=== block 1 ===
### Wires at chosen ports, followed through buffers, block 1

Scale bar: 50 um.
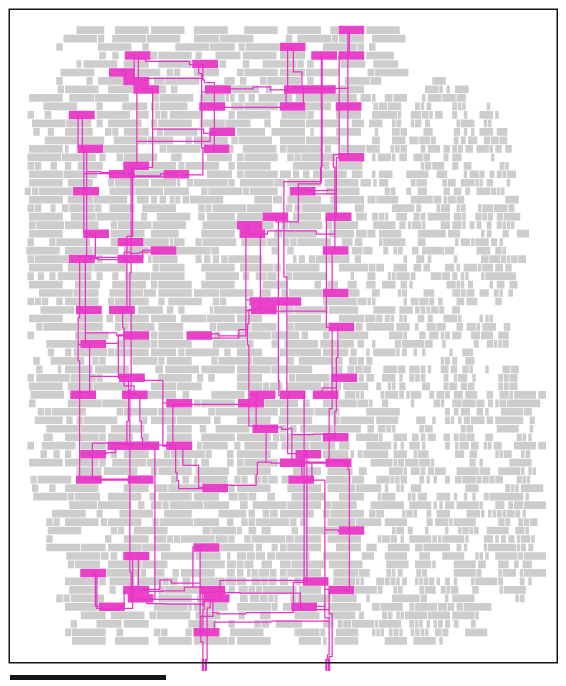
`config.mk`:
```
export PLATFORM = sky130hd
export DESIGN_NAME = my_cpu_core
export DESIGN_NICKNAME = d
export VERILOG_FILES = /design/src/rtl/my_cpu_core_pkg.sv /design/src/rtl/my_cpu_core_alu.sv /design/src/rtl/my_cpu_core.sv
export SDC_FILE = /design/constraint.sdc
export NUM_CORES = 1
export LEC_CHECK = 0
export CAP_MARGIN = 20
export CORE_ASPECT_RATIO = 1.2
export CORE_MARGIN = 3
export CORE_UTILIZATION = 60
export CTS_BUF_LIST = sky130_fd_sc_hd__clkbuf_16
export DETAILED_ROUTE_END_ITERATION = 8
export DONT_BUFFER_PORTS = 1
export PLACE_DENSITY = 0.74
export SLEW_MARGIN = 5
export SYNTH_ARGS = -nofsm -noshare
export SYNTH_HDL_FRONTEND = slang
export SYNTH_SLANG_ARGS = --single-unit
```
`constraint.sdc`:
```
create_clock -name CK -period 13.7 [get_ports CK]
set_input_delay 2.055 -clock CK [delete_from_list [all_inputs] [get_ports CK]]
set_output_delay 2.055 -clock CK [all_outputs]
set_load 0.1 [all_outputs]
```
`src/rtl/my_cpu_core_pkg.sv`:
```
// Shared definitions for my_cpu_core: FSM encoding, opcode and ALU function codes.
package my_cpu_core_pkg;

  typedef enum logic [1:0] {
    S_FETCH = 2'd0,
    S_EXEC  = 2'd1,
    S_WB    = 2'd2,
    S_HALT  = 2'd3
  } state_e;

  localparam logic [3:0] OP_ALU  = 4'b0000;
  localparam logic [3:0] OP_ADDI = 4'b0001;
  localparam logic [3:0] OP_JZ   = 4'b0010;
  localparam logic [3:0] OP_HALT = 4'b1111;

  localparam logic [3:0] FN_ADD = 4'b1010;
  localparam logic [3:0] FN_SUB = 4'b0010;
  localparam logic [3:0] FN_AND = 4'b1100;
  localparam logic [3:0] FN_OR  = 4'b1110;
  localparam logic [3:0] FN_XOR = 4'b1101;
  localparam logic [3:0] FN_NOT = 4'b1011;

  // Bit positions inside the {N, C, Z} flag vector.
  localparam int FLAG_N = 2;
  localparam int FLAG_C = 1;
  localparam int FLAG_Z = 0;

endpackage

```
`src/rtl/my_cpu_core_alu.sv`:
```
// Combinational ALU for my_cpu_core; the only arithmetic/logic in the core.
module my_alu_p
  import my_cpu_core_pkg::*;
#(
  parameter int WIDTH = 16
) (
  input  logic [WIDTH-1:0] a,
  input  logic [WIDTH-1:0] b,
  input  logic [3:0]       func,
  output logic [WIDTH-1:0] result,
  output logic             carry,
  output logic             valid_func
);

  logic [WIDTH:0] sum;
  logic [WIDTH:0] diff;

  assign sum  = {1'b0, a} + {1'b0, b};
  assign diff = {1'b0, a} - {1'b0, b};

  // SUB carry is "no borrow", i.e. a >= b unsigned.
  always_comb begin
    result     = '0;
    carry      = 1'b0;
    valid_func = 1'b1;
    case (func)
      FN_ADD: begin result = sum[WIDTH-1:0];  carry = sum[WIDTH];   end
      FN_SUB: begin result = diff[WIDTH-1:0]; carry = ~diff[WIDTH]; end
      FN_AND: result = a & b;
      FN_OR:  result = a | b;
      FN_XOR: result = a ^ b;
      FN_NOT: result = ~a;
      default: valid_func = 1'b0;
    endcase
  end

endmodule

```
`src/rtl/my_cpu_core.sv`:
```
// Multi-cycle 16-bit-instruction core: FETCH/EXEC/WB sequencer, PC, 16-entry register file.
//   state   | meaning
//   S_FETCH | imem_req high at PC, wait for imem_ack, latch IR
//   S_EXEC  | decode IR, capture ALU result/flags/write enables
//   S_WB    | commit register/flags, advance or load PC
//   S_HALT  | parked until RST
module my_cpu_core
  import my_cpu_core_pkg::*;
#(
  parameter int WIDTH = 16,
  parameter int PC_W  = 8
) (
  input  logic             CK,
  input  logic             RST,
  output logic             imem_req,
  output logic [PC_W-1:0]  imem_addr,
  input  logic             imem_ack,
  input  logic [15:0]      imem_data,
  input  logic [3:0]       dbg_sel,
  output logic [WIDTH-1:0] dbg_data,
  output logic [2:0]       flags,
  output logic             illegal,
  output logic             halted
);

  state_e           state_q;
  logic [PC_W-1:0]  pc_q;
  logic [15:0]      ir_q;
  logic [WIDTH-1:0] rf_q [16];
  logic [2:0]       flags_q;
  logic [WIDTH-1:0] res_q;
  logic [2:0]       flg_res_q;
  logic             wr_q, setf_q, jmp_q, halt_q;
  logic             illegal_q, halted_q;

  logic [3:0]       op, fn, rd, rs;
  logic [WIDTH-1:0] alu_a, alu_b, alu_res;
  logic [3:0]       alu_fn;
  logic             alu_carry, alu_valid;
  logic             wr_d, setf_d, jmp_d, halt_d, ill_d;
  logic [2:0]       flags_d;

  assign op = ir_q[15:12];
  assign rd = ir_q[11:8];
  assign fn = ir_q[7:4];
  assign rs = ir_q[3:0];

  // ADDI reuses the ALU adder with a sign-extended immediate.
  assign alu_a  = rf_q[rd];
  assign alu_b  = (op == OP_ADDI) ? WIDTH'($signed(ir_q[7:0])) : rf_q[rs];
  assign alu_fn = (op == OP_ADDI) ? FN_ADD : fn;

  my_alu_p #(.WIDTH(WIDTH)) u_alu (
    .a          (alu_a),
    .b          (alu_b),
    .func       (alu_fn),
    .result     (alu_res),
    .carry      (alu_carry),
    .valid_func (alu_valid)
  );

  assign flags_d = {alu_res[WIDTH-1], alu_carry, (alu_res == '0)};

  always_comb begin
    wr_d   = 1'b0;
    setf_d = 1'b0;
    jmp_d  = 1'b0;
    halt_d = 1'b0;
    ill_d  = 1'b0;
    case (op)
      OP_ALU: begin
        wr_d   = alu_valid;
        setf_d = alu_valid;
        ill_d  = ~alu_valid;
      end
      OP_ADDI: begin
        wr_d   = 1'b1;
        setf_d = 1'b1;
      end
      OP_JZ:   jmp_d  = flags_q[FLAG_Z];
      OP_HALT: halt_d = 1'b1;
      default: ill_d  = 1'b1;
    endcase
  end

  always_ff @(posedge CK) begin
    if (RST) begin
      state_q   <= S_FETCH;
      pc_q      <= '0;
      ir_q      <= '0;
      flags_q   <= '0;
      res_q     <= '0;
      flg_res_q <= '0;
      wr_q      <= 1'b0;
      setf_q    <= 1'b0;
      jmp_q     <= 1'b0;
      halt_q    <= 1'b0;
      illegal_q <= 1'b0;
      halted_q  <= 1'b0;
      for (int i = 0; i < 16; i++) rf_q[i] <= '0;
    end else begin
      illegal_q <= 1'b0;
      case (state_q)
        S_FETCH: begin
          if (imem_ack) begin
            ir_q    <= imem_data;
            state_q <= S_EXEC;
          end
        end
        S_EXEC: begin
          res_q     <= alu_res;
          flg_res_q <= flags_d;
          wr_q      <= wr_d;
          setf_q    <= setf_d;
          jmp_q     <= jmp_d;
          halt_q    <= halt_d;
          illegal_q <= ill_d;
          state_q   <= S_WB;
        end
        S_WB: begin
          if (wr_q)   rf_q[rd] <= res_q;
          if (setf_q) flags_q  <= flg_res_q;
          if (halt_q) begin
            halted_q <= 1'b1;
            state_q  <= S_HALT;
          end else begin
            pc_q    <= jmp_q ? PC_W'(ir_q[7:0]) : pc_q + PC_W'(1);
            state_q <= S_FETCH;
          end
        end
        default: state_q <= S_HALT;
      endcase
    end
  end

  assign imem_req  = (state_q == S_FETCH);
  assign imem_addr = pc_q;
  assign dbg_data  = rf_q[dbg_sel];
  assign flags     = flags_q;
  assign illegal   = illegal_q;
  assign halted    = halted_q;

endmodule

```
==> flow_metrics.tcl <==
# metrics dict for downstream scripts
set metrics [dict create \
    yosys.cell_count.top_type "and2_1" \
    whs_path_depth 2 \
    async_flop_share 0 \
    leakage_nw 7.848 \
    min_period_over_period 0.4785 \
    outcome "finished clean" \
    grt_usage 0.3389 \
    worstSetupStartpointType "register" \
    syn_to_final_growth_pct 7.713 \
    relSlewSlack 0.2268 \
    synthTopCellsByCount "267 x and2_1, 256 x edfxtp_1, 213 x mux4_2, 105 x nand2_1" \
    setup_viol 0 \
    grt_use_met1 0.4204 \
    antenna_found_initial 1 \
    logic_area_mm2 0.01109 \
    clkPwrFrac 0.369 \
    syn-cell-area_mm2 0.02062 \
    logic_family "multiplexers" \
    place_area_mm2 0.02100 \
    buf_share 0.01183 \
    fp_nets 1741 \
    dp_hpwl_mm 39.18 \
    worst_pin_slew_ns 1.159 \
    grt_pass1_vias 14900 \
]
## Picture notes: 'Wires at chosen ports, followed through buffers' of block 1
magenta -> `dbg_sel`  # bits 4, direction input, edge bottom, end cells 80, buffers 0, wire 2850 um
IO Pins: 53
port bufs: 0

-- path summary, 6_finish.rpt --
check | from | to
setup / recovery | register | flg_res_q[0]$_SDFFE_PP0N_
hold / removal | ir_q[1]$_SDFFE_PP0P_ | register
setup reg to reg | register | flg_res_q[0]$_SDFFE_PP0N_
hold reg to reg | ir_q[1]$_SDFFE_PP0P_ | register
-- metal layers --
metal  up-vias  routed length (um)
met4         0                3441
met3       197                5457
met1      7452               21320
li1       6270                   -
met2       955               31280
met5         -                   0

=== block 2 ===
### Wires at chosen ports, followed through buffers, block 2

Scale bar: 20 um.
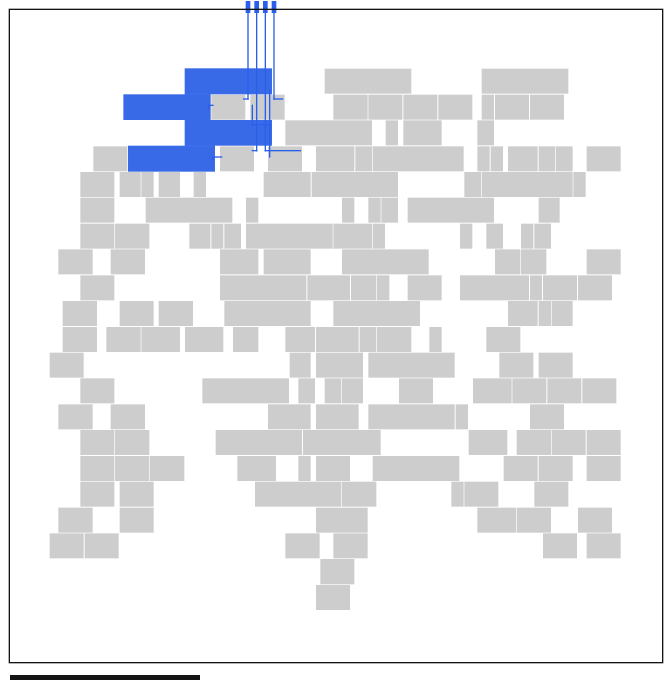
$ cat config.mk
export PLATFORM = sky130hd
export DESIGN_NAME = comparator_arbiter_flat
export DESIGN_NICKNAME = d
export VERILOG_FILES = /design/src/rtl/comparator_arbiter_if.sv /design/src/rtl/comparator_arbiter.sv /design/src/flat_wrapper.sv
export SDC_FILE = /design/constraint.sdc
export NUM_CORES = 1
export LEC_CHECK = 0
export CORE_MARGIN = 4
export CORE_UTILIZATION = 35
export DETAILED_ROUTE_END_ITERATION = 8
export GPL_ROUTABILITY_DRIVEN = 0
export PLACE_DENSITY = 0.66
export RECOVER_POWER = 25
export SETUP_SLACK_MARGIN = 0.1
export SYNTH_ARGS = -nofsm -noshare
export SYNTH_HDL_FRONTEND = slang
export SYNTH_SLANG_ARGS = --single-unit
$ cat constraint.sdc
create_clock -name clk -period 3.7 [get_ports clk]
set_input_delay 0.555 -clock clk [delete_from_list [all_inputs] [get_ports clk]]
set_output_delay 0.555 -clock clk [all_outputs]
set_load 0.01 [all_outputs]
$ cat src/rtl/comparator_arbiter_if.sv
// comparator_arbiter_if
//   Bundles the request/operand/result signals between the client FSMs and
//   the shared comparator arbiter.
//   Parameters: WIDTH (operand width), N (number of requesters).
//   Signals:
//     req      N        per-requester valid operands
//     a_in     N*WIDTH  operand A, requester i at [i*WIDTH +: WIDTH]
//     b_in     N*WIDTH  operand B, same packing
//     gnt      N        one-hot capture pulse
//     done     1        result valid pulse
//     done_id  IDW      requester index owning the result
//     gt/lt/eq 1        unsigned compare result of captured operands
//   Modports: master = requester side, slave = arbiter side.
interface comparator_arbiter_if #(
  parameter int WIDTH = 4,
  parameter int N     = 4
);
  localparam int IDW = $clog2(N);

  logic [N-1:0]       req;
  logic [N*WIDTH-1:0] a_in;
  logic [N*WIDTH-1:0] b_in;
  logic [N-1:0]       gnt;
  logic               done;
  logic [IDW-1:0]     done_id;
  logic               gt;
  logic               lt;
  logic               eq;

  modport master (
    output req, a_in, b_in,
    input  gnt, done, done_id, gt, lt, eq
  );

  modport slave (
    input  req, a_in, b_in,
    output gnt, done, done_id, gt, lt, eq
  );
endinterface

$ cat src/rtl/comparator_arbiter.sv
// comparator_arbiter
//   Shares one WIDTH-bit unsigned magnitude comparator between N requesters.
//   A winner is picked in IDLE, its operands captured and granted; the next
//   cycle registers gt/lt/eq with the winner's ID. One comparison per 2 clocks.
//   Ports:
//     clk    rising-edge clock
//     rst_n  asynchronous active-low reset
//     bus    comparator_arbiter_if.slave (req/a_in/b_in in, gnt/done/done_id/gt/lt/eq out)
//   Configuration macro:
//     CMP_ARB_FIXED_PRIO_EN  defined: lowest set req index always wins;
//                            undefined: round-robin starting after the last served ID.
//
//   state   | meaning
//   --------+-----------------------------------------------------------
//   IDLE    | sample req; on any request capture winner's operands, pulse gnt
//   COMPARE | register gt/lt/eq and done_id, pulse done, update last
module comparator_arbiter #(
  parameter int WIDTH = 4,
  parameter int N     = 4
) (
  input  logic                 clk,
  input  logic                 rst_n,
  comparator_arbiter_if.slave  bus
);
  localparam int IDW = $clog2(N);

  typedef enum logic {IDLE, COMPARE} state_t;

  state_t           state_q, state_d;
  logic [WIDTH-1:0] op_a_q, op_a_d;
  logic [WIDTH-1:0] op_b_q, op_b_d;
  logic [IDW-1:0]   id_q, id_d;
  logic [N-1:0]     gnt_q, gnt_d;
  logic             done_q, done_d;
  logic [IDW-1:0]   done_id_q, done_id_d;
  logic             gt_q, gt_d;
  logic             lt_q, lt_d;
  logic             eq_q, eq_d;
`ifndef CMP_ARB_FIXED_PRIO_EN
  logic [IDW-1:0]   last_q, last_d;
`endif

  logic [IDW-1:0]   win;
  logic [WIDTH-1:0] sel_a;
  logic [WIDTH-1:0] sel_b;

`ifdef CMP_ARB_FIXED_PRIO_EN
  // Scan from the top down so the lowest set index is the one left in win.
  always_comb begin
    win = '0;
    for (int i = N - 1; i >= 0; i--) begin
      if (bus.req[i]) win = IDW'(i);
    end
  end
`else
  // Search (last+1) .. (last+N) mod N; the first hit wins. last+1+k never
  // exceeds 2N-1, so a single subtraction implements the wrap.
  always_comb begin
    int             idx;
    logic [IDW-1:0] cand;
    logic           found;
    win   = '0;
    found = 1'b0;
    for (int k = 0; k < N; k++) begin
      idx = int'(last_q) + 1 + k;
      if (idx >= N) idx = idx - N;
      cand = IDW'(idx);
      if (!found && bus.req[cand]) begin
        win   = cand;
        found = 1'b1;
      end
    end
  end
`endif

  // Constant-index mux avoids a variable part-select on the packed buses.
  always_comb begin
    sel_a = '0;
    sel_b = '0;
    for (int i = 0; i < N; i++) begin
      if (win == IDW'(i)) begin
        sel_a = bus.a_in[i*WIDTH +: WIDTH];
        sel_b = bus.b_in[i*WIDTH +: WIDTH];
      end
    end
  end

  always_comb begin
    state_d   = state_q;
    op_a_d    = op_a_q;
    op_b_d    = op_b_q;
    id_d      = id_q;
    gnt_d     = '0;
    done_d    = 1'b0;
    done_id_d = done_id_q;
    gt_d      = gt_q;
    lt_d      = lt_q;
    eq_d      = eq_q;
`ifndef CMP_ARB_FIXED_PRIO_EN
    last_d    = last_q;
`endif
    case (state_q)
      IDLE: begin
        if (|bus.req) begin
          op_a_d  = sel_a;
          op_b_d  = sel_b;
          id_d    = win;
          gnt_d   = N'(1) << win;
          state_d = COMPARE;
        end
      end
      COMPARE: begin
        gt_d      = (op_a_q > op_b_q);
        lt_d      = (op_a_q < op_b_q);
        eq_d      = (op_a_q == op_b_q);
        done_id_d = id_q;
        done_d    = 1'b1;
`ifndef CMP_ARB_FIXED_PRIO_EN
        last_d    = id_q;
`endif
        state_d   = IDLE;
      end
      default: state_d = IDLE;
    endcase
  end

  always_ff @(posedge clk or negedge rst_n) begin
    if (!rst_n) begin
      state_q   <= IDLE;
      op_a_q    <= '0;
      op_b_q    <= '0;
      id_q      <= '0;
      gnt_q     <= '0;
      done_q    <= 1'b0;
      done_id_q <= '0;
      gt_q      <= 1'b0;
      lt_q      <= 1'b0;
      eq_q      <= 1'b0;
`ifndef CMP_ARB_FIXED_PRIO_EN
      last_q    <= IDW'(N - 1);
`endif
    end else begin
      state_q   <= state_d;
      op_a_q    <= op_a_d;
      op_b_q    <= op_b_d;
      id_q      <= id_d;
      gnt_q     <= gnt_d;
      done_q    <= done_d;
      done_id_q <= done_id_d;
      gt_q      <= gt_d;
      lt_q      <= lt_d;
      eq_q      <= eq_d;
`ifndef CMP_ARB_FIXED_PRIO_EN
      last_q    <= last_d;
`endif
    end
  end

  assign bus.gnt     = gnt_q;
  assign bus.done    = done_q;
  assign bus.done_id = done_id_q;
  assign bus.gt      = gt_q;
  assign bus.lt      = lt_q;
  assign bus.eq      = eq_q;

endmodule

$ cat src/flat_wrapper.sv
// flat-port wrapper written by rule: the top's interface ports become plain ports
module comparator_arbiter_flat 
#(
  parameter int WIDTH = 4,
  parameter int N     = 4
)
  (clk, rst_n, bus_req, bus_a_in, bus_b_in, bus_gnt, bus_done, bus_done_id, bus_gt, bus_lt, bus_eq);
  comparator_arbiter_if #(.WIDTH(WIDTH), .N(N)) bus_i ();
  input  logic clk;
  input  logic rst_n;
  input wire logic [$bits(bus_i.req)-1:0] bus_req;
  input wire logic [$bits(bus_i.a_in)-1:0] bus_a_in;
  input wire logic [$bits(bus_i.b_in)-1:0] bus_b_in;
  output wire logic [$bits(bus_i.gnt)-1:0] bus_gnt;
  output wire logic [$bits(bus_i.done)-1:0] bus_done;
  output wire logic [$bits(bus_i.done_id)-1:0] bus_done_id;
  output wire logic [$bits(bus_i.gt)-1:0] bus_gt;
  output wire logic [$bits(bus_i.lt)-1:0] bus_lt;
  output wire logic [$bits(bus_i.eq)-1:0] bus_eq;
  assign bus_i.req = bus_req;
  assign bus_i.a_in = bus_a_in;
  assign bus_i.b_in = bus_b_in;
  assign bus_gnt = bus_i.gnt;
  assign bus_done = bus_i.done;
  assign bus_done_id = bus_i.done_id;
  assign bus_gt = bus_i.gt;
  assign bus_lt = bus_i.lt;
  assign bus_eq = bus_i.eq;
  comparator_arbiter #(.WIDTH(WIDTH), .N(N)) u_core (.clk(clk), .rst_n(rst_n), .bus(bus_i));
endmodule
==> flow_metrics.tcl <==
# metrics dict for downstream scripts
set metrics [dict create \
    logic_area_um2 631.9 \
    grt_overflow 0 \
    top_cell_area_share 0.4074 \
    drtAntennaViolNets 0 \
    mostFrequentLayoutCells "46 x clkdlybuf4s50_1, 23 x mux2i_1, 21 x dfrtp_1" \
    drtPass1Iterations 3 \
    outcome "finished clean" \
    synthTopCellsByCount "23 x mux2i_1, 21 x dfrtp_1, 11 x inv_1, 10 x mux2_2, 5 x nor2_1" \
    arrival_ns 2.79 \
    critPathTopFamily "AND-OR/OR-AND gates" \
    cts.htree.levels 1 \
    endpoint_kind "register" \
    tool_warnings 26 \
    leakage_nw 0.8352 \
    top_layer "met4" \
    buf_share 0.2623 \
    fin_nets 203 \
    multi_input_comb_cells 73 \
    wl_per_cell_um 13.06 \
    async_flop_share 1.000 \
    fp_util 0.3748 \
    logic_family "multiplexers" \
    antenna_cells 0 \
    die_w_um 68.71 \
    r2r_slack_ns 1.42 \
]
About 'Wires at chosen ports, followed through buffers' of block 2:
blue -> `bus_gnt`  # bits 4, direction output, edge top, end cells 4, buffers 4, wire 65.5 um
port bufs: 47
IO Pins: 48

## flip-flops by register name, summed over array words and instances (netlist names)
register            count
u_core.bus.done         1
u_core.bus.done_id      2
u_core.bus.eq           1
u_core.bus.gnt          4
u_core.bus.gt           1
u_core.bus.lt           1
u_core.id_q             2
u_core.last_q           2
u_core.op_a_q           4
u_core.op_b_q           4
u_core.state_q          1
## power by group
part / internal (W) / leakage, nW / switching [W]
Combinational: 0.000336 / 0.533 / 0.000265
Sequential: 0.000365 / 0.277 / 0.0000599
Clock: 0.0000750 / 0.0255 / 0.0000747

=== block 3 ===
### Power grid, block 3

Scale bar: 20 um. Pins as bars on the die edge. Tap cells in gray.
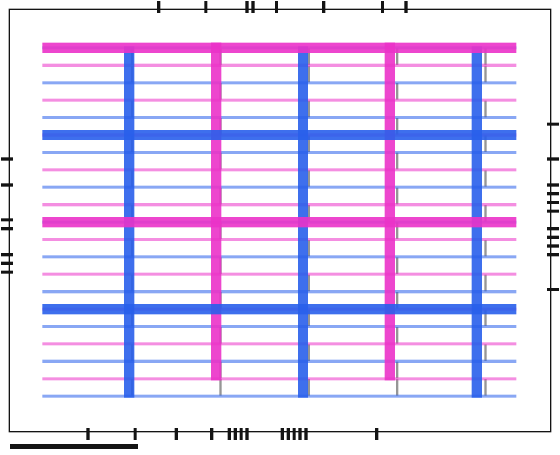
### Cells colored by class, block 3

Fill, decap, tap and diode cells in gray.
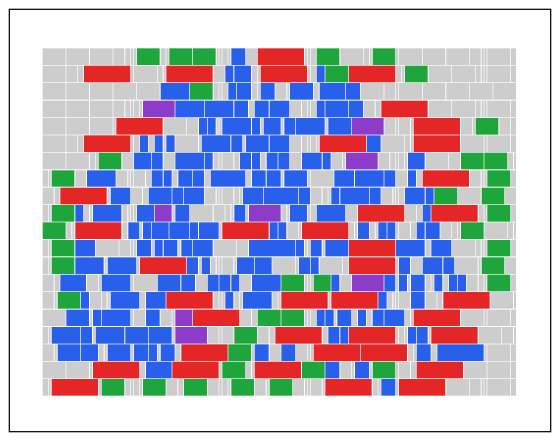
### Routed metal per tile, block 3

The die is cut into 17 by 13 equal tiles; dark blue is low, red is high, scaled to the fullest tile. Values are wire area over tile area, all layers added.
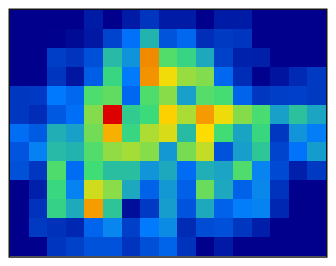
[src/rtl/summator_n_pkg.sv]
// rtl/summator_n_pkg.sv - shared state type, segment glyph table and digit-count helper for summator_n
package summator_n_pkg;

    typedef enum logic [1:0] {
        S_IDLE  = 2'd0,
        S_ACCUM = 2'd1,
        S_FULL  = 2'd2
    } state_t;

    // Active-low gfedcba glyphs, entry 15 (F) listed first
    localparam logic [15:0][6:0] SEG_GLYPHS = {
        7'h0E, 7'h06, 7'h21, 7'h46, 7'h03, 7'h08, 7'h10, 7'h00,
        7'h78, 7'h02, 7'h12, 7'h19, 7'h30, 7'h24, 7'h79, 7'h40
    };

    function automatic int digits(input int width);
        return (width + 3) / 4;
    endfunction

endpackage

[src/rtl/summator_n_hex7seg.sv]
// rtl/summator_n_hex7seg.sv - one hex nibble to seven active-low segments
module hex7seg
    import summator_n_pkg::*;
(
    input  logic [3:0] nibble,
    output logic [6:0] seg
);

    assign seg = SEG_GLYPHS[nibble];

endmodule

[src/rtl/summator_n_key.sv]
// rtl/summator_n_key.sv - key synchroniser, optional debouncer (SUMMATOR_N_DEBOUNCE_EN) and press detector
module summator_n_key #(
    parameter int DEB_CYCLES = 16
) (
    input  logic clk,
    input  logic rst,
    input  logic key,
    output logic press
);

    logic       sync1;
    logic       sync2;
    logic       level;
    logic       level_q;
    logic [1:0] fill;
    logic       armed;

    // fill tracks when sync2 carries a real post-reset sample; armed blocks
    // a press from a key that was already held when reset released
    always_ff @(posedge clk) begin
        if (rst) begin
            sync1   <= 1'b1;
            sync2   <= 1'b1;
            level_q <= 1'b1;
            fill    <= 2'b00;
            armed   <= 1'b0;
        end else begin
            sync1   <= key;
            sync2   <= sync1;
            level_q <= level;
            fill    <= {fill[0], 1'b1};
            if (fill[1] && sync2) begin
                armed <= 1'b1;
            end
        end
    end

`ifdef SUMMATOR_N_DEBOUNCE_EN
    localparam int CW = $clog2(DEB_CYCLES + 1);

    logic [CW-1:0] deb_cnt;
    logic          deb_level;

    always_ff @(posedge clk) begin
        if (rst) begin
            deb_level <= 1'b1;
            deb_cnt   <= '0;
        end else if (sync2 == deb_level) begin
            deb_cnt <= '0;
        end else if (deb_cnt == CW'(DEB_CYCLES - 1)) begin
            deb_level <= sync2;
            deb_cnt   <= '0;
        end else begin
            deb_cnt <= deb_cnt + 1'b1;
        end
    end

    assign level = deb_level;
`else
    logic unused_deb;

    assign unused_deb = DEB_CYCLES[0];
    assign level      = sync2;
`endif

    assign press = armed & level_q & ~level;

endmodule

[src/rtl/summator_n.sv]
// rtl/summator_n.sv - button-driven N-operand accumulator with hex display; SUMMATOR_N_DEBOUNCE_EN enables key debounce
module summator_n
    import summator_n_pkg::*;
#(
    parameter int WIDTH      = 8,
    parameter int DEPTH      = 4,
    parameter int DEB_CYCLES = 16
) (
    input  logic                        clk,
    input  logic                        rst,
    input  logic                        key_load,
    input  logic                        key_clr,
    input  logic [WIDTH-1:0]            sw,
    output logic [WIDTH-1:0]            sum,
    output logic [3:0]                  cnt,
    output logic                        done,
    output logic                        ovf,
    output logic [7*digits(WIDTH)-1:0]  hex
);

    localparam int         DIGITS    = digits(WIDTH);
    localparam logic [3:0] DEPTH_CNT = 4'(DEPTH);

    logic           load_press;
    logic           clr_press;
    state_t         state;
    logic [WIDTH:0] add_full;
    logic [3:0]     cnt_inc;

    summator_n_key #(.DEB_CYCLES(DEB_CYCLES)) u_key_load (
        .clk   (clk),
        .rst   (rst),
        .key   (key_load),
        .press (load_press)
    );

    summator_n_key #(.DEB_CYCLES(DEB_CYCLES)) u_key_clr (
        .clk   (clk),
        .rst   (rst),
        .key   (key_clr),
        .press (clr_press)
    );

    assign add_full = {1'b0, sum} + {1'b0, sw};
    assign cnt_inc  = cnt + 4'd1;

    // Clear has priority over a same-cycle load; loads in FULL are dropped
    always_ff @(posedge clk) begin
        if (rst || clr_press) begin
            state <= S_IDLE;
            sum   <= '0;
            cnt   <= '0;
            done  <= 1'b0;
            ovf   <= 1'b0;
        end else if (load_press && state != S_FULL) begin
            sum <= add_full[WIDTH-1:0];
            cnt <= cnt_inc;
            if (add_full[WIDTH]) begin
                ovf <= 1'b1;
            end
            if (cnt_inc == DEPTH_CNT) begin
                state <= S_FULL;
                done  <= 1'b1;
            end else begin
                state <= S_ACCUM;
            end
        end
    end

    logic [4*DIGITS-1:0] sum_pad;

    assign sum_pad = (4*DIGITS)'(sum);

    for (genvar i = 0; i < DIGITS; i++) begin : g_digit
        hex7seg u_seg (
            .nibble (sum_pad[4*i +: 4]),
            .seg    (hex[7*i +: 7])
        );
    end

endmodule

[config.mk]
export PLATFORM = sky130hd
export DESIGN_NAME = summator_n
export DESIGN_NICKNAME = d
export VERILOG_FILES = /design/src/rtl/summator_n_pkg.sv /design/src/rtl/summator_n_hex7seg.sv /design/src/rtl/summator_n_key.sv /design/src/rtl/summator_n.sv
export SDC_FILE = /design/constraint.sdc
export NUM_CORES = 1
export LEC_CHECK = 0
export CORE_ASPECT_RATIO = 0.75
export CORE_MARGIN = 5
export CORE_UTILIZATION = 50
export DETAILED_ROUTE_END_ITERATION = 12
export HOLD_SLACK_MARGIN = 0.03
export PLACE_DENSITY = 0.77
export SLEW_MARGIN = 20
export SYNTH_ARGS = -nofsm -noshare
export SYNTH_HDL_FRONTEND = slang
export SYNTH_SLANG_ARGS = --single-unit
[constraint.sdc]
create_clock -name clk -period 4.7 [get_ports clk]
set_input_delay 0.47 -clock clk [delete_from_list [all_inputs] [get_ports clk]]
set_output_delay 0.47 -clock clk [all_outputs]
set_load 0.02 [all_outputs]
==> flow_metrics.tcl <==
# metrics dict for downstream scripts
set metrics [dict create \
    power_leader "sequential cells" \
    ys_sh_mux 0.06578 \
    cts.path.max_buffers 2 \
    post_cts_buffers 0 \
    postSynthSeqShare 0.3862 \
    ys.flops 40 \
    buf_share 0.1544 \
    r2r_start "sum[0]$_SDFFE_PP0N_" \
    cp-startpoint "sw[0]" \
    fp_util 0.5146 \
    multi_input_comb_cells 157 \
    path_clk_slew_ns 0.08 \
    path_common_cell "ha_1" \
    nClkBuffers 6 \
    worst_pin_slew_ns 0.8350 \
    worstSetupStartpointType "input port" \
    route.detailed.drc 0 \
    die_area_mm2 0.005548 \
    outcome "finished clean" \
]
Notes on 'Power grid' of block 3 above:
magenta -> VDD
blue -> VSS
met5 straps = 4
met1 rails = 21
area of the core: 0.004029 mm^2
Peak supply drop: 0.1269 mV
DIE HEIGHT: 65.77 um

Notes on 'Cells colored by class' of block 3 above:
blue -> all other logic  # cells 170
red -> flops  # cells 40
purple -> clock drivers and dummy loads  # cells 8
green -> other buffers and delay cells  # cells 40
Rows: 20
register share of the cell area: 0.3107
final core occ: 0.6398
Finished Cell Area: 0.002577 mm^2

Notes on 'Routed metal per tile' of block 3 above:
mean over tiles = 0.12
nearly empty tiles = 20%
densest ninth of the die = middle
tiles over half the peak = 18%
Vias: 1621
Avg WL per Cell: 13.62 um
Tot GR Track Use: 0.1651
wirelength, routed: 4.263 mm

-- layout by cell type, fill, tap and decap left out, types with 3 or more instances in the layout --
cell,synthesis,final
a21o_1,3,3
mux2i_1,11,11
o21ai_0,4,4
nand2b_1,3,3
clkdlybuf4s50_1,0,39
inv_1,11,11
xnor2_1,5,5
a21oi_1,16,16
or2_2,6,6
ha_1,21,21
dfxtp_1,40,40
clkbuf_8,2,6
nand3_1,4,4
xor2_1,3,3
nand2_1,23,23
o22ai_1,7,7
nor2_1,12,12

=== block 4 ===
### config.mk
export PLATFORM = sky130hd
export DESIGN_NAME = matrix_ctrl
export DESIGN_NICKNAME = d
export VERILOG_FILES = /design/src/rtl/matrix_ctrl.sv
export SDC_FILE = /design/constraint.sdc
export NUM_CORES = 1
export LEC_CHECK = 0
export ABC_AREA = 1
export ABC_CLOCK_PERIOD_IN_PS = 3800
export CAP_MARGIN = 15
export CORE_UTILIZATION = 40
export DETAILED_ROUTE_END_ITERATION = 10
export PLACE_DENSITY = 0.8
export SLEW_MARGIN = 40
export SYNTH_ARGS = -nofsm -noshare
export SYNTH_HDL_FRONTEND = slang
export SYNTH_SLANG_ARGS = --single-unit
### constraint.sdc
create_clock -name CLK -period 3.8 [get_ports CLK]
set_input_delay 0.38 -clock CLK [delete_from_list [all_inputs] [get_ports CLK]]
set_output_delay 0.38 -clock CLK [all_outputs]
set_load 0.01 [all_outputs]
### src/rtl/matrix_ctrl.sv
// Round-robin access controller for the 1024x1024x32 matrix datapath; 1-cycle ACCESS, read data 2 cycles after accept.
// No response backpressure; readys only in IDLE. Optional whole-matrix clear under MATRIX_CTRL_CLEAR_EN.
module matrix_ctrl #(
  parameter logic [31:0] CLEAR_DATA = 32'h0000_0000
) (
  input  logic        CLK,
  input  logic        RST,
  input  logic        req0_valid,
  output logic        req0_ready,
  input  logic        req0_we,
  input  logic [9:0]  req0_row,
  input  logic [9:0]  req0_col,
  input  logic [31:0] req0_wdata,
  input  logic        req1_valid,
  output logic        req1_ready,
  input  logic        req1_we,
  input  logic [9:0]  req1_row,
  input  logic [9:0]  req1_col,
  input  logic [31:0] req1_wdata,
  output logic        rsp0_valid,
  output logic        rsp1_valid,
  output logic [31:0] rsp_data,
  input  logic        clear_start,
  output logic        clear_busy,
  output logic [15:0] ram_sel,
  output logic [15:0] a,
  output logic [31:0] din,
  output logic [15:0] we,
  input  logic [31:0] dout
);

  typedef enum logic [1:0] {S_IDLE, S_ACCESS, S_CLEAR} state_t;

  state_t      state_q, state_d;
  logic        last_q, last_d;
  logic        lat_we_q, lat_we_d;
  logic        lat_id_q, lat_id_d;
  logic [15:0] ram_sel_q, ram_sel_d;
  logic [15:0] a_q, a_d;
  logic [31:0] din_q, din_d;
  logic [15:0] we_q, we_d;
  logic [31:0] rsp_data_q, rsp_data_d;
  logic [1:0]  rsp_vld_q, rsp_vld_d;

  logic        clear_go;
  logic        gnt0, gnt1, accept;
  logic        g_we;
  logic [9:0]  g_row, g_col;
  logic [31:0] g_wdata;

`ifdef MATRIX_CTRL_CLEAR_EN
  logic [15:0] cnt_q, cnt_d;
  assign clear_go   = clear_start;
  assign clear_busy = (state_q == S_CLEAR);
`else
  logic unused_clear;
  assign unused_clear = clear_start ^ (^CLEAR_DATA);
  assign clear_go     = 1'b0;
  assign clear_busy   = 1'b0;
`endif

  // last_q names the previous winner; the other requester wins a tie.
  assign gnt0   = (state_q == S_IDLE) && !RST && !clear_go && req0_valid && (!req1_valid || last_q);
  assign gnt1   = (state_q == S_IDLE) && !RST && !clear_go && req1_valid && (!req0_valid || !last_q);
  assign accept = gnt0 || gnt1;

  assign g_we    = gnt1 ? req1_we    : req0_we;
  assign g_row   = gnt1 ? req1_row   : req0_row;
  assign g_col   = gnt1 ? req1_col   : req0_col;
  assign g_wdata = gnt1 ? req1_wdata : req0_wdata;

  always_ff @(posedge CLK or posedge RST) begin
    if (RST) begin
      state_q    <= S_IDLE;
      last_q     <= 1'b1;
      lat_we_q   <= 1'b0;
      lat_id_q   <= 1'b0;
      ram_sel_q  <= '0;
      a_q        <= '0;
      din_q      <= '0;
      we_q       <= '0;
      rsp_data_q <= '0;
      rsp_vld_q  <= '0;
`ifdef MATRIX_CTRL_CLEAR_EN
      cnt_q      <= '0;
`endif
    end else begin
      state_q    <= state_d;
      last_q     <= last_d;
      lat_we_q   <= lat_we_d;
      lat_id_q   <= lat_id_d;
      ram_sel_q  <= ram_sel_d;
      a_q        <= a_d;
      din_q      <= din_d;
      we_q       <= we_d;
      rsp_data_q <= rsp_data_d;
      rsp_vld_q  <= rsp_vld_d;
`ifdef MATRIX_CTRL_CLEAR_EN
      cnt_q      <= cnt_d;
`endif
    end
  end

  always_comb begin
    state_d = state_q;
    case (state_q)
      S_IDLE: begin
        if (clear_go)    state_d = S_CLEAR;
        else if (accept) state_d = S_ACCESS;
      end
      S_ACCESS: state_d = S_IDLE;
`ifdef MATRIX_CTRL_CLEAR_EN
      S_CLEAR: if (cnt_q == 16'hFFFF) state_d = S_IDLE;
`endif
      default: state_d = S_IDLE;
    endcase
  end

  always_comb begin
    last_d     = last_q;
    lat_we_d   = lat_we_q;
    lat_id_d   = lat_id_q;
    ram_sel_d  = ram_sel_q;
    a_d        = a_q;
    din_d      = din_q;
    we_d       = '0;
    rsp_data_d = rsp_data_q;
    rsp_vld_d  = '0;
`ifdef MATRIX_CTRL_CLEAR_EN
    cnt_d      = cnt_q;
`endif
    case (state_q)
      S_IDLE: begin
        if (clear_go) begin
`ifdef MATRIX_CTRL_CLEAR_EN
          cnt_d     = '0;
          a_d       = '0;
          we_d      = 16'hFFFF;
          din_d     = CLEAR_DATA;
          ram_sel_d = 16'h0001;
`endif
        end else if (accept) begin
          last_d    = gnt1;
          lat_we_d  = g_we;
          lat_id_d  = gnt1;
          ram_sel_d = 16'd1 << g_row[9:6];
          a_d       = {g_row[5:0], g_col};
          if (g_we) begin
            din_d = g_wdata;
            we_d  = 16'd1 << g_row[9:6];
          end
        end
      end
      S_ACCESS: begin
        if (!lat_we_q) begin
          rsp_data_d          = dout;
          rsp_vld_d[lat_id_q] = 1'b1;
        end
      end
`ifdef MATRIX_CTRL_CLEAR_EN
      S_CLEAR: begin
        if (cnt_q != 16'hFFFF) begin
          cnt_d = cnt_q + 16'd1;
          a_d   = cnt_q + 16'd1;
          we_d  = 16'hFFFF;
        end
      end
`endif
      default: ;
    endcase
  end

  assign req0_ready = gnt0;
  assign req1_ready = gnt1;
  assign rsp0_valid = rsp_vld_q[0];
  assign rsp1_valid = rsp_vld_q[1];
  assign rsp_data   = rsp_data_q;
  assign ram_sel    = ram_sel_q;
  assign a          = a_q;
  assign din        = din_q;
  assign we         = we_q;

endmodule
### Power grid, block 4

Scale bar: 20 um. Pins as bars on the die edge. Tap cells in gray.
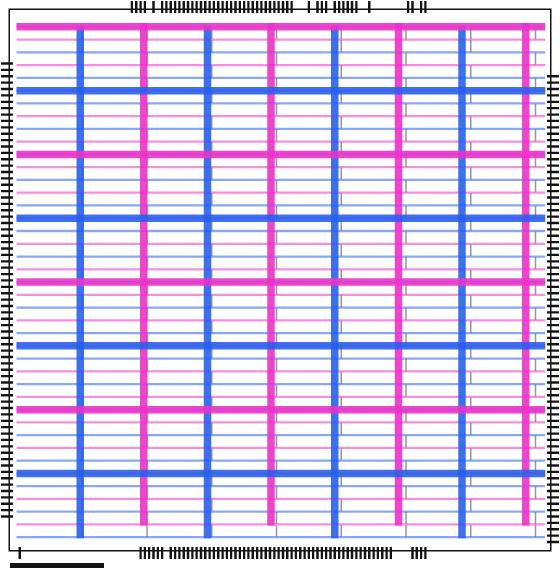
blue -> VSS
magenta -> VDD
tap cells = 168
met4 straps = 8
met5 straps = 8
met1 rails = 41
DIE HEIGHT: 115.1 um
die boundary width: 115.1 um
Peak supply drop: 0.3385 mV

==> flow_metrics.tcl <==
# metrics dict for downstream scripts
set metrics [dict create \
    drv_cap 0 \
    fin_util 0.6870 \
    wl_met1_mm 5.660 \
    top_usage_layer "met2" \
    outcome "finished clean" \
    setup_viol 0 \
    insertion_delay_ns 0.42 \
    postSynthCellCount 546 \
    layout-drive-gt1-share 0.1134 \
    slowest_delay_ns 0.61 \
    combinationalPower_w 0.00192 \
    p_sw_w 0.001632 \
    via_per_inst 4.787 \
    inverters_excl_clock 14 \
    logic_area_mm2 0.001931 \
    place_ws_ns 0.8893 \
    dp_hpwl_mm 11.26 \
    mostFrequentLayoutCells "257 x clkdlybuf4s50_1, 256 x nand2_1, 117 x dfrtp_1" \
]
==> state kept, by name, indices dropped and copies added (netlist names), 2 cells and up <==
register and flops:
din 32, a 16, we 16, rsp_vld_q 2, ram_sel 16, rsp_data 32
==> kinds of logic (layout without fill, tap and decap cells) <==
kind of cell           count (synthesis)  after routing  synth area share
other                                  1              1         0.0007328
multiplexers                          32             32           0.07042
flip-flops                           118            118            0.5773
AND-OR/OR-AND                         37             37           0.04548
buffers and inverters                 44            309           0.04548
AND/OR/NAND/NOR                      314            314            0.2606
==> critical path, delay by kind of cell <==
family        cells  cell delay (ns)
simple gates      2             0.53
buf+inv           3             1.31

=== block 5 ===
## src/rtl/alu_issue_stage.sv

```systemverilog
// alu_issue_stage -- ID/EX pipeline register feeding the ALU.
//
// Decodes DINST into the 4-bit ALU control code, selects/extends the ALU
// operands and destination register, and registers everything behind a
// valid/ready handshake with stall, flush and an issued-instruction counter.
//
// Ports:
//   CLK, CLRN              clock (rising edge), async active-low reset
//   DINST, DPC, DRS, DRT   instruction, its PC, rs/rt register values
//   DVALID / DREADY        upstream handshake (DREADY = !EVALID | EREADY)
//   FLUSH                  kill registered and incoming instruction
//   EREADY / EVALID        downstream handshake
//   EALUC, EXA, EXB        ALU control code and operands
//   EDST, EWREG, EMEM      destination reg, write enable, 01 load / 10 store
//   EILL                   one-cycle pulse on a dropped illegal instruction
//   ICOUNT                 number of issued instructions (wraps)
module alu_issue_stage #(
    parameter logic [31:0] JAL_OFFSET = 32'd8,
    parameter bit          ILL_BUBBLE = 1'b1
) (
    input  logic        CLK,
    input  logic        CLRN,
    input  logic [31:0] DINST,
    input  logic [31:0] DPC,
    input  logic [31:0] DRS,
    input  logic [31:0] DRT,
    input  logic        DVALID,
    output logic        DREADY,
    input  logic        FLUSH,
    input  logic        EREADY,
    output logic        EVALID,
    output logic [3:0]  EALUC,
    output logic [31:0] EXA,
    output logic [31:0] EXB,
    output logic [4:0]  EDST,
    output logic        EWREG,
    output logic [1:0]  EMEM,
    output logic        EILL,
    output logic [31:0] ICOUNT
);
    localparam logic [3:0] ALU_AND  = 4'b0000, ALU_OR   = 4'b0001,
                           ALU_ADD  = 4'b0010, ALU_ADDU = 4'b0011,
                           ALU_JAL  = 4'b0100, ALU_SLTU = 4'b0101,
                           ALU_SUB  = 4'b0110, ALU_SLT  = 4'b0111,
                           ALU_SLL  = 4'b1000, ALU_SRL  = 4'b1001,
                           ALU_NOR  = 4'b1010, ALU_XOR  = 4'b1100,
                           ALU_SUBU = 4'b1110, ALU_LUI  = 4'b1111;

    typedef struct packed {
        logic [3:0]  aluc;
        logic [31:0] exa;
        logic [31:0] exb;
        logic [4:0]  dst;
        logic        wreg;
        logic [1:0]  mem;
    } epay_t;

    logic [5:0]  op, fn;
    logic [31:0] sext, zext;
    epay_t       dec, pay_q;
    logic        legal;
    logic        evalid_q, eill_q, accept;
    logic [31:0] icount_q;
    logic        unused_rs_field;

    assign op   = DINST[31:26];
    assign fn   = DINST[5:0];
    assign sext = {{16{DINST[15]}}, DINST[15:0]};
    assign zext = {16'b0, DINST[15:0]};
    // rs field is consumed upstream as DRS
    assign unused_rs_field = ^DINST[25:21];

    always_comb begin
        dec.aluc = ALU_ADD;
        dec.exa  = DRS;
        dec.exb  = DRT;
        dec.dst  = DINST[15:11];
        dec.wreg = 1'b1;
        dec.mem  = 2'b00;
        legal    = 1'b1;
        case (op)
            6'b000000: begin
                case (fn)
                    6'b100000: dec.aluc = ALU_ADD;
                    6'b100001: dec.aluc = ALU_ADDU;
                    6'b100010: dec.aluc = ALU_SUB;
                    6'b100011: dec.aluc = ALU_SUBU;
                    6'b100100: dec.aluc = ALU_AND;
                    6'b100101: dec.aluc = ALU_OR;
                    6'b100110: dec.aluc = ALU_XOR;
                    6'b100111: dec.aluc = ALU_NOR;
                    6'b101010: dec.aluc = ALU_SLT;
                    6'b101011: dec.aluc = ALU_SLTU;
                    // shifts: value in EXA, shamt rides in EXB[10:6]
                    6'b000000: begin dec.aluc = ALU_SLL; dec.exa = DRT; dec.exb = zext; end
                    6'b000010: begin dec.aluc = ALU_SRL; dec.exa = DRT; dec.exb = zext; end
                    default:   legal = 1'b0;
                endcase
            end
            6'b001000: begin dec.aluc = ALU_ADD;  dec.exb = sext; dec.dst = DINST[20:16]; end
            6'b001001: begin dec.aluc = ALU_ADDU; dec.exb = sext; dec.dst = DINST[20:16]; end
            6'b001010: begin dec.aluc = ALU_SLT;  dec.exb = sext; dec.dst = DINST[20:16]; end
            6'b001011: begin dec.aluc = ALU_SLTU; dec.exb = sext; dec.dst = DINST[20:16]; end
            6'b001100: begin dec.aluc = ALU_AND;  dec.exb = zext; dec.dst = DINST[20:16]; end
            6'b001101: begin dec.aluc = ALU_OR;   dec.exb = zext; dec.dst = DINST[20:16]; end
            6'b001110: begin dec.aluc = ALU_XOR;  dec.exb = zext; dec.dst = DINST[20:16]; end
            6'b001111: begin dec.aluc = ALU_LUI;  dec.exb = zext; dec.dst = DINST[20:16]; end
            6'b100011: begin
                dec.exb = sext; dec.dst = DINST[20:16]; dec.mem = 2'b01;
            end
            6'b101011: begin
                dec.exb = sext; dec.dst = DINST[20:16]; dec.mem = 2'b10; dec.wreg = 1'b0;
            end
            6'b000100, 6'b000101: begin
                dec.aluc = ALU_SUB; dec.dst = DINST[20:16]; dec.wreg = 1'b0;
            end
            6'b000011: begin
                dec.aluc = ALU_JAL; dec.exa = DPC + JAL_OFFSET;
                dec.exb  = 32'b0;   dec.dst = 5'd31;
            end
            default: legal = 1'b0;
        endcase
        // an illegal op that still issues (no bubble) must be harmless
        if (!legal) begin
            dec.aluc = ALU_ADD;
            dec.wreg = 1'b0;
            dec.mem  = 2'b00;
        end
    end

    assign DREADY = !evalid_q | EREADY;
    assign accept = DVALID & DREADY;

    // Payload only loads on accept, and accept is impossible while
    // EVALID & !EREADY, so a stalled instruction is held stable for free.
    always_ff @(posedge CLK or negedge CLRN) begin
        if (!CLRN) begin
            evalid_q <= 1'b0;
            eill_q   <= 1'b0;
            pay_q    <= '0;
            icount_q <= 32'b0;
        end else begin
            eill_q <= 1'b0;
            if (FLUSH) begin
                evalid_q <= 1'b0;
            end else if (accept) begin
                pay_q    <= dec;
                evalid_q <= legal | !ILL_BUBBLE;
                if (legal || !ILL_BUBBLE) icount_q <= icount_q + 32'd1;
                else                      eill_q   <= 1'b1;
            end else if (EREADY) begin
                evalid_q <= 1'b0;
            end
        end
    end

    assign EVALID = evalid_q;
    assign EALUC  = pay_q.aluc;
    assign EXA    = pay_q.exa;
    assign EXB    = pay_q.exb;
    assign EDST   = pay_q.dst;
    assign EWREG  = pay_q.wreg;
    assign EMEM   = pay_q.mem;
    assign EILL   = eill_q;
    assign ICOUNT = icount_q;
endmodule
```

## config.mk

```make
export PLATFORM = sky130hd
export DESIGN_NAME = alu_issue_stage
export DESIGN_NICKNAME = d
export VERILOG_FILES = /design/src/rtl/alu_issue_stage.sv
export SDC_FILE = /design/constraint.sdc
export NUM_CORES = 1
export LEC_CHECK = 0
export ABC_AREA = 1
export CORE_ASPECT_RATIO = 1.4
export CORE_MARGIN = 2
export CORE_UTILIZATION = 60
export CTS_CLUSTER_DIAMETER = 40
export DETAILED_ROUTE_END_ITERATION = 8
export DONT_BUFFER_PORTS = 1
export PLACE_DENSITY_LB_ADDON = 0.15
export REMOVE_ABC_BUFFERS = 1
export SYNTH_ARGS = -nofsm -noshare
export SYNTH_HDL_FRONTEND = slang
export SYNTH_SLANG_ARGS = --single-unit
```

## constraint.sdc

```tcl
create_clock -name CLK -period 1.75 [get_ports CLK]
set_input_delay 0.2625 -clock CLK [delete_from_list [all_inputs] [get_ports CLK]]
set_output_delay 0.2625 -clock CLK [all_outputs]
set_load 0.005 [all_outputs]
```

==> flow_metrics.tcl <==
# metrics dict for downstream scripts
set metrics [dict create \
    post_cts_buffers 0 \
    tool_warnings 34 \
    flop_area_mm2 0.002756 \
    violations "negative hold slack" \
    postSynthCellCount 1063 \
    antenna_cells 0 \
    outcome "complete, but fails checks" \
    grt_setup_unrepaired "false" \
    relSlewSlack 0.7497 \
    finalHoldViolCount 110 \
    buf_share 0.05459 \
    syn-cell-area_mm2 0.007038 \
    path_cells "ha_1 -> inv_1 -> nor2_2 -> nand2_1 -> nor3_1 -> xor2_1 -> nand2_1 -> nand2_1" \
    fp_util 0.6176 \
    edf_count 0 \
    layout-drive-gt1-share 0.08716 \
    synth-simple-area-share 0.3819 \
    skew_ns 0.007115 \
    hold_ws_ns -0.4032 \
    drtPass1Iterations 5 \
    area_leaders "dfrtp_1 39%, nand2_1 18%, nor2_1 8.7%, a21oi_1 5.9%, nand3_1 5.2%" \
    via_per_inst 5.680 \
    nonClockBufferCount 45 \
    syn_to_final_growth_pct 10.72 \
]
-- through the flow --
stage / hold WS (ns) / total power (W) / worst slack, ns
5_1_grt: -0.4164 / 0.007022 / 0.003858
4_1_cts: -0.4124 / 0.006684 / 0.05465
3_5_place_dp: -0.03043 / 0.004580 / -0.01917
6_report: -0.4032 / 0.006689 / 0.1089
2_1_floorplan: -0.03309 / 0.004111 / -1.776
3_3_place_gp: -0.03052 / 0.004523 / 0.07612
-- sequential cells by signal, summed over array words and instances (netlist names) --
name,flops
EXA,32
ICOUNT,32
EILL,1
EDST,5
EWREG,1
EMEM,2
EALUC,4
EXB,32
EVALID,1
### Routed metal per tile, block 5

The die is cut into 19 by 26 equal tiles; dark blue is low, red is high, scaled to the fullest tile. Values are wire area over tile area, all layers added.
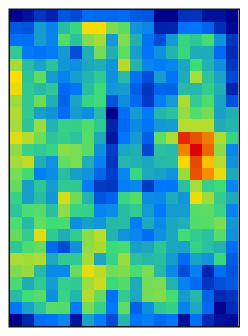
densest ninth of the die = right middle
mean over tiles = 0.29
tiles over half the peak = 25%
Tot GR Track Use: 0.3402
Vias: 7009
Avg WL per Cell: 17.50 um
wirelength, routed: 21.59 mm

### Wires at chosen ports, followed through buffers, block 5

Scale bar: 20 um.
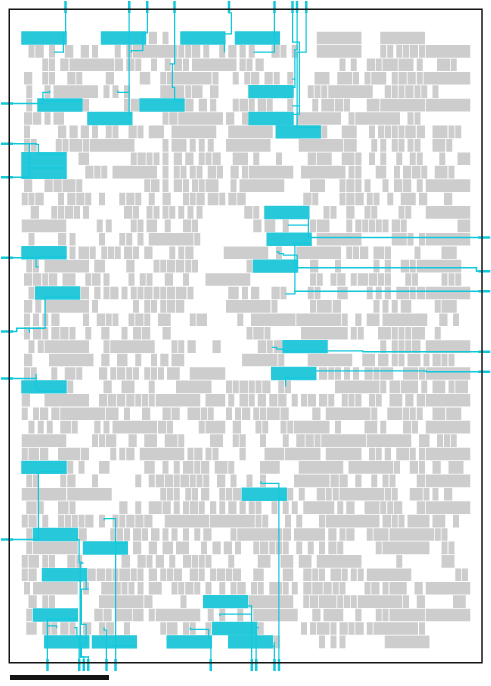
cyan -> `EXB`  # bits 32, direction output, edge 11 bottom, 9 top, 7 left, 5 right, end cells 32, buffers 0, wire 711 um
port bufs: 0
IO Pins: 244

### Cell outlines without signal wires, block 5

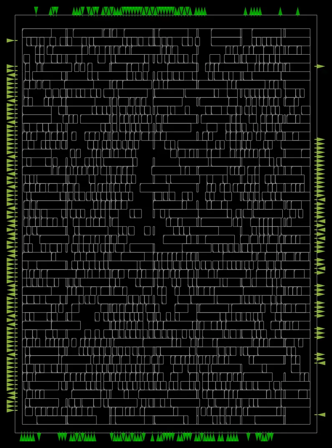
Well Taps: 144
post-route insts no fill: 1234
area of the core: 0.01140 mm^2


=== block 6 ===
$ cat config.mk
export PLATFORM = sky130hd
export DESIGN_NAME = out_nu_blk_core
export DESIGN_NICKNAME = d
export VERILOG_FILES = /design/src/rtl/out_nu_blk_core.sv
export SDC_FILE = /design/constraint.sdc
export NUM_CORES = 1
export LEC_CHECK = 0
export ABC_CLOCK_PERIOD_IN_PS = 6200
export CAP_MARGIN = 0
export CORE_ASPECT_RATIO = 0.75
export CORE_MARGIN = 2
export CORE_UTILIZATION = 38
export DETAILED_ROUTE_END_ITERATION = 12
export PLACE_DENSITY = 0.52
export SYNTH_ARGS = -nofsm -noshare
export SYNTH_HDL_FRONTEND = slang
export SYNTH_SLANG_ARGS = --single-unit
$ cat constraint.sdc
create_clock -name clk -period 6.2 [get_ports clk]
set_input_delay 1.24 -clock clk [delete_from_list [all_inputs] [get_ports clk]]
set_output_delay 1.24 -clock clk [all_outputs]
set_load 0.01 [all_outputs]
$ cat src/rtl/out_nu_blk_core.sv
// Output-layer spiking block: N leaky integrate-and-fire neurons fed serially
// from an M-bit input spike frame, with threshold, refractory and leak rules.
module out_nu_blk_core #(
  parameter int M    = 10,
  parameter int N    = 3,
  parameter int W    = 8,
  parameter int D    = 1,
  parameter int TH   = 90,
  parameter int REF  = 30,
  parameter int PRES = 10,
  parameter int PMIN = -10
) (
  input  logic         clk,
  input  logic         rst,
  input  logic         start_op_nub,
  input  logic         TU_incre,
  input  logic [M-1:0] spike_ip_nub,
  output logic         valid_op_nub,
  output logic [N-1:0] spike_op_nub
);

  localparam int RW = $clog2(REF + 1);
  localparam int IW = (M > 1) ? $clog2(M) : 1;

  localparam logic signed [15:0] PRES16 = 16'(PRES);
  localparam logic signed [15:0] PMIN16 = 16'(PMIN);
  localparam logic signed [15:0] TH16   = 16'(TH);
  localparam logic signed [15:0] D16    = 16'(D);
  localparam logic signed [16:0] SMAX   = 17'sd32767;
  localparam logic signed [16:0] SMIN   = -17'sd32768;

  typedef enum logic [1:0] {IDLE, ACC, FIRE} state_t;

  state_t                state_q, state_d;
  logic [M-1:0]          frame_q, frame_d;
  logic [IW-1:0]         idx_q, idx_d;
  logic                  tu_pend_q, tu_pend_d;
  logic                  valid_q, valid_d;
  logic [N-1:0]          spike_q, spike_d;
  logic signed [15:0]    pot_q [N];
  logic signed [15:0]    pot_d [N];
  logic [RW-1:0]         refr_q [N];
  logic [RW-1:0]         refr_d [N];
  logic signed [W-1:0]   w_q [N][M];

  // Saturating 16-bit add followed by the lower potential clamp.
  function automatic logic signed [15:0] acc_step(input logic signed [15:0] p,
                                                  input logic signed [W-1:0] w);
    logic signed [16:0] s;
    logic signed [15:0] r;
    s = $signed({p[15], p}) + $signed({{(17-W){w[W-1]}}, w});
    if (s > SMAX)      r = 16'sh7fff;
    else if (s < SMIN) r = 16'sh8000;
    else               r = s[15:0];
    if (r < PMIN16) r = PMIN16;
    return r;
  endfunction

  always_comb begin
    state_d   = state_q;
    frame_d   = frame_q;
    idx_d     = idx_q;
    tu_pend_d = tu_pend_q;
    valid_d   = 1'b0;
    spike_d   = spike_q;
    pot_d     = pot_q;
    refr_d    = refr_q;

    case (state_q)
      IDLE: begin
        // Time unit is applied before a coincident frame so the frame sees leaked potentials.
        if (TU_incre || tu_pend_q) begin
          tu_pend_d = 1'b0;
          for (int n = 0; n < N; n++) begin
            if (refr_q[n] != '0) begin
              refr_d[n] = refr_q[n] - 1'b1;
            end else if (pot_q[n] > PRES16) begin
              pot_d[n] = (pot_q[n] - D16 < PRES16) ? PRES16 : pot_q[n] - D16;
            end else if (pot_q[n] < PRES16) begin
              pot_d[n] = (pot_q[n] + D16 > PRES16) ? PRES16 : pot_q[n] + D16;
            end
          end
        end
        if (start_op_nub) begin
          frame_d = spike_ip_nub;
          idx_d   = '0;
          state_d = ACC;
        end
      end

      ACC: begin
        tu_pend_d = tu_pend_q | TU_incre;
        for (int n = 0; n < N; n++) begin
          if (refr_q[n] == '0 && frame_q[idx_q]) begin
            pot_d[n] = acc_step(pot_q[n], w_q[n][idx_q]);
          end
        end
        if (idx_q == IW'(M - 1)) state_d = FIRE;
        else                     idx_d   = idx_q + 1'b1;
      end

      FIRE: begin
        tu_pend_d = tu_pend_q | TU_incre;
        valid_d   = 1'b1;
        for (int n = 0; n < N; n++) begin
          if (refr_q[n] == '0 && pot_q[n] >= TH16) begin
            spike_d[n] = 1'b1;
            pot_d[n]   = PRES16;
            refr_d[n]  = RW'(REF);
          end else begin
            spike_d[n] = 1'b0;
          end
        end
        state_d = IDLE;
      end

      default: state_d = IDLE;
    endcase
  end

  // Weights are loaded only by reset and otherwise hold their value.
  always_ff @(posedge clk or negedge rst) begin
    if (!rst) begin
      state_q   <= IDLE;
      frame_q   <= '0;
      idx_q     <= '0;
      tu_pend_q <= 1'b0;
      valid_q   <= 1'b0;
      spike_q   <= '0;
      for (int n = 0; n < N; n++) begin
        pot_q[n]  <= PRES16;
        refr_q[n] <= '0;
        for (int m = 0; m < M; m++) begin
          w_q[n][m] <= W'(8 * ((m + n) % 4) - 8);
        end
      end
    end else begin
      state_q   <= state_d;
      frame_q   <= frame_d;
      idx_q     <= idx_d;
      tu_pend_q <= tu_pend_d;
      valid_q   <= valid_d;
      spike_q   <= spike_d;
      pot_q     <= pot_d;
      refr_q    <= refr_d;
    end
  end

  assign valid_op_nub = valid_q;
  assign spike_op_nub = spike_q;

endmodule

### Power grid, block 6

Scale bar: 50 um. Pins as bars on the die edge. Tap cells in gray.
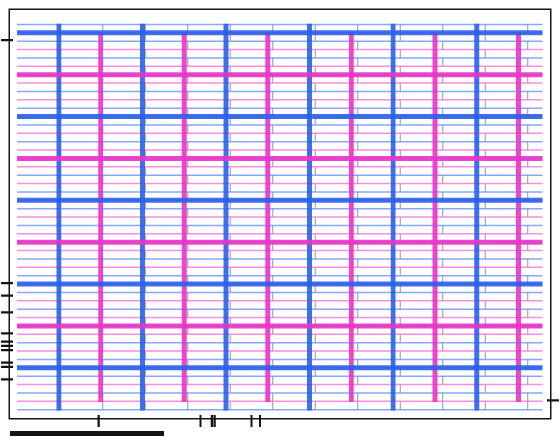
magenta -> VDD
blue -> VSS
met4 straps = 12
rows = 46
die boundary width: 175.4 um
Peak supply drop: 0.2499 mV
DIE HEIGHT: 132.5 um
area of the core: 0.02135 mm^2

### Cells colored by class, block 6

Fill, decap, tap and diode cells in gray.
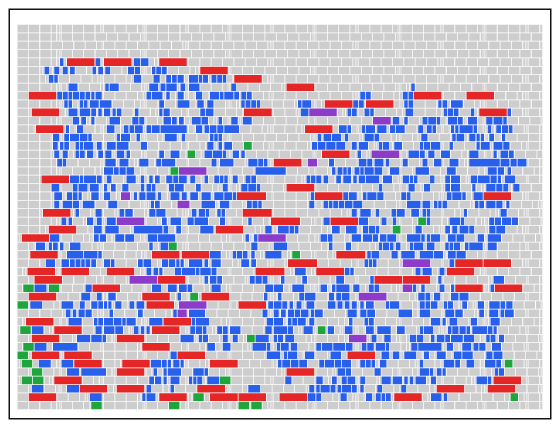
purple -> clock drivers and dummy loads  # cells 16
red -> flops  # cells 84
blue -> all other logic  # cells 903
green -> other buffers and delay cells  # cells 28
Rows: 46
final core occ: 0.4147

-- flip-flops by register name, summed over array words and instances (netlist names) --
signal,flops
pot_q,48
refr_q,15
frame_q,10
idx_q,4
spike_op_nub,3
state_q,2
tu_pend_q,1
valid_op_nub,1
-- stage by stage --
stage | utilization | area [um^2]
after CTS | 0.4147 | 8856
after detailed placement | 0.4005 | 8552
final | 0.4147 | 8856
after global placement | 0.4005 | 8552
after global routing | 0.4147 | 8856
after floorplan | - | 8369
==> flow_metrics.tcl <==
# metrics dict for downstream scripts
set metrics [dict create \
    ys.flops 84 \
    sh_seq_area 0.2382 \
    outcome "finished clean" \
    synthAoiAreaFrac 0.3015 \
    hold_ws_ns 0.5028 \
    met2_usage 0.2994 \
    fin_nets 1068 \
    cp_max_fo 24 \
    min_path_type "reg2reg" \
    top_cell_area_share 0.2332 \
    ios 18 \
    cts_made_buffers 9 \
    largest_cell_class "multi-input combinational cells" \
    async_flop_share 1.000 \
    cp_slowest_cell "nor4_1" \
    synth_chip_area_mm2 0.008369 \
    synth-simple-area-share 0.2631 \
    top_layer "met4" \
    whs_path_depth 1 \
    vias 8296 \
    relSlewSlack 0.3410 \
]

=== block 7 ===
### Power grid, block 7

Scale bar: 20 um. Pins as bars on the die edge. Tap cells in gray.
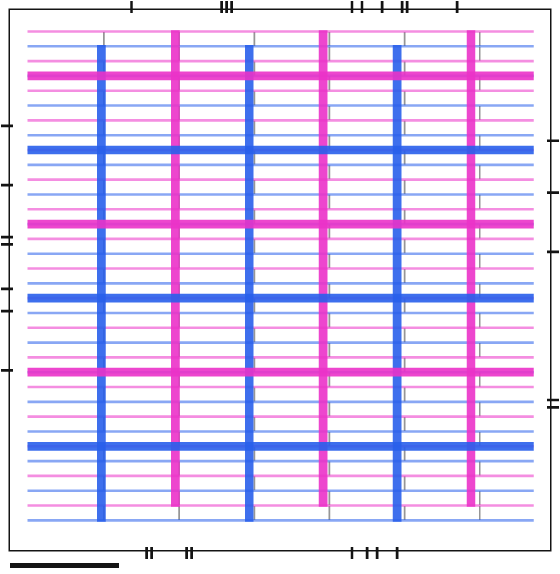
`src/rtl/arb_pkg.sv`:
```
// Shared types and defaults for the arbiter requester agent.
package arb_pkg;

  // Requester FSM states.
  typedef enum logic [1:0] {
    IDLE = 2'd0,
    REQ  = 2'd1,
    XFER = 2'd2,
    REL  = 2'd3
  } arb_state_e;

  localparam int ARB_LEN_W_DEF   = 4;
  localparam int ARB_DATA_W_DEF  = 8;
  localparam int ARB_TIMEOUT_DEF = 16;

  // Job layout in the FIFO: length in the upper bits, base data below.
  typedef struct packed {
    logic [ARB_LEN_W_DEF-1:0]  len;
    logic [ARB_DATA_W_DEF-1:0] data;
  } arb_job_t;

endpackage

```
`src/rtl/arb_job_fifo.sv`:
```
// Synchronous job FIFO: push is dropped when full, pop is ignored when empty.
module arb_job_fifo #(
  parameter int DEPTH = 4,
  parameter int W     = 12
) (
  input  logic         clk,
  input  logic         rst,
  input  logic         push,
  input  logic         pop,
  input  logic [W-1:0] din,
  output logic         full,
  output logic         empty,
  output logic [W-1:0] head
);

  localparam int PTR_W = $clog2(DEPTH);
  localparam int CNT_W = PTR_W + 1;

  logic [PTR_W-1:0] wr_ptr_q, wr_ptr_d;
  logic [PTR_W-1:0] rd_ptr_q, rd_ptr_d;
  logic [CNT_W-1:0] count_q, count_d;
  logic [W-1:0]     mem_q [DEPTH];
  logic             push_ok_s;
  logic             pop_ok_s;

  assign full  = (count_q == CNT_W'(DEPTH));
  assign empty = (count_q == '0);
  assign head  = mem_q[rd_ptr_q];

  // Next pointers and occupancy; pointers wrap naturally since DEPTH is a power of 2.
  always_comb begin
    push_ok_s = push && !full;
    pop_ok_s  = pop && !empty;
    wr_ptr_d  = wr_ptr_q;
    rd_ptr_d  = rd_ptr_q;
    count_d   = count_q;
    if (push_ok_s) begin
      wr_ptr_d = wr_ptr_q + PTR_W'(1);
    end else begin
      wr_ptr_d = wr_ptr_q;
    end
    if (pop_ok_s) begin
      rd_ptr_d = rd_ptr_q + PTR_W'(1);
    end else begin
      rd_ptr_d = rd_ptr_q;
    end
    case ({push_ok_s, pop_ok_s})
      2'b10:   count_d = count_q + CNT_W'(1);
      2'b01:   count_d = count_q - CNT_W'(1);
      default: count_d = count_q;
    endcase
  end

  // Pointer and count registers; reset empties the FIFO.
  always_ff @(posedge clk or negedge rst) begin
    if (!rst) begin
      wr_ptr_q <= '0;
      rd_ptr_q <= '0;
      count_q  <= '0;
    end else begin
      wr_ptr_q <= wr_ptr_d;
      rd_ptr_q <= rd_ptr_d;
      count_q  <= count_d;
    end
  end

  // Storage array; contents are don't-care while the count says empty.
  always_ff @(posedge clk) begin
    if (push_ok_s) begin
      mem_q[wr_ptr_q] <= din;
    end
  end

endmodule

```
`src/rtl/arb_requester.sv`:
```
// Client-side arbiter agent: queues jobs, requests the bus, streams bursts,
// releases request for one cycle between jobs, aborts on grant timeout.
module arb_requester
  import arb_pkg::*;
#(
  parameter int DEPTH   = 4,
  parameter int LEN_W   = ARB_LEN_W_DEF,
  parameter int DATA_W  = ARB_DATA_W_DEF,
  parameter int TIMEOUT = ARB_TIMEOUT_DEF
) (
  input  logic              clk,
  input  logic              rst,
  input  logic              job_valid,
  output logic              job_ready,
  input  logic [LEN_W-1:0]  job_len,
  input  logic [DATA_W-1:0] job_data,
  output logic              request,
  input  logic              grant,
  output logic              bus_valid,
  output logic [DATA_W-1:0] bus_data,
  output logic              bus_last,
  output logic              busy,
  output logic              timeout_err
);

  localparam int JOB_W  = LEN_W + DATA_W;
  localparam int WAIT_W = $clog2(TIMEOUT);

  arb_state_e        state_q, state_d;
  logic              request_q, request_d;
  logic              bus_valid_q, bus_valid_d;
  logic [DATA_W-1:0] bus_data_q, bus_data_d;
  logic              bus_last_q, bus_last_d;
  logic              timeout_err_q, timeout_err_d;
  logic [LEN_W-1:0]  beat_q, beat_d;
  logic [WAIT_W-1:0] wait_q, wait_d;

  logic              fifo_full_s;
  logic              fifo_empty_s;
  logic              fifo_pop_s;
  logic [JOB_W-1:0]  fifo_head_s;
  logic [LEN_W-1:0]  head_len_s;
  logic [DATA_W-1:0] head_data_s;

  // job_ready is plain !full: a pop in the same cycle does not free a slot early.
  assign job_ready   = !fifo_full_s;
  assign head_len_s  = fifo_head_s[DATA_W +: LEN_W];
  assign head_data_s = fifo_head_s[DATA_W-1:0];

  arb_job_fifo #(
    .DEPTH (DEPTH),
    .W     (JOB_W)
  ) u_fifo (
    .clk   (clk),
    .rst   (rst),
    .push  (job_valid),
    .pop   (fifo_pop_s),
    .din   ({job_len, job_data}),
    .full  (fifo_full_s),
    .empty (fifo_empty_s),
    .head  (fifo_head_s)
  );

  assign request     = request_q;
  assign bus_valid   = bus_valid_q;
  assign bus_data    = bus_data_q;
  assign bus_last    = bus_last_q;
  assign timeout_err = timeout_err_q;
  assign busy        = (state_q != IDLE) || !fifo_empty_s;

  // Next-state and next-output logic; beat_q is the index of the next beat to emit.
  always_comb begin
    state_d       = state_q;
    request_d     = request_q;
    bus_valid_d   = 1'b0;
    bus_data_d    = bus_data_q;
    bus_last_d    = 1'b0;
    timeout_err_d = 1'b0;
    beat_d        = beat_q;
    wait_d        = wait_q;
    fifo_pop_s    = 1'b0;
    case (state_q)
      IDLE: begin
        if (!fifo_empty_s) begin
          state_d   = REQ;
          request_d = 1'b1;
          wait_d    = '0;
        end else begin
          state_d   = IDLE;
          request_d = 1'b0;
        end
      end
      REQ: begin
        request_d = 1'b1;
        if (grant) begin
          bus_valid_d = 1'b1;
          bus_data_d  = head_data_s;
          wait_d      = '0;
          if (head_len_s == '0) begin
            // Single-beat job finishes on the grant edge itself.
            bus_last_d = 1'b1;
            fifo_pop_s = 1'b1;
            request_d  = 1'b0;
            beat_d     = '0;
            state_d    = REL;
          end else begin
            beat_d  = LEN_W'(1);
            state_d = XFER;
          end
        end else if (wait_q == WAIT_W'(TIMEOUT - 1)) begin
          fifo_pop_s    = 1'b1;
          timeout_err_d = 1'b1;
          request_d     = 1'b0;
          wait_d        = '0;
          state_d       = REL;
        end else begin
          wait_d = wait_q + WAIT_W'(1);
        end
      end
      XFER: begin
        request_d = 1'b1;
        if (grant) begin
          bus_valid_d = 1'b1;
          bus_data_d  = head_data_s + DATA_W'(beat_q);
          if (beat_q == head_len_s) begin
            bus_last_d = 1'b1;
            fifo_pop_s = 1'b1;
            request_d  = 1'b0;
            beat_d     = '0;
            state_d    = REL;
          end else begin
            beat_d = beat_q + LEN_W'(1);
          end
        end else begin
          // Grant withdrawn: pause with beat index held and request kept high.
          beat_d = beat_q;
        end
      end
      REL: begin
        // The cycle spent here is the single request-low gap; a queued job
        // re-raises request on the very next edge.
        if (!fifo_empty_s) begin
          state_d   = REQ;
          request_d = 1'b1;
          wait_d    = '0;
        end else begin
          state_d   = IDLE;
          request_d = 1'b0;
        end
      end
      default: begin
        state_d   = IDLE;
        request_d = 1'b0;
        beat_d    = '0;
        wait_d    = '0;
      end
    endcase
  end

  // State, counter and output registers; reset drops any burst in flight.
  always_ff @(posedge clk or negedge rst) begin
    if (!rst) begin
      state_q       <= IDLE;
      request_q     <= 1'b0;
      bus_valid_q   <= 1'b0;
      bus_data_q    <= '0;
      bus_last_q    <= 1'b0;
      timeout_err_q <= 1'b0;
      beat_q        <= '0;
      wait_q        <= '0;
    end else begin
      state_q       <= state_d;
      request_q     <= request_d;
      bus_valid_q   <= bus_valid_d;
      bus_data_q    <= bus_data_d;
      bus_last_q    <= bus_last_d;
      timeout_err_q <= timeout_err_d;
      beat_q        <= beat_d;
      wait_q        <= wait_d;
    end
  end

endmodule

```
`config.mk`:
```
export PLATFORM = sky130hd
export DESIGN_NAME = arb_requester
export DESIGN_NICKNAME = d
export VERILOG_FILES = /design/src/rtl/arb_pkg.sv /design/src/rtl/arb_job_fifo.sv /design/src/rtl/arb_requester.sv
export SDC_FILE = /design/constraint.sdc
export NUM_CORES = 1
export LEC_CHECK = 0
export CELL_PAD_IN_SITES_DETAIL_PLACEMENT = 1
export CELL_PAD_IN_SITES_GLOBAL_PLACEMENT = 2
export CORE_MARGIN = 3
export CORE_UTILIZATION = 41
export CTS_CLUSTER_DIAMETER = 60
export CTS_CLUSTER_SIZE = 14
export DETAILED_ROUTE_END_ITERATION = 7
export PLACE_DENSITY = 0.84
export REMOVE_ABC_BUFFERS = 1
export SYNTH_ARGS = -nofsm -noshare
export SYNTH_HDL_FRONTEND = slang
export SYNTH_SLANG_ARGS = --single-unit
```
`constraint.sdc`:
```
create_clock -name clk -period 4.04 [get_ports clk]
set_input_delay 1.212 -clock clk [delete_from_list [all_inputs] [get_ports clk]]
set_output_delay 1.212 -clock clk [all_outputs]
set_load 0.01 [all_outputs]
```
==> flow_metrics.tcl <==
# metrics dict for downstream scripts
set metrics [dict create \
    min_period_over_period 0.8615 \
    grt_setup_unrepaired "false" \
    outcome "finished clean" \
    logic_family "multiplexers" \
    clockRootBuffer "clkbuf_8" \
    post_cts_buffers 0 \
    whs_path_depth 1 \
    p_int_w 0.001812 \
    arrival_ns 3.76 \
    cts.path.max_buffers 2 \
    crit_type "reg2reg" \
    adder_share 0.06050 \
    fin_nets 315 \
    endpoint_kind "register" \
    grt_pass1_wl_mm 12.03 \
    r2r_cells 12 \
    lay_top_count "edfxtp_1" \
    path_cells "buf_4 -> mux4_2 -> xor2_1 -> nor4_4 -> nand3_2 -> a31oi_4 -> ha_1 -> inv_1 -> fa_1 -> xor2_1 -> nor2_1 -> xor2_1" \
    top_usage_layer "met2" \
]
## Picture notes: 'Power grid' of block 7
magenta -> VDD
blue -> VSS
rows = 33
tap cells = 105
signal pins = 30
met1 rails = 34
met5 straps = 6
die boundary width: 99.15 um
DIE HEIGHT: 99.15 um
area of the core: 0.008341 mm^2

[final cells by class]
cell class / count / area (um^2)
well taps: 105 / 131.4
fillers: 841 / 4182
flip-flops and latches: 77 / 2167
inverters: 12 / 45.04
repair buffers: 35 / 335.3
multi-input cells: 148 / 1292
clock buffers: 9 / 123.9
clock inverters: 7 / 63.81
[kinds of logic (layout without fill, tap and decap cells)]
group	count (synthesis)	in the layout
flops	77	77
xor+xnor	16	16
simple gates	56	56
fa+ha+maj	16	16
compound gates	42	42
mux	18	18
buf+inv	22	63

=== block 8 ===
### Cell outlines without signal wires, block 8

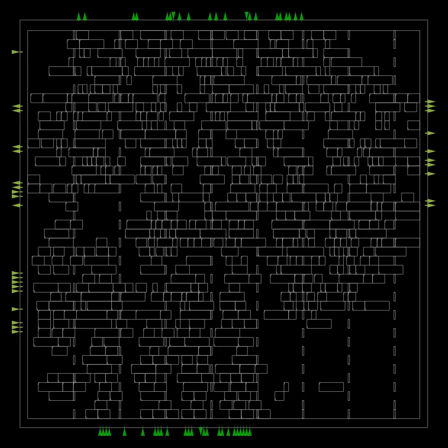
### Wires at chosen ports, followed through buffers, block 8

Scale bar: 20 um.
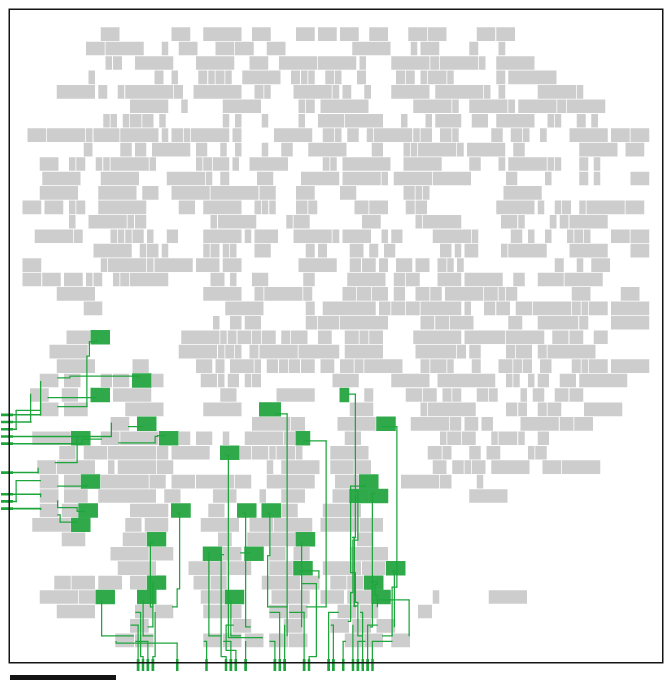
File: config.mk
export PLATFORM = sky130hd
export DESIGN_NAME = spi_master_ctrl
export DESIGN_NICKNAME = d
export VERILOG_FILES = /design/src/rtl/spi_master_ctrl.sv
export SDC_FILE = /design/constraint.sdc
export NUM_CORES = 1
export LEC_CHECK = 0
export CAP_MARGIN = 20
export CORE_MARGIN = 2
export CORE_UTILIZATION = 40
export CTS_CLUSTER_SIZE = 28
export DETAILED_ROUTE_END_ITERATION = 10
export GPL_ROUTABILITY_DRIVEN = 0
export HOLD_SLACK_MARGIN = 0.12
export PLACE_DENSITY = 0.6
export SKIP_CTS_REPAIR_TIMING = 1
export SYNTH_ARGS = -nofsm -noshare
export SYNTH_HDL_FRONTEND = slang
export SYNTH_SLANG_ARGS = --single-unit
File: constraint.sdc
create_clock -name clk -period 3.2 [get_ports clk]
set_input_delay 0.64 -clock clk [delete_from_list [all_inputs] [get_ports clk]]
set_output_delay 0.64 -clock clk [all_outputs]
set_load 0.01 [all_outputs]
File: src/rtl/spi_master_ctrl.sv
// Mode-0 SPI master: one full-duplex transfer of 8/16/24/32 bits, LSB first,
// with programmable SCLK half-period and chip-select setup/hold times.
module spi_master_ctrl #(
    parameter int DATA_WIDTH = 32,
    parameter int CLK_DIV    = 4,
    parameter int CS_SETUP   = 2,
    parameter int CS_HOLD    = 2
) (
    input  logic                  clk,
    input  logic                  rst,
    input  logic                  start,
    input  logic [1:0]            SPI_DATA_LEN,
    input  logic [DATA_WIDTH-1:0] tx_data,
    output logic                  busy,
    output logic                  done,
    output logic [DATA_WIDTH-1:0] rx_data,
    output logic                  SCLK,
    output logic                  CS_n,
    output logic                  MOSI,
    input  logic                  MISO
);

    typedef enum logic [2:0] {
        S_IDLE,
        S_SETUP,
        S_SHIFT,
        S_HOLD,
        S_DONE
    } state_t;

    state_t                state;
    state_t                state_nxt;
    logic [15:0]           cnt;
    logic [5:0]            bit_cnt;
    logic [5:0]            nbits;
    logic [5:0]            len_bits;
    logic [DATA_WIDTH-1:0] tx_sh;
    logic [DATA_WIDTH-1:0] rx_sh;
    logic [DATA_WIDTH-1:0] rx_q;
    logic                  sclk_q;
    logic                  mosi_q;
    logic                  phase_end;
    logic                  last_fall;

    assign len_bits  = {1'b0, SPI_DATA_LEN, 3'b000} + 6'd8;
    assign phase_end = (cnt == 16'(CLK_DIV - 1));
    // Falling SCLK edge that closes the final bit period.
    assign last_fall = (state == S_SHIFT) && phase_end && sclk_q &&
                       (bit_cnt == nbits - 6'd1);

    always_ff @(posedge clk) begin
        if (rst) begin
            state   <= S_IDLE;
            cnt     <= '0;
            bit_cnt <= '0;
            nbits   <= '0;
            tx_sh   <= '0;
            rx_sh   <= '0;
            rx_q    <= '0;
            sclk_q  <= 1'b0;
            mosi_q  <= 1'b0;
        end else begin
            state <= state_nxt;
            case (state)
                S_IDLE: begin
                    if (start) begin
                        // tx_sh holds the bits still to be sent; bit 0 goes out now.
                        tx_sh   <= tx_data >> 1;
                        mosi_q  <= tx_data[0];
                        nbits   <= len_bits;
                        rx_sh   <= '0;
                        bit_cnt <= '0;
                        cnt     <= '0;
                    end
                end
                S_SETUP, S_HOLD: begin
                    cnt <= (state_nxt != state) ? '0 : cnt + 16'd1;
                end
                S_SHIFT: begin
                    if (phase_end) begin
                        cnt    <= '0;
                        sclk_q <= ~sclk_q;
                        if (!sclk_q) begin
                            // Rising edge: new bit enters at N-1 and the word moves right.
                            rx_sh <= (rx_sh >> 1) |
                                     (DATA_WIDTH'(MISO) << (nbits - 6'd1));
                        end else begin
                            bit_cnt <= bit_cnt + 6'd1;
                            if (last_fall) begin
                                mosi_q <= 1'b0;
                            end else begin
                                mosi_q <= tx_sh[0];
                                tx_sh  <= tx_sh >> 1;
                            end
                        end
                    end else begin
                        cnt <= cnt + 16'd1;
                    end
                end
                default: ;
            endcase
            if (state == S_HOLD && state_nxt == S_DONE) begin
                rx_q <= rx_sh;
            end
        end
    end

    always_comb begin
        state_nxt = state;
        case (state)
            S_IDLE:  if (start) state_nxt = S_SETUP;
            S_SETUP: if (cnt == 16'(CS_SETUP - 1)) state_nxt = S_SHIFT;
            S_SHIFT: if (last_fall) state_nxt = S_HOLD;
            S_HOLD:  if (cnt == 16'(CS_HOLD - 1)) state_nxt = S_DONE;
            S_DONE:  state_nxt = S_IDLE;
            default: state_nxt = S_IDLE;
        endcase
    end

    always_comb begin
        busy    = (state != S_IDLE);
        done    = (state == S_DONE);
        CS_n    = (state == S_IDLE) || (state == S_DONE);
        SCLK    = sclk_q;
        MOSI    = mosi_q;
        rx_data = rx_q;
    end

endmodule

==> flow_metrics.tcl <==
# metrics dict for downstream scripts
set metrics [dict create \
    outcome "finished clean" \
    syn_to_final_growth_pct 24.66 \
    clock_sinks 125 \
    synthTopCellsByCount "125 x dfxtp_1, 110 x nand2_1, 41 x a21oi_1, 34 x clkbuf_1, 32 x mux2i_1" \
    grt_use_met1 0.2278 \
    cts_made_buffers 17 \
    min_path_type "reg2reg" \
    drtPass1Iterations 5 \
    clk_share 0.08258 \
    power_leader "the clock network" \
    layout-drive-gt1-share 0.1217 \
    top_usage_layer "met2" \
    wl_per_cell_um 15.58 \
    p_per_area_mw_per_mm2 544.1 \
    synth-main-ff-cell "dfxtp_1" \
    min_from "rx_data[25]$_SDFFE_PP0P_" \
    buf_share 0.1204 \
    drtAntennaViolNets 0 \
    fin_nets 704 \
    power_frac_seq 0.422 \
    die_area_mm2 0.01510 \
    worst_pin_slew_ns 1.074 \
    logic_family "simple AND/OR/NAND/NOR gates" \
    fin_ws_ns 0.4713 \
    endpoint_kind "register" \
]
About 'Cell outlines without signal wires' of block 8:
Rows: 43
FF+latch count: 125
Layout fillers: 1239
Well Taps: 180
final core occ: 0.5095

About 'Wires at chosen ports, followed through buffers' of block 8:
green -> `tx_data`  # bits 32, direction input, edge 23 bottom, 9 left, end cells 32, buffers 32, wire 869 um
port bufs: 74
IO Pins: 75

==> critical path, stage by stage (launching register included) <==
cell and delay (ns):
dfxtp_1 0.42, ha_1 0.34, nor3b_1 0.37, nand4_4 0.21, a2111o_1 0.54, buf_4 0.32
nor4_2 0.33, a31o_1 0.14
==> registers in the layout, indices dropped and copies added (netlist names) <==
name / count
MOSI: 1
rx_sh: 32
state: 3
bit_cnt: 6
tx_sh: 31
nbits: 3
SCLK: 1
cnt: 16
rx_data: 32

=== block 9 ===
### Cells colored by class, block 9

Fill, decap, tap and diode cells in gray.
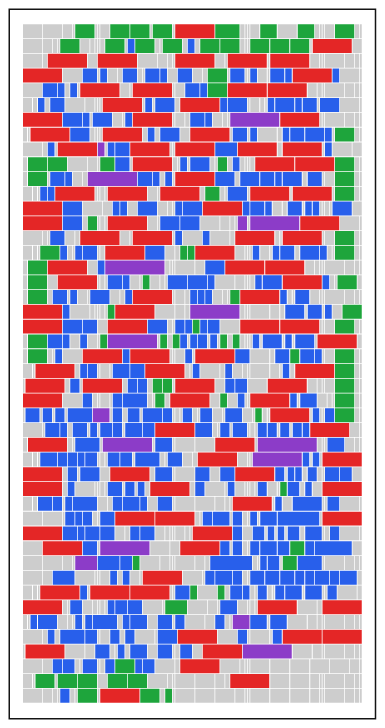
### Cell outlines without signal wires, block 9

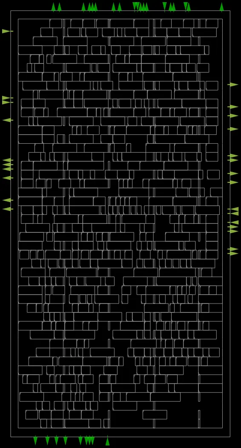
--- src/rtl/apu_pkg.sv ---
// Shared constants, header field layout and FSM state type for the pulse-channel
// register loader.
package apu_pkg;

   localparam logic [3:0] HEADER_TAG_DEFAULT = 4'hA;

   localparam int unsigned TAG_MSB    = 7;
   localparam int unsigned TAG_LSB    = 4;
   localparam int unsigned RSV_BIT    = 3;
   localparam int unsigned COMMIT_BIT = 2;
   localparam int unsigned ADDR_MSB   = 1;
   localparam int unsigned ADDR_LSB   = 0;

   localparam logic [1:0] REG_DUTY  = 2'd0;
   localparam logic [1:0] REG_SWEEP = 2'd1;
   localparam logic [1:0] REG_LO    = 2'd2;
   localparam logic [1:0] REG_HI    = 2'd3;

   typedef enum logic {
      IDLE = 1'b0,
      DATA = 1'b1
   } state_t;

   // A header is valid when its tag matches and the reserved bit is clear.
   function automatic logic hdr_valid(input logic [7:0] b, input logic [3:0] tag);
      return (b[TAG_MSB:TAG_LSB] == tag) && !b[RSV_BIT];
   endfunction

endpackage

--- src/rtl/apu_holdoff_timer.sv ---
// Loadable down-counter: on i_load it takes CYCLES-1, then counts down to zero
// and holds there; o_expired_c is high whenever the count is zero.
module apu_holdoff_timer #(
   parameter int unsigned CYCLES = 32768
) (
   input  logic clk,
   input  logic reset,
   input  logic i_load,
   output logic o_expired_c
);

   localparam int unsigned W = (CYCLES > 1) ? $clog2(CYCLES) : 1;

   logic [W-1:0] r_count;

   always_ff @(posedge clk) begin
      if (reset) begin
         r_count <= '0;
      end else if (i_load) begin
         r_count <= W'(CYCLES - 1);
      end else if (r_count != '0) begin
         r_count <= r_count - W'(1);
      end
   end

   assign o_expired_c = (r_count == '0);

endmodule

--- src/rtl/apu_reg_loader.sv ---
// Parses header/data byte pairs into shadow register writes and commits them
// atomically to the pulse-channel registers, rate-limited by a holdoff timer.
module apu_reg_loader
   import apu_pkg::*;
#(
   parameter logic [3:0]  HEADER_TAG     = HEADER_TAG_DEFAULT,
   parameter int unsigned TIMEOUT_CYCLES = 50000,
   parameter int unsigned COMMIT_HOLDOFF = 32768
) (
   input  logic       clk,
   input  logic       reset,
   input  logic [7:0] rx_data,
   input  logic       rx_valid,
   output logic [7:0] reg_0,
   output logic [7:0] reg_1,
   output logic [7:0] reg_2,
   output logic [7:0] reg_3,
   output logic       change,
   output logic       commit_pending,
   output logic [7:0] frame_errors
);

   state_t          r_state;
   state_t          w_state_nxt;
   logic [1:0]      r_addr;
   logic            r_commit;
   logic [3:0][7:0] r_shadow;
   logic [3:0][7:0] w_shadow_nxt;
   logic [3:0][7:0] r_reg;
   logic            r_change;
   logic            r_pending;
   logic [7:0]      r_frame_errors;

   logic w_hdr_ok;
   logic w_hdr_accept;
   logic w_hdr_reject;
   logic w_data_wr;
   logic w_timeout;
   logic w_to_expired;
   logic w_ho_expired;
   logic w_commit_req;
   logic w_commit_now;

   assign w_hdr_ok = hdr_valid(rx_data, HEADER_TAG);

   // Timeout counter expires on the last cycle a data byte is still accepted.
   apu_holdoff_timer #(.CYCLES(TIMEOUT_CYCLES)) u_timeout (
      .clk         (clk),
      .reset       (reset),
      .i_load      (w_hdr_accept),
      .o_expired_c (w_to_expired)
   );

   apu_holdoff_timer #(.CYCLES(COMMIT_HOLDOFF)) u_holdoff (
      .clk         (clk),
      .reset       (reset),
      .i_load      (w_commit_now),
      .o_expired_c (w_ho_expired)
   );

   always_ff @(posedge clk) begin
      if (reset) r_state <= IDLE;
      else       r_state <= w_state_nxt;
   end

   always_comb begin
      w_state_nxt = r_state;
      case (r_state)
         IDLE: if (rx_valid && w_hdr_ok) w_state_nxt = DATA;
         DATA: if (rx_valid || w_to_expired) w_state_nxt = IDLE;
         default: w_state_nxt = IDLE;
      endcase
   end

   // A byte on the expiry cycle wins over the timeout.
   always_comb begin
      w_hdr_accept = 1'b0;
      w_hdr_reject = 1'b0;
      w_data_wr    = 1'b0;
      w_timeout    = 1'b0;
      case (r_state)
         IDLE: begin
            if (rx_valid) begin
               w_hdr_accept = w_hdr_ok;
               w_hdr_reject = !w_hdr_ok;
            end
         end
         DATA: begin
            if (rx_valid)          w_data_wr = 1'b1;
            else if (w_to_expired) w_timeout = 1'b1;
         end
         default: ;
      endcase
   end

   assign w_commit_req = w_data_wr && r_commit;
   assign w_commit_now = w_ho_expired && (w_commit_req || r_pending);

   // Commits copy the shadows including any byte captured on the same edge.
   always_comb begin
      w_shadow_nxt = r_shadow;
      if (w_data_wr) w_shadow_nxt[r_addr] = rx_data;
   end

   always_ff @(posedge clk) begin
      if (reset) begin
         r_addr         <= '0;
         r_commit       <= 1'b0;
         r_shadow       <= '0;
         r_reg          <= '0;
         r_change       <= 1'b0;
         r_pending      <= 1'b0;
         r_frame_errors <= '0;
      end else begin
         if (w_hdr_accept) begin
            r_addr   <= rx_data[ADDR_MSB:ADDR_LSB];
            r_commit <= rx_data[COMMIT_BIT];
         end
         r_shadow <= w_shadow_nxt;
         if (w_commit_now) begin
            r_reg     <= w_shadow_nxt;
            r_change  <= ~r_change;
            r_pending <= 1'b0;
         end else if (w_commit_req) begin
            r_pending <= 1'b1;
         end
         if ((w_hdr_reject || w_timeout) && (r_frame_errors != 8'hFF)) begin
            r_frame_errors <= r_frame_errors + 8'd1;
         end
      end
   end

   assign reg_0          = r_reg[REG_DUTY];
   assign reg_1          = r_reg[REG_SWEEP];
   assign reg_2          = r_reg[REG_LO];
   assign reg_3          = r_reg[REG_HI];
   assign change         = r_change;
   assign commit_pending = r_pending;
   assign frame_errors   = r_frame_errors;

endmodule
--- config.mk ---
export PLATFORM = sky130hd
export DESIGN_NAME = apu_reg_loader
export DESIGN_NICKNAME = d
export VERILOG_FILES = /design/src/rtl/apu_pkg.sv /design/src/rtl/apu_holdoff_timer.sv /design/src/rtl/apu_reg_loader.sv
export SDC_FILE = /design/constraint.sdc
export NUM_CORES = 1
export LEC_CHECK = 0
export CAP_MARGIN = 10
export CORE_ASPECT_RATIO = 2
export CORE_MARGIN = 2
export CORE_UTILIZATION = 55
export CTS_CLUSTER_DIAMETER = 120
export DETAILED_ROUTE_END_ITERATION = 12
export GPL_ROUTABILITY_DRIVEN = 0
export GPL_TIMING_DRIVEN = 0
export PLACE_DENSITY_LB_ADDON = 0.12
export SYNTH_ARGS = -nofsm -noshare
export SYNTH_HDL_FRONTEND = slang
export SYNTH_SLANG_ARGS = --single-unit
--- constraint.sdc ---
create_clock -name clk -period 2.45 [get_ports clk]
set_clock_uncertainty 0.1 [all_clocks]
set_input_delay 0.735 -clock clk [delete_from_list [all_inputs] [get_ports clk]]
set_output_delay 0.735 -clock clk [all_outputs]
set_load 0.01 [all_outputs]
==> flow_metrics.tcl <==
# metrics dict for downstream scripts
set metrics [dict create \
    outcome "finished clean" \
    largest_reg_flops 32 \
    fin_nets 546 \
    path_clk_slew_ns 0.07 \
    clock_sinks 109 \
    finalHoldViolCount 0 \
    lay_top_count "dfxtp_1" \
    fp.dieH_um 130.4 \
    nonClockBufferCount 79 \
    flop_area_mm2 0.002182 \
    ys_warn_count 0 \
    r2r_start "u_timeout.r_count[0]$_SDFFE_PP0P_" \
    comb-cell-share 0.3862 \
    layout-drive-gt1-share 0.07836 \
    numPortBuffers 50 \
    insertion_delay_ns 0.35 \
    synth_chip_area_mm2 0.004393 \
    drt-total-wl_mm 9.759 \
]
## Picture notes: 'Cells colored by class' of block 9
red -> flops  # cells 109
blue -> all other logic  # cells 332
purple -> clock drivers and dummy loads  # cells 16
green -> other buffers and delay cells  # cells 79
register share of the cell area: 0.4060
area of the core: 0.007828 mm^2

## Picture notes: 'Cell outlines without signal wires' of block 9
post-route insts no fill: 632
final core occ: 0.6867
Well Taps: 96
Layout fillers: 667

critical path: stages, from the launching register on:
cell and delay [ns]:
dfxtp_1 0.35, inv_1 0.08, ha_2 0.21, nor3b_4 0.29, nand4_4 0.15, o31a_1 0.38, buf_6 0.16, nor2_1 0.18
mux2_2 0.35
power groups by stage:
stage / Sequential (W) / Combinational [W] / Clock [W]
floorplan: 0.00226 / 0.00132 / 0
global placement: 0.00230 / 0.00157 / 0
detailed placement: 0.00231 / 0.00159 / 0
CTS: 0.00228 / 0.00162 / 0.00159
global route: 0.00233 / 0.00193 / 0.00165
finish: 0.00229 / 0.00170 / 0.00157

=== block 10 ===
### Wires at chosen ports, followed through buffers, block 10

Scale bar: 200 um.
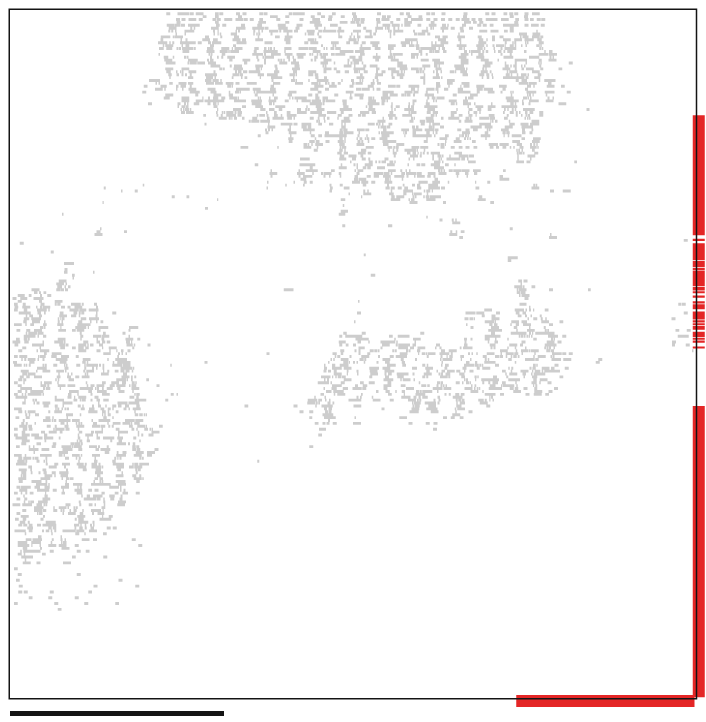
### Cell outlines without signal wires, block 10

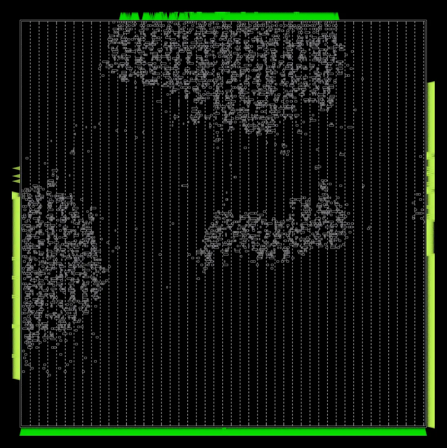
==> src/rtl/csr_bank_pkg.sv <==
// csr_bank shared types: access kinds, mask helper, byte-enable width.
// Masks are passed zero-extended to MAX_REG bits.
package csr_bank_pkg;

  typedef enum logic [1:0] {
    ACC_RW,
    ACC_RO,
    ACC_W1C
  } csr_acc_e;

  localparam int MAX_REG    = 128;
  localparam int DWIDTH_DEF = 32;
  localparam int BE_W       = DWIDTH_DEF / 8;

  // RO wins over W1C when both mask bits are set
  function automatic csr_acc_e acc_of(
    input int                 i,
    input logic [MAX_REG-1:0] ro,
    input logic [MAX_REG-1:0] w1c
  );
    if (ro[i])  return ACC_RO;
    if (w1c[i]) return ACC_W1C;
    return ACC_RW;
  endfunction

endpackage

==> src/rtl/csr_reg.sv <==
// csr_bank single register: RW byte writes, W1C clear with sticky
// event set (set wins), or constant RO storage.
module csr_reg
  import csr_bank_pkg::*;
#(
  parameter int                DWIDTH  = 32,
  parameter logic [DWIDTH-1:0] RST_VAL = '0,
  parameter csr_acc_e          ACC     = ACC_RW
) (
  input  logic                  clk,
  input  logic                  rst,
  input  logic                  we_i,
  input  logic [DWIDTH-1:0]     din_i,
  input  logic [DWIDTH/8-1:0]   be_i,
  input  logic [DWIDTH-1:0]     evt_i,
  output logic [DWIDTH-1:0]     q_o
);

  logic [DWIDTH-1:0] q_q;
  logic [DWIDTH-1:0] q_d;
  logic [DWIDTH-1:0] bmask;
  logic [DWIDTH-1:0] rw_d;
  logic [DWIDTH-1:0] w1c_d;

  always_comb begin
    bmask = '0;
    for (int k = 0; k < DWIDTH / 8; k++) begin
      bmask[k*8 +: 8] = {8{be_i[k]}};
    end
  end

  assign rw_d  = we_i ? ((q_q & ~bmask) | (din_i & bmask)) : q_q;
  assign w1c_d = (q_q & ~(we_i ? (din_i & bmask) : '0)) | evt_i;

  always_comb begin
    q_d = q_q;
    unique case (ACC)
      ACC_RW:  q_d = rw_d;
      ACC_W1C: q_d = w1c_d;
      default: q_d = q_q;
    endcase
  end

  always_ff @(posedge clk) begin
    if (rst) begin
      q_q <= RST_VAL;
    end else begin
      q_q <= q_d;
    end
  end

  assign q_o = q_q;

endmodule

==> src/rtl/csr_bank.sv <==
// csr_bank top: decode, registered read path, error pulse, optional irq.
// Define CSR_BANK_IRQ_EN to build the W1C-driven interrupt.
module csr_bank
  import csr_bank_pkg::*;
#(
  parameter int                         DWIDTH   = 32,
  parameter int                         NUM_REG  = 16,
  parameter int                         ALINES   = 7,
  parameter logic [DWIDTH*NUM_REG-1:0]  RST_VAL  = '0,
  parameter logic [NUM_REG-1:0]         RO_MASK  = '0,
  parameter logic [NUM_REG-1:0]         W1C_MASK = '0
) (
  input  logic                        clk,
  input  logic                        rst,
  input  logic                        cs,
  input  logic                        wr,
  input  logic                        rd,
  input  logic [ALINES-1:0]           addr,
  input  logic [DWIDTH-1:0]           din,
  input  logic [DWIDTH/8-1:0]         be,
  input  logic [DWIDTH*NUM_REG-1:0]   dfbck,
  input  logic [DWIDTH*NUM_REG-1:0]   evt,
  output logic [DWIDTH*NUM_REG-1:0]   regdata,
  output logic [NUM_REG-1:0]          decd,
  output logic [DWIDTH-1:0]           dout,
  output logic                        dout_vld,
  output logic                        err,
  output logic                        irq
);

  localparam logic [MAX_REG-1:0] RO_X  = MAX_REG'(RO_MASK);
  localparam logic [MAX_REG-1:0] W1C_X = MAX_REG'(W1C_MASK) & ~RO_X;

  logic              hit;
  logic              rd_v;
  logic              ro_sel;
  logic              err_d;
  logic [DWIDTH-1:0] rdata;
  logic [DWIDTH-1:0] dout_q;
  logic              vld_q;
  logic              err_q;

  assign hit  = {1'b0, addr} < (ALINES+1)'(NUM_REG);
  assign rd_v = cs & rd;

  for (genvar i = 0; i < NUM_REG; i++) begin : g_reg
    assign decd[i] = cs && (addr == ALINES'(i));

    csr_reg #(
      .DWIDTH  (DWIDTH),
      .RST_VAL (RST_VAL[i*DWIDTH +: DWIDTH]),
      .ACC     (acc_of(i, RO_X, W1C_X))
    ) u_reg (
      .clk   (clk),
      .rst   (rst),
      .we_i  (decd[i] & wr),
      .din_i (din),
      .be_i  (be),
      .evt_i (evt[i*DWIDTH +: DWIDTH]),
      .q_o   (regdata[i*DWIDTH +: DWIDTH])
    );
  end

  // decd is one-hot or zero, so rdata is 0 for out-of-range reads
  always_comb begin
    rdata  = '0;
    ro_sel = 1'b0;
    for (int i = 0; i < NUM_REG; i++) begin
      if (decd[i]) begin
        rdata  = RO_X[i] ? dfbck[i*DWIDTH +: DWIDTH]
                         : regdata[i*DWIDTH +: DWIDTH];
        ro_sel = RO_X[i];
      end
    end
  end

  assign err_d = cs & (((wr | rd) & ~hit) | (wr & ro_sel));

  always_ff @(posedge clk) begin
    if (rst) begin
      dout_q <= '0;
      vld_q  <= 1'b0;
      err_q  <= 1'b0;
    end else begin
      vld_q <= rd_v;
      err_q <= err_d;
      if (rd_v) begin
        dout_q <= rdata;
      end
    end
  end

  assign dout     = dout_q;
  assign dout_vld = vld_q;
  assign err      = err_q;

`ifdef CSR_BANK_IRQ_EN
  logic irq_q;
  logic irq_d;

  always_comb begin
    irq_d = 1'b0;
    for (int i = 0; i < NUM_REG; i++) begin
      if (W1C_X[i]) begin
        irq_d = irq_d | (|regdata[i*DWIDTH +: DWIDTH]);
      end
    end
  end

  always_ff @(posedge clk) begin
    if (rst) begin
      irq_q <= 1'b0;
    end else begin
      irq_q <= irq_d;
    end
  end

  assign irq = irq_q;
`else
  assign irq = 1'b0;
`endif

endmodule

==> config.mk <==
export PLATFORM = sky130hd
export DESIGN_NAME = csr_bank
export DESIGN_NICKNAME = d
export VERILOG_FILES = /design/src/rtl/csr_bank_pkg.sv /design/src/rtl/csr_reg.sv /design/src/rtl/csr_bank.sv
export SDC_FILE = /design/constraint.sdc
export NUM_CORES = 1
export LEC_CHECK = 0
export ABC_AREA = 1
export CORE_AREA = 2 2 640 642
export DETAILED_ROUTE_END_ITERATION = 10
export DIE_AREA = 0 0 642 644
export GPL_ROUTABILITY_DRIVEN = 0
export PLACE_DENSITY = 0.33
export REMOVE_ABC_BUFFERS = 1
export SLEW_MARGIN = 20
export SYNTH_ARGS = -nofsm -noshare
export SYNTH_HDL_FRONTEND = slang
export SYNTH_SLANG_ARGS = --single-unit
==> constraint.sdc <==
create_clock -name clk -period 5 [get_ports clk]
set_input_delay 1 -clock clk [delete_from_list [all_inputs] [get_ports clk]]
set_output_delay 1 -clock clk [all_outputs]
set_load 0.01 [all_outputs]
==> flow_metrics.tcl <==
# metrics dict for downstream scripts
set metrics [dict create \
    routed-wl-met3_mm 22.05 \
    grt_max_degree 156 \
    postSynthSeqShare 0.4594 \
    die_w_um 642 \
    worst_pin_slew_ns 1.189 \
    grt_usage 0.09814 \
    synthAoiAreaFrac 0.1770 \
    cts.path.max_buffers 3 \
    fin_cells 9468 \
    fp_util 0.05838 \
    worstSetupStartpointType "input port" \
    syn-cell-area_mm2 0.02379 \
    lay_top_count "nor2_1" \
    p_total_w 0.01053 \
    tool_warnings 1032 \
    clk-power_w 0.00568 \
    wl_met1_mm 77.91 \
    final_cell_area_mm2 0.03929 \
    layout-drive-gt1-share 0.08551 \
    edf_count 0 \
    finalHoldViolCount 0 \
    min_from "dout[30]$_SDFFE_PP0P_" \
    outcome "finished clean" \
    grt_pass1_vias 25030 \
    relSlewSlack 0.2074 \
    yosys.cell_count.top_type "nor2_1" \
    powerSeq_w 0.00436 \
    vdd_drop_max_mv 0.2160 \
    route.detailed.drc 0 \
    rows 235 \
]
## Picture notes: 'Wires at chosen ports, followed through buffers' of block 10
red -> `evt`  # bits 512, direction input, edge 332 right, 180 bottom, end cells 0, buffers 0
IO Pins: 1635
port bufs: 609

## Picture notes: 'Cell outlines without signal wires' of block 10
area of the core: 0.4075 mm^2
final core occ: 0.09640
FF+latch count: 546
Well Taps: 5451

==> area by class of cell <==
cell class,instances,area (um^2)
clock buffers,103,2205
multi-input cells,2261,10580
inverters,341,1287
repair buffers,732,7089
clock inverters,28,357.8
well taps,5451,6820
flip-flops and latches,546,10930
diodes,6,15.01
fillers,47760,368200
==> critical path: stages <==
cell and delay, ns:
clkdlybuf4s50_1 0.68, nand3_1 0.19, nor2_4 0.28, nand2_1 0.12, inv_1 0.48, clkdlybuf4s50_1 0.66

=== block 11 ===
### Routed metal per tile, block 11

The die is cut into 10 by 11 equal tiles; dark blue is low, red is high, scaled to the fullest tile. Values are wire area over tile area, all layers added.
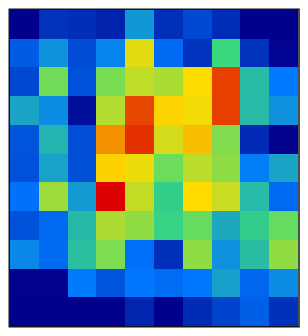
### Cell outlines without signal wires, block 11

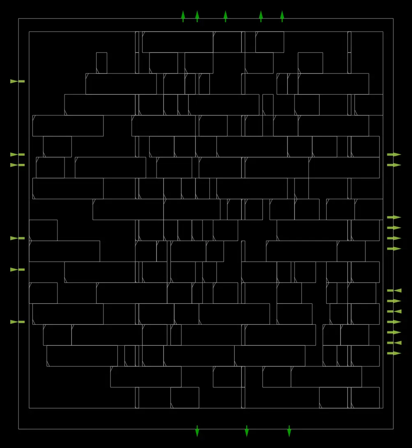
### Power grid, block 11

Scale bar: 10 um. Pins as bars on the die edge. Tap cells in gray.
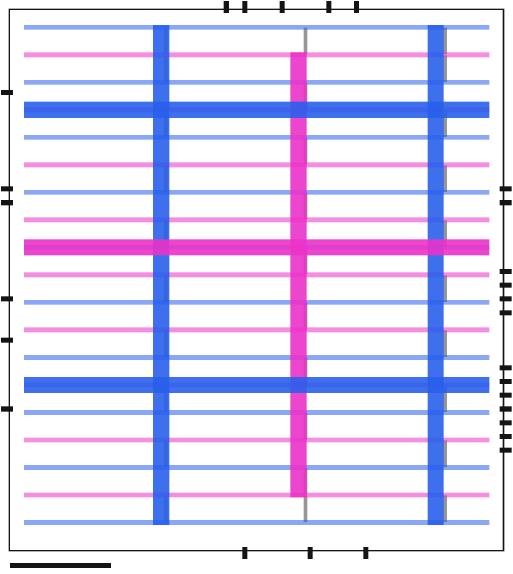
$ cat src/rtl/wr_ctrl_sync.sv
`default_nettype none
// ============================================================================
//  Module   : wr_ctrl_sync
//  Brief    : Write-side controller for the asynchronous FIFO (generation 2).
//             Owns the binary/Gray write pointers and the RAM write port,
//             synchronises the read Gray pointer into w_clk and produces
//             registered full, almost-full, fill level and sticky overflow.
//  Revision : 1.0 - initial release
// ============================================================================
module wr_ctrl_sync #(
    parameter int ADDR_WIDTH  = 4,
    parameter int SYNC_STAGES = 2,
    parameter int AF_THRESH   = 2**ADDR_WIDTH - 2
) (
    input  logic                  w_clk,
    input  logic                  w_rst,
    input  logic                  winc,
    input  logic                  ovf_clr,
    input  logic [ADDR_WIDTH:0]   r_ptr,
    output logic                  wen,
    output logic [ADDR_WIDTH-1:0] waddr,
    output logic [ADDR_WIDTH:0]   w_ptr,
    output logic                  wfull,
    output logic                  walmost_full,
    output logic [ADDR_WIDTH:0]   wlevel,
    output logic                  woverflow
);

    localparam logic [ADDR_WIDTH:0] C_AF_THRESH = (ADDR_WIDTH+1)'(AF_THRESH);

    logic [ADDR_WIDTH:0]                    r_wbin;
    logic [SYNC_STAGES-1:0][ADDR_WIDTH:0]   r_sync;

    logic                w_accept;
    logic [ADDR_WIDTH:0] w_wbin_next;
    logic [ADDR_WIDTH:0] w_wgray_next;
    logic [ADDR_WIDTH:0] w_rq;
    logic [ADDR_WIDTH:0] w_rbin_s;
    logic [ADDR_WIDTH:0] w_full_cmp;
    logic [ADDR_WIDTH:0] w_level_next;

    // Write strobe: only while out of reset and not full, so a full FIFO
    // never sees a RAM write and the pointer cannot overrun the reader.
    assign w_accept = winc & ~wfull;
    assign wen      = w_accept & w_rst;
    assign waddr    = r_wbin[ADDR_WIDTH-1:0];

    // Next pointers; equal to the current ones when nothing is accepted.
    assign w_wbin_next  = r_wbin + {{ADDR_WIDTH{1'b0}}, w_accept};
    assign w_wgray_next = w_wbin_next ^ (w_wbin_next >> 1);

    // Synchronised read pointer and its binary equivalent.
    assign w_rq = r_sync[SYNC_STAGES-1];

    // Gray-to-binary: each binary bit is the XOR of all Gray bits at or above it.
    always_comb begin
        w_rbin_s = '0;
        for (int i = 0; i <= ADDR_WIDTH; i++) begin
            w_rbin_s[i] = ^(w_rq >> i);
        end
    end

    // Full when the write pointer is exactly one lap ahead of the read pointer:
    // in Gray code that means the top two bits inverted, the rest equal.
    assign w_full_cmp   = {~w_rq[ADDR_WIDTH:ADDR_WIDTH-1], w_rq[ADDR_WIDTH-2:0]};
    assign w_level_next = w_wbin_next - w_rbin_s;

    // Read-pointer synchroniser chain into the w_clk domain.
    always_ff @(posedge w_clk or negedge w_rst) begin
        if (!w_rst) begin
            r_sync <= '0;
        end else begin
            r_sync[0] <= r_ptr;
            for (int i = 1; i < SYNC_STAGES; i++) begin
                r_sync[i] <= r_sync[i-1];
            end
        end
    end

    // Write pointers advance together so w_ptr is always gray(r_wbin).
    always_ff @(posedge w_clk or negedge w_rst) begin
        if (!w_rst) begin
            r_wbin <= '0;
            w_ptr  <= '0;
        end else begin
            r_wbin <= w_wbin_next;
            w_ptr  <= w_wgray_next;
        end
    end

    // Status flags are recomputed on every edge from the next write pointer
    // and the synchronised read pointer, so a same-edge write and read cancel.
    always_ff @(posedge w_clk or negedge w_rst) begin
        if (!w_rst) begin
            wfull        <= 1'b0;
            wlevel       <= '0;
            walmost_full <= 1'b0;
        end else begin
            wfull        <= (w_wgray_next == w_full_cmp);
            wlevel       <= w_level_next;
            walmost_full <= (w_level_next >= C_AF_THRESH);
        end
    end

    // Sticky overflow: a set on the same edge as a clear takes priority.
    always_ff @(posedge w_clk or negedge w_rst) begin
        if (!w_rst) begin
            woverflow <= 1'b0;
        end else if (winc && wfull) begin
            woverflow <= 1'b1;
        end else if (ovf_clr) begin
            woverflow <= 1'b0;
        end
    end

endmodule
`default_nettype wire

$ cat config.mk
export PLATFORM = sky130hd
export DESIGN_NAME = wr_ctrl_sync
export DESIGN_NICKNAME = d
export VERILOG_FILES = /design/src/rtl/wr_ctrl_sync.sv
export SDC_FILE = /design/constraint.sdc
export NUM_CORES = 1
export LEC_CHECK = 0
export CAP_MARGIN = 15
export CORE_ASPECT_RATIO = 1.1
export CORE_UTILIZATION = 48
export DETAILED_ROUTE_END_ITERATION = 6
export PLACE_DENSITY = 0.75
export SLEW_MARGIN = 0
export SYNTH_ARGS = -nofsm -noshare
export SYNTH_HDL_FRONTEND = slang
export SYNTH_SLANG_ARGS = --single-unit
$ cat constraint.sdc
create_clock -name w_clk -period 3.8 [get_ports w_clk]
set_clock_uncertainty 0.1 [all_clocks]
set_input_delay 0.38 -clock w_clk [delete_from_list [all_inputs] [get_ports w_clk]]
set_output_delay 0.38 -clock w_clk [all_outputs]
set_load 0.03 [all_outputs]
==> flow_metrics.tcl <==
# metrics dict for downstream scripts
set metrics [dict create \
    outcome "finished clean" \
    clkPwrFrac 0.083 \
    combPwrFrac 0.608 \
    p_sw_w 0.0006278 \
    yosys.cell_count.top_type "dfrtp_1" \
    fp_util 0.5117 \
    insertion_delay_ns 0.32 \
    whs_path_depth 0 \
    syn-cell-area_mm2 0.001152 \
    cts-resized-gates 0 \
    cp-startpoint "w_rq[4]$_DFF_PN0_" \
    ios 27 \
    ys_cells 88 \
    path_clk_slew_ns 0.13 \
    worst_pin_slew_ns 0.4335 \
    grt_use_met1 0.1884 \
    relSlewSlack 0.7100 \
    required_ns 3.95 \
    synthTopCellsByCount "27 x dfrtp_1, 10 x xnor2_1, 9 x inv_1, 9 x xor2_1" \
    logic_family "XOR/XNOR gates" \
    clock_sinks 27 \
    min_path_type "reg2reg" \
]
## Picture notes: 'Routed metal per tile' of block 11
densest ninth of the die = middle
nearly empty tiles = 11%
fullest tile = 0.30
mean over tiles = 0.11
Avg WL per Cell: 12.09 um
wirelength, routed: 1.802 mm
Vias: 733
Tot GR Track Use: 0.1709

## Picture notes: 'Cell outlines without signal wires' of block 11
final core occ: 0.6594
Layout fillers: 177
FF+latch count: 27
post-route insts no fill: 149

## Picture notes: 'Power grid' of block 11
blue -> VSS
magenta -> VDD
signal pins = 27
met4 straps = 3
Peak supply drop: 0.4692 mV
DIE HEIGHT: 53.39 um
die boundary width: 48.72 um

-- area by class of cell --
| cell class | count | area (um^2) | share of cell area |
|---|---|---|---|
| clock buffers | 3 | 22.52 | 0.01516 |
| clock inverters | 1 | 5.005 | 0.003370 |
| inverters | 9 | 33.78 | 0.02275 |
| multi-input cells | 52 | 442.9 | 0.2982 |
| flip-flops and latches | 27 | 675.6 | 0.4549 |
| well taps | 30 | 37.54 | 0.02527 |
| repair buffers | 27 | 267.8 | 0.1803 |

=== block 12 ===
## src/rtl/x_stream_serializer.sv

```systemverilog
// x_stream_serializer: accepts WIDTH-bit words over valid/ready and shifts them out MSB-first on x_out.
// Define PARITY_BIT_EN to append an even-parity bit to every frame.
module x_stream_serializer #(
  parameter int WIDTH      = 8,
  parameter bit IDLE_LEVEL = 1'b0,
  parameter int GAP        = 0
) (
  input  logic             clk,
  input  logic             reset,
  input  logic [WIDTH-1:0] data_in,
  input  logic             load_valid,
  output logic             load_ready,
  output logic             x_out,
  output logic             frame_active,
  output logic             frame_start,
  output logic             done,
  output logic [15:0]      frames_sent
);

  localparam int               CNT_W    = $clog2(WIDTH);
  localparam logic [CNT_W-1:0] TOP_BIT  = CNT_W'(WIDTH - 1);
  localparam logic [3:0]       GAP_LOAD = (GAP > 0) ? 4'(GAP - 1) : 4'd0;
`ifdef PARITY_BIT_EN
  localparam bit PAR_EN = 1'b1;
`else
  localparam bit PAR_EN = 1'b0;
`endif

  typedef enum logic [1:0] {
    S_IDLE,
    S_SHIFT,
`ifdef PARITY_BIT_EN
    S_PAR,
`endif
    S_GAP
  } state_t;

  state_t             state_q, state_n;
  logic               buf_full, ready_en, accept, take, frame_end;
  logic [WIDTH-1:0]   buf_data, shreg, shreg_n;
  logic [CNT_W-1:0]   bit_cnt, bit_cnt_n;
  logic [3:0]         gap_cnt, gap_cnt_n;
  logic               x_n, active_n, start_n, done_n;

  // ready_en keeps load_ready low until the first edge after reset
  assign load_ready = ready_en & ~buf_full;
  assign accept     = load_valid & load_ready;

  always_comb begin
    state_n   = state_q;
    shreg_n   = shreg;
    bit_cnt_n = bit_cnt;
    gap_cnt_n = gap_cnt;
    x_n       = IDLE_LEVEL;
    active_n  = 1'b0;
    start_n   = 1'b0;
    done_n    = 1'b0;
    take      = 1'b0;
    frame_end = 1'b0;
    case (state_q)
      S_IDLE: take = buf_full;
      S_SHIFT: begin
        if (bit_cnt != '0) begin
          bit_cnt_n = bit_cnt - CNT_W'(1);
          x_n       = shreg[bit_cnt_n];
          active_n  = 1'b1;
          done_n    = (bit_cnt_n == '0) && !PAR_EN;
        end else begin
`ifdef PARITY_BIT_EN
          state_n  = S_PAR;
          x_n      = ^shreg;
          active_n = 1'b1;
          done_n   = 1'b1;
`else
          frame_end = 1'b1;
`endif
        end
      end
`ifdef PARITY_BIT_EN
      S_PAR: frame_end = 1'b1;
`endif
      S_GAP: begin
        if (gap_cnt == 4'd0) begin
          state_n = S_IDLE;
          take    = buf_full;
        end else begin
          gap_cnt_n = gap_cnt - 4'd1;
        end
      end
      default: state_n = S_IDLE;
    endcase

    if (frame_end) begin
      if (GAP > 0) begin
        state_n   = S_GAP;
        gap_cnt_n = GAP_LOAD;
      end else begin
        state_n = S_IDLE;
        take    = buf_full;
      end
    end

    // A buffered word starts immediately, overriding any idle/exit choice above
    if (take) begin
      state_n   = S_SHIFT;
      shreg_n   = buf_data;
      bit_cnt_n = TOP_BIT;
      x_n       = buf_data[WIDTH-1];
      active_n  = 1'b1;
      start_n   = 1'b1;
    end
  end

  always_ff @(posedge clk or posedge reset) begin
    if (reset) begin
      state_q      <= S_IDLE;
      shreg        <= '0;
      bit_cnt      <= '0;
      gap_cnt      <= 4'd0;
      buf_full     <= 1'b0;
      buf_data     <= '0;
      ready_en     <= 1'b0;
      x_out        <= IDLE_LEVEL;
      frame_active <= 1'b0;
      frame_start  <= 1'b0;
      done         <= 1'b0;
      frames_sent  <= 16'd0;
    end else begin
      state_q      <= state_n;
      shreg        <= shreg_n;
      bit_cnt      <= bit_cnt_n;
      gap_cnt      <= gap_cnt_n;
      ready_en     <= 1'b1;
      x_out        <= x_n;
      frame_active <= active_n;
      frame_start  <= start_n;
      done         <= done_n;
      if (done) frames_sent <= frames_sent + 16'd1;
      if (take) begin
        buf_full <= 1'b0;
      end else if (accept) begin
        buf_full <= 1'b1;
        buf_data <= data_in;
      end
    end
  end

endmodule

```

## config.mk

```make
export PLATFORM = sky130hd
export DESIGN_NAME = x_stream_serializer
export DESIGN_NICKNAME = d
export VERILOG_FILES = /design/src/rtl/x_stream_serializer.sv
export SDC_FILE = /design/constraint.sdc
export NUM_CORES = 1
export LEC_CHECK = 0
export CAP_MARGIN = 30
export CORE_UTILIZATION = 58
export CTS_BUF_LIST = sky130_fd_sc_hd__clkbuf_8
export CTS_CLUSTER_DIAMETER = 50
export DETAILED_ROUTE_END_ITERATION = 7
export GPL_ROUTABILITY_DRIVEN = 0
export PLACE_DENSITY_LB_ADDON = 0.1
export SYNTH_ARGS = -nofsm -noshare
export SYNTH_HDL_FRONTEND = slang
export SYNTH_SLANG_ARGS = --single-unit
```

## constraint.sdc

```tcl
create_clock -name clk -period 2.6 [get_ports clk]
set_input_delay 0.78 -clock clk [delete_from_list [all_inputs] [get_ports clk]]
set_output_delay 0.78 -clock clk [all_outputs]
set_load 0.01 [all_outputs]
```

### Power grid, block 12

Scale bar: 20 um. Pins as bars on the die edge. Tap cells in gray.
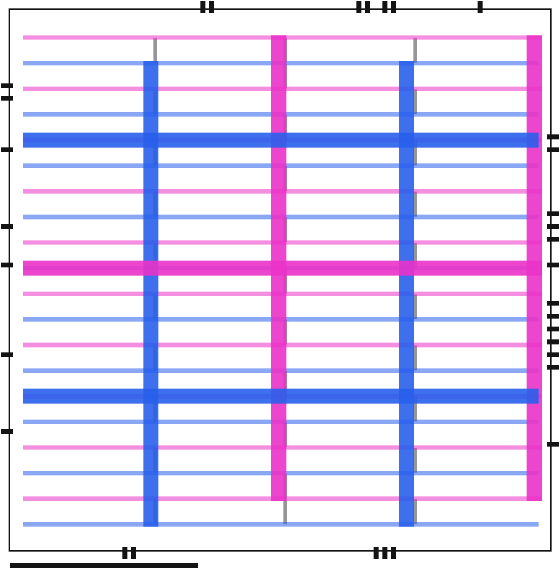
blue -> VSS
magenta -> VDD
met4 straps = 4
rows = 19
tap cells = 31
DIE HEIGHT: 57.33 um
die boundary width: 57.33 um
Peak supply drop: 0.9688 mV

==> flow_metrics.tcl <==
# metrics dict for downstream scripts
set metrics [dict create \
    outcome "complete, but fails checks" \
    violations "design-rule violations" \
    relSlewSlack 0.6665 \
    antenna_found_initial 0 \
    reg2reg_to "shreg[1]$_DFFE_PP0P_" \
    grt_usage 0.1910 \
    route.detailed.drc 4 \
    comb-cell-share 0.3098 \
    combinationalPower_w 0.000738 \
    syn-cell-area_mm2 0.001775 \
    routed-wl-met3_um 103 \
    via_per_inst 5.406 \
    nonClockBufferCount 32 \
    die_area_mm2 0.003286 \
    min_to "frames_sent[15]$_DFFE_PP0P_" \
    worstSetupStartpointType "register" \
    drt-total-wl_mm 2.660 \
]
==> sequential cells by signal, indices dropped and copies added, names as in the netlist <==
name and flops:
buf_data 8, state_q 1, bit_cnt 3, ready_en 1, done 1, frame_active 1
frame_start 1, buf_full 1, frames_sent 16, shreg 8, x_out 1
==> through the flow <==
stage	area [um^2]	worst slack (ns)	cells
global route	2230	0.3112	197
CTS	2230	0.3700	197
detailed placement	2121	0.6159	189
floorplan	1775	0.8456	127
finish	2230	0.3805	197
global placement	2121	0.6541	189

=== block 13 ===
### Routed metal per tile, block 13

The die is cut into 9 by 9 equal tiles; dark blue is low, red is high, scaled to the fullest tile. Values are wire area over tile area, all layers added.
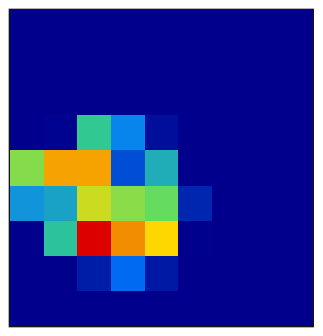
### Wires at chosen ports, followed through buffers, block 13

Scale bar: 10 um.
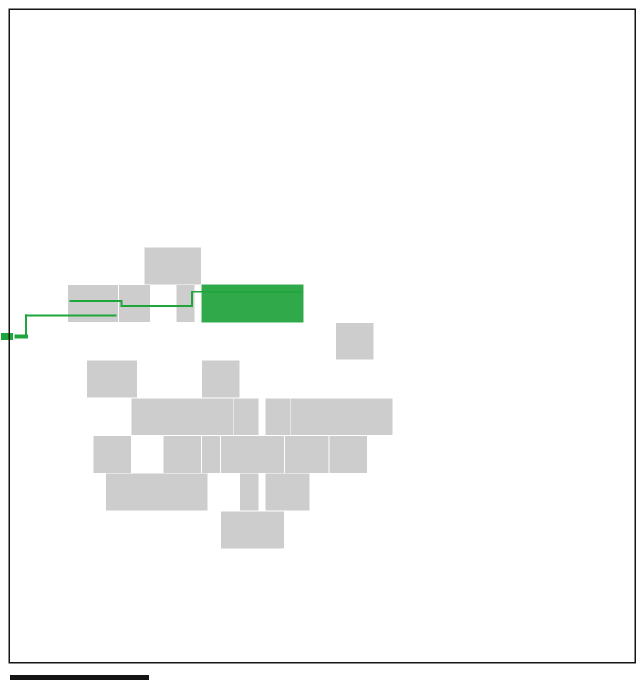
### Cells colored by class, block 13

Fill, decap, tap and diode cells in gray.
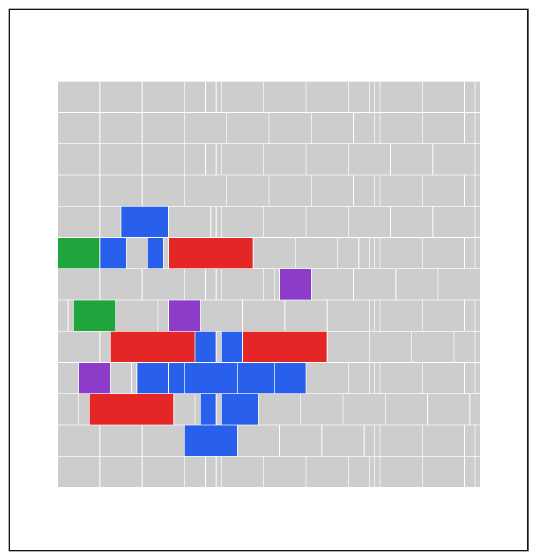
### src/rtl/clk_divider.sv
// Even-ratio clock divider: registered 50%-duty o_clk with period FACTOR clk cycles.
// Define CLK_DIVIDER_ASSERT_EN to compile the simulation-only protocol checker.
module clk_divider #(
  parameter int FACTOR = 10
) (
  input  logic clk,
  input  logic rst,
  output logic o_clk
);

  localparam int HALF = FACTOR / 32'sd2;
  localparam int CW   = (HALF > 32'sd1) ? $clog2(HALF) : 32'sd1;
  localparam logic [CW-1:0] CNT_LAST = CW'(HALF - 32'sd1);

  if ((FACTOR < 32'sd2) || ((FACTOR % 32'sd2) != 32'sd0)) begin : g_bad_factor
    $fatal(1, "clk_divider: FACTOR must be even and >= 2");
  end

  logic [CW-1:0] cnt_r;
  logic          o_clk_r;

  // Half-period counter; the output flop toggles when a half period completes.
  always_ff @(posedge clk) begin
    if (rst) begin
      cnt_r   <= '0;
      o_clk_r <= 1'b0;
    end else if (cnt_r == CNT_LAST) begin
      cnt_r   <= '0;
      o_clk_r <= ~o_clk_r;
    end else begin
      cnt_r   <= cnt_r + CW'(1);
      o_clk_r <= o_clk_r;
    end
  end

  assign o_clk = o_clk_r;

`ifdef CLK_DIVIDER_ASSERT_EN
  clk_divider_checker #(
    .FACTOR (FACTOR),
    .CW     (CW)
  ) u_checker (
    .clk   (clk),
    .rst   (rst),
    .cnt   (cnt_r),
    .o_clk (o_clk_r)
  );
`endif

endmodule

`ifdef CLK_DIVIDER_ASSERT_EN
// Simulation-only observer of the divider's counter and output phase behaviour.
module clk_divider_checker #(
  parameter int FACTOR = 10,
  parameter int CW     = 3
) (
  input logic          clk,
  input logic          rst,
  input logic [CW-1:0] cnt,
  input logic          o_clk
);

  localparam int HALF = FACTOR / 32'sd2;
  localparam logic [CW-1:0] CNT_LAST = CW'(HALF - 32'sd1);

  logic        started_r;
  logic        prev_o_r;
  logic        prev_rst_r;
  logic        clean_r;
  logic [31:0] run_r;
  logic        phase_err_s;

  // Phase-length tracker; a phase is only judged if it began and ended with a toggle.
  always_ff @(posedge clk) begin
    if (rst) begin
      started_r <= 1'b1;
    end else begin
      started_r <= started_r;
    end
    prev_o_r   <= o_clk;
    prev_rst_r <= rst;
    if (o_clk != prev_o_r) begin
      run_r   <= 32'd1;
      clean_r <= !prev_rst_r && !rst;
    end else begin
      run_r   <= run_r + 32'd1;
      clean_r <= rst ? 1'b0 : clean_r;
    end
  end

  assign phase_err_s = (o_clk != prev_o_r) && clean_r && !prev_rst_r && (run_r != 32'(HALF));

  a_cnt_range: assert property (@(posedge clk) disable iff (!started_r)
    cnt <= CNT_LAST)
    else $error("clk_divider: cnt out of range at %0t", $time);

  a_toggle_src: assert property (@(posedge clk) disable iff (!started_r)
    $changed(o_clk) |-> ($past(rst) || ($past(!rst) && ($past(cnt) == CNT_LAST))))
    else $error("clk_divider: o_clk changed off terminal count at %0t", $time);

  a_rst_low: assert property (@(posedge clk) disable iff (!started_r)
    rst |=> !o_clk)
    else $error("clk_divider: o_clk high after reset edge at %0t", $time);

  a_phase_len: assert property (@(posedge clk) disable iff (!started_r)
    !phase_err_s)
    else $error("clk_divider: phase length differs from FACTOR/2 at %0t", $time);

endmodule
`endif

### config.mk
export PLATFORM = sky130hd
export DESIGN_NAME = clk_divider
export DESIGN_NICKNAME = d
export VERILOG_FILES = /design/src/rtl/clk_divider.sv
export SDC_FILE = /design/constraint.sdc
export NUM_CORES = 1
export LEC_CHECK = 0
export CAP_MARGIN = 20
export CORE_AREA = 4 4 41 43
export CTS_CLUSTER_DIAMETER = 120
export DETAILED_ROUTE_END_ITERATION = 16
export DIE_AREA = 0 0 45 47
export PLACE_DENSITY = 0.38
export SYNTH_ARGS = -nofsm -noshare
export SYNTH_HDL_FRONTEND = slang
export SYNTH_SLANG_ARGS = --single-unit
### constraint.sdc
create_clock -name clk -period 1.7 [get_ports clk]
set_input_delay 0.17 -clock clk [delete_from_list [all_inputs] [get_ports clk]]
set_output_delay 0.17 -clock clk [all_outputs]
set_load 0.05 [all_outputs]
==> flow_metrics.tcl <==
# metrics dict for downstream scripts
set metrics [dict create \
    skew_ns 0.005938 \
    cts_made_buffers 3 \
    top_cell_area_share 0.4539 \
    top_usage_layer "met3" \
    fp_nets 21 \
    multi_input_comb_cells 11 \
    dpl.cell_count 34 \
    logic_area_um2 88.84 \
    ff_count 4 \
    fin_ws_ns 0.1514 \
    outcome "finished clean" \
    crit_type "reg2out" \
    p_sw_w 0.00004967 \
    insertion_delay_ns 0.23 \
    arrival_ns 1.38 \
    p_int_w 0.0001935 \
    vdd_drop_max_mv 0.3587 \
    route.detailed.drc 0 \
    comb-cell-share 0.3737 \
    max_freq_mhz 645.8 \
]
About 'Routed metal per tile' of block 13:
tiles over half the peak = 11%
mean over tiles = 0.020
nearly empty tiles = 74%
densest ninth of the die = left middle
fullest tile = 0.17
wirelength, routed: 249 um
Vias: 126

About 'Wires at chosen ports, followed through buffers' of block 13:
green -> `o_clk`  # bits 1, direction output, edge left, end cells 1, buffers 1, wire 26.6 um
port bufs: 2
IO Pins: 3

About 'Cells colored by class' of block 13:
red -> flops  # cells 4
purple -> cells driving clock nets  # cells 3
blue -> all other logic  # cells 13
green -> other buffers and delay cells  # cells 2
Finished Cell Area: 237.7 um^2
register share of the cell area: 0.3368
area of the core: 0.001301 mm^2
Rows: 13

path summary, 6_finish.rpt:
kind | startpoint | endpoint | slack, ns | cells after the start
min reg2reg | cnt_r[0]$_SDFF_PP0_ | cnt_r[0]$_SDFF_PP0_ | 0.46 | 1
max reg2reg | cnt_r[0]$_SDFF_PP0_ | o_clk$_SDFFE_PP0N_ | 0.52 | 4
min | cnt_r[0]$_SDFF_PP0_ | cnt_r[0]$_SDFF_PP0_ | 0.46 | 1
max | o_clk$_SDFFE_PP0N_ | o_clk | 0.15 | 1
registers in the layout, indices dropped and copies added, names as in the netlist:
signal and cells:
cnt_r 3, o_clk 1

=== block 14 ===
### Wires at chosen ports, followed through buffers, block 14

Scale bar: 50 um.
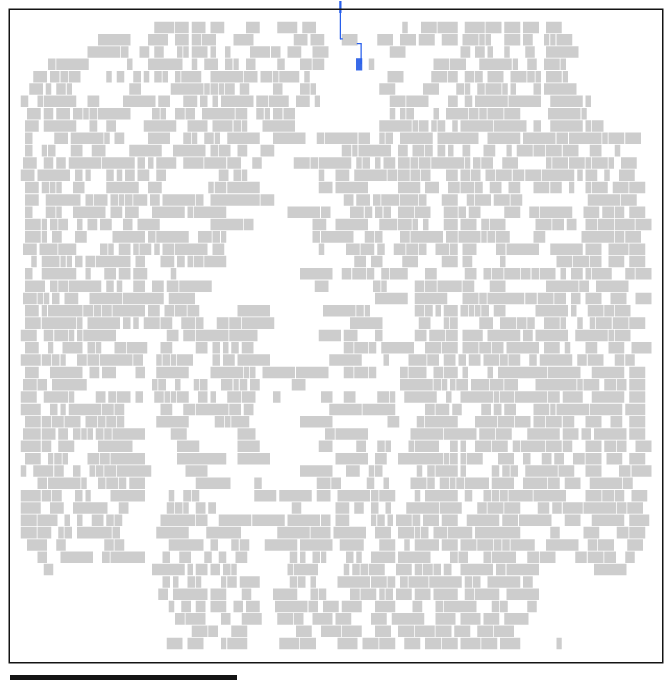
### Power grid, block 14

Scale bar: 50 um. Pins as bars on the die edge. Tap cells in gray.
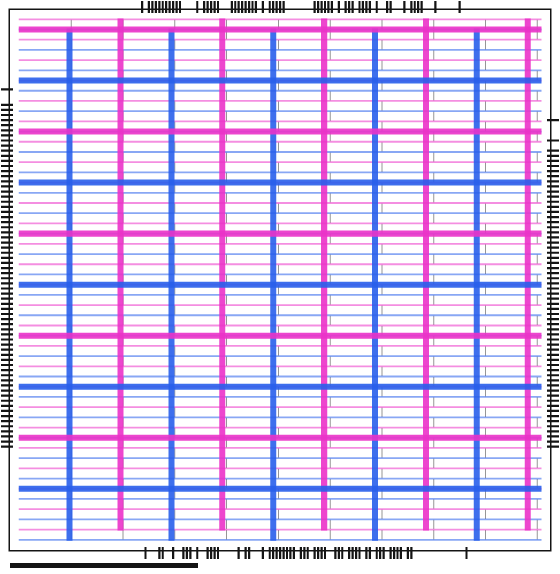
**src/rtl/mem_lsu_ctrl.sv**
```systemverilog
// rtl/mem_lsu_ctrl.sv - load/store sequencer for the unified memory data port
module mem_lsu_ctrl #(
    parameter int MEM_SIZE = 4096,
    parameter int WIDTH    = 32
) (
    input  logic             clk,
    input  logic             rst_n,
    input  logic             req_valid,
    output logic             req_ready,
    input  logic             req_we,
    input  logic [1:0]       req_size,
    input  logic             req_unsigned,
    input  logic [31:0]      req_addr,
    input  logic [WIDTH-1:0] req_wdata,
    output logic             resp_valid,
    output logic [WIDTH-1:0] resp_rdata,
    output logic             resp_err,
    output logic [31:0]      mem_r_addr,
    input  logic [WIDTH-1:0] mem_r_data,
    output logic             mem_w_enable,
    output logic [31:0]      mem_w_addr,
    output logic [WIDTH-1:0] mem_w_data
);

    typedef enum logic [2:0] {
        S_IDLE,
        S_LOAD,
        S_RMW,
        S_WRITE,
        S_WAIT_W,
        S_ERR,
        S_RESP
    } state_t;

    state_t      state;
    logic [1:0]  size_q;
    logic        uns_q;
    logic [1:0]  lane_q;
    logic [31:0] addr_a_q;
    logic [31:0] wdata_q;
    logic [31:0] rdata_q;
    logic        resp_valid_q;
    logic        resp_err_q;
    logic        w_en_q;
    logic [31:0] w_addr_q;
    logic [31:0] w_data_q;

    logic [31:0] addr_a_in;
    logic        range_err;
    logic        req_err;
    logic [31:0] load_val;
    logic [31:0] merged;

    // Decode of the incoming request: aligned word address and error conditions
    always_comb begin
        addr_a_in = {req_addr[31:2], 2'b00};
        range_err = ({1'b0, addr_a_in} + 33'd3) >= 33'(MEM_SIZE);
        req_err   = (req_size == 2'd3)
                  | ((req_size == 2'd1) & req_addr[0])
                  | ((req_size == 2'd2) & (req_addr[1:0] != 2'b00))
                  | range_err;
    end

    // Lane extraction and sign/zero extension of the word read back for a load
    always_comb begin
        load_val = mem_r_data;
        case (size_q)
            2'd0: begin
                logic [7:0] b;
                case (lane_q)
                    2'd0:    b = mem_r_data[7:0];
                    2'd1:    b = mem_r_data[15:8];
                    2'd2:    b = mem_r_data[23:16];
                    default: b = mem_r_data[31:24];
                endcase
                load_val = {{24{b[7] & ~uns_q}}, b};
            end
            2'd1: begin
                logic [15:0] h;
                h = lane_q[1] ? mem_r_data[31:16] : mem_r_data[15:0];
                load_val = {{16{h[15] & ~uns_q}}, h};
            end
            default: load_val = mem_r_data;
        endcase
    end

    // Merge of sub-word store data into the word read back for read-modify-write
    always_comb begin
        merged = mem_r_data;
        if (size_q == 2'd0) begin
            case (lane_q)
                2'd0:    merged[7:0]   = wdata_q[7:0];
                2'd1:    merged[15:8]  = wdata_q[7:0];
                2'd2:    merged[23:16] = wdata_q[7:0];
                default: merged[31:24] = wdata_q[7:0];
            endcase
        end else if (lane_q[1]) begin
            merged[31:16] = wdata_q[15:0];
        end else begin
            merged[15:0] = wdata_q[15:0];
        end
    end

    // Sequencer: captures a request in IDLE and walks it through load, RMW, write or error
    always_ff @(posedge clk) begin
        if (!rst_n) begin
            state        <= S_IDLE;
            size_q       <= 2'd0;
            uns_q        <= 1'b0;
            lane_q       <= 2'd0;
            addr_a_q     <= 32'd0;
            wdata_q      <= 32'd0;
            rdata_q      <= 32'd0;
            resp_valid_q <= 1'b0;
            resp_err_q   <= 1'b0;
            w_en_q       <= 1'b0;
            w_addr_q     <= 32'd0;
            w_data_q     <= 32'd0;
        end else begin
            resp_valid_q <= 1'b0;
            w_en_q       <= 1'b0;
            case (state)
                S_IDLE: begin
                    if (req_valid) begin
                        size_q   <= req_size;
                        uns_q    <= req_unsigned;
                        lane_q   <= req_addr[1:0];
                        addr_a_q <= addr_a_in;
                        wdata_q  <= req_wdata;
                        if (req_err) begin
                            state <= S_ERR;
                        end else if (!req_we) begin
                            state <= S_LOAD;
                        end else if (req_size == 2'd2) begin
                            w_en_q   <= 1'b1;
                            w_addr_q <= addr_a_in;
                            w_data_q <= req_wdata;
                            state    <= S_WRITE;
                        end else begin
                            state <= S_RMW;
                        end
                    end
                end
                S_LOAD: begin
                    rdata_q      <= load_val;
                    resp_valid_q <= 1'b1;
                    resp_err_q   <= 1'b0;
                    state        <= S_RESP;
                end
                S_RMW: begin
                    w_en_q   <= 1'b1;
                    w_addr_q <= addr_a_q;
                    w_data_q <= merged;
                    state    <= S_WRITE;
                end
                S_WRITE: begin
                    state <= S_WAIT_W;
                end
                S_WAIT_W: begin
                    rdata_q      <= 32'd0;
                    resp_valid_q <= 1'b1;
                    resp_err_q   <= 1'b0;
                    state        <= S_RESP;
                end
                S_ERR: begin
                    rdata_q      <= 32'd0;
                    resp_valid_q <= 1'b1;
                    resp_err_q   <= 1'b1;
                    state        <= S_RESP;
                end
                S_RESP: begin
                    rdata_q    <= 32'd0;
                    resp_err_q <= 1'b0;
                    state      <= S_IDLE;
                end
                default: state <= S_IDLE;
            endcase
        end
    end

    // Outputs are forced low while reset is asserted so no write can leak out mid-reset
    always_comb begin
        req_ready    = (state == S_IDLE) & rst_n;
        resp_valid   = resp_valid_q & rst_n;
        resp_err     = resp_err_q & rst_n;
        resp_rdata   = rdata_q & {WIDTH{rst_n}};
        mem_r_addr   = addr_a_q & {32{rst_n}};
        mem_w_enable = w_en_q & rst_n;
        mem_w_addr   = w_addr_q & {32{rst_n}};
        mem_w_data   = w_data_q & {WIDTH{rst_n}};
    end

endmodule

```
**config.mk**
```make
export PLATFORM = sky130hd
export DESIGN_NAME = mem_lsu_ctrl
export DESIGN_NICKNAME = d
export VERILOG_FILES = /design/src/rtl/mem_lsu_ctrl.sv
export SDC_FILE = /design/constraint.sdc
export NUM_CORES = 1
export LEC_CHECK = 0
export ABC_AREA = 0
export CAP_MARGIN = 10
export CORE_MARGIN = 2
export CORE_UTILIZATION = 40
export CTS_BUF_LIST = sky130_fd_sc_hd__clkbuf_8
export DETAILED_ROUTE_END_ITERATION = 12
export PLACE_DENSITY = 0.75
export SETUP_SLACK_MARGIN = 0.05
export SLEW_MARGIN = 15
export SYNTH_ARGS = -nofsm -noshare
export SYNTH_HDL_FRONTEND = slang
export SYNTH_SLANG_ARGS = --single-unit
```
**constraint.sdc**
```tcl
create_clock -name clk -period 1.95 [get_ports clk]
set_input_delay 0.39 -clock clk [delete_from_list [all_inputs] [get_ports clk]]
set_output_delay 0.39 -clock clk [all_outputs]
set_load 0.01 [all_outputs]
```
==> flow_metrics.tcl <==
# metrics dict for downstream scripts
set metrics [dict create \
    min_period_over_period 0.9675 \
    path_cells "dlygate4sd2_1 -> nor4_2 -> o211a_1 -> nand4_1 -> o31a_4 -> buf_12 -> mux2_4" \
    postSynthSeqShare 0.3860 \
    cts-resized-gates 106 \
    async_flop_share 0 \
    dp_hpwl_mm 18.70 \
    critPathTopFamily "AND-OR/OR-AND gates" \
    gp_congestion 0.9203 \
    grt_pass1_wl_mm 39.76 \
    r2r_start "size_q[1]$_SDFFE_PN0P_" \
    outcome "finished clean" \
    drt-total-wl_mm 26.73 \
    edf_count 0 \
    clockRootBuffer "clkbuf_8" \
    met2_usage 0.4130 \
    fin_nets 1323 \
    p_total_w 0.008722 \
    drv_cap 0 \
]
## Picture notes: 'Wires at chosen ports, followed through buffers' of block 14
blue -> `req_unsigned`  # bits 1, direction input, edge top, end cells 1, buffers 1, wire 11.9 um
IO Pins: 235
port bufs: 230

## Picture notes: 'Power grid' of block 14
magenta -> VDD
blue -> VSS
rows = 51
met5 straps = 10
signal pins = 235
tap cells = 265
area of the core: 0.01933 mm^2
Peak supply drop: 0.5010 mV

[report_power, final]
group	total, W	switching, W	internal, W
clock network	0.00258	0.00131	0.00128
registers	0.00356	0.000178	0.00338
logic	0.00258	0.00135	0.00123
total	0.00872	0.00283	0.00589
[final cells by class]
type | instances | area (um^2)
Clock inverter | 15 | 178.9
Sequential cell | 151 | 3045
Tap cell | 265 | 331.6
Clock buffer | 17 | 234.0
Timing Repair Buffer | 324 | 3386
Fill cell | 1707 | 7636
Inverter | 23 | 86.33
Multi-Input combinational cell | 703 | 4437

=== block 15 ===
===== src/rtl/axis_crc_stream_engine_if.sv =====
//------------------------------------------------------------------------------
// axis_crc_stream_engine_if : AXI-Stream input/output bundle of the CRC engine
// Rev 1.0 - initial release
//------------------------------------------------------------------------------
`default_nettype none

interface axis_crc_stream_engine_if #(
   parameter int DATA_WIDTH = 32,
   parameter int CRC_WIDTH  = 32
);
   logic [DATA_WIDTH-1:0]   s_axis_tdata;
   logic [DATA_WIDTH/8-1:0] s_axis_tkeep;
   logic                    s_axis_tlast;
   logic                    s_axis_tvalid;
   logic                    s_axis_tready;
   logic [CRC_WIDTH-1:0]    m_axis_tdata;
   logic                    m_axis_tvalid;
   logic                    m_axis_tready;
   logic                    crc_done;

   // Engine side: consumes the input stream, produces the CRC stream
   modport slave (
      input  s_axis_tdata, s_axis_tkeep, s_axis_tlast, s_axis_tvalid, m_axis_tready,
      output s_axis_tready, m_axis_tdata, m_axis_tvalid, crc_done
   );

   // Environment side: drives packets in, accepts CRC words out
   modport master (
      output s_axis_tdata, s_axis_tkeep, s_axis_tlast, s_axis_tvalid, m_axis_tready,
      input  s_axis_tready, m_axis_tdata, m_axis_tvalid, crc_done
   );
endinterface

`default_nettype wire


===== src/rtl/axis_crc_stream_engine.sv =====
//------------------------------------------------------------------------------
// axis_crc_stream_engine : packet CRC over AXI-Stream beats, one CRC word per packet
// Optional AXIS_CRC_CHECK_EN adds crc_ok (packet with appended CRC checks clean)
// Rev 1.0 - initial release
//------------------------------------------------------------------------------
`default_nettype none

module axis_crc_stream_engine #(
   parameter int          DATA_WIDTH = 32,
   parameter int          CRC_WIDTH  = 32,
   parameter logic [31:0] POLY_CRC   = 32'h04C11DB7,
   parameter logic [31:0] INIT_CRC   = 32'hFFFFFFFF,
   parameter logic [31:0] XOR_OUT    = 32'h00000000
) (
   input  wire                        aclk,
   input  wire                        aresetn,
   axis_crc_stream_engine_if.slave    axis
`ifdef AXIS_CRC_CHECK_EN
   ,
   output logic                       crc_ok
`endif
);

   localparam int                   c_num_lanes = DATA_WIDTH / 8;
   localparam logic [CRC_WIDTH-1:0] c_poly      = POLY_CRC[CRC_WIDTH-1:0];
   localparam logic [CRC_WIDTH-1:0] c_init      = INIT_CRC[CRC_WIDTH-1:0];
   localparam logic [CRC_WIDTH-1:0] c_xor       = XOR_OUT[CRC_WIDTH-1:0];

   typedef enum logic [0:0] {
      ST_ACCUM  = 1'b0,
      ST_OUTPUT = 1'b1
   } state_t;

   state_t                 state_q, state_d;
   logic [CRC_WIDTH-1:0]   crc_q, crc_d;
   logic                   s_ready_q, s_ready_d;
   logic                   m_valid_q, m_valid_d;
   logic [CRC_WIDTH-1:0]   m_data_q, m_data_d;
   logic                   done_q, done_d;
`ifdef AXIS_CRC_CHECK_EN
   logic                   crc_ok_q, crc_ok_d;
`endif

   logic [CRC_WIDTH-1:0]   w_crc_calc;
   logic                   w_fb;
   logic                   w_s_hs;
   logic                   w_m_hs;

   assign w_s_hs = s_ready_q & axis.s_axis_tvalid;
   assign w_m_hs = m_valid_q & axis.m_axis_tready;

   // Bitwise serial CRC unrolled over the whole beat; on the last beat, lanes
   // with tkeep clear are skipped so set lanes are consumed in ascending order.
   always_comb begin
      w_crc_calc = crc_q;
      w_fb       = 1'b0;
      for (int i = 0; i < c_num_lanes; i++) begin
         if (!axis.s_axis_tlast || axis.s_axis_tkeep[i]) begin
            for (int b = 7; b >= 0; b--) begin
               w_fb       = w_crc_calc[CRC_WIDTH-1] ^ axis.s_axis_tdata[8*i+b];
               w_crc_calc = {w_crc_calc[CRC_WIDTH-2:0], 1'b0} ^ (w_fb ? c_poly : '0);
            end
         end
      end
   end

   always_comb begin
      state_d   = state_q;
      crc_d     = crc_q;
      s_ready_d = s_ready_q;
      m_valid_d = m_valid_q;
      m_data_d  = m_data_q;
      done_d    = 1'b0;
`ifdef AXIS_CRC_CHECK_EN
      crc_ok_d  = crc_ok_q;
`endif
      case (state_q)
         ST_ACCUM: begin
            s_ready_d = 1'b1;
            if (w_s_hs) begin
               crc_d = w_crc_calc;
               if (axis.s_axis_tlast) begin
                  state_d   = ST_OUTPUT;
                  crc_d     = c_init;
                  m_data_d  = w_crc_calc ^ c_xor;
                  m_valid_d = 1'b1;
                  done_d    = 1'b1;
                  s_ready_d = 1'b0;
`ifdef AXIS_CRC_CHECK_EN
                  crc_ok_d  = ((w_crc_calc ^ c_xor) == '0);
`endif
               end
            end
         end
         ST_OUTPUT: begin
            if (w_m_hs) begin
               state_d   = ST_ACCUM;
               m_valid_d = 1'b0;
               m_data_d  = '0;
               s_ready_d = 1'b1;
`ifdef AXIS_CRC_CHECK_EN
               crc_ok_d  = 1'b0;
`endif
            end
         end
         default: begin
            state_d = ST_ACCUM;
         end
      endcase
   end

   always_ff @(posedge aclk) begin
      if (!aresetn) begin
         state_q   <= ST_ACCUM;
         crc_q     <= c_init;
         s_ready_q <= 1'b0;
         m_valid_q <= 1'b0;
         m_data_q  <= '0;
         done_q    <= 1'b0;
`ifdef AXIS_CRC_CHECK_EN
         crc_ok_q  <= 1'b0;
`endif
      end else begin
         state_q   <= state_d;
         crc_q     <= crc_d;
         s_ready_q <= s_ready_d;
         m_valid_q <= m_valid_d;
         m_data_q  <= m_data_d;
         done_q    <= done_d;
`ifdef AXIS_CRC_CHECK_EN
         crc_ok_q  <= crc_ok_d;
`endif
      end
   end

   assign axis.s_axis_tready = s_ready_q;
   assign axis.m_axis_tvalid = m_valid_q;
   assign axis.m_axis_tdata  = m_data_q;
   assign axis.crc_done      = done_q;
`ifdef AXIS_CRC_CHECK_EN
   assign crc_ok             = crc_ok_q;
`endif

endmodule

`default_nettype wire


===== src/flat_wrapper.sv =====
// flat-port wrapper written by rule: the top's interface ports become plain ports
module axis_crc_stream_engine_flat 
#(
   parameter int          DATA_WIDTH = 32,
   parameter int          CRC_WIDTH  = 32,
   parameter logic [31:0] POLY_CRC   = 32'h04C11DB7,
   parameter logic [31:0] INIT_CRC   = 32'hFFFFFFFF,
   parameter logic [31:0] XOR_OUT    = 32'h00000000
)
  (aclk, aresetn, axis_s_axis_tdata, axis_s_axis_tkeep, axis_s_axis_tlast, axis_s_axis_tvalid, axis_m_axis_tready, axis_s_axis_tready, axis_m_axis_tdata, axis_m_axis_tvalid, axis_crc_done);
  axis_crc_stream_engine_if #(.DATA_WIDTH(DATA_WIDTH), .CRC_WIDTH(CRC_WIDTH)) axis_i ();
  input  wire aclk;
  input  wire aresetn;
  input wire logic [$bits(axis_i.s_axis_tdata)-1:0] axis_s_axis_tdata;
  input wire logic [$bits(axis_i.s_axis_tkeep)-1:0] axis_s_axis_tkeep;
  input wire logic [$bits(axis_i.s_axis_tlast)-1:0] axis_s_axis_tlast;
  input wire logic [$bits(axis_i.s_axis_tvalid)-1:0] axis_s_axis_tvalid;
  input wire logic [$bits(axis_i.m_axis_tready)-1:0] axis_m_axis_tready;
  output wire logic [$bits(axis_i.s_axis_tready)-1:0] axis_s_axis_tready;
  output wire logic [$bits(axis_i.m_axis_tdata)-1:0] axis_m_axis_tdata;
  output wire logic [$bits(axis_i.m_axis_tvalid)-1:0] axis_m_axis_tvalid;
  output wire logic [$bits(axis_i.crc_done)-1:0] axis_crc_done;
  assign axis_i.s_axis_tdata = axis_s_axis_tdata;
  assign axis_i.s_axis_tkeep = axis_s_axis_tkeep;
  assign axis_i.s_axis_tlast = axis_s_axis_tlast;
  assign axis_i.s_axis_tvalid = axis_s_axis_tvalid;
  assign axis_i.m_axis_tready = axis_m_axis_tready;
  assign axis_s_axis_tready = axis_i.s_axis_tready;
  assign axis_m_axis_tdata = axis_i.m_axis_tdata;
  assign axis_m_axis_tvalid = axis_i.m_axis_tvalid;
  assign axis_crc_done = axis_i.crc_done;
  axis_crc_stream_engine #(.DATA_WIDTH(DATA_WIDTH), .CRC_WIDTH(CRC_WIDTH), .POLY_CRC(POLY_CRC), .INIT_CRC(INIT_CRC), .XOR_OUT(XOR_OUT)) u_core (.aclk(aclk), .aresetn(aresetn), .axis(axis_i));
endmodule

===== config.mk =====
export PLATFORM = sky130hd
export DESIGN_NAME = axis_crc_stream_engine_flat
export DESIGN_NICKNAME = d
export VERILOG_FILES = /design/src/rtl/axis_crc_stream_engine_if.sv /design/src/rtl/axis_crc_stream_engine.sv /design/src/flat_wrapper.sv
export SDC_FILE = /design/constraint.sdc
export NUM_CORES = 1
export LEC_CHECK = 0
export CAP_MARGIN = 5
export CORE_MARGIN = 4
export CORE_UTILIZATION = 30
export DETAILED_ROUTE_END_ITERATION = 10
export HOLD_SLACK_MARGIN = 0.02
export SYNTH_ARGS = -nofsm -noshare
export SYNTH_HDL_FRONTEND = slang
export SYNTH_SLANG_ARGS = --single-unit

===== constraint.sdc =====
create_clock -name aclk -period 7 [get_ports aclk]
set_input_delay 1.75 -clock aclk [delete_from_list [all_inputs] [get_ports aclk]]
set_output_delay 1.75 -clock aclk [all_outputs]
set_load 0.01 [all_outputs]

==> flow_metrics.tcl <==
# metrics dict for downstream scripts
set metrics [dict create \
    outcome "finished clean" \
    fin_nets 1058 \
    syn_to_final_growth_pct 25.02 \
    syn_area_per_cell_um2 8.770 \
    r2r_start "u_core.crc_q[29]$_SDFFE_PN1P_" \
    drtAntennaViolNets 0 \
    fin_ws_ns 0.2696 \
    cts-resized-gates 0 \
    cp_slowest_cell "clkdlybuf4s50_1" \
    whs_path_depth 2 \
    yosysUniqueCellTypes 82 \
    arrival_ns 6.98 \
    yosys.cell_count.top_type "xnor2_1" \
    insertion_delay_ns 0.34 \
    dp_hpwl_mm 22.49 \
    wl_met1_mm 12.95 \
    antenna_cells 0 \
    drtPass1Iterations 5 \
    cts.path.max_buffers 2 \
    cp.depth 18 \
    cp_max_fo 6 \
    ys.flops 68 \
    dpl.cell_count 1336 \
    adder_share 0 \
    synth_chip_area_mm2 0.007866 \
    maxSlewViolCount 0 \
    drtIter0Drc 631 \
    top_layer "met4" \
]
[cell families (layout without fill, tap and decap cells)]
logic type,after synthesis,after routing
flops,68,68
compound gates,198,198
mux,44,44
simple gates,256,256
xor+xnor,269,269
buf+inv,62,187
[area by class of cell]
type / instances / share of cell area
clock buffer: 9 / 0.02290
timing repair buffer: 163 / 0.1435
tap: 335 / 0.04262
inverter: 8 / 0.003053
clock inverter: 7 / 0.008270
sequential: 68 / 0.1384
multi-input combinational: 767 / 0.6412
### Wires at chosen ports, followed through buffers, block 15

Scale bar: 50 um.
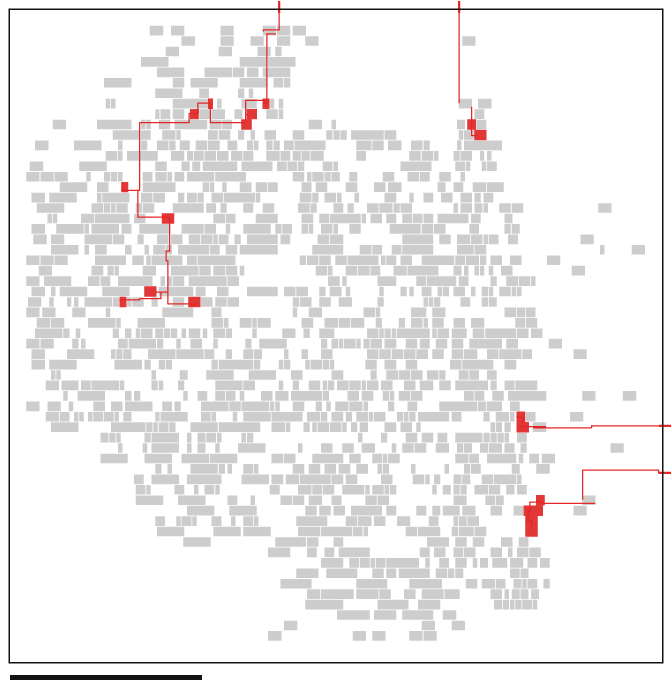
red -> `axis_s_axis_tkeep`  # bits 4, direction input, edge 2 right, 2 top, end cells 18, buffers 4, wire 303 um
port bufs: 75
IO Pins: 76


=== block 16 ===
## src/rtl/cdb_arbiter_pkg.sv

```systemverilog
// Shared constants, source enumeration and entry type for the common data bus arbiter.
// ROB_DEPTH_BITS and DATA_WIDTH may be supplied by the core build; defaults are given here.
`ifndef ROB_DEPTH_BITS
`define ROB_DEPTH_BITS 4
`endif
`ifndef DATA_WIDTH
`define DATA_WIDTH 32
`endif

package cdb_arbiter_pkg;

  localparam int CDB_NUM_SRC = 3;
  localparam int CDB_TAG_W   = `ROB_DEPTH_BITS;
  localparam int CDB_DATA_W  = `DATA_WIDTH;

  typedef enum logic [1:0] {
    CDB_SRC_ALU    = 2'd0,
    CDB_SRC_LOAD   = 2'd1,
    CDB_SRC_BRANCH = 2'd2
  } cdb_src_e;

  typedef struct packed {
    logic [CDB_TAG_W-1:0]  tag;
    logic [CDB_DATA_W-1:0] data;
  } cdb_entry_t;

  // Reduces idx modulo n for idx < 2*n, which is all a round-robin scan ever needs.
  function automatic int unsigned rr_wrap(input int unsigned idx, input int unsigned n);
    return (idx >= n) ? idx - n : idx;
  endfunction

endpackage

```

## src/rtl/cdb_src_fifo.sv

```systemverilog
// Per-source holding FIFO: circular buffer whose occupancy count doubles as its
// EMPTY / PARTIAL / FULL state. Flush and reset both empty it at the clock edge.
module cdb_src_fifo
  import cdb_arbiter_pkg::*;
#(
  parameter int  DEPTH   = 2,
  parameter type entry_t = cdb_entry_t,
  localparam int PTR_W   = $clog2(DEPTH),
  localparam int CNT_W   = $clog2(DEPTH) + 1
) (
  input  logic             clk,
  input  logic             rst,
  input  logic             flush,
  input  logic             enq,
  input  entry_t           enq_entry,
  input  logic             deq,
  output entry_t           head_entry,
  output logic [CNT_W-1:0] count
);

  entry_t           mem_q [DEPTH];
  logic [PTR_W-1:0] wr_ptr_q;
  logic [PTR_W-1:0] rd_ptr_q;
  logic [CNT_W-1:0] count_q;
  logic             full;
  logic             empty;
  logic             do_enq;
  logic             do_deq;

  assign full   = (count_q == CNT_W'(DEPTH));
  assign empty  = (count_q == '0);
  assign do_enq = enq && !full;
  assign do_deq = deq && !empty;

  // NOTE: state registers use non-blocking assignments so every flop samples pre-edge values.
  always_ff @(posedge clk) begin
    if (rst || flush) begin
      wr_ptr_q <= '0;
      rd_ptr_q <= '0;
      count_q  <= '0;
    end else begin
      if (do_enq) wr_ptr_q <= wr_ptr_q + PTR_W'(1);
      if (do_deq) rd_ptr_q <= rd_ptr_q + PTR_W'(1);
      unique case ({do_enq, do_deq})
        2'b10:   count_q <= count_q + CNT_W'(1);
        2'b01:   count_q <= count_q - CNT_W'(1);
        default: ;
      endcase
    end
  end

  // NOTE: storage has no reset; count_q gates every read, so stale words are never observed.
  always_ff @(posedge clk) begin
    if (do_enq) mem_q[wr_ptr_q] <= enq_entry;
  end

  assign head_entry = mem_q[rd_ptr_q];
  assign count      = count_q;

  a_no_overflow: assert property (@(posedge clk) disable iff (rst) count_q <= CNT_W'(DEPTH));
  a_no_underflow: assert property (@(posedge clk) disable iff (rst) deq |-> !empty);

endmodule

```

## src/rtl/cdb_arbiter.sv

```systemverilog
// Common data bus arbiter: per-source holding FIFOs, round-robin select and a registered
// broadcast. Define CDB_BYPASS_EN to let an empty source's input win the bus the cycle it arrives.
module cdb_arbiter
  import cdb_arbiter_pkg::*;
#(
  parameter int  NUM_SRC    = CDB_NUM_SRC,
  parameter int  FIFO_DEPTH = 2,
  parameter int  TAG_W      = CDB_TAG_W,
  parameter int  DATA_W     = CDB_DATA_W,
  localparam int SRC_W      = (NUM_SRC > 1) ? $clog2(NUM_SRC) : 1,
  localparam int CNT_W      = $clog2(FIFO_DEPTH) + 1
) (
  input  logic                      clk,
  input  logic                      rst,
  input  logic                      flush,
  input  logic [NUM_SRC-1:0]        src_valid,
  input  logic [NUM_SRC*TAG_W-1:0]  src_tag,
  input  logic [NUM_SRC*DATA_W-1:0] src_data,
  output logic [NUM_SRC-1:0]        src_ready,
  output logic                      cdb_valid,
  output logic [TAG_W-1:0]          cdb_tag,
  output logic [DATA_W-1:0]         cdb_data,
  output logic [SRC_W-1:0]          cdb_src
);

  typedef struct packed {
    logic [TAG_W-1:0]  tag;
    logic [DATA_W-1:0] data;
  } entry_t;

  entry_t             in_entry   [NUM_SRC];
  entry_t             head_entry [NUM_SRC];
  logic [CNT_W-1:0]   count      [NUM_SRC];
  logic [NUM_SRC-1:0] fifo_req;
  logic [NUM_SRC-1:0] bypass_req;
  logic [NUM_SRC-1:0] req;
  logic [NUM_SRC-1:0] enq;
  logic [NUM_SRC-1:0] deq;

  logic               grant_valid;
  logic [SRC_W-1:0]   grant_idx;
  logic [SRC_W-1:0]   scan_idx;
  entry_t             grant_entry;

  logic [SRC_W-1:0]   rr_ptr_q;
  logic [SRC_W-1:0]   rr_ptr_d;
  logic               cdb_valid_q;
  logic [TAG_W-1:0]   cdb_tag_q;
  logic [DATA_W-1:0]  cdb_data_q;
  logic [SRC_W-1:0]   cdb_src_q;

  for (genvar i = 0; i < NUM_SRC; i++) begin : g_src
    logic granted;

    assign in_entry[i]  = {src_tag[i*TAG_W +: TAG_W], src_data[i*DATA_W +: DATA_W]};
    assign src_ready[i] = (count[i] != CNT_W'(FIFO_DEPTH));
    assign fifo_req[i]  = (count[i] != '0);
`ifdef CDB_BYPASS_EN
    assign bypass_req[i] = !fifo_req[i] && src_valid[i];
`else
    assign bypass_req[i] = 1'b0;
`endif
    assign req[i]     = fifo_req[i] || bypass_req[i];
    assign granted    = grant_valid && (grant_idx == SRC_W'(i));
    assign deq[i]     = granted && fifo_req[i];
    // A bypass winner goes straight to the bus and must not also land in its FIFO.
    assign enq[i]     = src_valid[i] && src_ready[i] && !(granted && bypass_req[i]);

    cdb_src_fifo #(
      .DEPTH   (FIFO_DEPTH),
      .entry_t (entry_t)
    ) u_fifo (
      .clk        (clk),
      .rst        (rst),
      .flush      (flush),
      .enq        (enq[i]),
      .enq_entry  (in_entry[i]),
      .deq        (deq[i]),
      .head_entry (head_entry[i]),
      .count      (count[i])
    );

    a_src_protocol: assert property (@(posedge clk) disable iff (rst)
      !(src_valid[i] && !src_ready[i]));
  end

  always_comb begin
    // NOTE: every combinational output gets a default first so no path infers a latch.
    grant_valid = 1'b0;
    grant_idx   = '0;
    scan_idx    = '0;
    for (int k = 0; k < NUM_SRC; k++) begin
      scan_idx = SRC_W'(rr_wrap(int'(rr_ptr_q) + k, NUM_SRC));
      if (!grant_valid && req[scan_idx]) begin
        grant_valid = 1'b1;
        grant_idx   = scan_idx;
      end
    end
    grant_entry = fifo_req[grant_idx] ? head_entry[grant_idx] : in_entry[grant_idx];
    rr_ptr_d    = grant_valid ? SRC_W'(rr_wrap(int'(grant_idx) + 1, NUM_SRC)) : rr_ptr_q;
  end

  // Flush cancels the broadcast but deliberately leaves rr_ptr where it was.
  always_ff @(posedge clk) begin
    if (rst) begin
      rr_ptr_q    <= '0;
      cdb_valid_q <= 1'b0;
      cdb_tag_q   <= '0;
      cdb_data_q  <= '0;
      cdb_src_q   <= '0;
    end else if (flush) begin
      cdb_valid_q <= 1'b0;
    end else begin
      cdb_valid_q <= grant_valid;
      rr_ptr_q    <= rr_ptr_d;
      if (grant_valid) begin
        cdb_tag_q  <= grant_entry.tag;
        cdb_data_q <= grant_entry.data;
        cdb_src_q  <= grant_idx;
      end
    end
  end

  assign cdb_valid = cdb_valid_q;
  assign cdb_tag   = cdb_tag_q;
  assign cdb_data  = cdb_data_q;
  assign cdb_src   = cdb_src_q;

  a_src_in_range: assert property (@(posedge clk) disable iff (rst)
    cdb_valid_q |-> (int'(cdb_src_q) < NUM_SRC));

endmodule

```

## config.mk

```make
export PLATFORM = sky130hd
export DESIGN_NAME = cdb_arbiter
export DESIGN_NICKNAME = d
export VERILOG_FILES = /design/src/rtl/cdb_arbiter_pkg.sv /design/src/rtl/cdb_src_fifo.sv /design/src/rtl/cdb_arbiter.sv
export SDC_FILE = /design/constraint.sdc
export NUM_CORES = 1
export LEC_CHECK = 0
export ABC_AREA = 1
export CAP_MARGIN = 20
export CORE_AREA = 4 4 165 287
export CTS_CLUSTER_DIAMETER = 200
export DETAILED_ROUTE_END_ITERATION = 10
export DIE_AREA = 0 0 169 291
export PLACE_DENSITY = 0.42
export SYNTH_ARGS = -nofsm -noshare
export SYNTH_HDL_FRONTEND = slang
export SYNTH_SLANG_ARGS = --single-unit
```

## constraint.sdc

```tcl
create_clock -name clk -period 2.6 [get_ports clk]
set_input_delay 0.52 -clock clk [delete_from_list [all_inputs] [get_ports clk]]
set_output_delay 0.52 -clock clk [all_outputs]
set_load 0.02 [all_outputs]
```

### Cells colored by class, block 16

Fill, decap, tap and diode cells in gray.
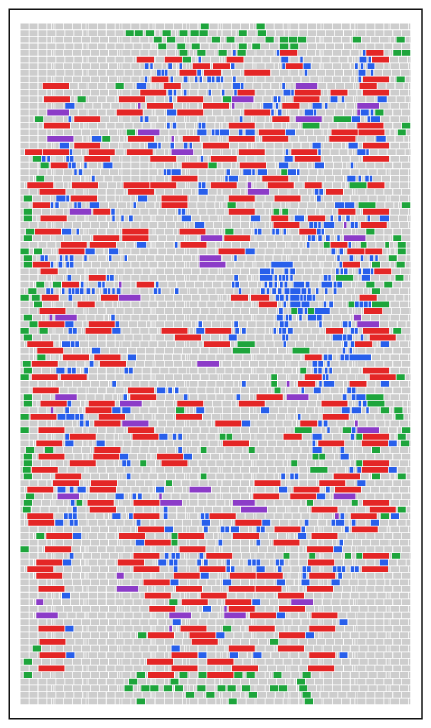
red -> flops  # cells 272
green -> other buffers and delay cells  # cells 201
purple -> clock drivers and dummy loads  # cells 52
blue -> all other logic  # cells 537
Rows: 103
final core occ: 0.3266

==> flow_metrics.tcl <==
# metrics dict for downstream scripts
set metrics [dict create \
    outcome "finished clean" \
    fp.dieH_um 291 \
    cts.path.max_buffers 3 \
    gp_congestion 0.8057 \
    synth_chip_area_mm2 0.01114 \
    min_to "g_src[2].u_fifo.count[1]$_SDFFE_PP0P_" \
    slowest_delay_ns 0.34 \
    area_leaders "edfxtp_1 58%, dfxtp_1 10%, mux2i_1 6.5%, nand3_1 6.3%, nand2_1 4.5%" \
    r2r_slack_ns 0.15 \
    path_cells "inv_2 -> ha_4 -> inv_2 -> nand2_1 -> nand2_1 -> nand2_1 -> nand2_2 -> nand3_2 -> nand2_2 -> nand2_4 -> ha_1 -> nand3_1 -> inv_1 -> ha_4 -> nor2_2 -> and3_1 -> nor3_1" \
    grt_max_degree 41 \
    post_cts_buffers 0 \
    whs_path_depth 4 \
    yosysUniqueCellTypes 29 \
    antenna_cells 0 \
    reg2reg_to "g_src[1].u_fifo.count[1]$_SDFFE_PP0P_" \
    ys_sh_mux 0.1010 \
    logic_family "simple AND/OR/NAND/NOR gates" \
    cp.depth 17 \
    async_flop_share 0 \
    finalHoldViolCount 0 \
    synth-main-ff-cell "edfxtp_1" \
    syn-cell-area_mm2 0.01114 \
    fp_nets 978 \
    numPortBuffers 155 \
    synth-simple-area-share 0.1403 \
    yosys.cell_count.top_type "edfxtp_1" \
]
## cell type report
class,instances,area share
Sequential cell,272,0.5182
Multi-Input combinational cell,510,0.2203
Timing Repair Buffer,201,0.1399
Clock buffer,34,0.05068
Tap cell,577,0.04915
Clock inverter,18,0.01474
Inverter,27,0.007070
## layer usage
metal,vias to the layer above,GRT usage
met3,40,0.01902
li1,3477,-
met4,0,0.05600
met5,-,0
met1,3500,0.1458
met2,172,0.2662
## logic make-up after synthesis
family	Yosys count
muxes	108
buffers and inverters	75
AOI/OAI and AO/OA	67
xor gates and xnor gates	1
adders and majority gates	7
DFF	272
and+or+nand+nor	327

=== block 17 ===
===== config.mk =====
export PLATFORM = sky130hd
export DESIGN_NAME = uart_rx_fsm
export DESIGN_NICKNAME = d
export VERILOG_FILES = /design/src/rtl/uart_rx_fsm.sv
export SDC_FILE = /design/constraint.sdc
export NUM_CORES = 1
export LEC_CHECK = 0
export CAP_MARGIN = 20
export CORE_ASPECT_RATIO = 1.2
export CORE_MARGIN = 2
export CORE_UTILIZATION = 47
export CTS_CLUSTER_SIZE = 40
export DETAILED_ROUTE_END_ITERATION = 10
export PLACE_DENSITY = 0.74
export REMOVE_ABC_BUFFERS = 1
export SLEW_MARGIN = 30
export SYNTH_ARGS = -nofsm -noshare
export SYNTH_HDL_FRONTEND = slang
export SYNTH_SLANG_ARGS = --single-unit

===== constraint.sdc =====
create_clock -name CLK -period 2 [get_ports CLK]
set_input_delay 0.5 -clock CLK [delete_from_list [all_inputs] [get_ports CLK]]
set_output_delay 0.5 -clock CLK [all_outputs]
set_load 0.02 [all_outputs]

===== src/rtl/uart_rx_fsm.sv =====
// UART receiver control FSM: sequences start, data, optional parity and stop
// bits with an oversampling edge counter, strobes the checker/deserializer
// stages, and reports each frame with a one-cycle valid or error pulse.
module uart_rx_fsm #(
    parameter int DATA_WIDTH     = 8,
    parameter int PRESCALE_WIDTH = 6
) (
    input  logic                      CLK,
    input  logic                      RST,
    input  logic                      RX_IN,
    input  logic                      PAR_EN,
    input  logic [PRESCALE_WIDTH-1:0] Prescale,
    input  logic                      strt_glitch,
    input  logic                      par_err,
    input  logic                      stp_err,
    output logic                      dat_samp_en,
    output logic                      strt_chk_en,
    output logic                      deser_en,
    output logic                      par_chk_en,
    output logic                      stp_chk_en,
    output logic [PRESCALE_WIDTH-1:0] edge_cnt,
    output logic [3:0]                bit_cnt,
    output logic                      data_valid,
    output logic                      parity_error,
    output logic                      framing_error
);

    typedef enum logic [2:0] {
        IDLE,
        START,
        DATA,
        PARITY,
        STOP
    } state_t;

    localparam logic [3:0] LAST_BIT = 4'(DATA_WIDTH - 1);

    state_t                    state;
    logic [PRESCALE_WIDTH-1:0] p_lat;
    logic                      par_en_lat;
    logic                      par_flag;

    logic [PRESCALE_WIDTH-1:0] p_sel;
    logic [PRESCALE_WIDTH-1:0] s_idx;
    logic [PRESCALE_WIDTH-1:0] w_idx;
    logic [PRESCALE_WIDTH-1:0] s_next;
    logic                      at_s;
    logic                      edge_end;

    // Oversampling indices derived from the latched ratio; unsupported ratios fall back to 8
    always_comb begin
        p_sel = PRESCALE_WIDTH'(8);
        if (Prescale == PRESCALE_WIDTH'(8) || Prescale == PRESCALE_WIDTH'(16) ||
            Prescale == PRESCALE_WIDTH'(32))
            p_sel = Prescale;
        s_idx    = (p_lat >> 1) + PRESCALE_WIDTH'(2);
        w_idx    = p_lat - PRESCALE_WIDTH'(1);
        s_next   = s_idx + PRESCALE_WIDTH'(1);
        at_s     = (edge_cnt == s_idx);
        edge_end = (edge_cnt == w_idx);
    end

    // Strobes decode only registered state and counters
    always_comb begin
        dat_samp_en = (state != IDLE);
        strt_chk_en = (state == START)  && at_s;
        deser_en    = (state == DATA)   && at_s;
        par_chk_en  = (state == PARITY) && at_s;
        stp_chk_en  = (state == STOP)   && at_s;
    end

    // Frame sequencer, counters, configuration latch and result pulses
    always_ff @(posedge CLK or posedge RST) begin
        if (RST) begin
            state         <= IDLE;
            edge_cnt      <= '0;
            bit_cnt       <= '0;
            p_lat         <= '0;
            par_en_lat    <= 1'b0;
            par_flag      <= 1'b0;
            data_valid    <= 1'b0;
            parity_error  <= 1'b0;
            framing_error <= 1'b0;
        end else begin
            data_valid    <= 1'b0;
            parity_error  <= 1'b0;
            framing_error <= 1'b0;
            if (state != IDLE)
                edge_cnt <= edge_end ? '0 : edge_cnt + PRESCALE_WIDTH'(1);
            case (state)
                IDLE: begin
                    edge_cnt <= '0;
                    bit_cnt  <= '0;
                    if (!RX_IN) begin
                        // detection cycle is edge 0 of the start bit
                        state      <= START;
                        edge_cnt   <= PRESCALE_WIDTH'(1);
                        p_lat      <= p_sel;
                        par_en_lat <= PAR_EN;
                        par_flag   <= 1'b0;
                    end
                end
                START: begin
                    bit_cnt <= '0;
                    if (edge_end)
                        state <= strt_glitch ? IDLE : DATA;
                end
                DATA: begin
                    if (edge_end) begin
                        if (bit_cnt == LAST_BIT) begin
                            bit_cnt <= '0;
                            state   <= par_en_lat ? PARITY : STOP;
                        end else begin
                            bit_cnt <= bit_cnt + 4'd1;
                        end
                    end
                end
                PARITY: begin
                    if (edge_end) begin
                        par_flag <= par_err & par_en_lat;
                        state    <= STOP;
                    end
                end
                STOP: begin
                    // leave mid stop bit so a following start edge is not missed
                    if (edge_cnt == s_next) begin
                        state    <= IDLE;
                        edge_cnt <= '0;
                        if (par_flag)
                            parity_error <= 1'b1;
                        else if (stp_err)
                            framing_error <= 1'b1;
                        else
                            data_valid <= 1'b1;
                    end
                end
                default: begin
                    state    <= IDLE;
                    edge_cnt <= '0;
                    bit_cnt  <= '0;
                end
            endcase
        end
    end

endmodule


### Cells colored by class, block 17

Fill, decap, tap and diode cells in gray.
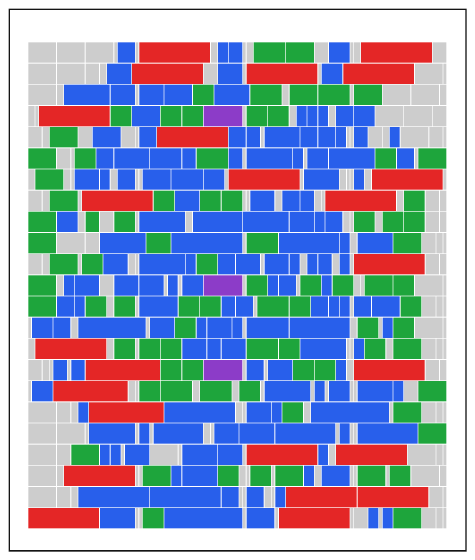
green -> other buffers and delay cells  # cells 82
blue -> all other logic  # cells 150
purple -> cells driving clock nets  # cells 3
red -> flops  # cells 24
Rows: 23
register share of the cell area: 0.2218

## logic make-up (layout without fill, tap and decap cells)
| group | after synthesis | in the layout | share of synthesized area |
|---|---|---|---|
| AOI/OAI and AO/OA | 30 | 30 | 0.1419 |
| xor gates and xnor gates | 26 | 26 | 0.1359 |
| adders and majority gates | 9 | 9 | 0.06722 |
| buffers and inverters | 18 | 94 | 0.04854 |
| DFF | 24 | 24 | 0.3585 |
| and+or+nand+nor | 76 | 76 | 0.2479 |
==> flow_metrics.tcl <==
# metrics dict for downstream scripts
set metrics [dict create \
    combPwrFrac 0.706 \
    antenna_cells 0 \
    outcome "complete, but fails checks" \
    multi_input_comb_cells 141 \
    min_path_type "reg2reg" \
    post_cts_buffers 8 \
    dp_hpwl_mm 3.653 \
    fp.dieH_um 69.40 \
    path_clk_slew_ns 0.08 \
    setup_viol 18 \
    fill_cells 185 \
    fp_util 0.4976 \
    p_sw_frac 0.4633 \
    lay_top_count "buf_4" \
    yosysUniqueCellTypes 43 \
    violations "negative setup slack" \
    antenna_found_initial 0 \
    inverters_excl_clock 9 \
    skew_ns 0.004206 \
    grt_util_met3 0.02425 \
    taps 37 \
    fin_nets 283 \
    fin_ws_ns -0.4526 \
    min_from "par_flag$_DFFE_PP0P_" \
    area_leaders "dfrtp_1 36%, xnor2_1 8.9%, ha_1 6.7%, xor2_1 4.7%, nand2_1 4.5%" \
    gp_congestion 0.8903 \
    leakage_nw 1.161 \
    largest_area_cell "dfrtp_1" \
    setup_tns_ns -3.762 \
]

=== block 18 ===
### Power grid, block 18

Scale bar: 10 um. Pins as bars on the die edge. Tap cells in gray.
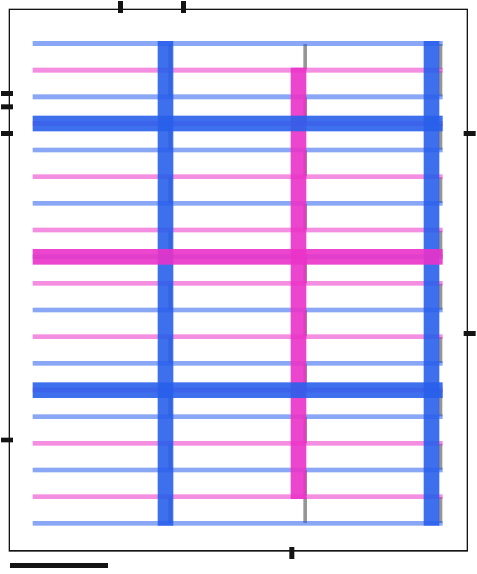
### Wires at chosen ports, followed through buffers, block 18

Scale bar: 10 um.
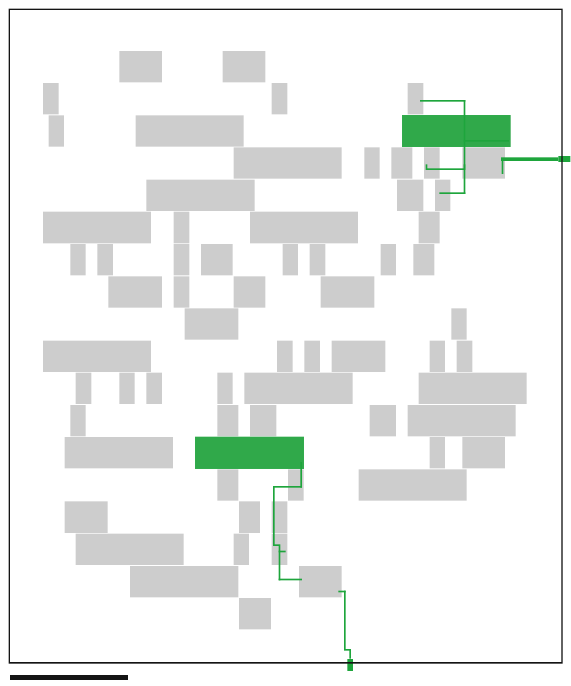
==> src/rtl/debounce_sync.sv <==
`default_nettype none
// ============================================================================
// Module   : debounce_sync
// Brief    : Per-bit synchroniser + stable-window debouncer with change strobe
//            and combined busy flag. Optional macro DEBOUNCE_CHANGED_EN builds
//            the registered 'changed' strobes; otherwise 'changed' is zero.
// Revision : 1.0 - initial release
// ============================================================================
module debounce_sync #(
    parameter int WIDTH         = 2,
    parameter int SYNC_STAGES   = 2,
    parameter int STABLE_CYCLES = 8
) (
    input  logic             clk,
    input  logic             rst,
    input  logic [WIDTH-1:0] raw_in,
    output logic [WIDTH-1:0] clean_out,
    output logic [WIDTH-1:0] changed,
    output logic             busy
);

    localparam int               c_CNT_W   = $clog2(STABLE_CYCLES);
    localparam logic [c_CNT_W-1:0] c_CNT_MAX = c_CNT_W'(STABLE_CYCLES - 1);

    typedef enum logic [0:0] {
        ST_STABLE = 1'b0,
        ST_CHECK  = 1'b1
    } state_t;

    logic [WIDTH-1:0] w_in_check;
    logic [WIDTH-1:0] w_clean;
    logic [WIDTH-1:0] w_changed;
    logic             r_busy;

    generate
        for (genvar g = 0; g < WIDTH; g++) begin : g_ch
            logic [SYNC_STAGES-1:0] r_sync;
            logic                   w_sync_bit;
            state_t                 r_state;
            state_t                 w_state_nxt;
            logic [c_CNT_W-1:0]     r_cnt;
            logic [c_CNT_W-1:0]     w_cnt_nxt;
            logic                   w_load;
            logic                   r_clean;

            // Pure flop chain: nothing between stages.
            always_ff @(posedge clk or posedge rst) begin
                if (rst) begin
                    r_sync <= '0;
                end else begin
                    r_sync <= {r_sync[SYNC_STAGES-2:0], raw_in[g]};
                end
            end

            assign w_sync_bit = r_sync[SYNC_STAGES-1];

            always_comb begin
                w_state_nxt = r_state;
                w_cnt_nxt   = '0;
                w_load      = 1'b0;
                case (r_state)
                    ST_STABLE: begin
                        if (w_sync_bit != r_clean) begin
                            w_state_nxt = ST_CHECK;
                            w_cnt_nxt   = c_CNT_W'(1);
                        end
                    end
                    ST_CHECK: begin
                        if (w_sync_bit == r_clean) begin
                            w_state_nxt = ST_STABLE;
                        end else if (r_cnt == c_CNT_MAX) begin
                            w_load      = 1'b1;
                            w_state_nxt = ST_STABLE;
                        end else begin
                            w_cnt_nxt = r_cnt + c_CNT_W'(1);
                        end
                    end
                    default: begin
                        w_state_nxt = ST_STABLE;
                    end
                endcase
            end

            always_ff @(posedge clk or posedge rst) begin
                if (rst) begin
                    r_state <= ST_STABLE;
                    r_cnt   <= '0;
                    r_clean <= 1'b0;
                end else begin
                    r_state <= w_state_nxt;
                    r_cnt   <= w_cnt_nxt;
                    if (w_load) begin
                        r_clean <= w_sync_bit;
                    end
                end
            end

            assign w_clean[g]    = r_clean;
            assign w_in_check[g] = (r_state == ST_CHECK);

`ifdef DEBOUNCE_CHANGED_EN
            logic r_changed;

            always_ff @(posedge clk or posedge rst) begin
                if (rst) begin
                    r_changed <= 1'b0;
                end else begin
                    r_changed <= w_load;
                end
            end

            assign w_changed[g] = r_changed;
`else
            assign w_changed[g] = 1'b0;
`endif
        end
    endgenerate

    // Busy reflects the current state, so it trails CHECK entry/exit by a cycle.
    always_ff @(posedge clk or posedge rst) begin
        if (rst) begin
            r_busy <= 1'b0;
        end else begin
            r_busy <= |w_in_check;
        end
    end

    assign clean_out = w_clean;
    assign changed   = w_changed;
    assign busy      = r_busy;

endmodule
`default_nettype wire

==> config.mk <==
export PLATFORM = sky130hd
export DESIGN_NAME = debounce_sync
export DESIGN_NICKNAME = d
export VERILOG_FILES = /design/src/rtl/debounce_sync.sv
export SDC_FILE = /design/constraint.sdc
export NUM_CORES = 1
export LEC_CHECK = 0
export ABC_AREA = 1
export CELL_PAD_IN_SITES_DETAIL_PLACEMENT = 1
export CELL_PAD_IN_SITES_GLOBAL_PLACEMENT = 1
export CORE_ASPECT_RATIO = 1.2
export CORE_MARGIN = 2
export CORE_UTILIZATION = 28
export DETAILED_ROUTE_END_ITERATION = 8
export PLACE_DENSITY_LB_ADDON = 0.1
export SYNTH_ARGS = -nofsm -noshare
export SYNTH_HDL_FRONTEND = slang
export SYNTH_SLANG_ARGS = --single-unit
==> constraint.sdc <==
create_clock -name clk -period 2.2 [get_ports clk]
set_clock_uncertainty 0.15 [all_clocks]
set_input_delay 0.44 -clock clk [delete_from_list [all_inputs] [get_ports clk]]
set_output_delay 0.44 -clock clk [all_outputs]
set_load 0.005 [all_outputs]
==> flow_metrics.tcl <==
# metrics dict for downstream scripts
set metrics [dict create \
    edf_count 0 \
    syn_to_final_growth_pct 16.02 \
    grt_setup_unrepaired "false" \
    drtAntennaViolNets 0 \
    die_area_mm2 0.002567 \
    cp_slowest_cell "clkdlybuf4s50_1" \
    routed-wl-met3_um 38 \
    postSynthSeqShare 0.6160 \
    buf_share 0.08496 \
    clock_sinks 15 \
    outcome "finished clean" \
    grt_pass1_wl_mm 1.483 \
    lay_top_count "dfrtp_1" \
    route.detailed.drc 0 \
    r2r_slack_ns 0.92 \
    synth_chip_area_um2 609.3 \
    cp_max_fo 4 \
]
## Picture notes: 'Power grid' of block 18
blue -> VSS
magenta -> VDD
met4 straps = 3
tap cells = 30
met5 straps = 3
rows = 18
signal pins = 9
die boundary width: 46.59 um
DIE HEIGHT: 55.10 um
area of the core: 0.002049 mm^2

## Picture notes: 'Wires at chosen ports, followed through buffers' of block 18
green -> `clean_out`  # bits 2, direction output, edge 1 bottom, 1 right, end cells 2, buffers 2, wire 48.3 um
IO Pins: 9
port bufs: 6

-- flip-flops by register name, summed over array words and instances (netlist names) --
name,flops
g_ch.r_cnt,6
g_ch.r_sync,4
busy,1
g_ch.r_state,2
g_ch.r_clean,2
-- worst register-to-register path: stages (launching register included) --
cell,delay [ns]
dfrtp_1,0.40
ha_1,0.20
ha_1,0.17
nand2_1,0.10
nand3_1,0.11
nor2_1,0.09
-- where the power goes --
group	internal (W)	switching [W]
combinational	0.0000143	0.0000175
clock	0.0000704	0.0000863
sequential	0.000287	0.00000579
total	0.000372	0.000110

=== block 19 ===
--- src/rtl/red_pkg.sv ---
// Shared types and constants for the reduced RISC-V execute pipeline.
package red_pkg;

   // Operation codes as presented on ALUctrl.
   typedef enum logic [2:0] {
      ADD = 3'd0,
      SUB = 3'd1,
      AND = 3'd2,
      OR  = 3'd3,
      XOR = 3'd4,
      SLT = 3'd5,
      SLL = 3'd6,
      MUL = 3'd7
   } alu_op_t;

   // Occupancy of the EX stage.
   typedef enum logic [1:0] {
      ST_IDLE = 2'd0,
      ST_EXEC = 2'd1,
      ST_MUL  = 2'd2
   } ex_state_t;

   // Index of register a0, exported on the a0 port.
   localparam int A0_IDX = 10;

endpackage

--- src/rtl/red_alu.sv ---
// Combinational ALU for all single-cycle operations plus the operand equality flag.
// MUL is produced by the iterative sequencer in the top; here it yields zero.
module red_alu
   import red_pkg::*;
#(
   parameter int DATA_WIDTH = 32
) (
   input  logic [DATA_WIDTH-1:0] i_op1,
   input  logic [DATA_WIDTH-1:0] i_op2,
   input  alu_op_t               i_ctrl,
   output logic [DATA_WIDTH-1:0] o_res,
   output logic                  o_eq
);

   localparam int SH_W = $clog2(DATA_WIDTH);

   // Select the single-cycle result and compare the operands.
   always_comb begin
      o_res = '0;
      case (i_ctrl)
         ADD:     o_res = i_op1 + i_op2;
         SUB:     o_res = i_op1 - i_op2;
         AND:     o_res = i_op1 & i_op2;
         OR:      o_res = i_op1 | i_op2;
         XOR:     o_res = i_op1 ^ i_op2;
         SLT:     o_res = {{(DATA_WIDTH-1){1'b0}}, ($signed(i_op1) < $signed(i_op2))};
         SLL:     o_res = i_op1 << i_op2[SH_W-1:0];
         default: o_res = '0;
      endcase
      o_eq = (i_op1 == i_op2);
   end

endmodule

--- src/rtl/red_exec_pipe.sv ---
// Two-stage execute datapath: register file, issue with EX bypass, registered
// EX stage with an iterative shift-add multiplier, and a registered result port.
module red_exec_pipe
   import red_pkg::*;
#(
   parameter int DATA_WIDTH    = 32,
   parameter int ADDRESS_WIDTH = 5,
   parameter int ALUctrl_WIDTH = 3
) (
   input  logic                     clk,
   input  logic                     rst_n,
   input  logic                     in_valid,
   output logic                     in_ready,
   input  logic [ADDRESS_WIDTH-1:0] rs1,
   input  logic [ADDRESS_WIDTH-1:0] rs2,
   input  logic [ADDRESS_WIDTH-1:0] rd,
   input  logic                     RegWrite,
   input  logic                     ALUsrc,
   input  logic [ALUctrl_WIDTH-1:0] ALUctrl,
   input  logic [DATA_WIDTH-1:0]    ImmOp,
   output logic                     res_valid,
   output logic [DATA_WIDTH-1:0]    res_data,
   output logic [ADDRESS_WIDTH-1:0] res_rd,
   output logic                     EQ,
   output logic [DATA_WIDTH-1:0]    a0
);

   localparam int                   CNT_W    = $clog2(DATA_WIDTH);
   localparam int                   NREGS    = 1 << ADDRESS_WIDTH;
   localparam logic [CNT_W-1:0]     CNT_LAST = CNT_W'(DATA_WIDTH - 1);
   localparam logic [ADDRESS_WIDTH-1:0] A0_ADDR = ADDRESS_WIDTH'(A0_IDX);

   // Architectural state
   logic [DATA_WIDTH-1:0]    r_regs [NREGS];

   // EX stage (ID/EX register) and multiplier sequencer
   ex_state_t                r_state;
   logic [CNT_W-1:0]         r_cnt;
   logic [DATA_WIDTH-1:0]    r_op1;
   logic [DATA_WIDTH-1:0]    r_op2;
   logic [ADDRESS_WIDTH-1:0] r_rd;
   logic                     r_regwrite;
   alu_op_t                  r_aluctrl;
   logic [DATA_WIDTH-1:0]    r_mcand;
   logic [DATA_WIDTH-1:0]    r_mplier;
   logic [DATA_WIDTH-1:0]    r_acc;

   // Combinational nets
   logic                     w_mul_last;
   logic                     w_ex_last;
   logic                     w_ready;
   logic                     w_accept;
   logic                     w_bypass_ok;
   logic                     w_wb_en;
   alu_op_t                  w_new_op;
   logic [DATA_WIDTH-1:0]    w_alu_res;
   logic                     w_alu_eq;
   logic [DATA_WIDTH-1:0]    w_mul_step;
   logic [DATA_WIDTH-1:0]    w_ex_res;
   logic [DATA_WIDTH-1:0]    w_op1;
   logic [DATA_WIDTH-1:0]    w_op2;

   red_alu #(
      .DATA_WIDTH (DATA_WIDTH)
   ) u_alu (
      .i_op1  (r_op1),
      .i_op2  (r_op2),
      .i_ctrl (r_aluctrl),
      .o_res  (w_alu_res),
      .o_eq   (w_alu_eq)
   );

   // Stage control: an op finishes EX this cycle in EXEC or in the last MUL step;
   // issue stalls only while a multiply still has steps left.
   always_comb begin
      w_mul_last  = (r_state == ST_MUL) && (r_cnt == CNT_LAST);
      w_ex_last   = (r_state == ST_EXEC) || w_mul_last;
      w_ready     = !((r_state == ST_MUL) && (r_cnt != CNT_LAST));
      w_accept    = in_valid && w_ready;
      w_bypass_ok = w_ex_last && r_regwrite && (r_rd != '0);
      w_wb_en     = w_ex_last && r_regwrite && (r_rd != '0);
      w_new_op    = alu_op_t'(ALUctrl[2:0]);
   end

   // One shift-add step; in the final step this is the finished product.
   always_comb begin
      if (r_mplier[0]) begin
         w_mul_step = r_acc + r_mcand;
      end else begin
         w_mul_step = r_acc;
      end
   end

   // Result leaving EX this cycle.
   always_comb begin
      if (r_state == ST_MUL) begin
         w_ex_res = w_mul_step;
      end else begin
         w_ex_res = w_alu_res;
      end
   end

   // Operand resolution: x0 reads zero, EX result overrides the register file.
   always_comb begin
      if (w_bypass_ok && (r_rd == rs1)) begin
         w_op1 = w_ex_res;
      end else if (rs1 == '0) begin
         w_op1 = '0;
      end else begin
         w_op1 = r_regs[rs1];
      end

      if (ALUsrc) begin
         w_op2 = ImmOp;
      end else if (w_bypass_ok && (r_rd == rs2)) begin
         w_op2 = w_ex_res;
      end else if (rs2 == '0) begin
         w_op2 = '0;
      end else begin
         w_op2 = r_regs[rs2];
      end
   end

   // EX state machine: issue into the ID/EX register or advance the multiplier.
   always_ff @(posedge clk or negedge rst_n) begin
      if (!rst_n) begin
         r_state    <= ST_IDLE;
         r_cnt      <= '0;
         r_op1      <= '0;
         r_op2      <= '0;
         r_rd       <= '0;
         r_regwrite <= 1'b0;
         r_aluctrl  <= ADD;
         r_mcand    <= '0;
         r_mplier   <= '0;
         r_acc      <= '0;
      end else if (w_ready) begin
         if (w_accept) begin
            r_op1      <= w_op1;
            r_op2      <= w_op2;
            r_rd       <= rd;
            r_regwrite <= RegWrite;
            r_aluctrl  <= w_new_op;
            r_cnt      <= '0;
            r_acc      <= '0;
            r_mcand    <= w_op1;
            r_mplier   <= w_op2;
            if (w_new_op == MUL) begin
               r_state <= ST_MUL;
            end else begin
               r_state <= ST_EXEC;
            end
         end else begin
            r_state <= ST_IDLE;
         end
      end else begin
         r_state  <= ST_MUL;
         r_cnt    <= r_cnt + CNT_W'(1);
         r_acc    <= w_mul_step;
         r_mcand  <= r_mcand << 1;
         r_mplier <= r_mplier >> 1;
      end
   end

   // Register file write at the end of an op's last EX cycle; x0 is never written.
   always_ff @(posedge clk or negedge rst_n) begin
      if (!rst_n) begin
         for (int i = 0; i < NREGS; i++) begin
            r_regs[i] <= '0;
         end
      end else if (w_wb_en) begin
         r_regs[r_rd] <= w_ex_res;
      end else begin
         r_regs[0] <= '0;
      end
   end

   // Registered retire port: one-cycle valid pulse with data, rd and EQ.
   always_ff @(posedge clk or negedge rst_n) begin
      if (!rst_n) begin
         res_valid <= 1'b0;
         res_data  <= '0;
         res_rd    <= '0;
         EQ        <= 1'b0;
      end else begin
         res_valid <= w_ex_last;
         if (w_ex_last) begin
            res_data <= w_ex_res;
            res_rd   <= r_rd;
            EQ       <= w_alu_eq;
         end else begin
            res_data <= res_data;
            res_rd   <= res_rd;
            EQ       <= EQ;
         end
      end
   end

   assign in_ready = w_ready;
   assign a0       = r_regs[A0_ADDR];

endmodule

--- config.mk ---
export PLATFORM = sky130hd
export DESIGN_NAME = red_exec_pipe
export DESIGN_NICKNAME = d
export VERILOG_FILES = /design/src/rtl/red_pkg.sv /design/src/rtl/red_alu.sv /design/src/rtl/red_exec_pipe.sv
export SDC_FILE = /design/constraint.sdc
export NUM_CORES = 2
export LEC_CHECK = 0
export ABC_CLOCK_PERIOD_IN_PS = 8600
export CORE_ASPECT_RATIO = 1.4
export CORE_MARGIN = 2
export CORE_UTILIZATION = 40
export DETAILED_ROUTE_END_ITERATION = 7
export PLACE_DENSITY = 0.64
export SLEW_MARGIN = 15
export SYNTH_ARGS = -nofsm -noshare
export SYNTH_HDL_FRONTEND = slang
export SYNTH_SLANG_ARGS = --single-unit
--- constraint.sdc ---
create_clock -name clk -period 8.6 [get_ports clk]
set_clock_uncertainty 0.2 [all_clocks]
set_input_delay 1.72 -clock clk [delete_from_list [all_inputs] [get_ports clk]]
set_output_delay 1.72 -clock clk [all_outputs]
set_load 0.005 [all_outputs]
### Routed metal per tile, block 19

The die is cut into 18 by 25 equal tiles; dark blue is low, red is high, scaled to the fullest tile. Values are wire area over tile area, all layers added.
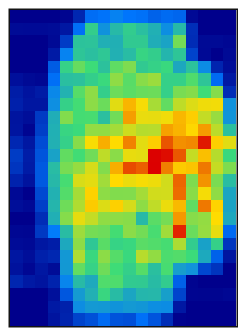
fullest tile = 0.73
mean over tiles = 0.28
tiles over half the peak = 39%
nearly empty tiles = 14%
Tot GR Track Use: 0.3193
Avg WL per Cell: 31.32 um
wirelength, routed: 297.4 mm
Vias: 61640

### Cells colored by class, block 19

Fill, decap, tap and diode cells in gray.
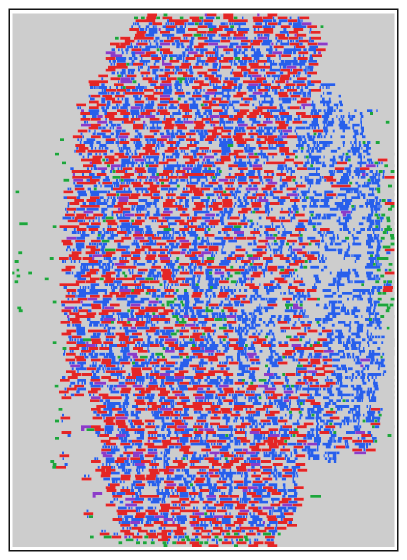
blue -> all other logic  # cells 5405
red -> flops  # cells 1239
green -> other buffers and delay cells  # cells 304
purple -> clock drivers and dummy loads  # cells 218
register share of the cell area: 0.3907
Finished Cell Area: 0.07937 mm^2
final core occ: 0.4425
area of the core: 0.1793 mm^2
Rows: 184

==> flow_metrics.tcl <==
# metrics dict for downstream scripts
set metrics [dict create \
    syn_area_per_cell_um2 9.823 \
    power_frac_seq 0.397 \
    largest_cell_class "multi-input combinational cells" \
    synth-simple-area-share 0.1055 \
    cts-resized-gates 0 \
    insertion_delay_ns 0.81 \
    cts_made_buffers 120 \
    gp_congestion 1.043 \
    post_cts_buffers 0 \
    p_sw_w 0.007940 \
    postSynthSeqShare 0.4297 \
    min_from "r_cnt[3]$_DFFE_PN0P_" \
    worst_pin_slew_ns 1.439 \
    synth_chip_area_mm2 0.07215 \
    outcome "finished clean" \
    powerSeq_w 0.00821 \
    top_layer "met5" \
    grt_overflow 0 \
    ios 127 \
]
[path summary, 6_finish.rpt]
check                                            to  depth (start not counted)
setup / recovery           r_mplier[22]$_DFFE_PN0P_                         10
hold / removal                 r_cnt[3]$_DFFE_PN0P_                          1
setup reg to reg           r_mplier[24]$_DFFE_PN0P_                         13
hold reg to reg                r_cnt[3]$_DFFE_PN0P_                          1
max in group asynchronous   r_regs[207]$_DFFE_PN0P_                          3
min in group asynchronous    r_regs[89]$_DFFE_PN0P_                          1

=== block 20 ===
--- src/rtl/wb_regfile.sv ---
// wb_regfile: MEM/WB write-back mux plus a 31x32 register file.
// It has two bypassed combinational read ports and a committed-write counter.
module wb_regfile (
  input  logic        clk,
  input  logic        rst_n,
  input  logic [1:0]  wb_ctrl,
  input  logic [31:0] wb_read_data,
  input  logic [31:0] wb_alu_result,
  input  logic [4:0]  wb_write_reg,
  input  logic [4:0]  rs_addr,
  input  logic [4:0]  rt_addr,
  output logic [31:0] rs_data,
  output logic [31:0] rt_data,
  output logic        wb_we,
  output logic [31:0] wb_data,
  output logic [15:0] wr_count
);
  logic [31:0] regs [1:31];
  assign wb_data = wb_ctrl[0] ? wb_read_data : wb_alu_result;
  assign wb_we   = wb_ctrl[1] && (wb_write_reg != 5'd0);
  always_ff @(posedge clk or negedge rst_n)
    if (!rst_n) begin
      for (int i = 1; i < 32; i++) regs[i] <= '0;
      wr_count <= '0;
    end else if (wb_we) begin
      regs[wb_write_reg] <= wb_data;
      wr_count <= wr_count + 16'd1;
    end
  // Address 0 wins over the bypass; the bypass wins over stored data.
  always_comb begin
    rs_data = (rs_addr == 5'd0) ? 32'd0 : (wb_we && rs_addr == wb_write_reg) ? wb_data : regs[rs_addr];
    rt_data = (rt_addr == 5'd0) ? 32'd0 : (wb_we && rt_addr == wb_write_reg) ? wb_data : regs[rt_addr];
  end
endmodule

--- config.mk ---
export PLATFORM = sky130hd
export DESIGN_NAME = wb_regfile
export DESIGN_NICKNAME = d
export VERILOG_FILES = /design/src/rtl/wb_regfile.sv
export SDC_FILE = /design/constraint.sdc
export NUM_CORES = 2
export LEC_CHECK = 0
export ABC_CLOCK_PERIOD_IN_PS = 8000
export CORE_UTILIZATION = 61
export CTS_CLUSTER_DIAMETER = 100
export DETAILED_ROUTE_END_ITERATION = 8
export PLACE_DENSITY = 0.8
export SYNTH_ARGS = -nofsm -noshare
export SYNTH_HDL_FRONTEND = slang
export SYNTH_SLANG_ARGS = --single-unit
--- constraint.sdc ---
create_clock -name clk -period 8 [get_ports clk]
set_input_delay 1.6 -clock clk [delete_from_list [all_inputs] [get_ports clk]]
set_output_delay 1.6 -clock clk [all_outputs]
set_load 0.005 [all_outputs]
### Wires at chosen ports, followed through buffers, block 20

Scale bar: 100 um.
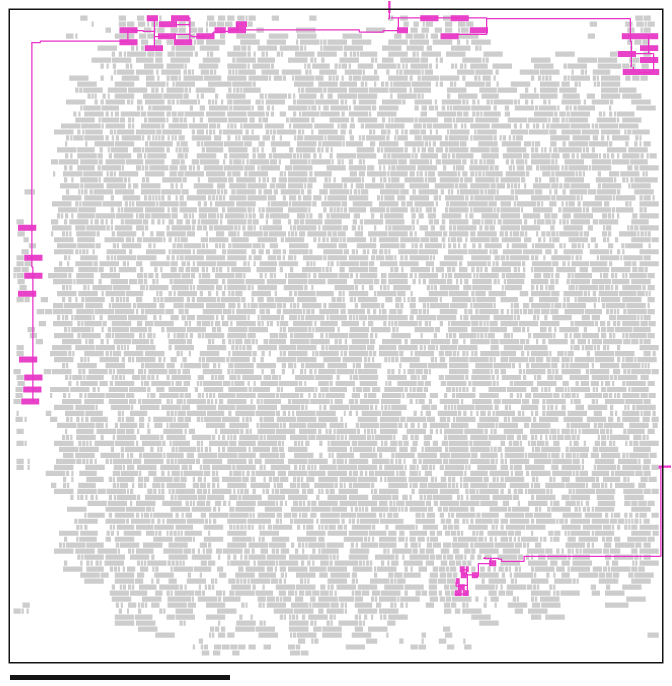
magenta -> `wb_ctrl`  # bits 2, direction input, edge 1 top, 1 right, end cells 41, buffers 3, wire 736 um
port bufs: 195
IO Pins: 196

### Routed metal per tile, block 20

The die is cut into 30 by 30 equal tiles; dark blue is low, red is high, scaled to the fullest tile. Values are wire area over tile area, all layers added.
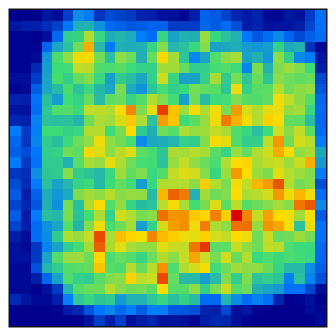
mean over tiles = 0.36
fullest tile = 0.82
tiles over half the peak = 48%
nearly empty tiles = 6.3%
Tot GR Track Use: 0.4066
Avg WL per Cell: 28.73 um
wirelength, routed: 175.5 mm
Vias: 43680

==> flow_metrics.tcl <==
# metrics dict for downstream scripts
set metrics [dict create \
    grt_util_met3 0.1138 \
    cts_tree "built" \
    edf_count 0 \
    fp_nets 5054 \
    synth-main-ff-cell "dfrtp_1" \
    power_frac_seq 0.447 \
    cts.path.max_buffers 3 \
    via_per_inst 7.151 \
    r2r_start "wr_count[0]$_DFFE_PN0P_" \
    logic_family "multiplexers" \
    grt_pass1_wl_mm 265.1 \
    min_period_ns 7.096 \
    maxSlewViolCount 0 \
    top_cell_area_share 0.4780 \
    crit_type "in2out" \
    xor_share 0.004149 \
    area_leaders "dfrtp_1 48%, mux4_2 15%, a21oi_1 5.3%, o21ai_0 4.7%, mux2_2 4.5%" \
    outcome "finished clean" \
    post_cts_buffers 0 \
    drtIter0Drc 6073 \
    p_per_area_mw_per_mm2 271.2 \
    route.detailed.drc 0 \
    p_sw_frac 0.3034 \
    die_area_mm2 0.08768 \
    required_ns 6.40 \
    final_cell_area_mm2 0.05899 \
    place_area_mm2 0.05537 \
    clock_sinks 1008 \
    top_register "regs" \
]
### Power grid, block 20

Scale bar: 100 um. Pins as bars on the die edge. Tap cells in gray.
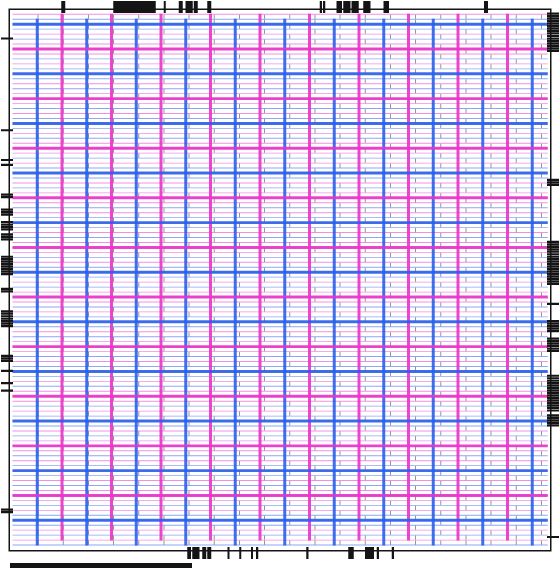
magenta -> VDD
blue -> VSS
signal pins = 196
met5 straps = 21
met4 straps = 21
die boundary width: 296.1 um
DIE HEIGHT: 296.1 um
Peak supply drop: 0.1761 mV

## cell type report
type / instances / share of cell area
Multi-Input combinational cell: 3407 / 0.4333
Clock buffer: 143 / 0.05124
Inverter: 34 / 0.002163
Tap cell: 1144 / 0.02426
Clock inverter: 49 / 0.01003
Antenna cell: 2 / 0.00008484
Timing Repair Buffer: 321 / 0.05137
Sequential cell: 1008 / 0.4276
## critical path, cell delays in order
cell and delay, ns:
clkdlybuf4s50_1 0.69, or3_1 0.21, o21a_1 0.46, nand4_4 0.95
o22ai_1 0.87, clkdlybuf4s50_1 0.71

=== block 21 ===
[src/rtl/board_move_ctrl.sv]
// Command sequencer and bus arbiter for the 64-square board register file.
// Runs read-modify-write board operations and passes CPU accesses through when idle.
module board_move_ctrl #(
  parameter int NSQ = 64
) (
  input  logic       CLK,
  input  logic       RESET_N,
  // CPU-side Avalon-MM slave
  input  logic       CPU_CS,
  input  logic       CPU_READ,
  input  logic       CPU_WRITE,
  input  logic [5:0] CPU_ADDR,
  input  logic [7:0] CPU_WRITEDATA,
  output logic [7:0] CPU_READDATA,
  output logic       CPU_WAITREQ,
  // Command port
  input  logic       CMD_VALID,
  output logic       CMD_READY,
  input  logic [1:0] CMD_OP,
  input  logic [5:0] CMD_SRC,
  input  logic [5:0] CMD_DST,
  output logic       BUSY,
  output logic       DONE,
  output logic       ERR,
  // Board-side Avalon-MM master
  output logic       BRD_CS,
  output logic       BRD_READ,
  output logic       BRD_WRITE,
  output logic [5:0] BRD_ADDR,
  output logic [7:0] BRD_WRITEDATA,
  input  logic [7:0] BRD_READDATA,
  // Sequencer state, for observation only
  output logic [2:0] DBG_STATE
);

  localparam logic [2:0] S_IDLE  = 3'd0;
  localparam logic [2:0] S_RD    = 3'd1;
  localparam logic [2:0] S_RWAIT = 3'd2;
  localparam logic [2:0] S_WR1   = 3'd3;
  localparam logic [2:0] S_WR2   = 3'd4;
  localparam logic [2:0] S_FIN   = 3'd5;

  localparam logic [1:0] OP_NOP   = 2'b00;
  localparam logic [1:0] OP_MOVE  = 2'b01;
  localparam logic [1:0] OP_CLEAR = 2'b10;
  localparam logic [1:0] OP_HLSET = 2'b11;

  localparam logic [5:0] LAST_IDX = 6'(NSQ - 1);

  logic [2:0] r_state;
  logic [2:0] w_next;
  logic [1:0] r_op;
  logic [5:0] r_src;
  logic [5:0] r_dst;
  logic [5:0] r_idx;
  logic [3:0] r_piece;
  logic       r_err;

  logic w_idle;
  logic w_cpu_req;
  logic w_accept;
  logic w_same_sq;
  logic w_empty;
  logic w_last;

  // Handshake: a command transfers on the CLK edge where CMD_VALID && CMD_READY.
  // READY is only offered in IDLE with no CPU request pending (CPU wins ties),
  // and never while RESET_N is low.
  assign w_idle    = (r_state == S_IDLE);
  assign w_cpu_req = CPU_CS && (CPU_READ || CPU_WRITE);
  assign CMD_READY = RESET_N && w_idle && !w_cpu_req;
  assign w_accept  = CMD_VALID && CMD_READY;
  assign w_same_sq = (CMD_SRC == CMD_DST);
  assign w_empty   = (BRD_READDATA[3:0] == 4'd0);
  assign w_last    = (r_idx == LAST_IDX);

  assign BUSY         = !w_idle;
  assign DONE         = (r_state == S_FIN);
  assign ERR          = r_err;
  assign CPU_WAITREQ  = !w_idle && w_cpu_req;
  assign CPU_READDATA = BRD_READDATA;
  assign DBG_STATE    = r_state;

  always_comb begin
    w_next = r_state;
    case (r_state)
      S_IDLE: begin
        if (w_accept) begin
          case (CMD_OP)
            OP_NOP:  w_next = S_FIN;
            OP_MOVE: w_next = w_same_sq ? S_FIN : S_RD;
            default: w_next = S_RD;
          endcase
        end
      end
      S_RD:    w_next = S_RWAIT;
      S_RWAIT: w_next = ((r_op == OP_MOVE) && w_empty) ? S_FIN : S_WR1;
      S_WR1: begin
        case (r_op)
          OP_MOVE:  w_next = S_WR2;
          OP_CLEAR: w_next = w_last ? S_FIN : S_RD;
          default:  w_next = S_FIN;
        endcase
      end
      S_WR2:   w_next = S_FIN;
      S_FIN:   w_next = S_IDLE;
      default: w_next = S_IDLE;
    endcase
  end

  always_ff @(posedge CLK or negedge RESET_N) begin
    if (!RESET_N) begin
      r_state <= S_IDLE;
      r_op    <= OP_NOP;
      r_src   <= 6'd0;
      r_dst   <= 6'd0;
      r_idx   <= 6'd0;
      r_piece <= 4'd0;
      r_err   <= 1'b0;
    end else begin
      r_state <= w_next;
      if (w_idle && w_accept) begin
        r_op  <= CMD_OP;
        r_src <= CMD_SRC;
        r_dst <= CMD_DST;
        r_idx <= 6'd0;
        // A same-square move fails without touching the board.
        r_err <= (CMD_OP == OP_MOVE) && w_same_sq;
      end
      if (r_state == S_RWAIT) begin
        r_piece <= BRD_READDATA[3:0];
        if ((r_op == OP_MOVE) && w_empty) begin
          r_err <= 1'b1;
        end
      end
      if ((r_state == S_WR1) && (r_op == OP_CLEAR) && !w_last) begin
        r_idx <= r_idx + 6'd1;
      end
    end
  end

  always_comb begin
    BRD_CS        = 1'b0;
    BRD_READ      = 1'b0;
    BRD_WRITE     = 1'b0;
    BRD_ADDR      = 6'd0;
    BRD_WRITEDATA = 8'd0;
    case (r_state)
      S_IDLE: begin
        if (RESET_N) begin
          BRD_CS        = CPU_CS;
          BRD_READ      = CPU_READ;
          BRD_WRITE     = CPU_WRITE;
          BRD_ADDR      = CPU_ADDR;
          BRD_WRITEDATA = CPU_WRITEDATA;
        end
      end
      S_RD: begin
        BRD_CS   = 1'b1;
        BRD_READ = 1'b1;
        BRD_ADDR = (r_op == OP_CLEAR) ? r_idx : r_src;
      end
      S_WR1: begin
        BRD_CS    = 1'b1;
        BRD_WRITE = 1'b1;
        case (r_op)
          OP_MOVE: begin
            BRD_ADDR      = r_dst;
            BRD_WRITEDATA = {3'b000, 1'b1, r_piece};
          end
          OP_CLEAR: begin
            BRD_ADDR      = r_idx;
            BRD_WRITEDATA = {4'b0000, r_piece};
          end
          default: begin
            BRD_ADDR      = r_src;
            BRD_WRITEDATA = {3'b000, 1'b1, r_piece};
          end
        endcase
      end
      S_WR2: begin
        // Vacated source square is left empty but highlighted.
        BRD_CS        = 1'b1;
        BRD_WRITE     = 1'b1;
        BRD_ADDR      = r_src;
        BRD_WRITEDATA = 8'h10;
      end
      default: begin
        BRD_CS = 1'b0;
      end
    endcase
  end

endmodule

[config.mk]
export PLATFORM = sky130hd
export DESIGN_NAME = board_move_ctrl
export DESIGN_NICKNAME = d
export VERILOG_FILES = /design/src/rtl/board_move_ctrl.sv
export SDC_FILE = /design/constraint.sdc
export NUM_CORES = 1
export LEC_CHECK = 0
export ABC_CLOCK_PERIOD_IN_PS = 4600
export CORE_MARGIN = 3
export CORE_UTILIZATION = 30
export DETAILED_ROUTE_END_ITERATION = 12
export HOLD_SLACK_MARGIN = 0.08
export SLEW_MARGIN = 15
export SYNTH_ARGS = -nofsm -noshare
export SYNTH_HDL_FRONTEND = slang
export SYNTH_SLANG_ARGS = --single-unit
[constraint.sdc]
create_clock -name CLK -period 4.6 [get_ports CLK]
set_clock_uncertainty 0.1 [all_clocks]
set_input_delay 1.15 -clock CLK [delete_from_list [all_inputs] [get_ports CLK]]
set_output_delay 1.15 -clock CLK [all_outputs]
set_load 0.1 [all_outputs]
### Cell outlines without signal wires, block 21

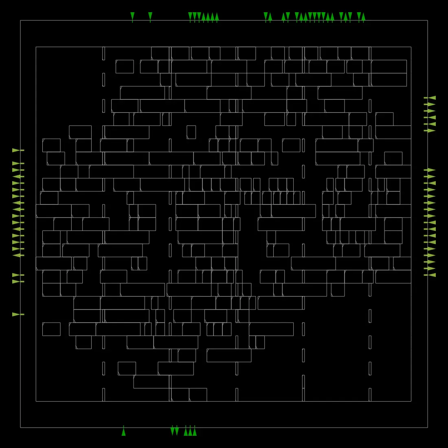
register share of the cell area: 0.2581
area of the core: 0.005709 mm^2

==> flow_metrics.tcl <==
# metrics dict for downstream scripts
set metrics [dict create \
    flop_area_um2 700.7 \
    clkPwrFrac 0.061 \
    outcome "finished clean" \
    drtIter0Drc 153 \
    top_usage_layer "met1" \
    fp_util 0.3228 \
    dpl.cell_count 308 \
    grt_usage 0.1316 \
    largest_area_cell "dfrtp_1" \
    inverters_excl_clock 13 \
    dr_wl_met2_mm 2.077 \
    power_leader "combinational cells" \
    hold_ws_ns 0.4132 \
    min_to "ERR$_DFF_PN0_" \
    met2_usage 0.1937 \
    fill_cells 533 \
    clock_sinks 28 \
]
### Power grid, block 21

Scale bar: 20 um. Pins as bars on the die edge. Tap cells in gray.
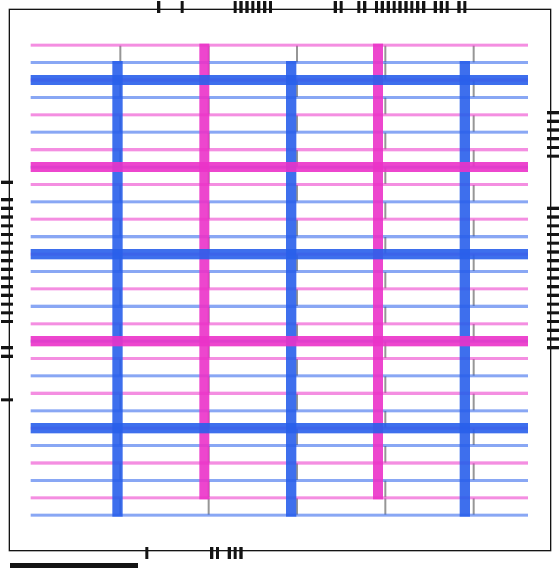
magenta -> VDD
blue -> VSS
signal pins = 75
met4 straps = 5
die boundary width: 84.38 um
DIE HEIGHT: 84.38 um

## cells in the mapped netlist, types with 2 or more instances
cell and number:
clkbuf_1 2, ha_1 4, xor2_1 7, nor3_1 3, nor2b_1 2, nor2_1 8, xnor2_1 2, buf_6 2
a22oi_1 2, or4_1 2, inv_1 12, a21oi_1 8, dfrtp_1 28, o21ai_0 17, a22o_1 4, nand2_1 11
nand3_1 6, mux2_4 14, mux2_2 4, buf_2 3, and2_1 5, a222oi_1 5, buf_4 8, o22ai_1 2

=== block 22 ===
### Cell outlines without signal wires, block 22

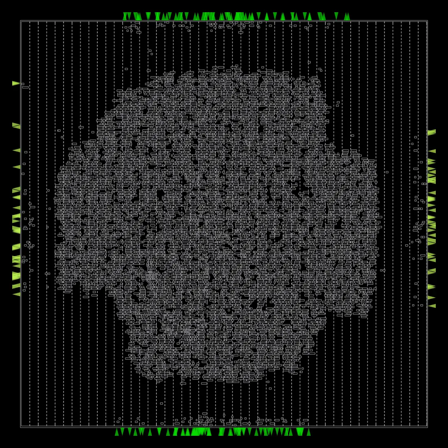
File: src/rtl/regfile_scoreboard_if.sv
// Decode/writeback bus of the register file: two read ports with busy status,
// one writeback port and one issue port.
interface regfile_scoreboard_if #(
  parameter int unsigned DATA_W = 64,
  parameter int unsigned ADDR_W = 5
);
  logic [ADDR_W-1:0] read_register_1;
  logic [ADDR_W-1:0] read_register_2;
  logic [DATA_W-1:0] read_data_1;
  logic [DATA_W-1:0] read_data_2;
  logic              busy_1;
  logic              busy_2;
  logic              reg_write;
  logic [ADDR_W-1:0] write_register;
  logic [DATA_W-1:0] write_data;
  logic              issue_valid;
  logic [ADDR_W-1:0] issue_register;

  // Core side: drives indices, writeback and issue; consumes read data.
  modport master (
    output read_register_1, read_register_2,
    input  read_data_1, read_data_2, busy_1, busy_2,
    output reg_write, write_register, write_data,
    output issue_valid, issue_register
  );

  // Register file side.
  modport slave (
    input  read_register_1, read_register_2,
    output read_data_1, read_data_2, busy_1, busy_2,
    input  reg_write, write_register, write_data,
    input  issue_valid, issue_register
  );
endinterface

File: src/rtl/regfile_scoreboard.sv
// Parametrised 2R/1W register file with a per-register busy scoreboard.
// Optional macro REGFILE_BYPASS_EN enables same-cycle write-through forwarding.
module regfile_scoreboard #(
  parameter int unsigned DATA_W   = 64,
  parameter int unsigned NUM_REGS = 32,
  parameter int unsigned ZERO_REG = 1
) (
  input  logic                 clk,
  input  logic                 rst_n,
  regfile_scoreboard_if.slave  bus
);
  localparam int unsigned ADDR_W  = $clog2(NUM_REGS);
  localparam logic        ZERO_EN = (ZERO_REG != 0);

  logic [DATA_W-1:0]   regs [NUM_REGS];
  logic [NUM_REGS-1:0] busy;
  logic [NUM_REGS-1:0] busy_nxt;
  logic                wr_en;

  assign wr_en = bus.reg_write && !(ZERO_EN && bus.write_register == '0);

  // Register storage; index 0 is never written when hardwired to zero.
  always_ff @(posedge clk or negedge rst_n) begin
    if (!rst_n) begin
      for (int unsigned i = 0; i < NUM_REGS; i++) regs[i] <= '0;
    end else if (wr_en) begin
      regs[bus.write_register] <= bus.write_data;
    end
  end

  // Scoreboard next state: clear on writeback, then set on issue (younger producer wins).
  always_comb begin
    busy_nxt = busy;
    for (int unsigned i = 0; i < NUM_REGS; i++) begin
      if (bus.reg_write && bus.write_register == ADDR_W'(i)) busy_nxt[i] = 1'b0;
      if (bus.issue_valid && bus.issue_register == ADDR_W'(i)) busy_nxt[i] = 1'b1;
    end
    if (ZERO_EN) busy_nxt[0] = 1'b0;
  end

  always_ff @(posedge clk or negedge rst_n) begin
    if (!rst_n) busy <= '0;
    else        busy <= busy_nxt;
  end

  // Read port 1.
  always_comb begin
    bus.read_data_1 = regs[bus.read_register_1];
    bus.busy_1      = busy[bus.read_register_1];
`ifdef REGFILE_BYPASS_EN
    if (rst_n && bus.reg_write && bus.write_register == bus.read_register_1) begin
      bus.read_data_1 = bus.write_data;
      bus.busy_1      = bus.issue_valid && bus.issue_register == bus.read_register_1;
    end
`endif
    if (ZERO_EN && bus.read_register_1 == '0) begin
      bus.read_data_1 = '0;
      bus.busy_1      = 1'b0;
    end
  end

  // Read port 2.
  always_comb begin
    bus.read_data_2 = regs[bus.read_register_2];
    bus.busy_2      = busy[bus.read_register_2];
`ifdef REGFILE_BYPASS_EN
    if (rst_n && bus.reg_write && bus.write_register == bus.read_register_2) begin
      bus.read_data_2 = bus.write_data;
      bus.busy_2      = bus.issue_valid && bus.issue_register == bus.read_register_2;
    end
`endif
    if (ZERO_EN && bus.read_register_2 == '0) begin
      bus.read_data_2 = '0;
      bus.busy_2      = 1'b0;
    end
  end
endmodule

File: src/flat_wrapper.sv
// flat-port wrapper written by rule: the top's interface ports become plain ports
module regfile_scoreboard_flat 
#(
  parameter int unsigned DATA_W   = 64,
  parameter int unsigned NUM_REGS = 32,
  parameter int unsigned ZERO_REG = 1
)
  (clk, rst_n, bus_read_register_1, bus_read_register_2, bus_read_data_1, bus_read_data_2, bus_busy_1, bus_busy_2, bus_reg_write, bus_write_register, bus_write_data, bus_issue_valid, bus_issue_register);
  regfile_scoreboard_if #(.DATA_W(DATA_W), .ADDR_W(5)) bus_i ();
  input  logic clk;
  input  logic rst_n;
  input wire logic [$bits(bus_i.read_register_1)-1:0] bus_read_register_1;
  input wire logic [$bits(bus_i.read_register_2)-1:0] bus_read_register_2;
  output wire logic [$bits(bus_i.read_data_1)-1:0] bus_read_data_1;
  output wire logic [$bits(bus_i.read_data_2)-1:0] bus_read_data_2;
  output wire logic [$bits(bus_i.busy_1)-1:0] bus_busy_1;
  output wire logic [$bits(bus_i.busy_2)-1:0] bus_busy_2;
  input wire logic [$bits(bus_i.reg_write)-1:0] bus_reg_write;
  input wire logic [$bits(bus_i.write_register)-1:0] bus_write_register;
  input wire logic [$bits(bus_i.write_data)-1:0] bus_write_data;
  input wire logic [$bits(bus_i.issue_valid)-1:0] bus_issue_valid;
  input wire logic [$bits(bus_i.issue_register)-1:0] bus_issue_register;
  assign bus_i.read_register_1 = bus_read_register_1;
  assign bus_i.read_register_2 = bus_read_register_2;
  assign bus_read_data_1 = bus_i.read_data_1;
  assign bus_read_data_2 = bus_i.read_data_2;
  assign bus_busy_1 = bus_i.busy_1;
  assign bus_busy_2 = bus_i.busy_2;
  assign bus_i.reg_write = bus_reg_write;
  assign bus_i.write_register = bus_write_register;
  assign bus_i.write_data = bus_write_data;
  assign bus_i.issue_valid = bus_issue_valid;
  assign bus_i.issue_register = bus_issue_register;
  regfile_scoreboard #(.DATA_W(DATA_W), .NUM_REGS(NUM_REGS), .ZERO_REG(ZERO_REG)) u_core (.clk(clk), .rst_n(rst_n), .bus(bus_i));
endmodule
File: config.mk
export PLATFORM = sky130hd
export DESIGN_NAME = regfile_scoreboard_flat
export DESIGN_NICKNAME = d
export VERILOG_FILES = /design/src/rtl/regfile_scoreboard_if.sv /design/src/rtl/regfile_scoreboard.sv /design/src/flat_wrapper.sv
export SDC_FILE = /design/constraint.sdc
export NUM_CORES = 2
export LEC_CHECK = 0
export CAP_MARGIN = 20
export CORE_UTILIZATION = 25
export CTS_CLUSTER_SIZE = 28
export DETAILED_ROUTE_END_ITERATION = 8
export SKIP_CTS_REPAIR_TIMING = 1
export SLEW_MARGIN = 20
export SYNTH_ARGS = -nofsm -noshare
export SYNTH_HDL_FRONTEND = slang
export SYNTH_SLANG_ARGS = --single-unit
File: constraint.sdc
create_clock -name clk -period 2.4 [get_ports clk]
set_input_delay 0.24 -clock clk [delete_from_list [all_inputs] [get_ports clk]]
set_output_delay 0.24 -clock clk [all_outputs]
set_load 0.02 [all_outputs]
==> flow_metrics.tcl <==
# metrics dict for downstream scripts
set metrics [dict create \
    outcome "complete, but fails checks" \
    violations "negative setup slack" \
    fin_ws_ns -0.7488 \
    ys.flops 2079 \
    antenna_found_initial 28 \
    p_int_w 0.07975 \
    relSlewSlack 0.2412 \
    postSynthCellCount 7123 \
    largest_area_cell "dfrtp_1" \
    die_area_mm2 0.4431 \
    power_frac_seq 0.422 \
    whs_path_depth 2 \
    drv_cap 0 \
    endpoint_kind "output pin" \
    setup_viol 130 \
    yosysUniqueCellTypes 52 \
    ys_sh_mux 0.4567 \
    finalHoldViolCount 0 \
    gp_congestion 0.8562 \
    logic_area_mm2 0.05598 \
    wl_per_cell_um 28.78 \
    hold_ws_ns 0.09459 \
    grt_setup_unrepaired "true" \
    place_area_mm2 0.1271 \
    logic_family "multiplexers" \
    worst_pin_slew_ns 1.135 \
]
About 'Cell outlines without signal wires' of block 22:
final core occ: 0.3133
register share of the cell area: 0.3790
area of the core: 0.4381 mm^2
post-route insts no fill: 13770
Layout fillers: 42600

-- routing by layer --
metal | routed length [um] | GRT usage | up-vias
met4 | 19590 | 0.07757 | 10
li1 | - | - | 28650
met5 | 64 | 0 | -
met1 | 160400 | 0.2243 | 39250
met3 | 23370 | 0.02726 | 764
met2 | 192800 | 0.2911 | 2710
-- critical path, cell delays in order, from the launching register on --
cell and delay, ns:
dfrtp_1 0.41, mux4_2 0.49, mux2i_2 0.19, nor2_1 0.07, or4_4 0.53, buf_6 0.17
buf_6 0.13

=== block 23 ===
===== config.mk =====
export PLATFORM = sky130hd
export DESIGN_NAME = riscv_amo_unit
export DESIGN_NICKNAME = d
export VERILOG_FILES = /design/src/rtl/riscv_amo_pkg.sv /design/src/rtl/riscv_amo_alu.sv /design/src/rtl/riscv_amo_unit.sv
export SDC_FILE = /design/constraint.sdc
export NUM_CORES = 1
export LEC_CHECK = 0
export CAP_MARGIN = 20
export CORE_MARGIN = 2
export CORE_UTILIZATION = 54
export CTS_BUF_LIST = sky130_fd_sc_hd__clkbuf_16
export DETAILED_ROUTE_END_ITERATION = 10
export PLACE_DENSITY = 0.82
export SLEW_MARGIN = 20
export SYNTH_ARGS = -nofsm -noshare
export SYNTH_HDL_FRONTEND = slang
export SYNTH_SLANG_ARGS = --single-unit

===== constraint.sdc =====
create_clock -name i_riscv_amo_clk -period 9.46 [get_ports i_riscv_amo_clk]
set_input_delay 1.419 -clock i_riscv_amo_clk [delete_from_list [all_inputs] [get_ports i_riscv_amo_clk]]
set_output_delay 1.419 -clock i_riscv_amo_clk [all_outputs]
set_load 0.01 [all_outputs]

===== src/rtl/riscv_amo_pkg.sv =====
// Shared types and helpers for the RV64A atomic memory operation unit.
package riscv_amo_pkg;

   typedef enum logic [4:0] {
      AMO_ADD  = 5'b00000,
      AMO_SWAP = 5'b00001,
      AMO_XOR  = 5'b00100,
      AMO_OR   = 5'b01000,
      AMO_AND  = 5'b01100,
      AMO_MIN  = 5'b10000,
      AMO_MAX  = 5'b10100,
      AMO_MINU = 5'b11000,
      AMO_MAXU = 5'b11100
   } amo_op_e;

   typedef enum logic [1:0] {
      ST_IDLE  = 2'd0,
      ST_READ  = 2'd1,
      ST_WRITE = 2'd2,
      ST_DONE  = 2'd3
   } amo_state_e;

   // Byte enables for the addressed word or the whole doubleword.
   function automatic logic [7:0] amo_bmask(input logic word, input logic hi);
      logic [7:0] m;
      if (!word) begin
         m = 8'hFF;
      end else if (hi) begin
         m = 8'hF0;
      end else begin
         m = 8'h0F;
      end
      return m;
   endfunction

endpackage


===== src/rtl/riscv_amo_alu.sv =====
// Combinational AMO operation: new memory value from old value and rs2.
module riscv_amo_alu
   import riscv_amo_pkg::*;
(
   input  logic [4:0]  funct,
   input  logic        word,
   input  logic [63:0] old_value,
   input  logic [63:0] operand,
   output logic [63:0] result
);

   logic [31:0] a_w_s;
   logic [31:0] b_w_s;
   logic [31:0] r_w_s;
   logic [63:0] r_d_s;
   logic        lt_w_s;
   logic        ltu_w_s;
   logic        lt_d_s;
   logic        ltu_d_s;

   // Signed and unsigned orderings for both widths.
   always_comb begin
      a_w_s   = old_value[31:0];
      b_w_s   = operand[31:0];
      lt_w_s  = $signed(a_w_s) < $signed(b_w_s);
      ltu_w_s = a_w_s < b_w_s;
      lt_d_s  = $signed(old_value) < $signed(operand);
      ltu_d_s = old_value < operand;
   end

   // Word-width operation; unknown codes leave memory unchanged.
   always_comb begin
      case (funct)
         AMO_ADD:  r_w_s = a_w_s + b_w_s;
         AMO_SWAP: r_w_s = b_w_s;
         AMO_XOR:  r_w_s = a_w_s ^ b_w_s;
         AMO_AND:  r_w_s = a_w_s & b_w_s;
         AMO_OR:   r_w_s = a_w_s | b_w_s;
         AMO_MIN:  r_w_s = lt_w_s  ? a_w_s : b_w_s;
         AMO_MAX:  r_w_s = lt_w_s  ? b_w_s : a_w_s;
         AMO_MINU: r_w_s = ltu_w_s ? a_w_s : b_w_s;
         AMO_MAXU: r_w_s = ltu_w_s ? b_w_s : a_w_s;
         default:  r_w_s = a_w_s;
      endcase
   end

   // Doubleword-width operation.
   always_comb begin
      case (funct)
         AMO_ADD:  r_d_s = old_value + operand;
         AMO_SWAP: r_d_s = operand;
         AMO_XOR:  r_d_s = old_value ^ operand;
         AMO_AND:  r_d_s = old_value & operand;
         AMO_OR:   r_d_s = old_value | operand;
         AMO_MIN:  r_d_s = lt_d_s  ? old_value : operand;
         AMO_MAX:  r_d_s = lt_d_s  ? operand : old_value;
         AMO_MINU: r_d_s = ltu_d_s ? old_value : operand;
         AMO_MAXU: r_d_s = ltu_d_s ? operand : old_value;
         default:  r_d_s = old_value;
      endcase
   end

   // A word result is replicated so either half of the bus carries it.
   always_comb begin
      if (word) begin
         result = {r_w_s, r_w_s};
      end else begin
         result = r_d_s;
      end
   end

endmodule


===== src/rtl/riscv_amo_unit.sv =====
// RV64A AMO sequencer: one read then one write over a single-beat memory port.
module riscv_amo_unit
   import riscv_amo_pkg::*;
(
   input  logic        i_riscv_amo_clk,
   input  logic        i_riscv_amo_rst,
   input  logic        i_riscv_amo_start,
   input  logic [4:0]  i_riscv_amo_funct,
   input  logic        i_riscv_amo_word,
   input  logic [63:0] i_riscv_amo_addr,
   input  logic [63:0] i_riscv_amo_rs2,
   input  logic        i_riscv_amo_kill,
   output logic        o_riscv_amo_mem_req,
   output logic        o_riscv_amo_mem_we,
   output logic [63:0] o_riscv_amo_mem_addr,
   output logic [7:0]  o_riscv_amo_mem_bmask,
   output logic [63:0] o_riscv_amo_mem_wdata,
   input  logic        i_riscv_amo_mem_ready,
   input  logic [63:0] i_riscv_amo_mem_rdata,
   output logic        o_riscv_amo_stall,
   output logic        o_riscv_amo_done,
   output logic [63:0] o_riscv_amo_rd_value
);

   amo_state_e  state_r;
   logic [4:0]  funct_r;
   logic        word_r;
   logic        addr_hi_r;
   logic [63:0] rs2_r;
   logic        req_r;
   logic        we_r;
   logic        done_r;
   logic [7:0]  bmask_r;
   logic [63:0] mem_addr_r;
   logic [63:0] wdata_r;
   logic [63:0] rd_value_r;
   logic [31:0] word_s;
   logic [63:0] old_s;
   logic [63:0] alu_s;
   logic        stall_s;
   logic        unused_s;

   // Alignment is guaranteed, so the byte offset within a word carries no information.
   assign unused_s = ^i_riscv_amo_addr[1:0];

   // Select and sign-extend the old memory value from the returned doubleword.
   always_comb begin
      if (addr_hi_r) begin
         word_s = i_riscv_amo_mem_rdata[63:32];
      end else begin
         word_s = i_riscv_amo_mem_rdata[31:0];
      end
      if (word_r) begin
         old_s = {{32{word_s[31]}}, word_s};
      end else begin
         old_s = i_riscv_amo_mem_rdata;
      end
   end

   riscv_amo_alu u_alu (
      .funct     (funct_r),
      .word      (word_r),
      .old_value (old_s),
      .operand   (rs2_r),
      .result    (alu_s)
   );

   // Pipeline hold: asserted from the accepting cycle until the write completes.
   always_comb begin
      if (i_riscv_amo_rst) begin
         stall_s = 1'b0;
      end else begin
         case (state_r)
            ST_IDLE:  stall_s = i_riscv_amo_start & ~i_riscv_amo_kill;
            ST_READ:  stall_s = 1'b1;
            ST_WRITE: stall_s = 1'b1;
            default:  stall_s = 1'b0;
         endcase
      end
   end

   // Sequencer with registered memory-port and completion outputs.
   always_ff @(posedge i_riscv_amo_clk or posedge i_riscv_amo_rst) begin
      if (i_riscv_amo_rst) begin
         state_r    <= ST_IDLE;
         funct_r    <= 5'd0;
         word_r     <= 1'b0;
         addr_hi_r  <= 1'b0;
         rs2_r      <= 64'd0;
         req_r      <= 1'b0;
         we_r       <= 1'b0;
         done_r     <= 1'b0;
         bmask_r    <= 8'd0;
         mem_addr_r <= 64'd0;
         wdata_r    <= 64'd0;
         rd_value_r <= 64'd0;
      end else begin
         case (state_r)
            ST_IDLE: begin
               done_r <= 1'b0;
               if (i_riscv_amo_start && !i_riscv_amo_kill) begin
                  funct_r    <= i_riscv_amo_funct;
                  word_r     <= i_riscv_amo_word;
                  addr_hi_r  <= i_riscv_amo_addr[2];
                  rs2_r      <= i_riscv_amo_rs2;
                  mem_addr_r <= {i_riscv_amo_addr[63:3], 3'b000};
                  bmask_r    <= amo_bmask(i_riscv_amo_word, i_riscv_amo_addr[2]);
                  req_r      <= 1'b1;
                  we_r       <= 1'b0;
                  wdata_r    <= 64'd0;
                  state_r    <= ST_READ;
               end
            end
            ST_READ: begin
               // Once the read has returned the write is committed regardless of kill.
               if (i_riscv_amo_mem_ready) begin
                  rd_value_r <= old_s;
                  wdata_r    <= alu_s;
                  we_r       <= 1'b1;
                  state_r    <= ST_WRITE;
               end else if (i_riscv_amo_kill) begin
                  req_r   <= 1'b0;
                  bmask_r <= 8'd0;
                  state_r <= ST_IDLE;
               end
            end
            ST_WRITE: begin
               if (i_riscv_amo_mem_ready) begin
                  req_r   <= 1'b0;
                  we_r    <= 1'b0;
                  bmask_r <= 8'd0;
                  wdata_r <= 64'd0;
                  done_r  <= 1'b1;
                  state_r <= ST_DONE;
               end
            end
            ST_DONE: begin
               done_r  <= 1'b0;
               state_r <= ST_IDLE;
            end
            default: begin
               req_r   <= 1'b0;
               we_r    <= 1'b0;
               bmask_r <= 8'd0;
               wdata_r <= 64'd0;
               done_r  <= 1'b0;
               state_r <= ST_IDLE;
            end
         endcase
      end
   end

   assign o_riscv_amo_mem_req   = req_r;
   assign o_riscv_amo_mem_we    = we_r;
   assign o_riscv_amo_mem_addr  = mem_addr_r;
   assign o_riscv_amo_mem_bmask = bmask_r;
   assign o_riscv_amo_mem_wdata = wdata_r;
   assign o_riscv_amo_stall     = stall_s;
   assign o_riscv_amo_done      = done_r;
   assign o_riscv_amo_rd_value  = rd_value_r;

endmodule


### Wires at chosen ports, followed through buffers, block 23

Scale bar: 50 um.
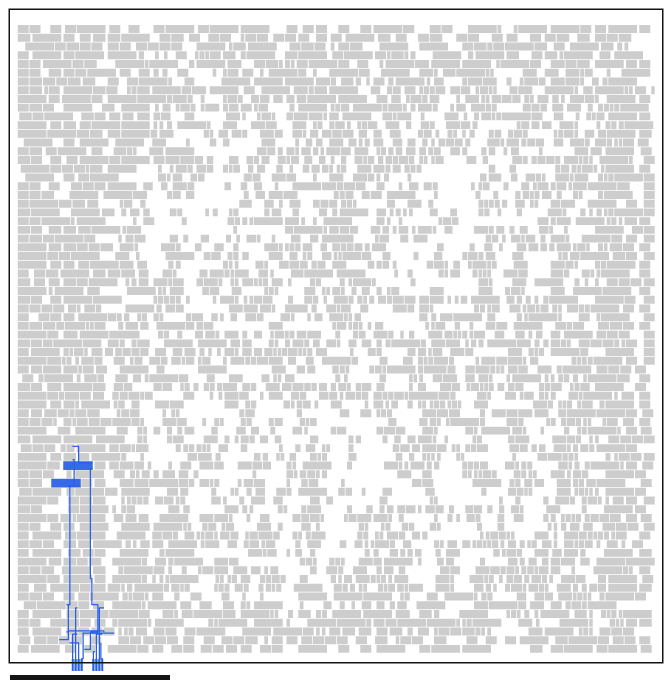
blue -> `o_riscv_amo_mem_bmask`  # bits 8, direction output, edge bottom, end cells 2, buffers 8, wire 243 um
IO Pins: 407
port bufs: 401

### Cells colored by class, block 23

Fill, decap, tap and diode cells in gray.
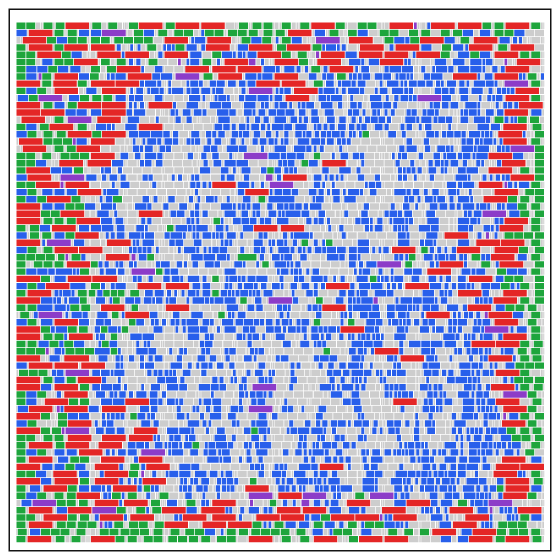
green -> other buffers and delay cells  # cells 449
purple -> clock drivers and dummy loads  # cells 56
blue -> all other logic  # cells 2067
red -> flops  # cells 267
final core occ: 0.6867
area of the core: 0.03892 mm^2
Finished Cell Area: 0.02672 mm^2
register share of the cell area: 0.2501

### Power grid, block 23

Scale bar: 50 um. Pins as bars on the die edge. Tap cells in gray.
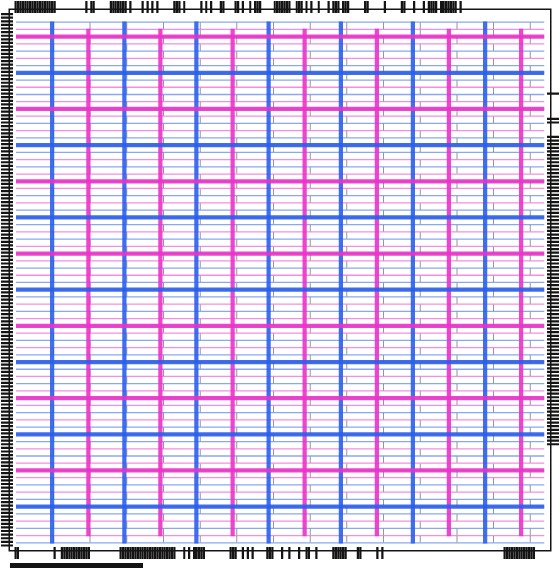
blue -> VSS
magenta -> VDD
signal pins = 407
rows = 72
Peak supply drop: 0.2811 mV
die boundary width: 203.1 um
DIE HEIGHT: 203.1 um

==> flow_metrics.tcl <==
# metrics dict for downstream scripts
set metrics [dict create \
    fin_nets 3216 \
    syn-cell-area_mm2 0.02142 \
    outcome "finished clean" \
    syn_area_per_cell_um2 8.522 \
    setup_tns_ns 0 \
    grt_max_degree 149 \
    grt_pass1_wl_mm 136.5 \
    slowest_delay_ns 0.81 \
    worst_pin_slew_ns 1.153 \
    syn_to_final_growth_pct 24.78 \
    postSynthCellCount 2513 \
    leakage_nw 11.80 \
    adder_share 0.1160 \
    cts_tree "built" \
    cts_made_buffers 30 \
    min_period_over_period 0.8431 \
    clk-power_w 0.00107 \
    grt_pass1_vias 22390 \
]
-- area by class of cell --
class	instances	area, um^2
clock inverters	25	108.9
flip-flops and latches	267	6684
multi-input cells	1896	13460
well taps	518	648.1
inverters	171	654.4
clock buffers	31	775.7
diodes	2	5.005
fillers	3155	12190
repair buffers	449	4387
-- layer usage --
| layer | track usage | vias to the layer above | share of wire |
|---|---|---|---|
| met3 | 0.1087 | 382 | 0.11 |
| met5 | 0.009524 | - | 0 |
| li1 | - | 9732 | - |
| met2 | 0.6738 | 1583 | 0.44 |
| met4 | 0.3235 | 0 | 0.085 |
| met1 | 0.5246 | 10850 | 0.37 |

=== block 24 ===
`src/rtl/snn_enc_pkg.sv`:
```
// Shared types and constants for the spike rate encoder.
// Latency: n/a (declarations only).
// Backpressure: n/a.
package snn_enc_pkg;

    typedef enum logic [1:0] {
        LOAD = 2'd0,
        RUN  = 2'd1,
        DONE = 2'd2
    } enc_state_t;

    // x^16 + x^14 + x^13 + x^11 + 1 as a left-shifting Fibonacci register:
    // feedback taps are state bits 15, 13, 12 and 10.
    localparam int                LFSR_W    = 16;
    localparam logic [LFSR_W-1:0] LFSR_TAPS = 16'hB400;

    // Per-channel offset multiplier so channels sharing one LFSR draw
    // different thresholds in the same step.
    localparam int CH_DECOR = 37;

    // One LFSR advance: shift left, parity of the tapped bits enters at bit 0.
    function automatic logic [LFSR_W-1:0] lfsr_step(input logic [LFSR_W-1:0] l);
        return {l[LFSR_W-2:0], ^(l & LFSR_TAPS)};
    endfunction

endpackage

```
`src/rtl/lfsr16.sv`:
```
// 16-bit Fibonacci LFSR, reloads SEED on reset and advances when enabled.
// Latency: new value visible the cycle after en_i is sampled high.
// Backpressure: none; en_i is the only pacing control.
module lfsr16
    import snn_enc_pkg::*;
#(
    parameter logic [LFSR_W-1:0] SEED = 16'hACE1
) (
    input  logic              clk_i,
    input  logic              rst_i,
    input  logic              en_i,
    output logic [LFSR_W-1:0] state_o
);

    // Shift register: reload seed on reset, otherwise step only when enabled.
    always_ff @(posedge clk_i) begin
        if (rst_i) begin
            state_o <= SEED;
        end else if (en_i) begin
            state_o <= lfsr_step(state_o);
        end
    end

endmodule

```
`src/rtl/spike_rate_encoder.sv`:
```
// Buffers NUM_CH serial pixels, then emits NUM_STEPS Bernoulli spike vectors and a done pulse.
// Latency: first spike vector one cycle after the last pixel handshake; all outputs registered.
// Backpressure: pix_ready_o low outside LOAD; spike side has none, consumer takes every step.
module spike_rate_encoder
    import snn_enc_pkg::*;
#(
    parameter int          NUM_CH    = 8,
    parameter int          WIDTH_P   = 8,
    parameter int          NUM_STEPS = 16,
    parameter logic [15:0] SEED      = 16'hACE1
) (
    input  logic               clk_i,
    input  logic               rst_i,
    input  logic               pix_valid_i,
    input  logic [WIDTH_P-1:0] pix_data_i,
    output logic               pix_ready_o,
    output logic               spike_valid_o,
    output logic [NUM_CH-1:0]  spike_o,
    output logic [7:0]         step_o,
    output logic               frame_done_o
);

    localparam int                 CH_W      = (NUM_CH > 1) ? $clog2(NUM_CH) : 1;
    localparam logic [CH_W-1:0]    LAST_CH   = CH_W'(NUM_CH - 1);
    localparam logic [7:0]         LAST_STEP = 8'(NUM_STEPS - 1);
    localparam logic [WIDTH_P-1:0] PIX_MAX   = '1;

    enc_state_t         state;
    enc_state_t         state_nxt;
    logic [CH_W-1:0]    ch;
    logic [WIDTH_P-1:0] pix_buf [NUM_CH];
    logic [LFSR_W-1:0]  lfsr;
    logic [WIDTH_P-1:0] rnd_base;
    logic [7:0]         step_nxt;
    logic [NUM_CH-1:0]  spike_nxt;
    logic               pix_hs;

    // pix_ready_o is high exactly in LOAD, so it doubles as the accept gate.
    assign pix_hs = pix_valid_i & pix_ready_o;

    lfsr16 #(
        .SEED (SEED)
    ) u_lfsr (
        .clk_i   (clk_i),
        .rst_i   (rst_i),
        .en_i    (state == RUN),
        .state_o (lfsr)
    );

    // Outputs are registered, so spikes are computed from the LFSR value the
    // next cycle will hold: current value when entering RUN, stepped value
    // while staying in RUN.
    always_comb begin
        rnd_base = WIDTH_P'((state == RUN) ? lfsr_step(lfsr) : lfsr);
    end

    // State register.
    always_ff @(posedge clk_i) begin
        if (rst_i) begin
            state <= LOAD;
        end else begin
            state <= state_nxt;
        end
    end

    // Next-state and next timestep index.
    always_comb begin
        state_nxt = state;
        step_nxt  = 8'd0;
        unique case (state)
            LOAD: begin
                if (pix_hs && (ch == LAST_CH)) begin
                    state_nxt = RUN;
                end
            end
            RUN: begin
                if (step_o == LAST_STEP) begin
                    state_nxt = DONE;
                end else begin
                    state_nxt = RUN;
                    step_nxt  = step_o + 8'd1;
                end
            end
            DONE: begin
                state_nxt = LOAD;
            end
            default: begin
                state_nxt = LOAD;
            end
        endcase
    end

    // One comparator per channel; the pixel arriving this cycle bypasses the
    // buffer so the last channel is usable in the very next (first RUN) cycle.
    for (genvar c = 0; c < NUM_CH; c++) begin : g_ch
        localparam int unsigned        DECOR_I = (c * CH_DECOR) % (1 << WIDTH_P);
        localparam logic [WIDTH_P-1:0] DECOR   = WIDTH_P'(DECOR_I);

        logic [WIDTH_P-1:0] pix_cur;
        logic [WIDTH_P-1:0] rnd;

        assign pix_cur      = (pix_hs && (ch == CH_W'(c))) ? pix_data_i : pix_buf[c];
        assign rnd          = rnd_base ^ DECOR;
        assign spike_nxt[c] = (pix_cur == PIX_MAX) || (pix_cur > rnd);
    end

    // Pixel buffer: store each accepted pixel at the current channel slot.
    always_ff @(posedge clk_i) begin
        for (int c = 0; c < NUM_CH; c++) begin
            if (rst_i) begin
                pix_buf[c] <= '0;
            end else if (pix_hs && (ch == CH_W'(c))) begin
                pix_buf[c] <= pix_data_i;
            end
        end
    end

    // Channel counter and registered outputs, all derived from the next state.
    always_ff @(posedge clk_i) begin
        if (rst_i) begin
            ch            <= '0;
            pix_ready_o   <= 1'b1;
            spike_valid_o <= 1'b0;
            spike_o       <= '0;
            step_o        <= 8'd0;
            frame_done_o  <= 1'b0;
        end else begin
            if (pix_hs) begin
                ch <= (ch == LAST_CH) ? '0 : ch + CH_W'(1);
            end
            pix_ready_o   <= (state_nxt == LOAD);
            spike_valid_o <= (state_nxt == RUN);
            spike_o       <= (state_nxt == RUN) ? spike_nxt : '0;
            step_o        <= step_nxt;
            frame_done_o  <= (state_nxt == DONE);
        end
    end

endmodule

```
`config.mk`:
```
export PLATFORM = sky130hd
export DESIGN_NAME = spike_rate_encoder
export DESIGN_NICKNAME = d
export VERILOG_FILES = /design/src/rtl/snn_enc_pkg.sv /design/src/rtl/lfsr16.sv /design/src/rtl/spike_rate_encoder.sv
export SDC_FILE = /design/constraint.sdc
export NUM_CORES = 1
export LEC_CHECK = 0
export ABC_AREA = 1
export CAP_MARGIN = 10
export CORE_MARGIN = 5
export CORE_UTILIZATION = 54
export CTS_CLUSTER_DIAMETER = 200
export DETAILED_ROUTE_END_ITERATION = 12
export PLACE_DENSITY = 0.8
export SYNTH_ARGS = -nofsm -noshare
export SYNTH_HDL_FRONTEND = slang
export SYNTH_HIERARCHICAL = 1
export SYNTH_SLANG_ARGS = --single-unit
```
`constraint.sdc`:
```
create_clock -name clk_i -period 2.6 [get_ports clk_i]
set_input_delay 0.52 -clock clk_i [delete_from_list [all_inputs] [get_ports clk_i]]
set_output_delay 0.52 -clock clk_i [all_outputs]
set_load 0.01 [all_outputs]
```
### Routed metal per tile, block 24

The die is cut into 24 by 24 equal tiles; dark blue is low, red is high, scaled to the fullest tile. Values are wire area over tile area, all layers added.
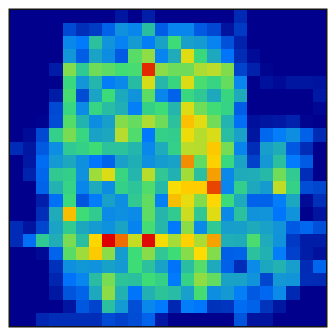
densest ninth of the die = middle
mean over tiles = 0.17
nearly empty tiles = 23%
emptiest ninth of the die = top right
fullest tile = 0.63
wirelength, routed: 15.62 mm
Vias: 5579
Tot GR Track Use: 0.2197

### Wires at chosen ports, followed through buffers, block 24

Scale bar: 20 um.
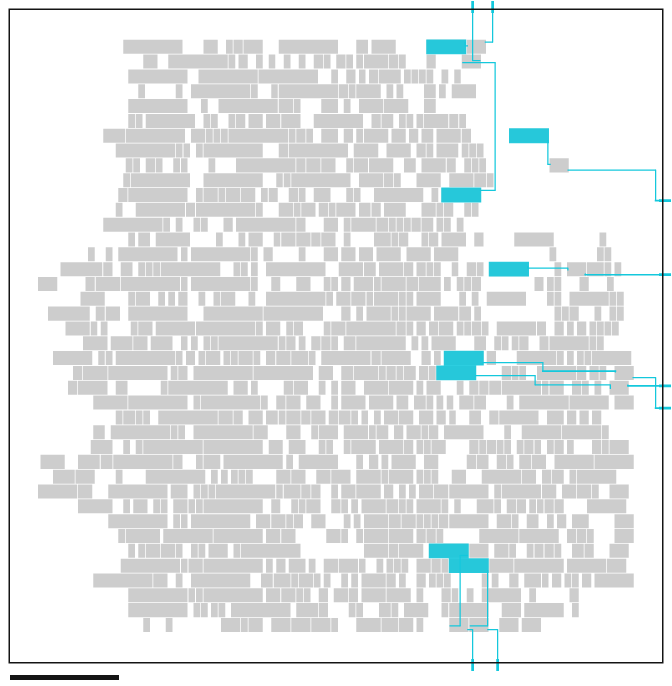
cyan -> `spike_o`  # bits 8, direction output, edge 4 right, 2 bottom, 2 top, end cells 8, buffers 8, wire 213 um
IO Pins: 30
port bufs: 29

### Cells colored by class, block 24

Fill, decap, tap and diode cells in gray.
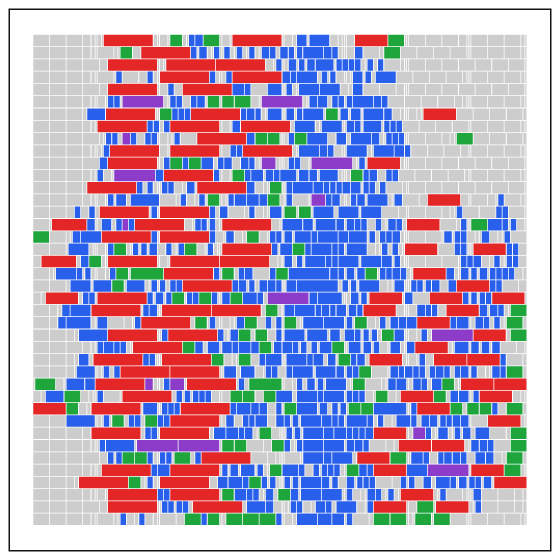
green -> other buffers and delay cells  # cells 106
blue -> all other logic  # cells 654
red -> flops  # cells 104
purple -> clock drivers and dummy loads  # cells 16
final core occ: 0.6484
area of the core: 0.01191 mm^2

## power breakdown
group | internal [W] | switching, W
registers | 0.00181 | 0.0000241
logic | 0.000222 | 0.000326
clock network | 0.000650 | 0.000631
total | 0.00268 | 0.000981
## per-layer routing
metal | wire [um] | part of all wire | vias up
li1 | - | - | 2820
met1 | 7052 | 0.45 | 2567
met2 | 7428 | 0.48 | 162
met3 | 786 | 0.050 | 30
met4 | 354 | 0.023 | 0
met5 | 0 | 0 | -
==> flow_metrics.tcl <==
# metrics dict for downstream scripts
set metrics [dict create \
    flop_area_mm2 0.002725 \
    leakage_nw 3.526 \
    cp_slowest_cell "ha_1" \
    outcome "finished clean" \
    ys.flops 104 \
    grt_use_met1 0.2876 \
    postSynthCellCount 781 \
    synth-simple-area-share 0.2558 \
    whs_path_depth 1 \
    r2r_cells 13 \
    path_clk_slew_ns 0.07 \
    required_ns 2.84 \
    nonClockBufferCount 106 \
    route.detailed.drc 0 \
    die_w_um 119.6 \
    synthAoiAreaFrac 0.1236 \
    antenna_cells 0 \
    cts_tree "built" \
    fin_ws_ns 0.1725 \
    die_area_mm2 0.01431 \
    fp.dieH_um 119.6 \
    relSlewSlack 0.6672 \
    finalHoldViolCount 0 \
    p_per_area_mw_per_mm2 474.1 \
    fp_nets 855 \
    hold_ws_ns 0.4724 \
    post_cts_buffers 0 \
    slowest_delay_ns 0.36 \
    taps 147 \
]

=== block 25 ===
### Cells colored by class, block 25

Fill, decap, tap and diode cells in gray.
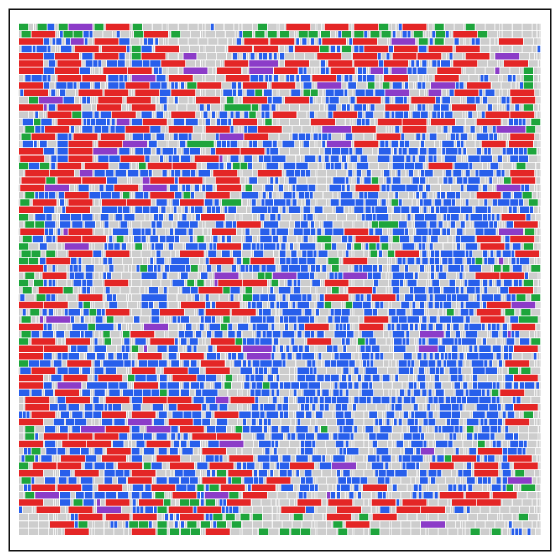
[src/rtl/reduce_combine_if.sv]
// rtl/reduce_combine_if.sv - flit input and result output handshake bundle for reduce_combine
interface reduce_combine_if #(
  parameter int FlitWidth     = 73,
  parameter int ChildrenWidth = 3
);
  logic [FlitWidth+ChildrenWidth-1:0] flit_in;
  logic                               in_ready;
  logic [FlitWidth-1:0]               packet_out;
  logic                               out_valid;
  logic                               out_ready;

  modport master (
    output flit_in,
    input  in_ready,
    input  packet_out,
    input  out_valid,
    output out_ready
  );

  modport slave (
    input  flit_in,
    output in_ready,
    output packet_out,
    output out_valid,
    input  out_ready
  );
endinterface

[src/rtl/reduce_combine.sv]
// rtl/reduce_combine.sv - in-network reduction: combines flits sharing {contextId,tag} until all children arrive
module reduce_combine #(
  parameter int         FlitWidth     = 73,
  parameter int         ChildrenWidth = 3,
  parameter int         TableSize     = 4,
  parameter logic [2:0] rank_x        = 3'b0,
  parameter logic [2:0] rank_y        = 3'b0,
  parameter logic [2:0] rank_z        = 3'b0
) (
  input logic            clk,
  input logic            rst,
  reduce_combine_if.slave bus
);

  localparam int IdxW = (TableSize > 1) ? $clog2(TableSize) : 1;

  // input field decode
  logic [ChildrenWidth-1:0] in_children;
  logic                     in_valid;
  logic [8:0]               in_dst;
  logic [15:0]              in_key;
  logic [1:0]               in_alg;
  logic [3:0]               in_op;
  logic [31:0]              in_payload;
  logic [8:0]               unused_src;

  assign in_children = bus.flit_in[FlitWidth +: ChildrenWidth];
  assign in_valid    = bus.flit_in[72];
  assign in_dst      = bus.flit_in[71:63];
  assign unused_src  = bus.flit_in[62:54];
  assign in_key      = bus.flit_in[53:38];
  assign in_alg      = bus.flit_in[37:36];
  assign in_op       = bus.flit_in[35:32];
  assign in_payload  = bus.flit_in[31:0];

  logic        busy_q [TableSize];
  logic [15:0] key_q  [TableSize];
  logic [3:0]  op_q   [TableSize];
  logic [8:0]  dst_q  [TableSize];
  logic [1:0]  alg_q  [TableSize];
  logic [31:0] acc_q  [TableSize];
  logic [3:0]  rem_q  [TableSize];

  logic                 out_valid_q;
  logic [FlitWidth-1:0] packet_q;

  function automatic logic [31:0] combine(input logic [3:0] op,
                                          input logic [31:0] a,
                                          input logic [31:0] b);
    case (op)
      4'd1:    combine = (a > b) ? a : b;
      4'd2:    combine = (a < b) ? a : b;
      4'd3:    combine = a & b;
      4'd4:    combine = a | b;
      4'd5:    combine = a ^ b;
      default: combine = a + b;
    endcase
  endfunction

  logic            match_hit;
  logic [IdxW-1:0] match_idx;
  logic            free_hit;
  logic [IdxW-1:0] free_idx;

  // descending scan leaves the lowest free index in free_idx
  always_comb begin
    match_hit = 1'b0;
    match_idx = '0;
    free_hit  = 1'b0;
    free_idx  = '0;
    for (int i = TableSize - 1; i >= 0; i--) begin
      if (busy_q[i] && (key_q[i] == in_key)) begin
        match_hit = 1'b1;
        match_idx = IdxW'(i);
      end
      if (!busy_q[i]) begin
        free_hit = 1'b1;
        free_idx = IdxW'(i);
      end
    end
  end

  logic stall;
  logic table_block;
  logic ready;
  logic accept;

  assign stall       = out_valid_q && !bus.out_ready;
  assign table_block = !match_hit && !free_hit && (in_children != '0);
  assign ready       = rst && !stall && !table_block;
  assign accept      = in_valid && ready;

  logic [31:0]          acc_new;
  logic [3:0]           rem_new;
  logic                 complete;
  logic [3:0]           res_op;
  logic [8:0]           res_dst;
  logic [1:0]           res_alg;
  logic [FlitWidth-1:0] result;

  always_comb begin
    acc_new = in_payload;
    rem_new = 4'(in_children);
    res_op  = in_op;
    res_dst = in_dst;
    res_alg = in_alg;
    if (match_hit) begin
      acc_new = combine(op_q[match_idx], acc_q[match_idx], in_payload);
      rem_new = rem_q[match_idx] - 4'd1;
      res_op  = op_q[match_idx];
      res_dst = dst_q[match_idx];
      res_alg = alg_q[match_idx];
    end
    complete = accept && (rem_new == 4'd0);
    result   = {1'b1, res_dst, rank_z, rank_y, rank_x, in_key, res_alg, res_op, acc_new};
  end

  always_ff @(posedge clk or negedge rst) begin
    if (!rst) begin
      for (int i = 0; i < TableSize; i++) begin
        busy_q[i] <= 1'b0;
        key_q[i]  <= '0;
        op_q[i]   <= '0;
        dst_q[i]  <= '0;
        alg_q[i]  <= '0;
        acc_q[i]  <= '0;
        rem_q[i]  <= '0;
      end
    end else if (accept) begin
      if (complete) begin
        if (match_hit) begin
          busy_q[match_idx] <= 1'b0;
        end
      end else if (match_hit) begin
        acc_q[match_idx] <= acc_new;
        rem_q[match_idx] <= rem_new;
      end else begin
        busy_q[free_idx] <= 1'b1;
        key_q[free_idx]  <= in_key;
        op_q[free_idx]   <= in_op;
        dst_q[free_idx]  <= in_dst;
        alg_q[free_idx]  <= in_alg;
        acc_q[free_idx]  <= acc_new;
        rem_q[free_idx]  <= rem_new;
      end
    end
  end

  // a load in the same cycle as a drain keeps out_valid high with no bubble
  always_ff @(posedge clk or negedge rst) begin
    if (!rst) begin
      out_valid_q <= 1'b0;
      packet_q    <= '0;
    end else if (complete) begin
      out_valid_q <= 1'b1;
      packet_q    <= result;
    end else if (out_valid_q && bus.out_ready) begin
      out_valid_q <= 1'b0;
    end
  end

  assign bus.in_ready   = ready;
  assign bus.out_valid  = out_valid_q;
  assign bus.packet_out = packet_q;

endmodule

[src/flat_wrapper.sv]
// flat-port wrapper written by rule: the top's interface ports become plain ports
module reduce_combine_flat 
#(
  parameter int         FlitWidth     = 73,
  parameter int         ChildrenWidth = 3,
  parameter int         TableSize     = 4,
  parameter logic [2:0] rank_x        = 3'b0,
  parameter logic [2:0] rank_y        = 3'b0,
  parameter logic [2:0] rank_z        = 3'b0
)
  (clk, rst, bus_flit_in, bus_in_ready, bus_packet_out, bus_out_valid, bus_out_ready);
  reduce_combine_if #(.FlitWidth(FlitWidth), .ChildrenWidth(ChildrenWidth)) bus_i ();
  input logic clk;
  input logic rst;
  input wire logic [$bits(bus_i.flit_in)-1:0] bus_flit_in;
  output wire logic [$bits(bus_i.in_ready)-1:0] bus_in_ready;
  output wire logic [$bits(bus_i.packet_out)-1:0] bus_packet_out;
  output wire logic [$bits(bus_i.out_valid)-1:0] bus_out_valid;
  input wire logic [$bits(bus_i.out_ready)-1:0] bus_out_ready;
  assign bus_i.flit_in = bus_flit_in;
  assign bus_in_ready = bus_i.in_ready;
  assign bus_packet_out = bus_i.packet_out;
  assign bus_out_valid = bus_i.out_valid;
  assign bus_i.out_ready = bus_out_ready;
  reduce_combine #(.FlitWidth(FlitWidth), .ChildrenWidth(ChildrenWidth), .TableSize(TableSize), .rank_x(rank_x), .rank_y(rank_y), .rank_z(rank_z)) u_core (.clk(clk), .rst(rst), .bus(bus_i));
endmodule
[config.mk]
export PLATFORM = sky130hd
export DESIGN_NAME = reduce_combine_flat
export DESIGN_NICKNAME = d
export VERILOG_FILES = /design/src/rtl/reduce_combine_if.sv /design/src/rtl/reduce_combine.sv /design/src/flat_wrapper.sv
export SDC_FILE = /design/constraint.sdc
export NUM_CORES = 1
export LEC_CHECK = 0
export CAP_MARGIN = 25
export CORE_MARGIN = 3
export CORE_UTILIZATION = 58
export DETAILED_ROUTE_END_ITERATION = 12
export MAX_ROUTING_LAYER = met4
export PLACE_DENSITY = 0.78
export SLEW_MARGIN = 20
export SYNTH_ARGS = -nofsm -noshare
export SYNTH_HDL_FRONTEND = slang
export SYNTH_SLANG_ARGS = --single-unit
[constraint.sdc]
create_clock -name clk -period 10 [get_ports clk]
set_input_delay 2 -clock clk [delete_from_list [all_inputs] [get_ports clk]]
set_output_delay 2 -clock clk [all_outputs]
set_load 0.05 [all_outputs]
==> flow_metrics.tcl <==
# metrics dict for downstream scripts
set metrics [dict create \
    routed-wl-met3_mm 5.946 \
    flop_area_mm2 0.008433 \
    min_from "u_core.bus.packet_out[45]$_DFFE_PN0P_" \
    async_flop_share 1.000 \
    largest_area_cell "dfrtp_1" \
    power_leader "combinational cells" \
    p_sw_frac 0.4451 \
    drtAntennaViolNets 0 \
    vdd_drop_max_mv 0.2219 \
    largest_cell_class "multi-input combinational cells" \
    cts_tree "built" \
    antenna_found_initial 1 \
    path_common_cell "buf_4" \
    drtIter0Drc 1852 \
    relSlewSlack 0.2685 \
    yosysUniqueCellTypes 100 \
    p_int_w 0.004081 \
    skew_ns 0.03148 \
    outcome "finished clean" \
    logic_area_mm2 0.01214 \
    cp_slowest_cell "clkdlybuf4s50_1" \
    r2r_cells 21 \
    via_per_inst 6.535 \
    cp-startpoint "bus_flit_in[51]" \
    r2r_start "u_core.key_q[29]$_DFFE_PN0P_" \
    clockRootBuffer "clkbuf_16" \
    fill_cells 3004 \
    crit_type "in2reg" \
    cp.depth 22 \
]
Notes on 'Cells colored by class' of block 25 above:
green -> other buffers and delay cells  # cells 217
blue -> all other logic  # cells 1862
purple -> clock drivers and dummy loads  # cells 64
red -> flops  # cells 337
final core occ: 0.6782
register share of the cell area: 0.3364
area of the core: 0.03696 mm^2
Finished Cell Area: 0.02507 mm^2
Rows: 70

## stage by stage
step                setup slack (ns)  total power, W  utilization  hold WS [ns]  std cells
finish                         1.377        0.007355       0.6782        0.4751       2985
global route                   1.061        0.007780       0.6782        0.4854       2985
CTS                            1.474        0.007306       0.6762        0.4745       2981
detailed placement            0.9434        0.005830       0.6418        0.4610       2917
global placement               1.151        0.005690       0.6415        0.4503       2916
floorplan                      2.860        0.004773            -        0.4447       2393

=== block 26 ===
### Power grid, block 26

Scale bar: 50 um. Pins as bars on the die edge. Tap cells in gray.
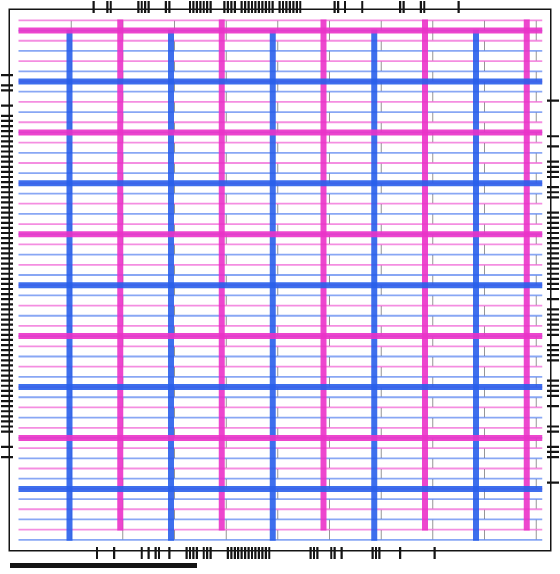
### Wires at chosen ports, followed through buffers, block 26

Scale bar: 50 um.
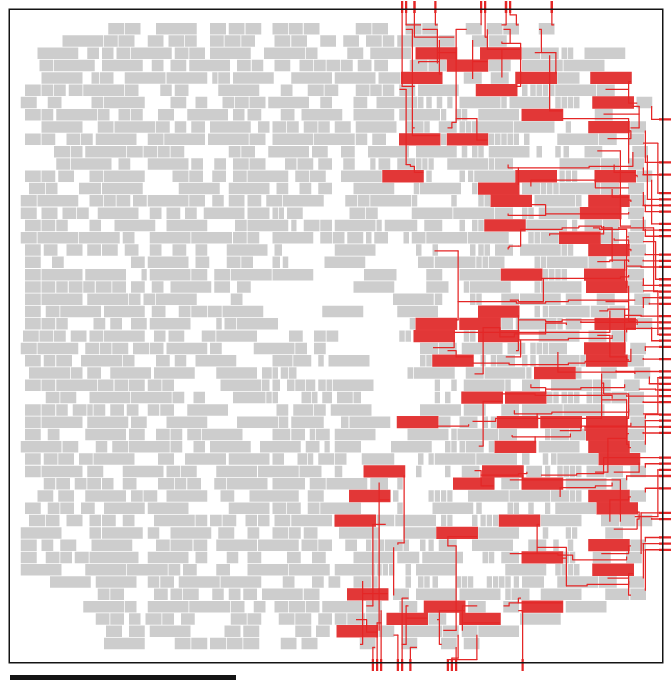
### Cell outlines without signal wires, block 26

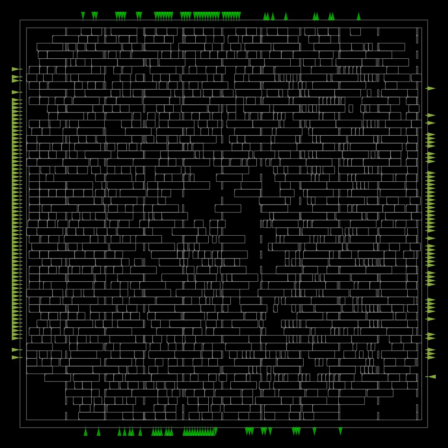
===== src/rtl/serial_add_if.sv =====
// serial_add_if: request/result bundle for the bit-serial adder.
// The master drives operands and control; the slave returns status and result.
interface serial_add_if #(
  parameter int WIDTH = 64
);
  logic             start;
  logic             abort;
  logic [WIDTH-1:0] a;
  logic [WIDTH-1:0] b;
  logic             cin;
  logic             busy;
  logic             done;
  logic [WIDTH-1:0] sum;
  logic             cout;
  logic             ovf;

  modport master (
    output start, abort, a, b, cin,
    input  busy, done, sum, cout, ovf
  );

  modport slave (
    input  start, abort, a, b, cin,
    output busy, done, sum, cout, ovf
  );
endinterface


===== src/rtl/serial_add_ctrl.sv =====
// serial_add_ctrl: bit-serial adder sequencer, one full-adder cell, LSB first.
// Takes WIDTH RUN cycles plus one DONE cycle per add.
module serial_add_ctrl #(
  parameter  int WIDTH = 64,
  localparam int CW    = $clog2(WIDTH)
) (
  input logic        clk,
  input logic        rst_n,
  serial_add_if.slave bus
);

  localparam logic [1:0] IDLE = 2'd0;
  localparam logic [1:0] RUN  = 2'd1;
  localparam logic [1:0] DONE = 2'd2;

  logic [1:0]       state;
  logic [WIDTH-1:0] a_sr;
  logic [WIDTH-1:0] b_sr;
  logic [WIDTH-1:0] sum_sr;
  logic             carry;
  logic [CW-1:0]    cnt;
  logic             busy_q;
  logic             done_q;
  logic [WIDTH-1:0] sum_q;
  logic             cout_q;
  logic             ovf_q;

  logic s_bit;
  logic c_nxt;
  logic last;
  logic run;
  logic kill;
  logic step;
  logic accept;

  assign s_bit  = a_sr[0] ^ b_sr[0] ^ carry;
  assign c_nxt  = (a_sr[0] & b_sr[0])
                | (a_sr[0] & carry)
                | (b_sr[0] & carry);
  assign last   = (cnt == CW'(WIDTH - 1));
  assign run    = (state == RUN);
  assign kill   = run & bus.abort;
  assign step   = run & ~bus.abort;
  assign accept = bus.start & (state == IDLE || state == DONE);

  always_ff @(posedge clk or negedge rst_n) begin
    if (!rst_n) begin
      state  <= IDLE;
      a_sr   <= '0;
      b_sr   <= '0;
      sum_sr <= '0;
      carry  <= 1'b0;
      cnt    <= '0;
      busy_q <= 1'b0;
      done_q <= 1'b0;
      sum_q  <= '0;
      cout_q <= 1'b0;
      ovf_q  <= 1'b0;
    end else begin
      done_q <= 1'b0;
      unique case (1'b1)
        kill: begin
          state  <= IDLE;
          cnt    <= '0;
          carry  <= 1'b0;
          busy_q <= 1'b0;
        end
        step: begin
          a_sr   <= a_sr >> 1;
          b_sr   <= b_sr >> 1;
          sum_sr <= {s_bit, sum_sr[WIDTH-1:1]};
          carry  <= c_nxt;
          cnt    <= cnt + CW'(1);
          if (last) begin
            // carry holds the carry into the MSB here
            state  <= DONE;
            cnt    <= '0;
            busy_q <= 1'b0;
            done_q <= 1'b1;
            sum_q  <= {s_bit, sum_sr[WIDTH-1:1]};
            cout_q <= c_nxt;
            ovf_q  <= carry ^ c_nxt;
          end
        end
        accept: begin
          state  <= RUN;
          a_sr   <= bus.a;
          b_sr   <= bus.b;
          carry  <= bus.cin;
          cnt    <= '0;
          busy_q <= 1'b1;
        end
        default: begin
          state  <= IDLE;
          busy_q <= 1'b0;
        end
      endcase
    end
  end

  assign bus.busy = busy_q;
  assign bus.done = done_q;
  assign bus.sum  = sum_q;
  assign bus.cout = cout_q;
  assign bus.ovf  = ovf_q;

endmodule


===== src/flat_wrapper.sv =====
// flat-port wrapper written by rule: the top's interface ports become plain ports
module serial_add_ctrl_flat 
#(
  parameter  int WIDTH = 64,
  localparam int CW    = $clog2(WIDTH)
)
  (clk, rst_n, bus_start, bus_abort, bus_a, bus_b, bus_cin, bus_busy, bus_done, bus_sum, bus_cout, bus_ovf);
  serial_add_if #(.WIDTH(WIDTH)) bus_i ();
  input logic clk;
  input logic rst_n;
  input wire logic [$bits(bus_i.start)-1:0] bus_start;
  input wire logic [$bits(bus_i.abort)-1:0] bus_abort;
  input wire logic [$bits(bus_i.a)-1:0] bus_a;
  input wire logic [$bits(bus_i.b)-1:0] bus_b;
  input wire logic [$bits(bus_i.cin)-1:0] bus_cin;
  output wire logic [$bits(bus_i.busy)-1:0] bus_busy;
  output wire logic [$bits(bus_i.done)-1:0] bus_done;
  output wire logic [$bits(bus_i.sum)-1:0] bus_sum;
  output wire logic [$bits(bus_i.cout)-1:0] bus_cout;
  output wire logic [$bits(bus_i.ovf)-1:0] bus_ovf;
  assign bus_i.start = bus_start;
  assign bus_i.abort = bus_abort;
  assign bus_i.a = bus_a;
  assign bus_i.b = bus_b;
  assign bus_i.cin = bus_cin;
  assign bus_busy = bus_i.busy;
  assign bus_done = bus_i.done;
  assign bus_sum = bus_i.sum;
  assign bus_cout = bus_i.cout;
  assign bus_ovf = bus_i.ovf;
  serial_add_ctrl #(.WIDTH(WIDTH)) u_core (.clk(clk), .rst_n(rst_n), .bus(bus_i));
endmodule

===== config.mk =====
export PLATFORM = sky130hd
export DESIGN_NAME = serial_add_ctrl_flat
export DESIGN_NICKNAME = d
export VERILOG_FILES = /design/src/rtl/serial_add_if.sv /design/src/rtl/serial_add_ctrl.sv /design/src/flat_wrapper.sv
export SDC_FILE = /design/constraint.sdc
export NUM_CORES = 1
export LEC_CHECK = 0
export CORE_MARGIN = 2
export CORE_UTILIZATION = 55
export DETAILED_ROUTE_END_ITERATION = 10
export HOLD_SLACK_MARGIN = 0.08
export PLACE_DENSITY = 0.81
export SLEW_MARGIN = 20
export SYNTH_ARGS = -nofsm -noshare
export SYNTH_HDL_FRONTEND = slang
export SYNTH_SLANG_ARGS = --single-unit
export TNS_END_PERCENT = 50

===== constraint.sdc =====
create_clock -name clk -period 3.2 [get_ports clk]
set_input_delay 0.64 -clock clk [delete_from_list [all_inputs] [get_ports clk]]
set_output_delay 0.64 -clock clk [all_outputs]
set_load 0.02 [all_outputs]

==> flow_metrics.tcl <==
# metrics dict for downstream scripts
set metrics [dict create \
    drv_cap 0 \
    fp_nets 1028 \
    outcome "finished clean" \
    worst_pin_slew_ns 0.7119 \
    combPwrFrac 0.143 \
    powerSeq_w 0.00426 \
    clk_share 0.06521 \
    finalHoldViolCount 0 \
    nonClockBufferCount 214 \
    holdBufCountCts 0 \
    lay_top_count "dfrtp_1" \
    final_cell_area_mm2 0.01397 \
    synth-main-ff-cell "dfrtp_1" \
    min_path_type "in2async" \
    grt_setup_unrepaired "false" \
    skew_ns 0.01080 \
    cp_slowest_cell "clkdlybuf4s50_1" \
    endpoint_kind "output pin" \
    arrival_ns 1.71 \
    hold_ws_ns 0.1222 \
    postSynthSeqShare 0.6179 \
]
About 'Power grid' of block 26:
blue -> VSS
magenta -> VDD
rows = 51
met4 straps = 10
DIE HEIGHT: 144.2 um
die boundary width: 144.2 um

About 'Wires at chosen ports, followed through buffers' of block 26:
red -> `bus_sum`  # bits 64, direction output, edge 45 right, 10 bottom, 9 top, end cells 64, buffers 64, wire 1970 um
IO Pins: 201
port bufs: 200

About 'Cell outlines without signal wires' of block 26:
Layout fillers: 1379
post-route insts no fill: 1355

worst max-delay path by stage:
stage / from / endpoint / slack (ns) / cells after the start
final: u_core.state[0]$_DFFE_PN0P_ / bus_busy / 0.85 / 1
after global routing: u_core.state[0]$_DFFE_PN0P_ / bus_busy / 0.80 / 1
after CTS: u_core.state[0]$_DFFE_PN0P_ / bus_busy / 0.83 / 1
after detailed placement: bus_abort / u_core.bus.sum[53]$_DFFE_PN0P_ / 0.40 / 5
after global placement: bus_abort / u_core.bus.sum[45]$_DFFE_PN0P_ / 0.44 / 5
after floorplan: bus_abort / u_core.bus.sum[15]$_DFFE_PN0P_ / 1.07 / 6


## Gallery

Power grid.
panel A
Scale bar: 200 um. Pins as bars on the die edge. Tap cells in gray.
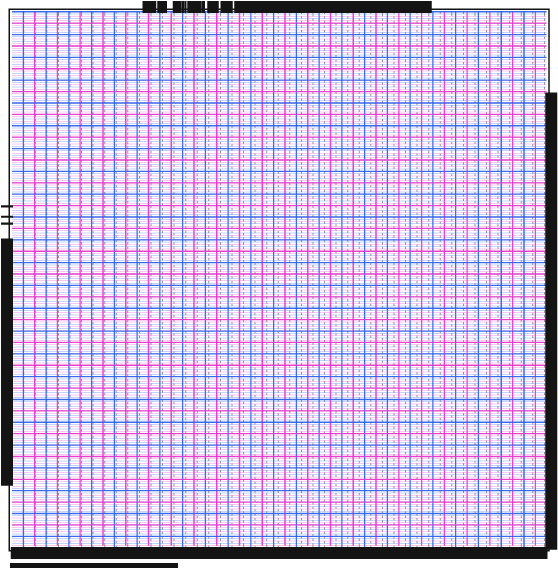
panel B
Scale bar: 20 um. Pins as bars on the die edge. Tap cells in gray.
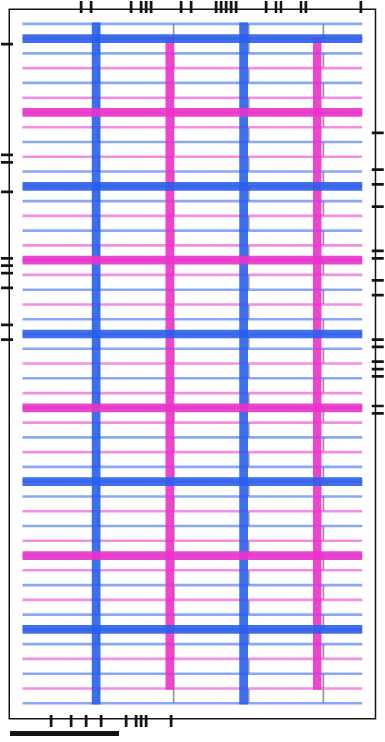
panel C
Scale bar: 20 um. Pins as bars on the die edge. Tap cells in gray.
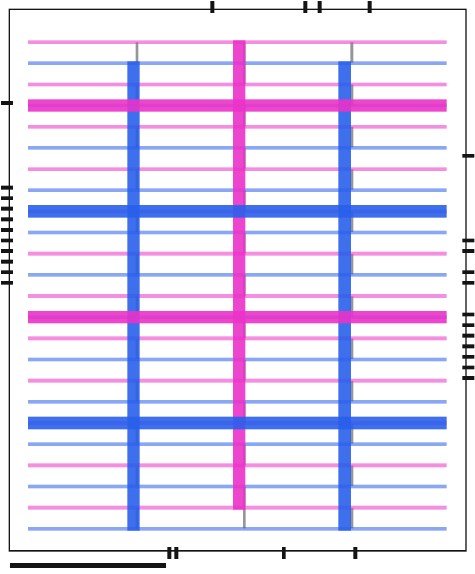
panel D
Scale bar: 50 um. Pins as bars on the die edge. Tap cells in gray.
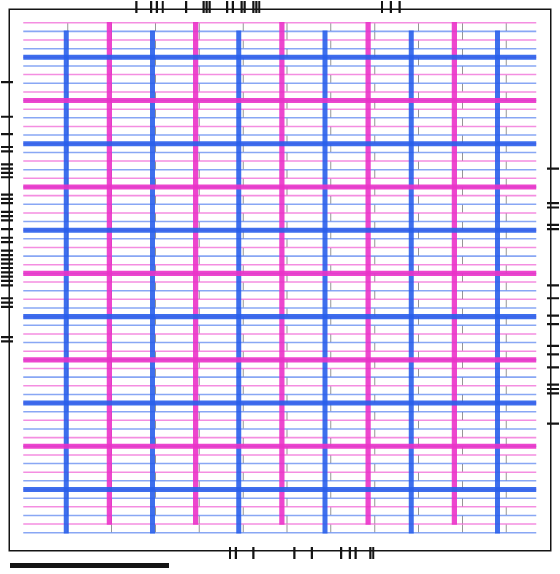
panel E
Scale bar: 10 um. Pins as bars on the die edge. Tap cells in gray.
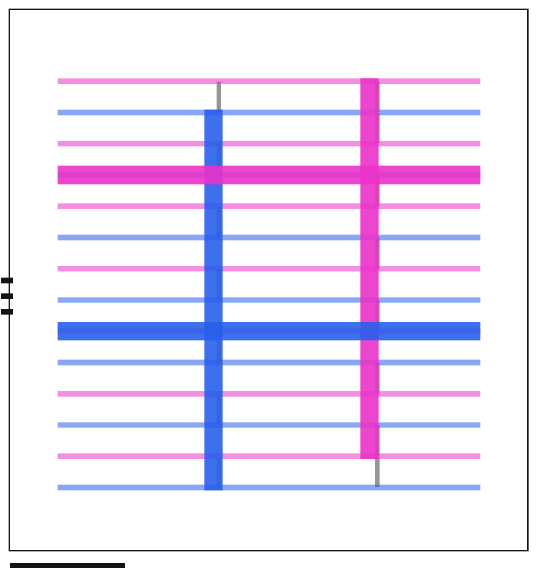
panel F
Scale bar: 20 um. Pins as bars on the die edge. Tap cells in gray.
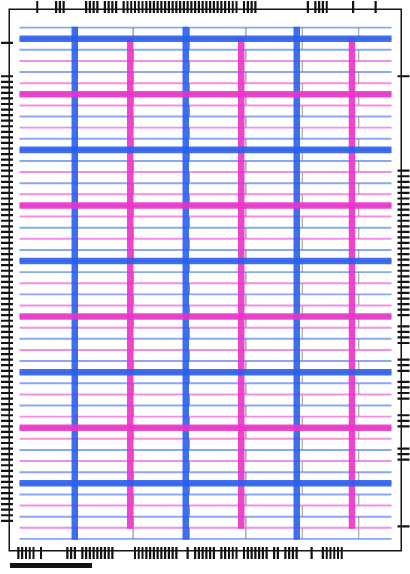
block 15: panel D
block 10: panel A
block 9: panel B
block 5: panel F
block 17: panel C
block 13: panel E

Key to panel E:
magenta -> VDD
blue -> VSS
rows = 13
met1 rails = 14


==> layout pictures side by side <==
Cells colored by class.
Fill, decap, tap and diode cells in gray.
(a)
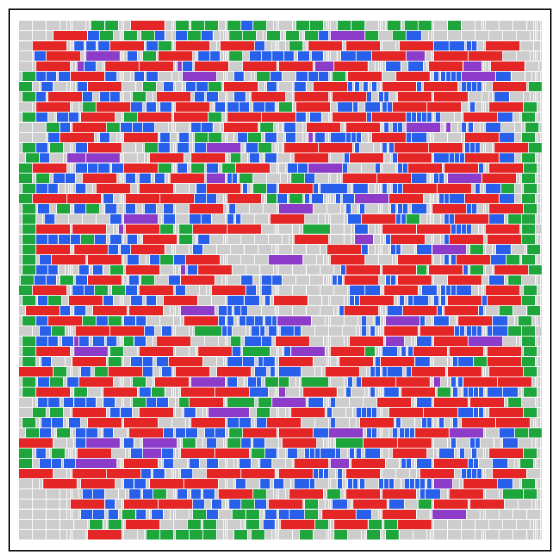
(b)
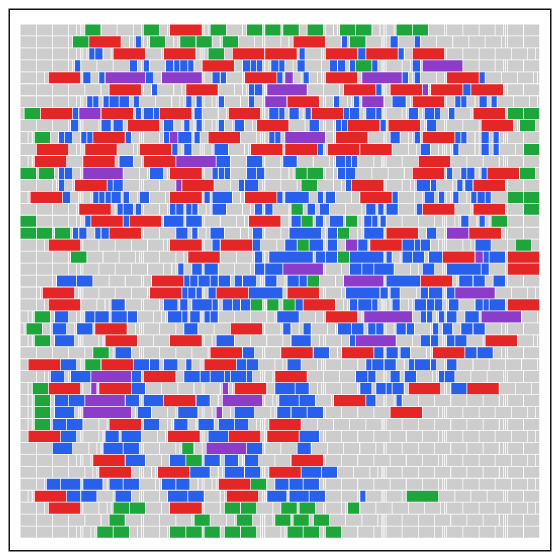
Of these, highest utilization: (a)
block 8: (b)
block 26: (a)

Power is estimated from default activity; no workload was simulated.
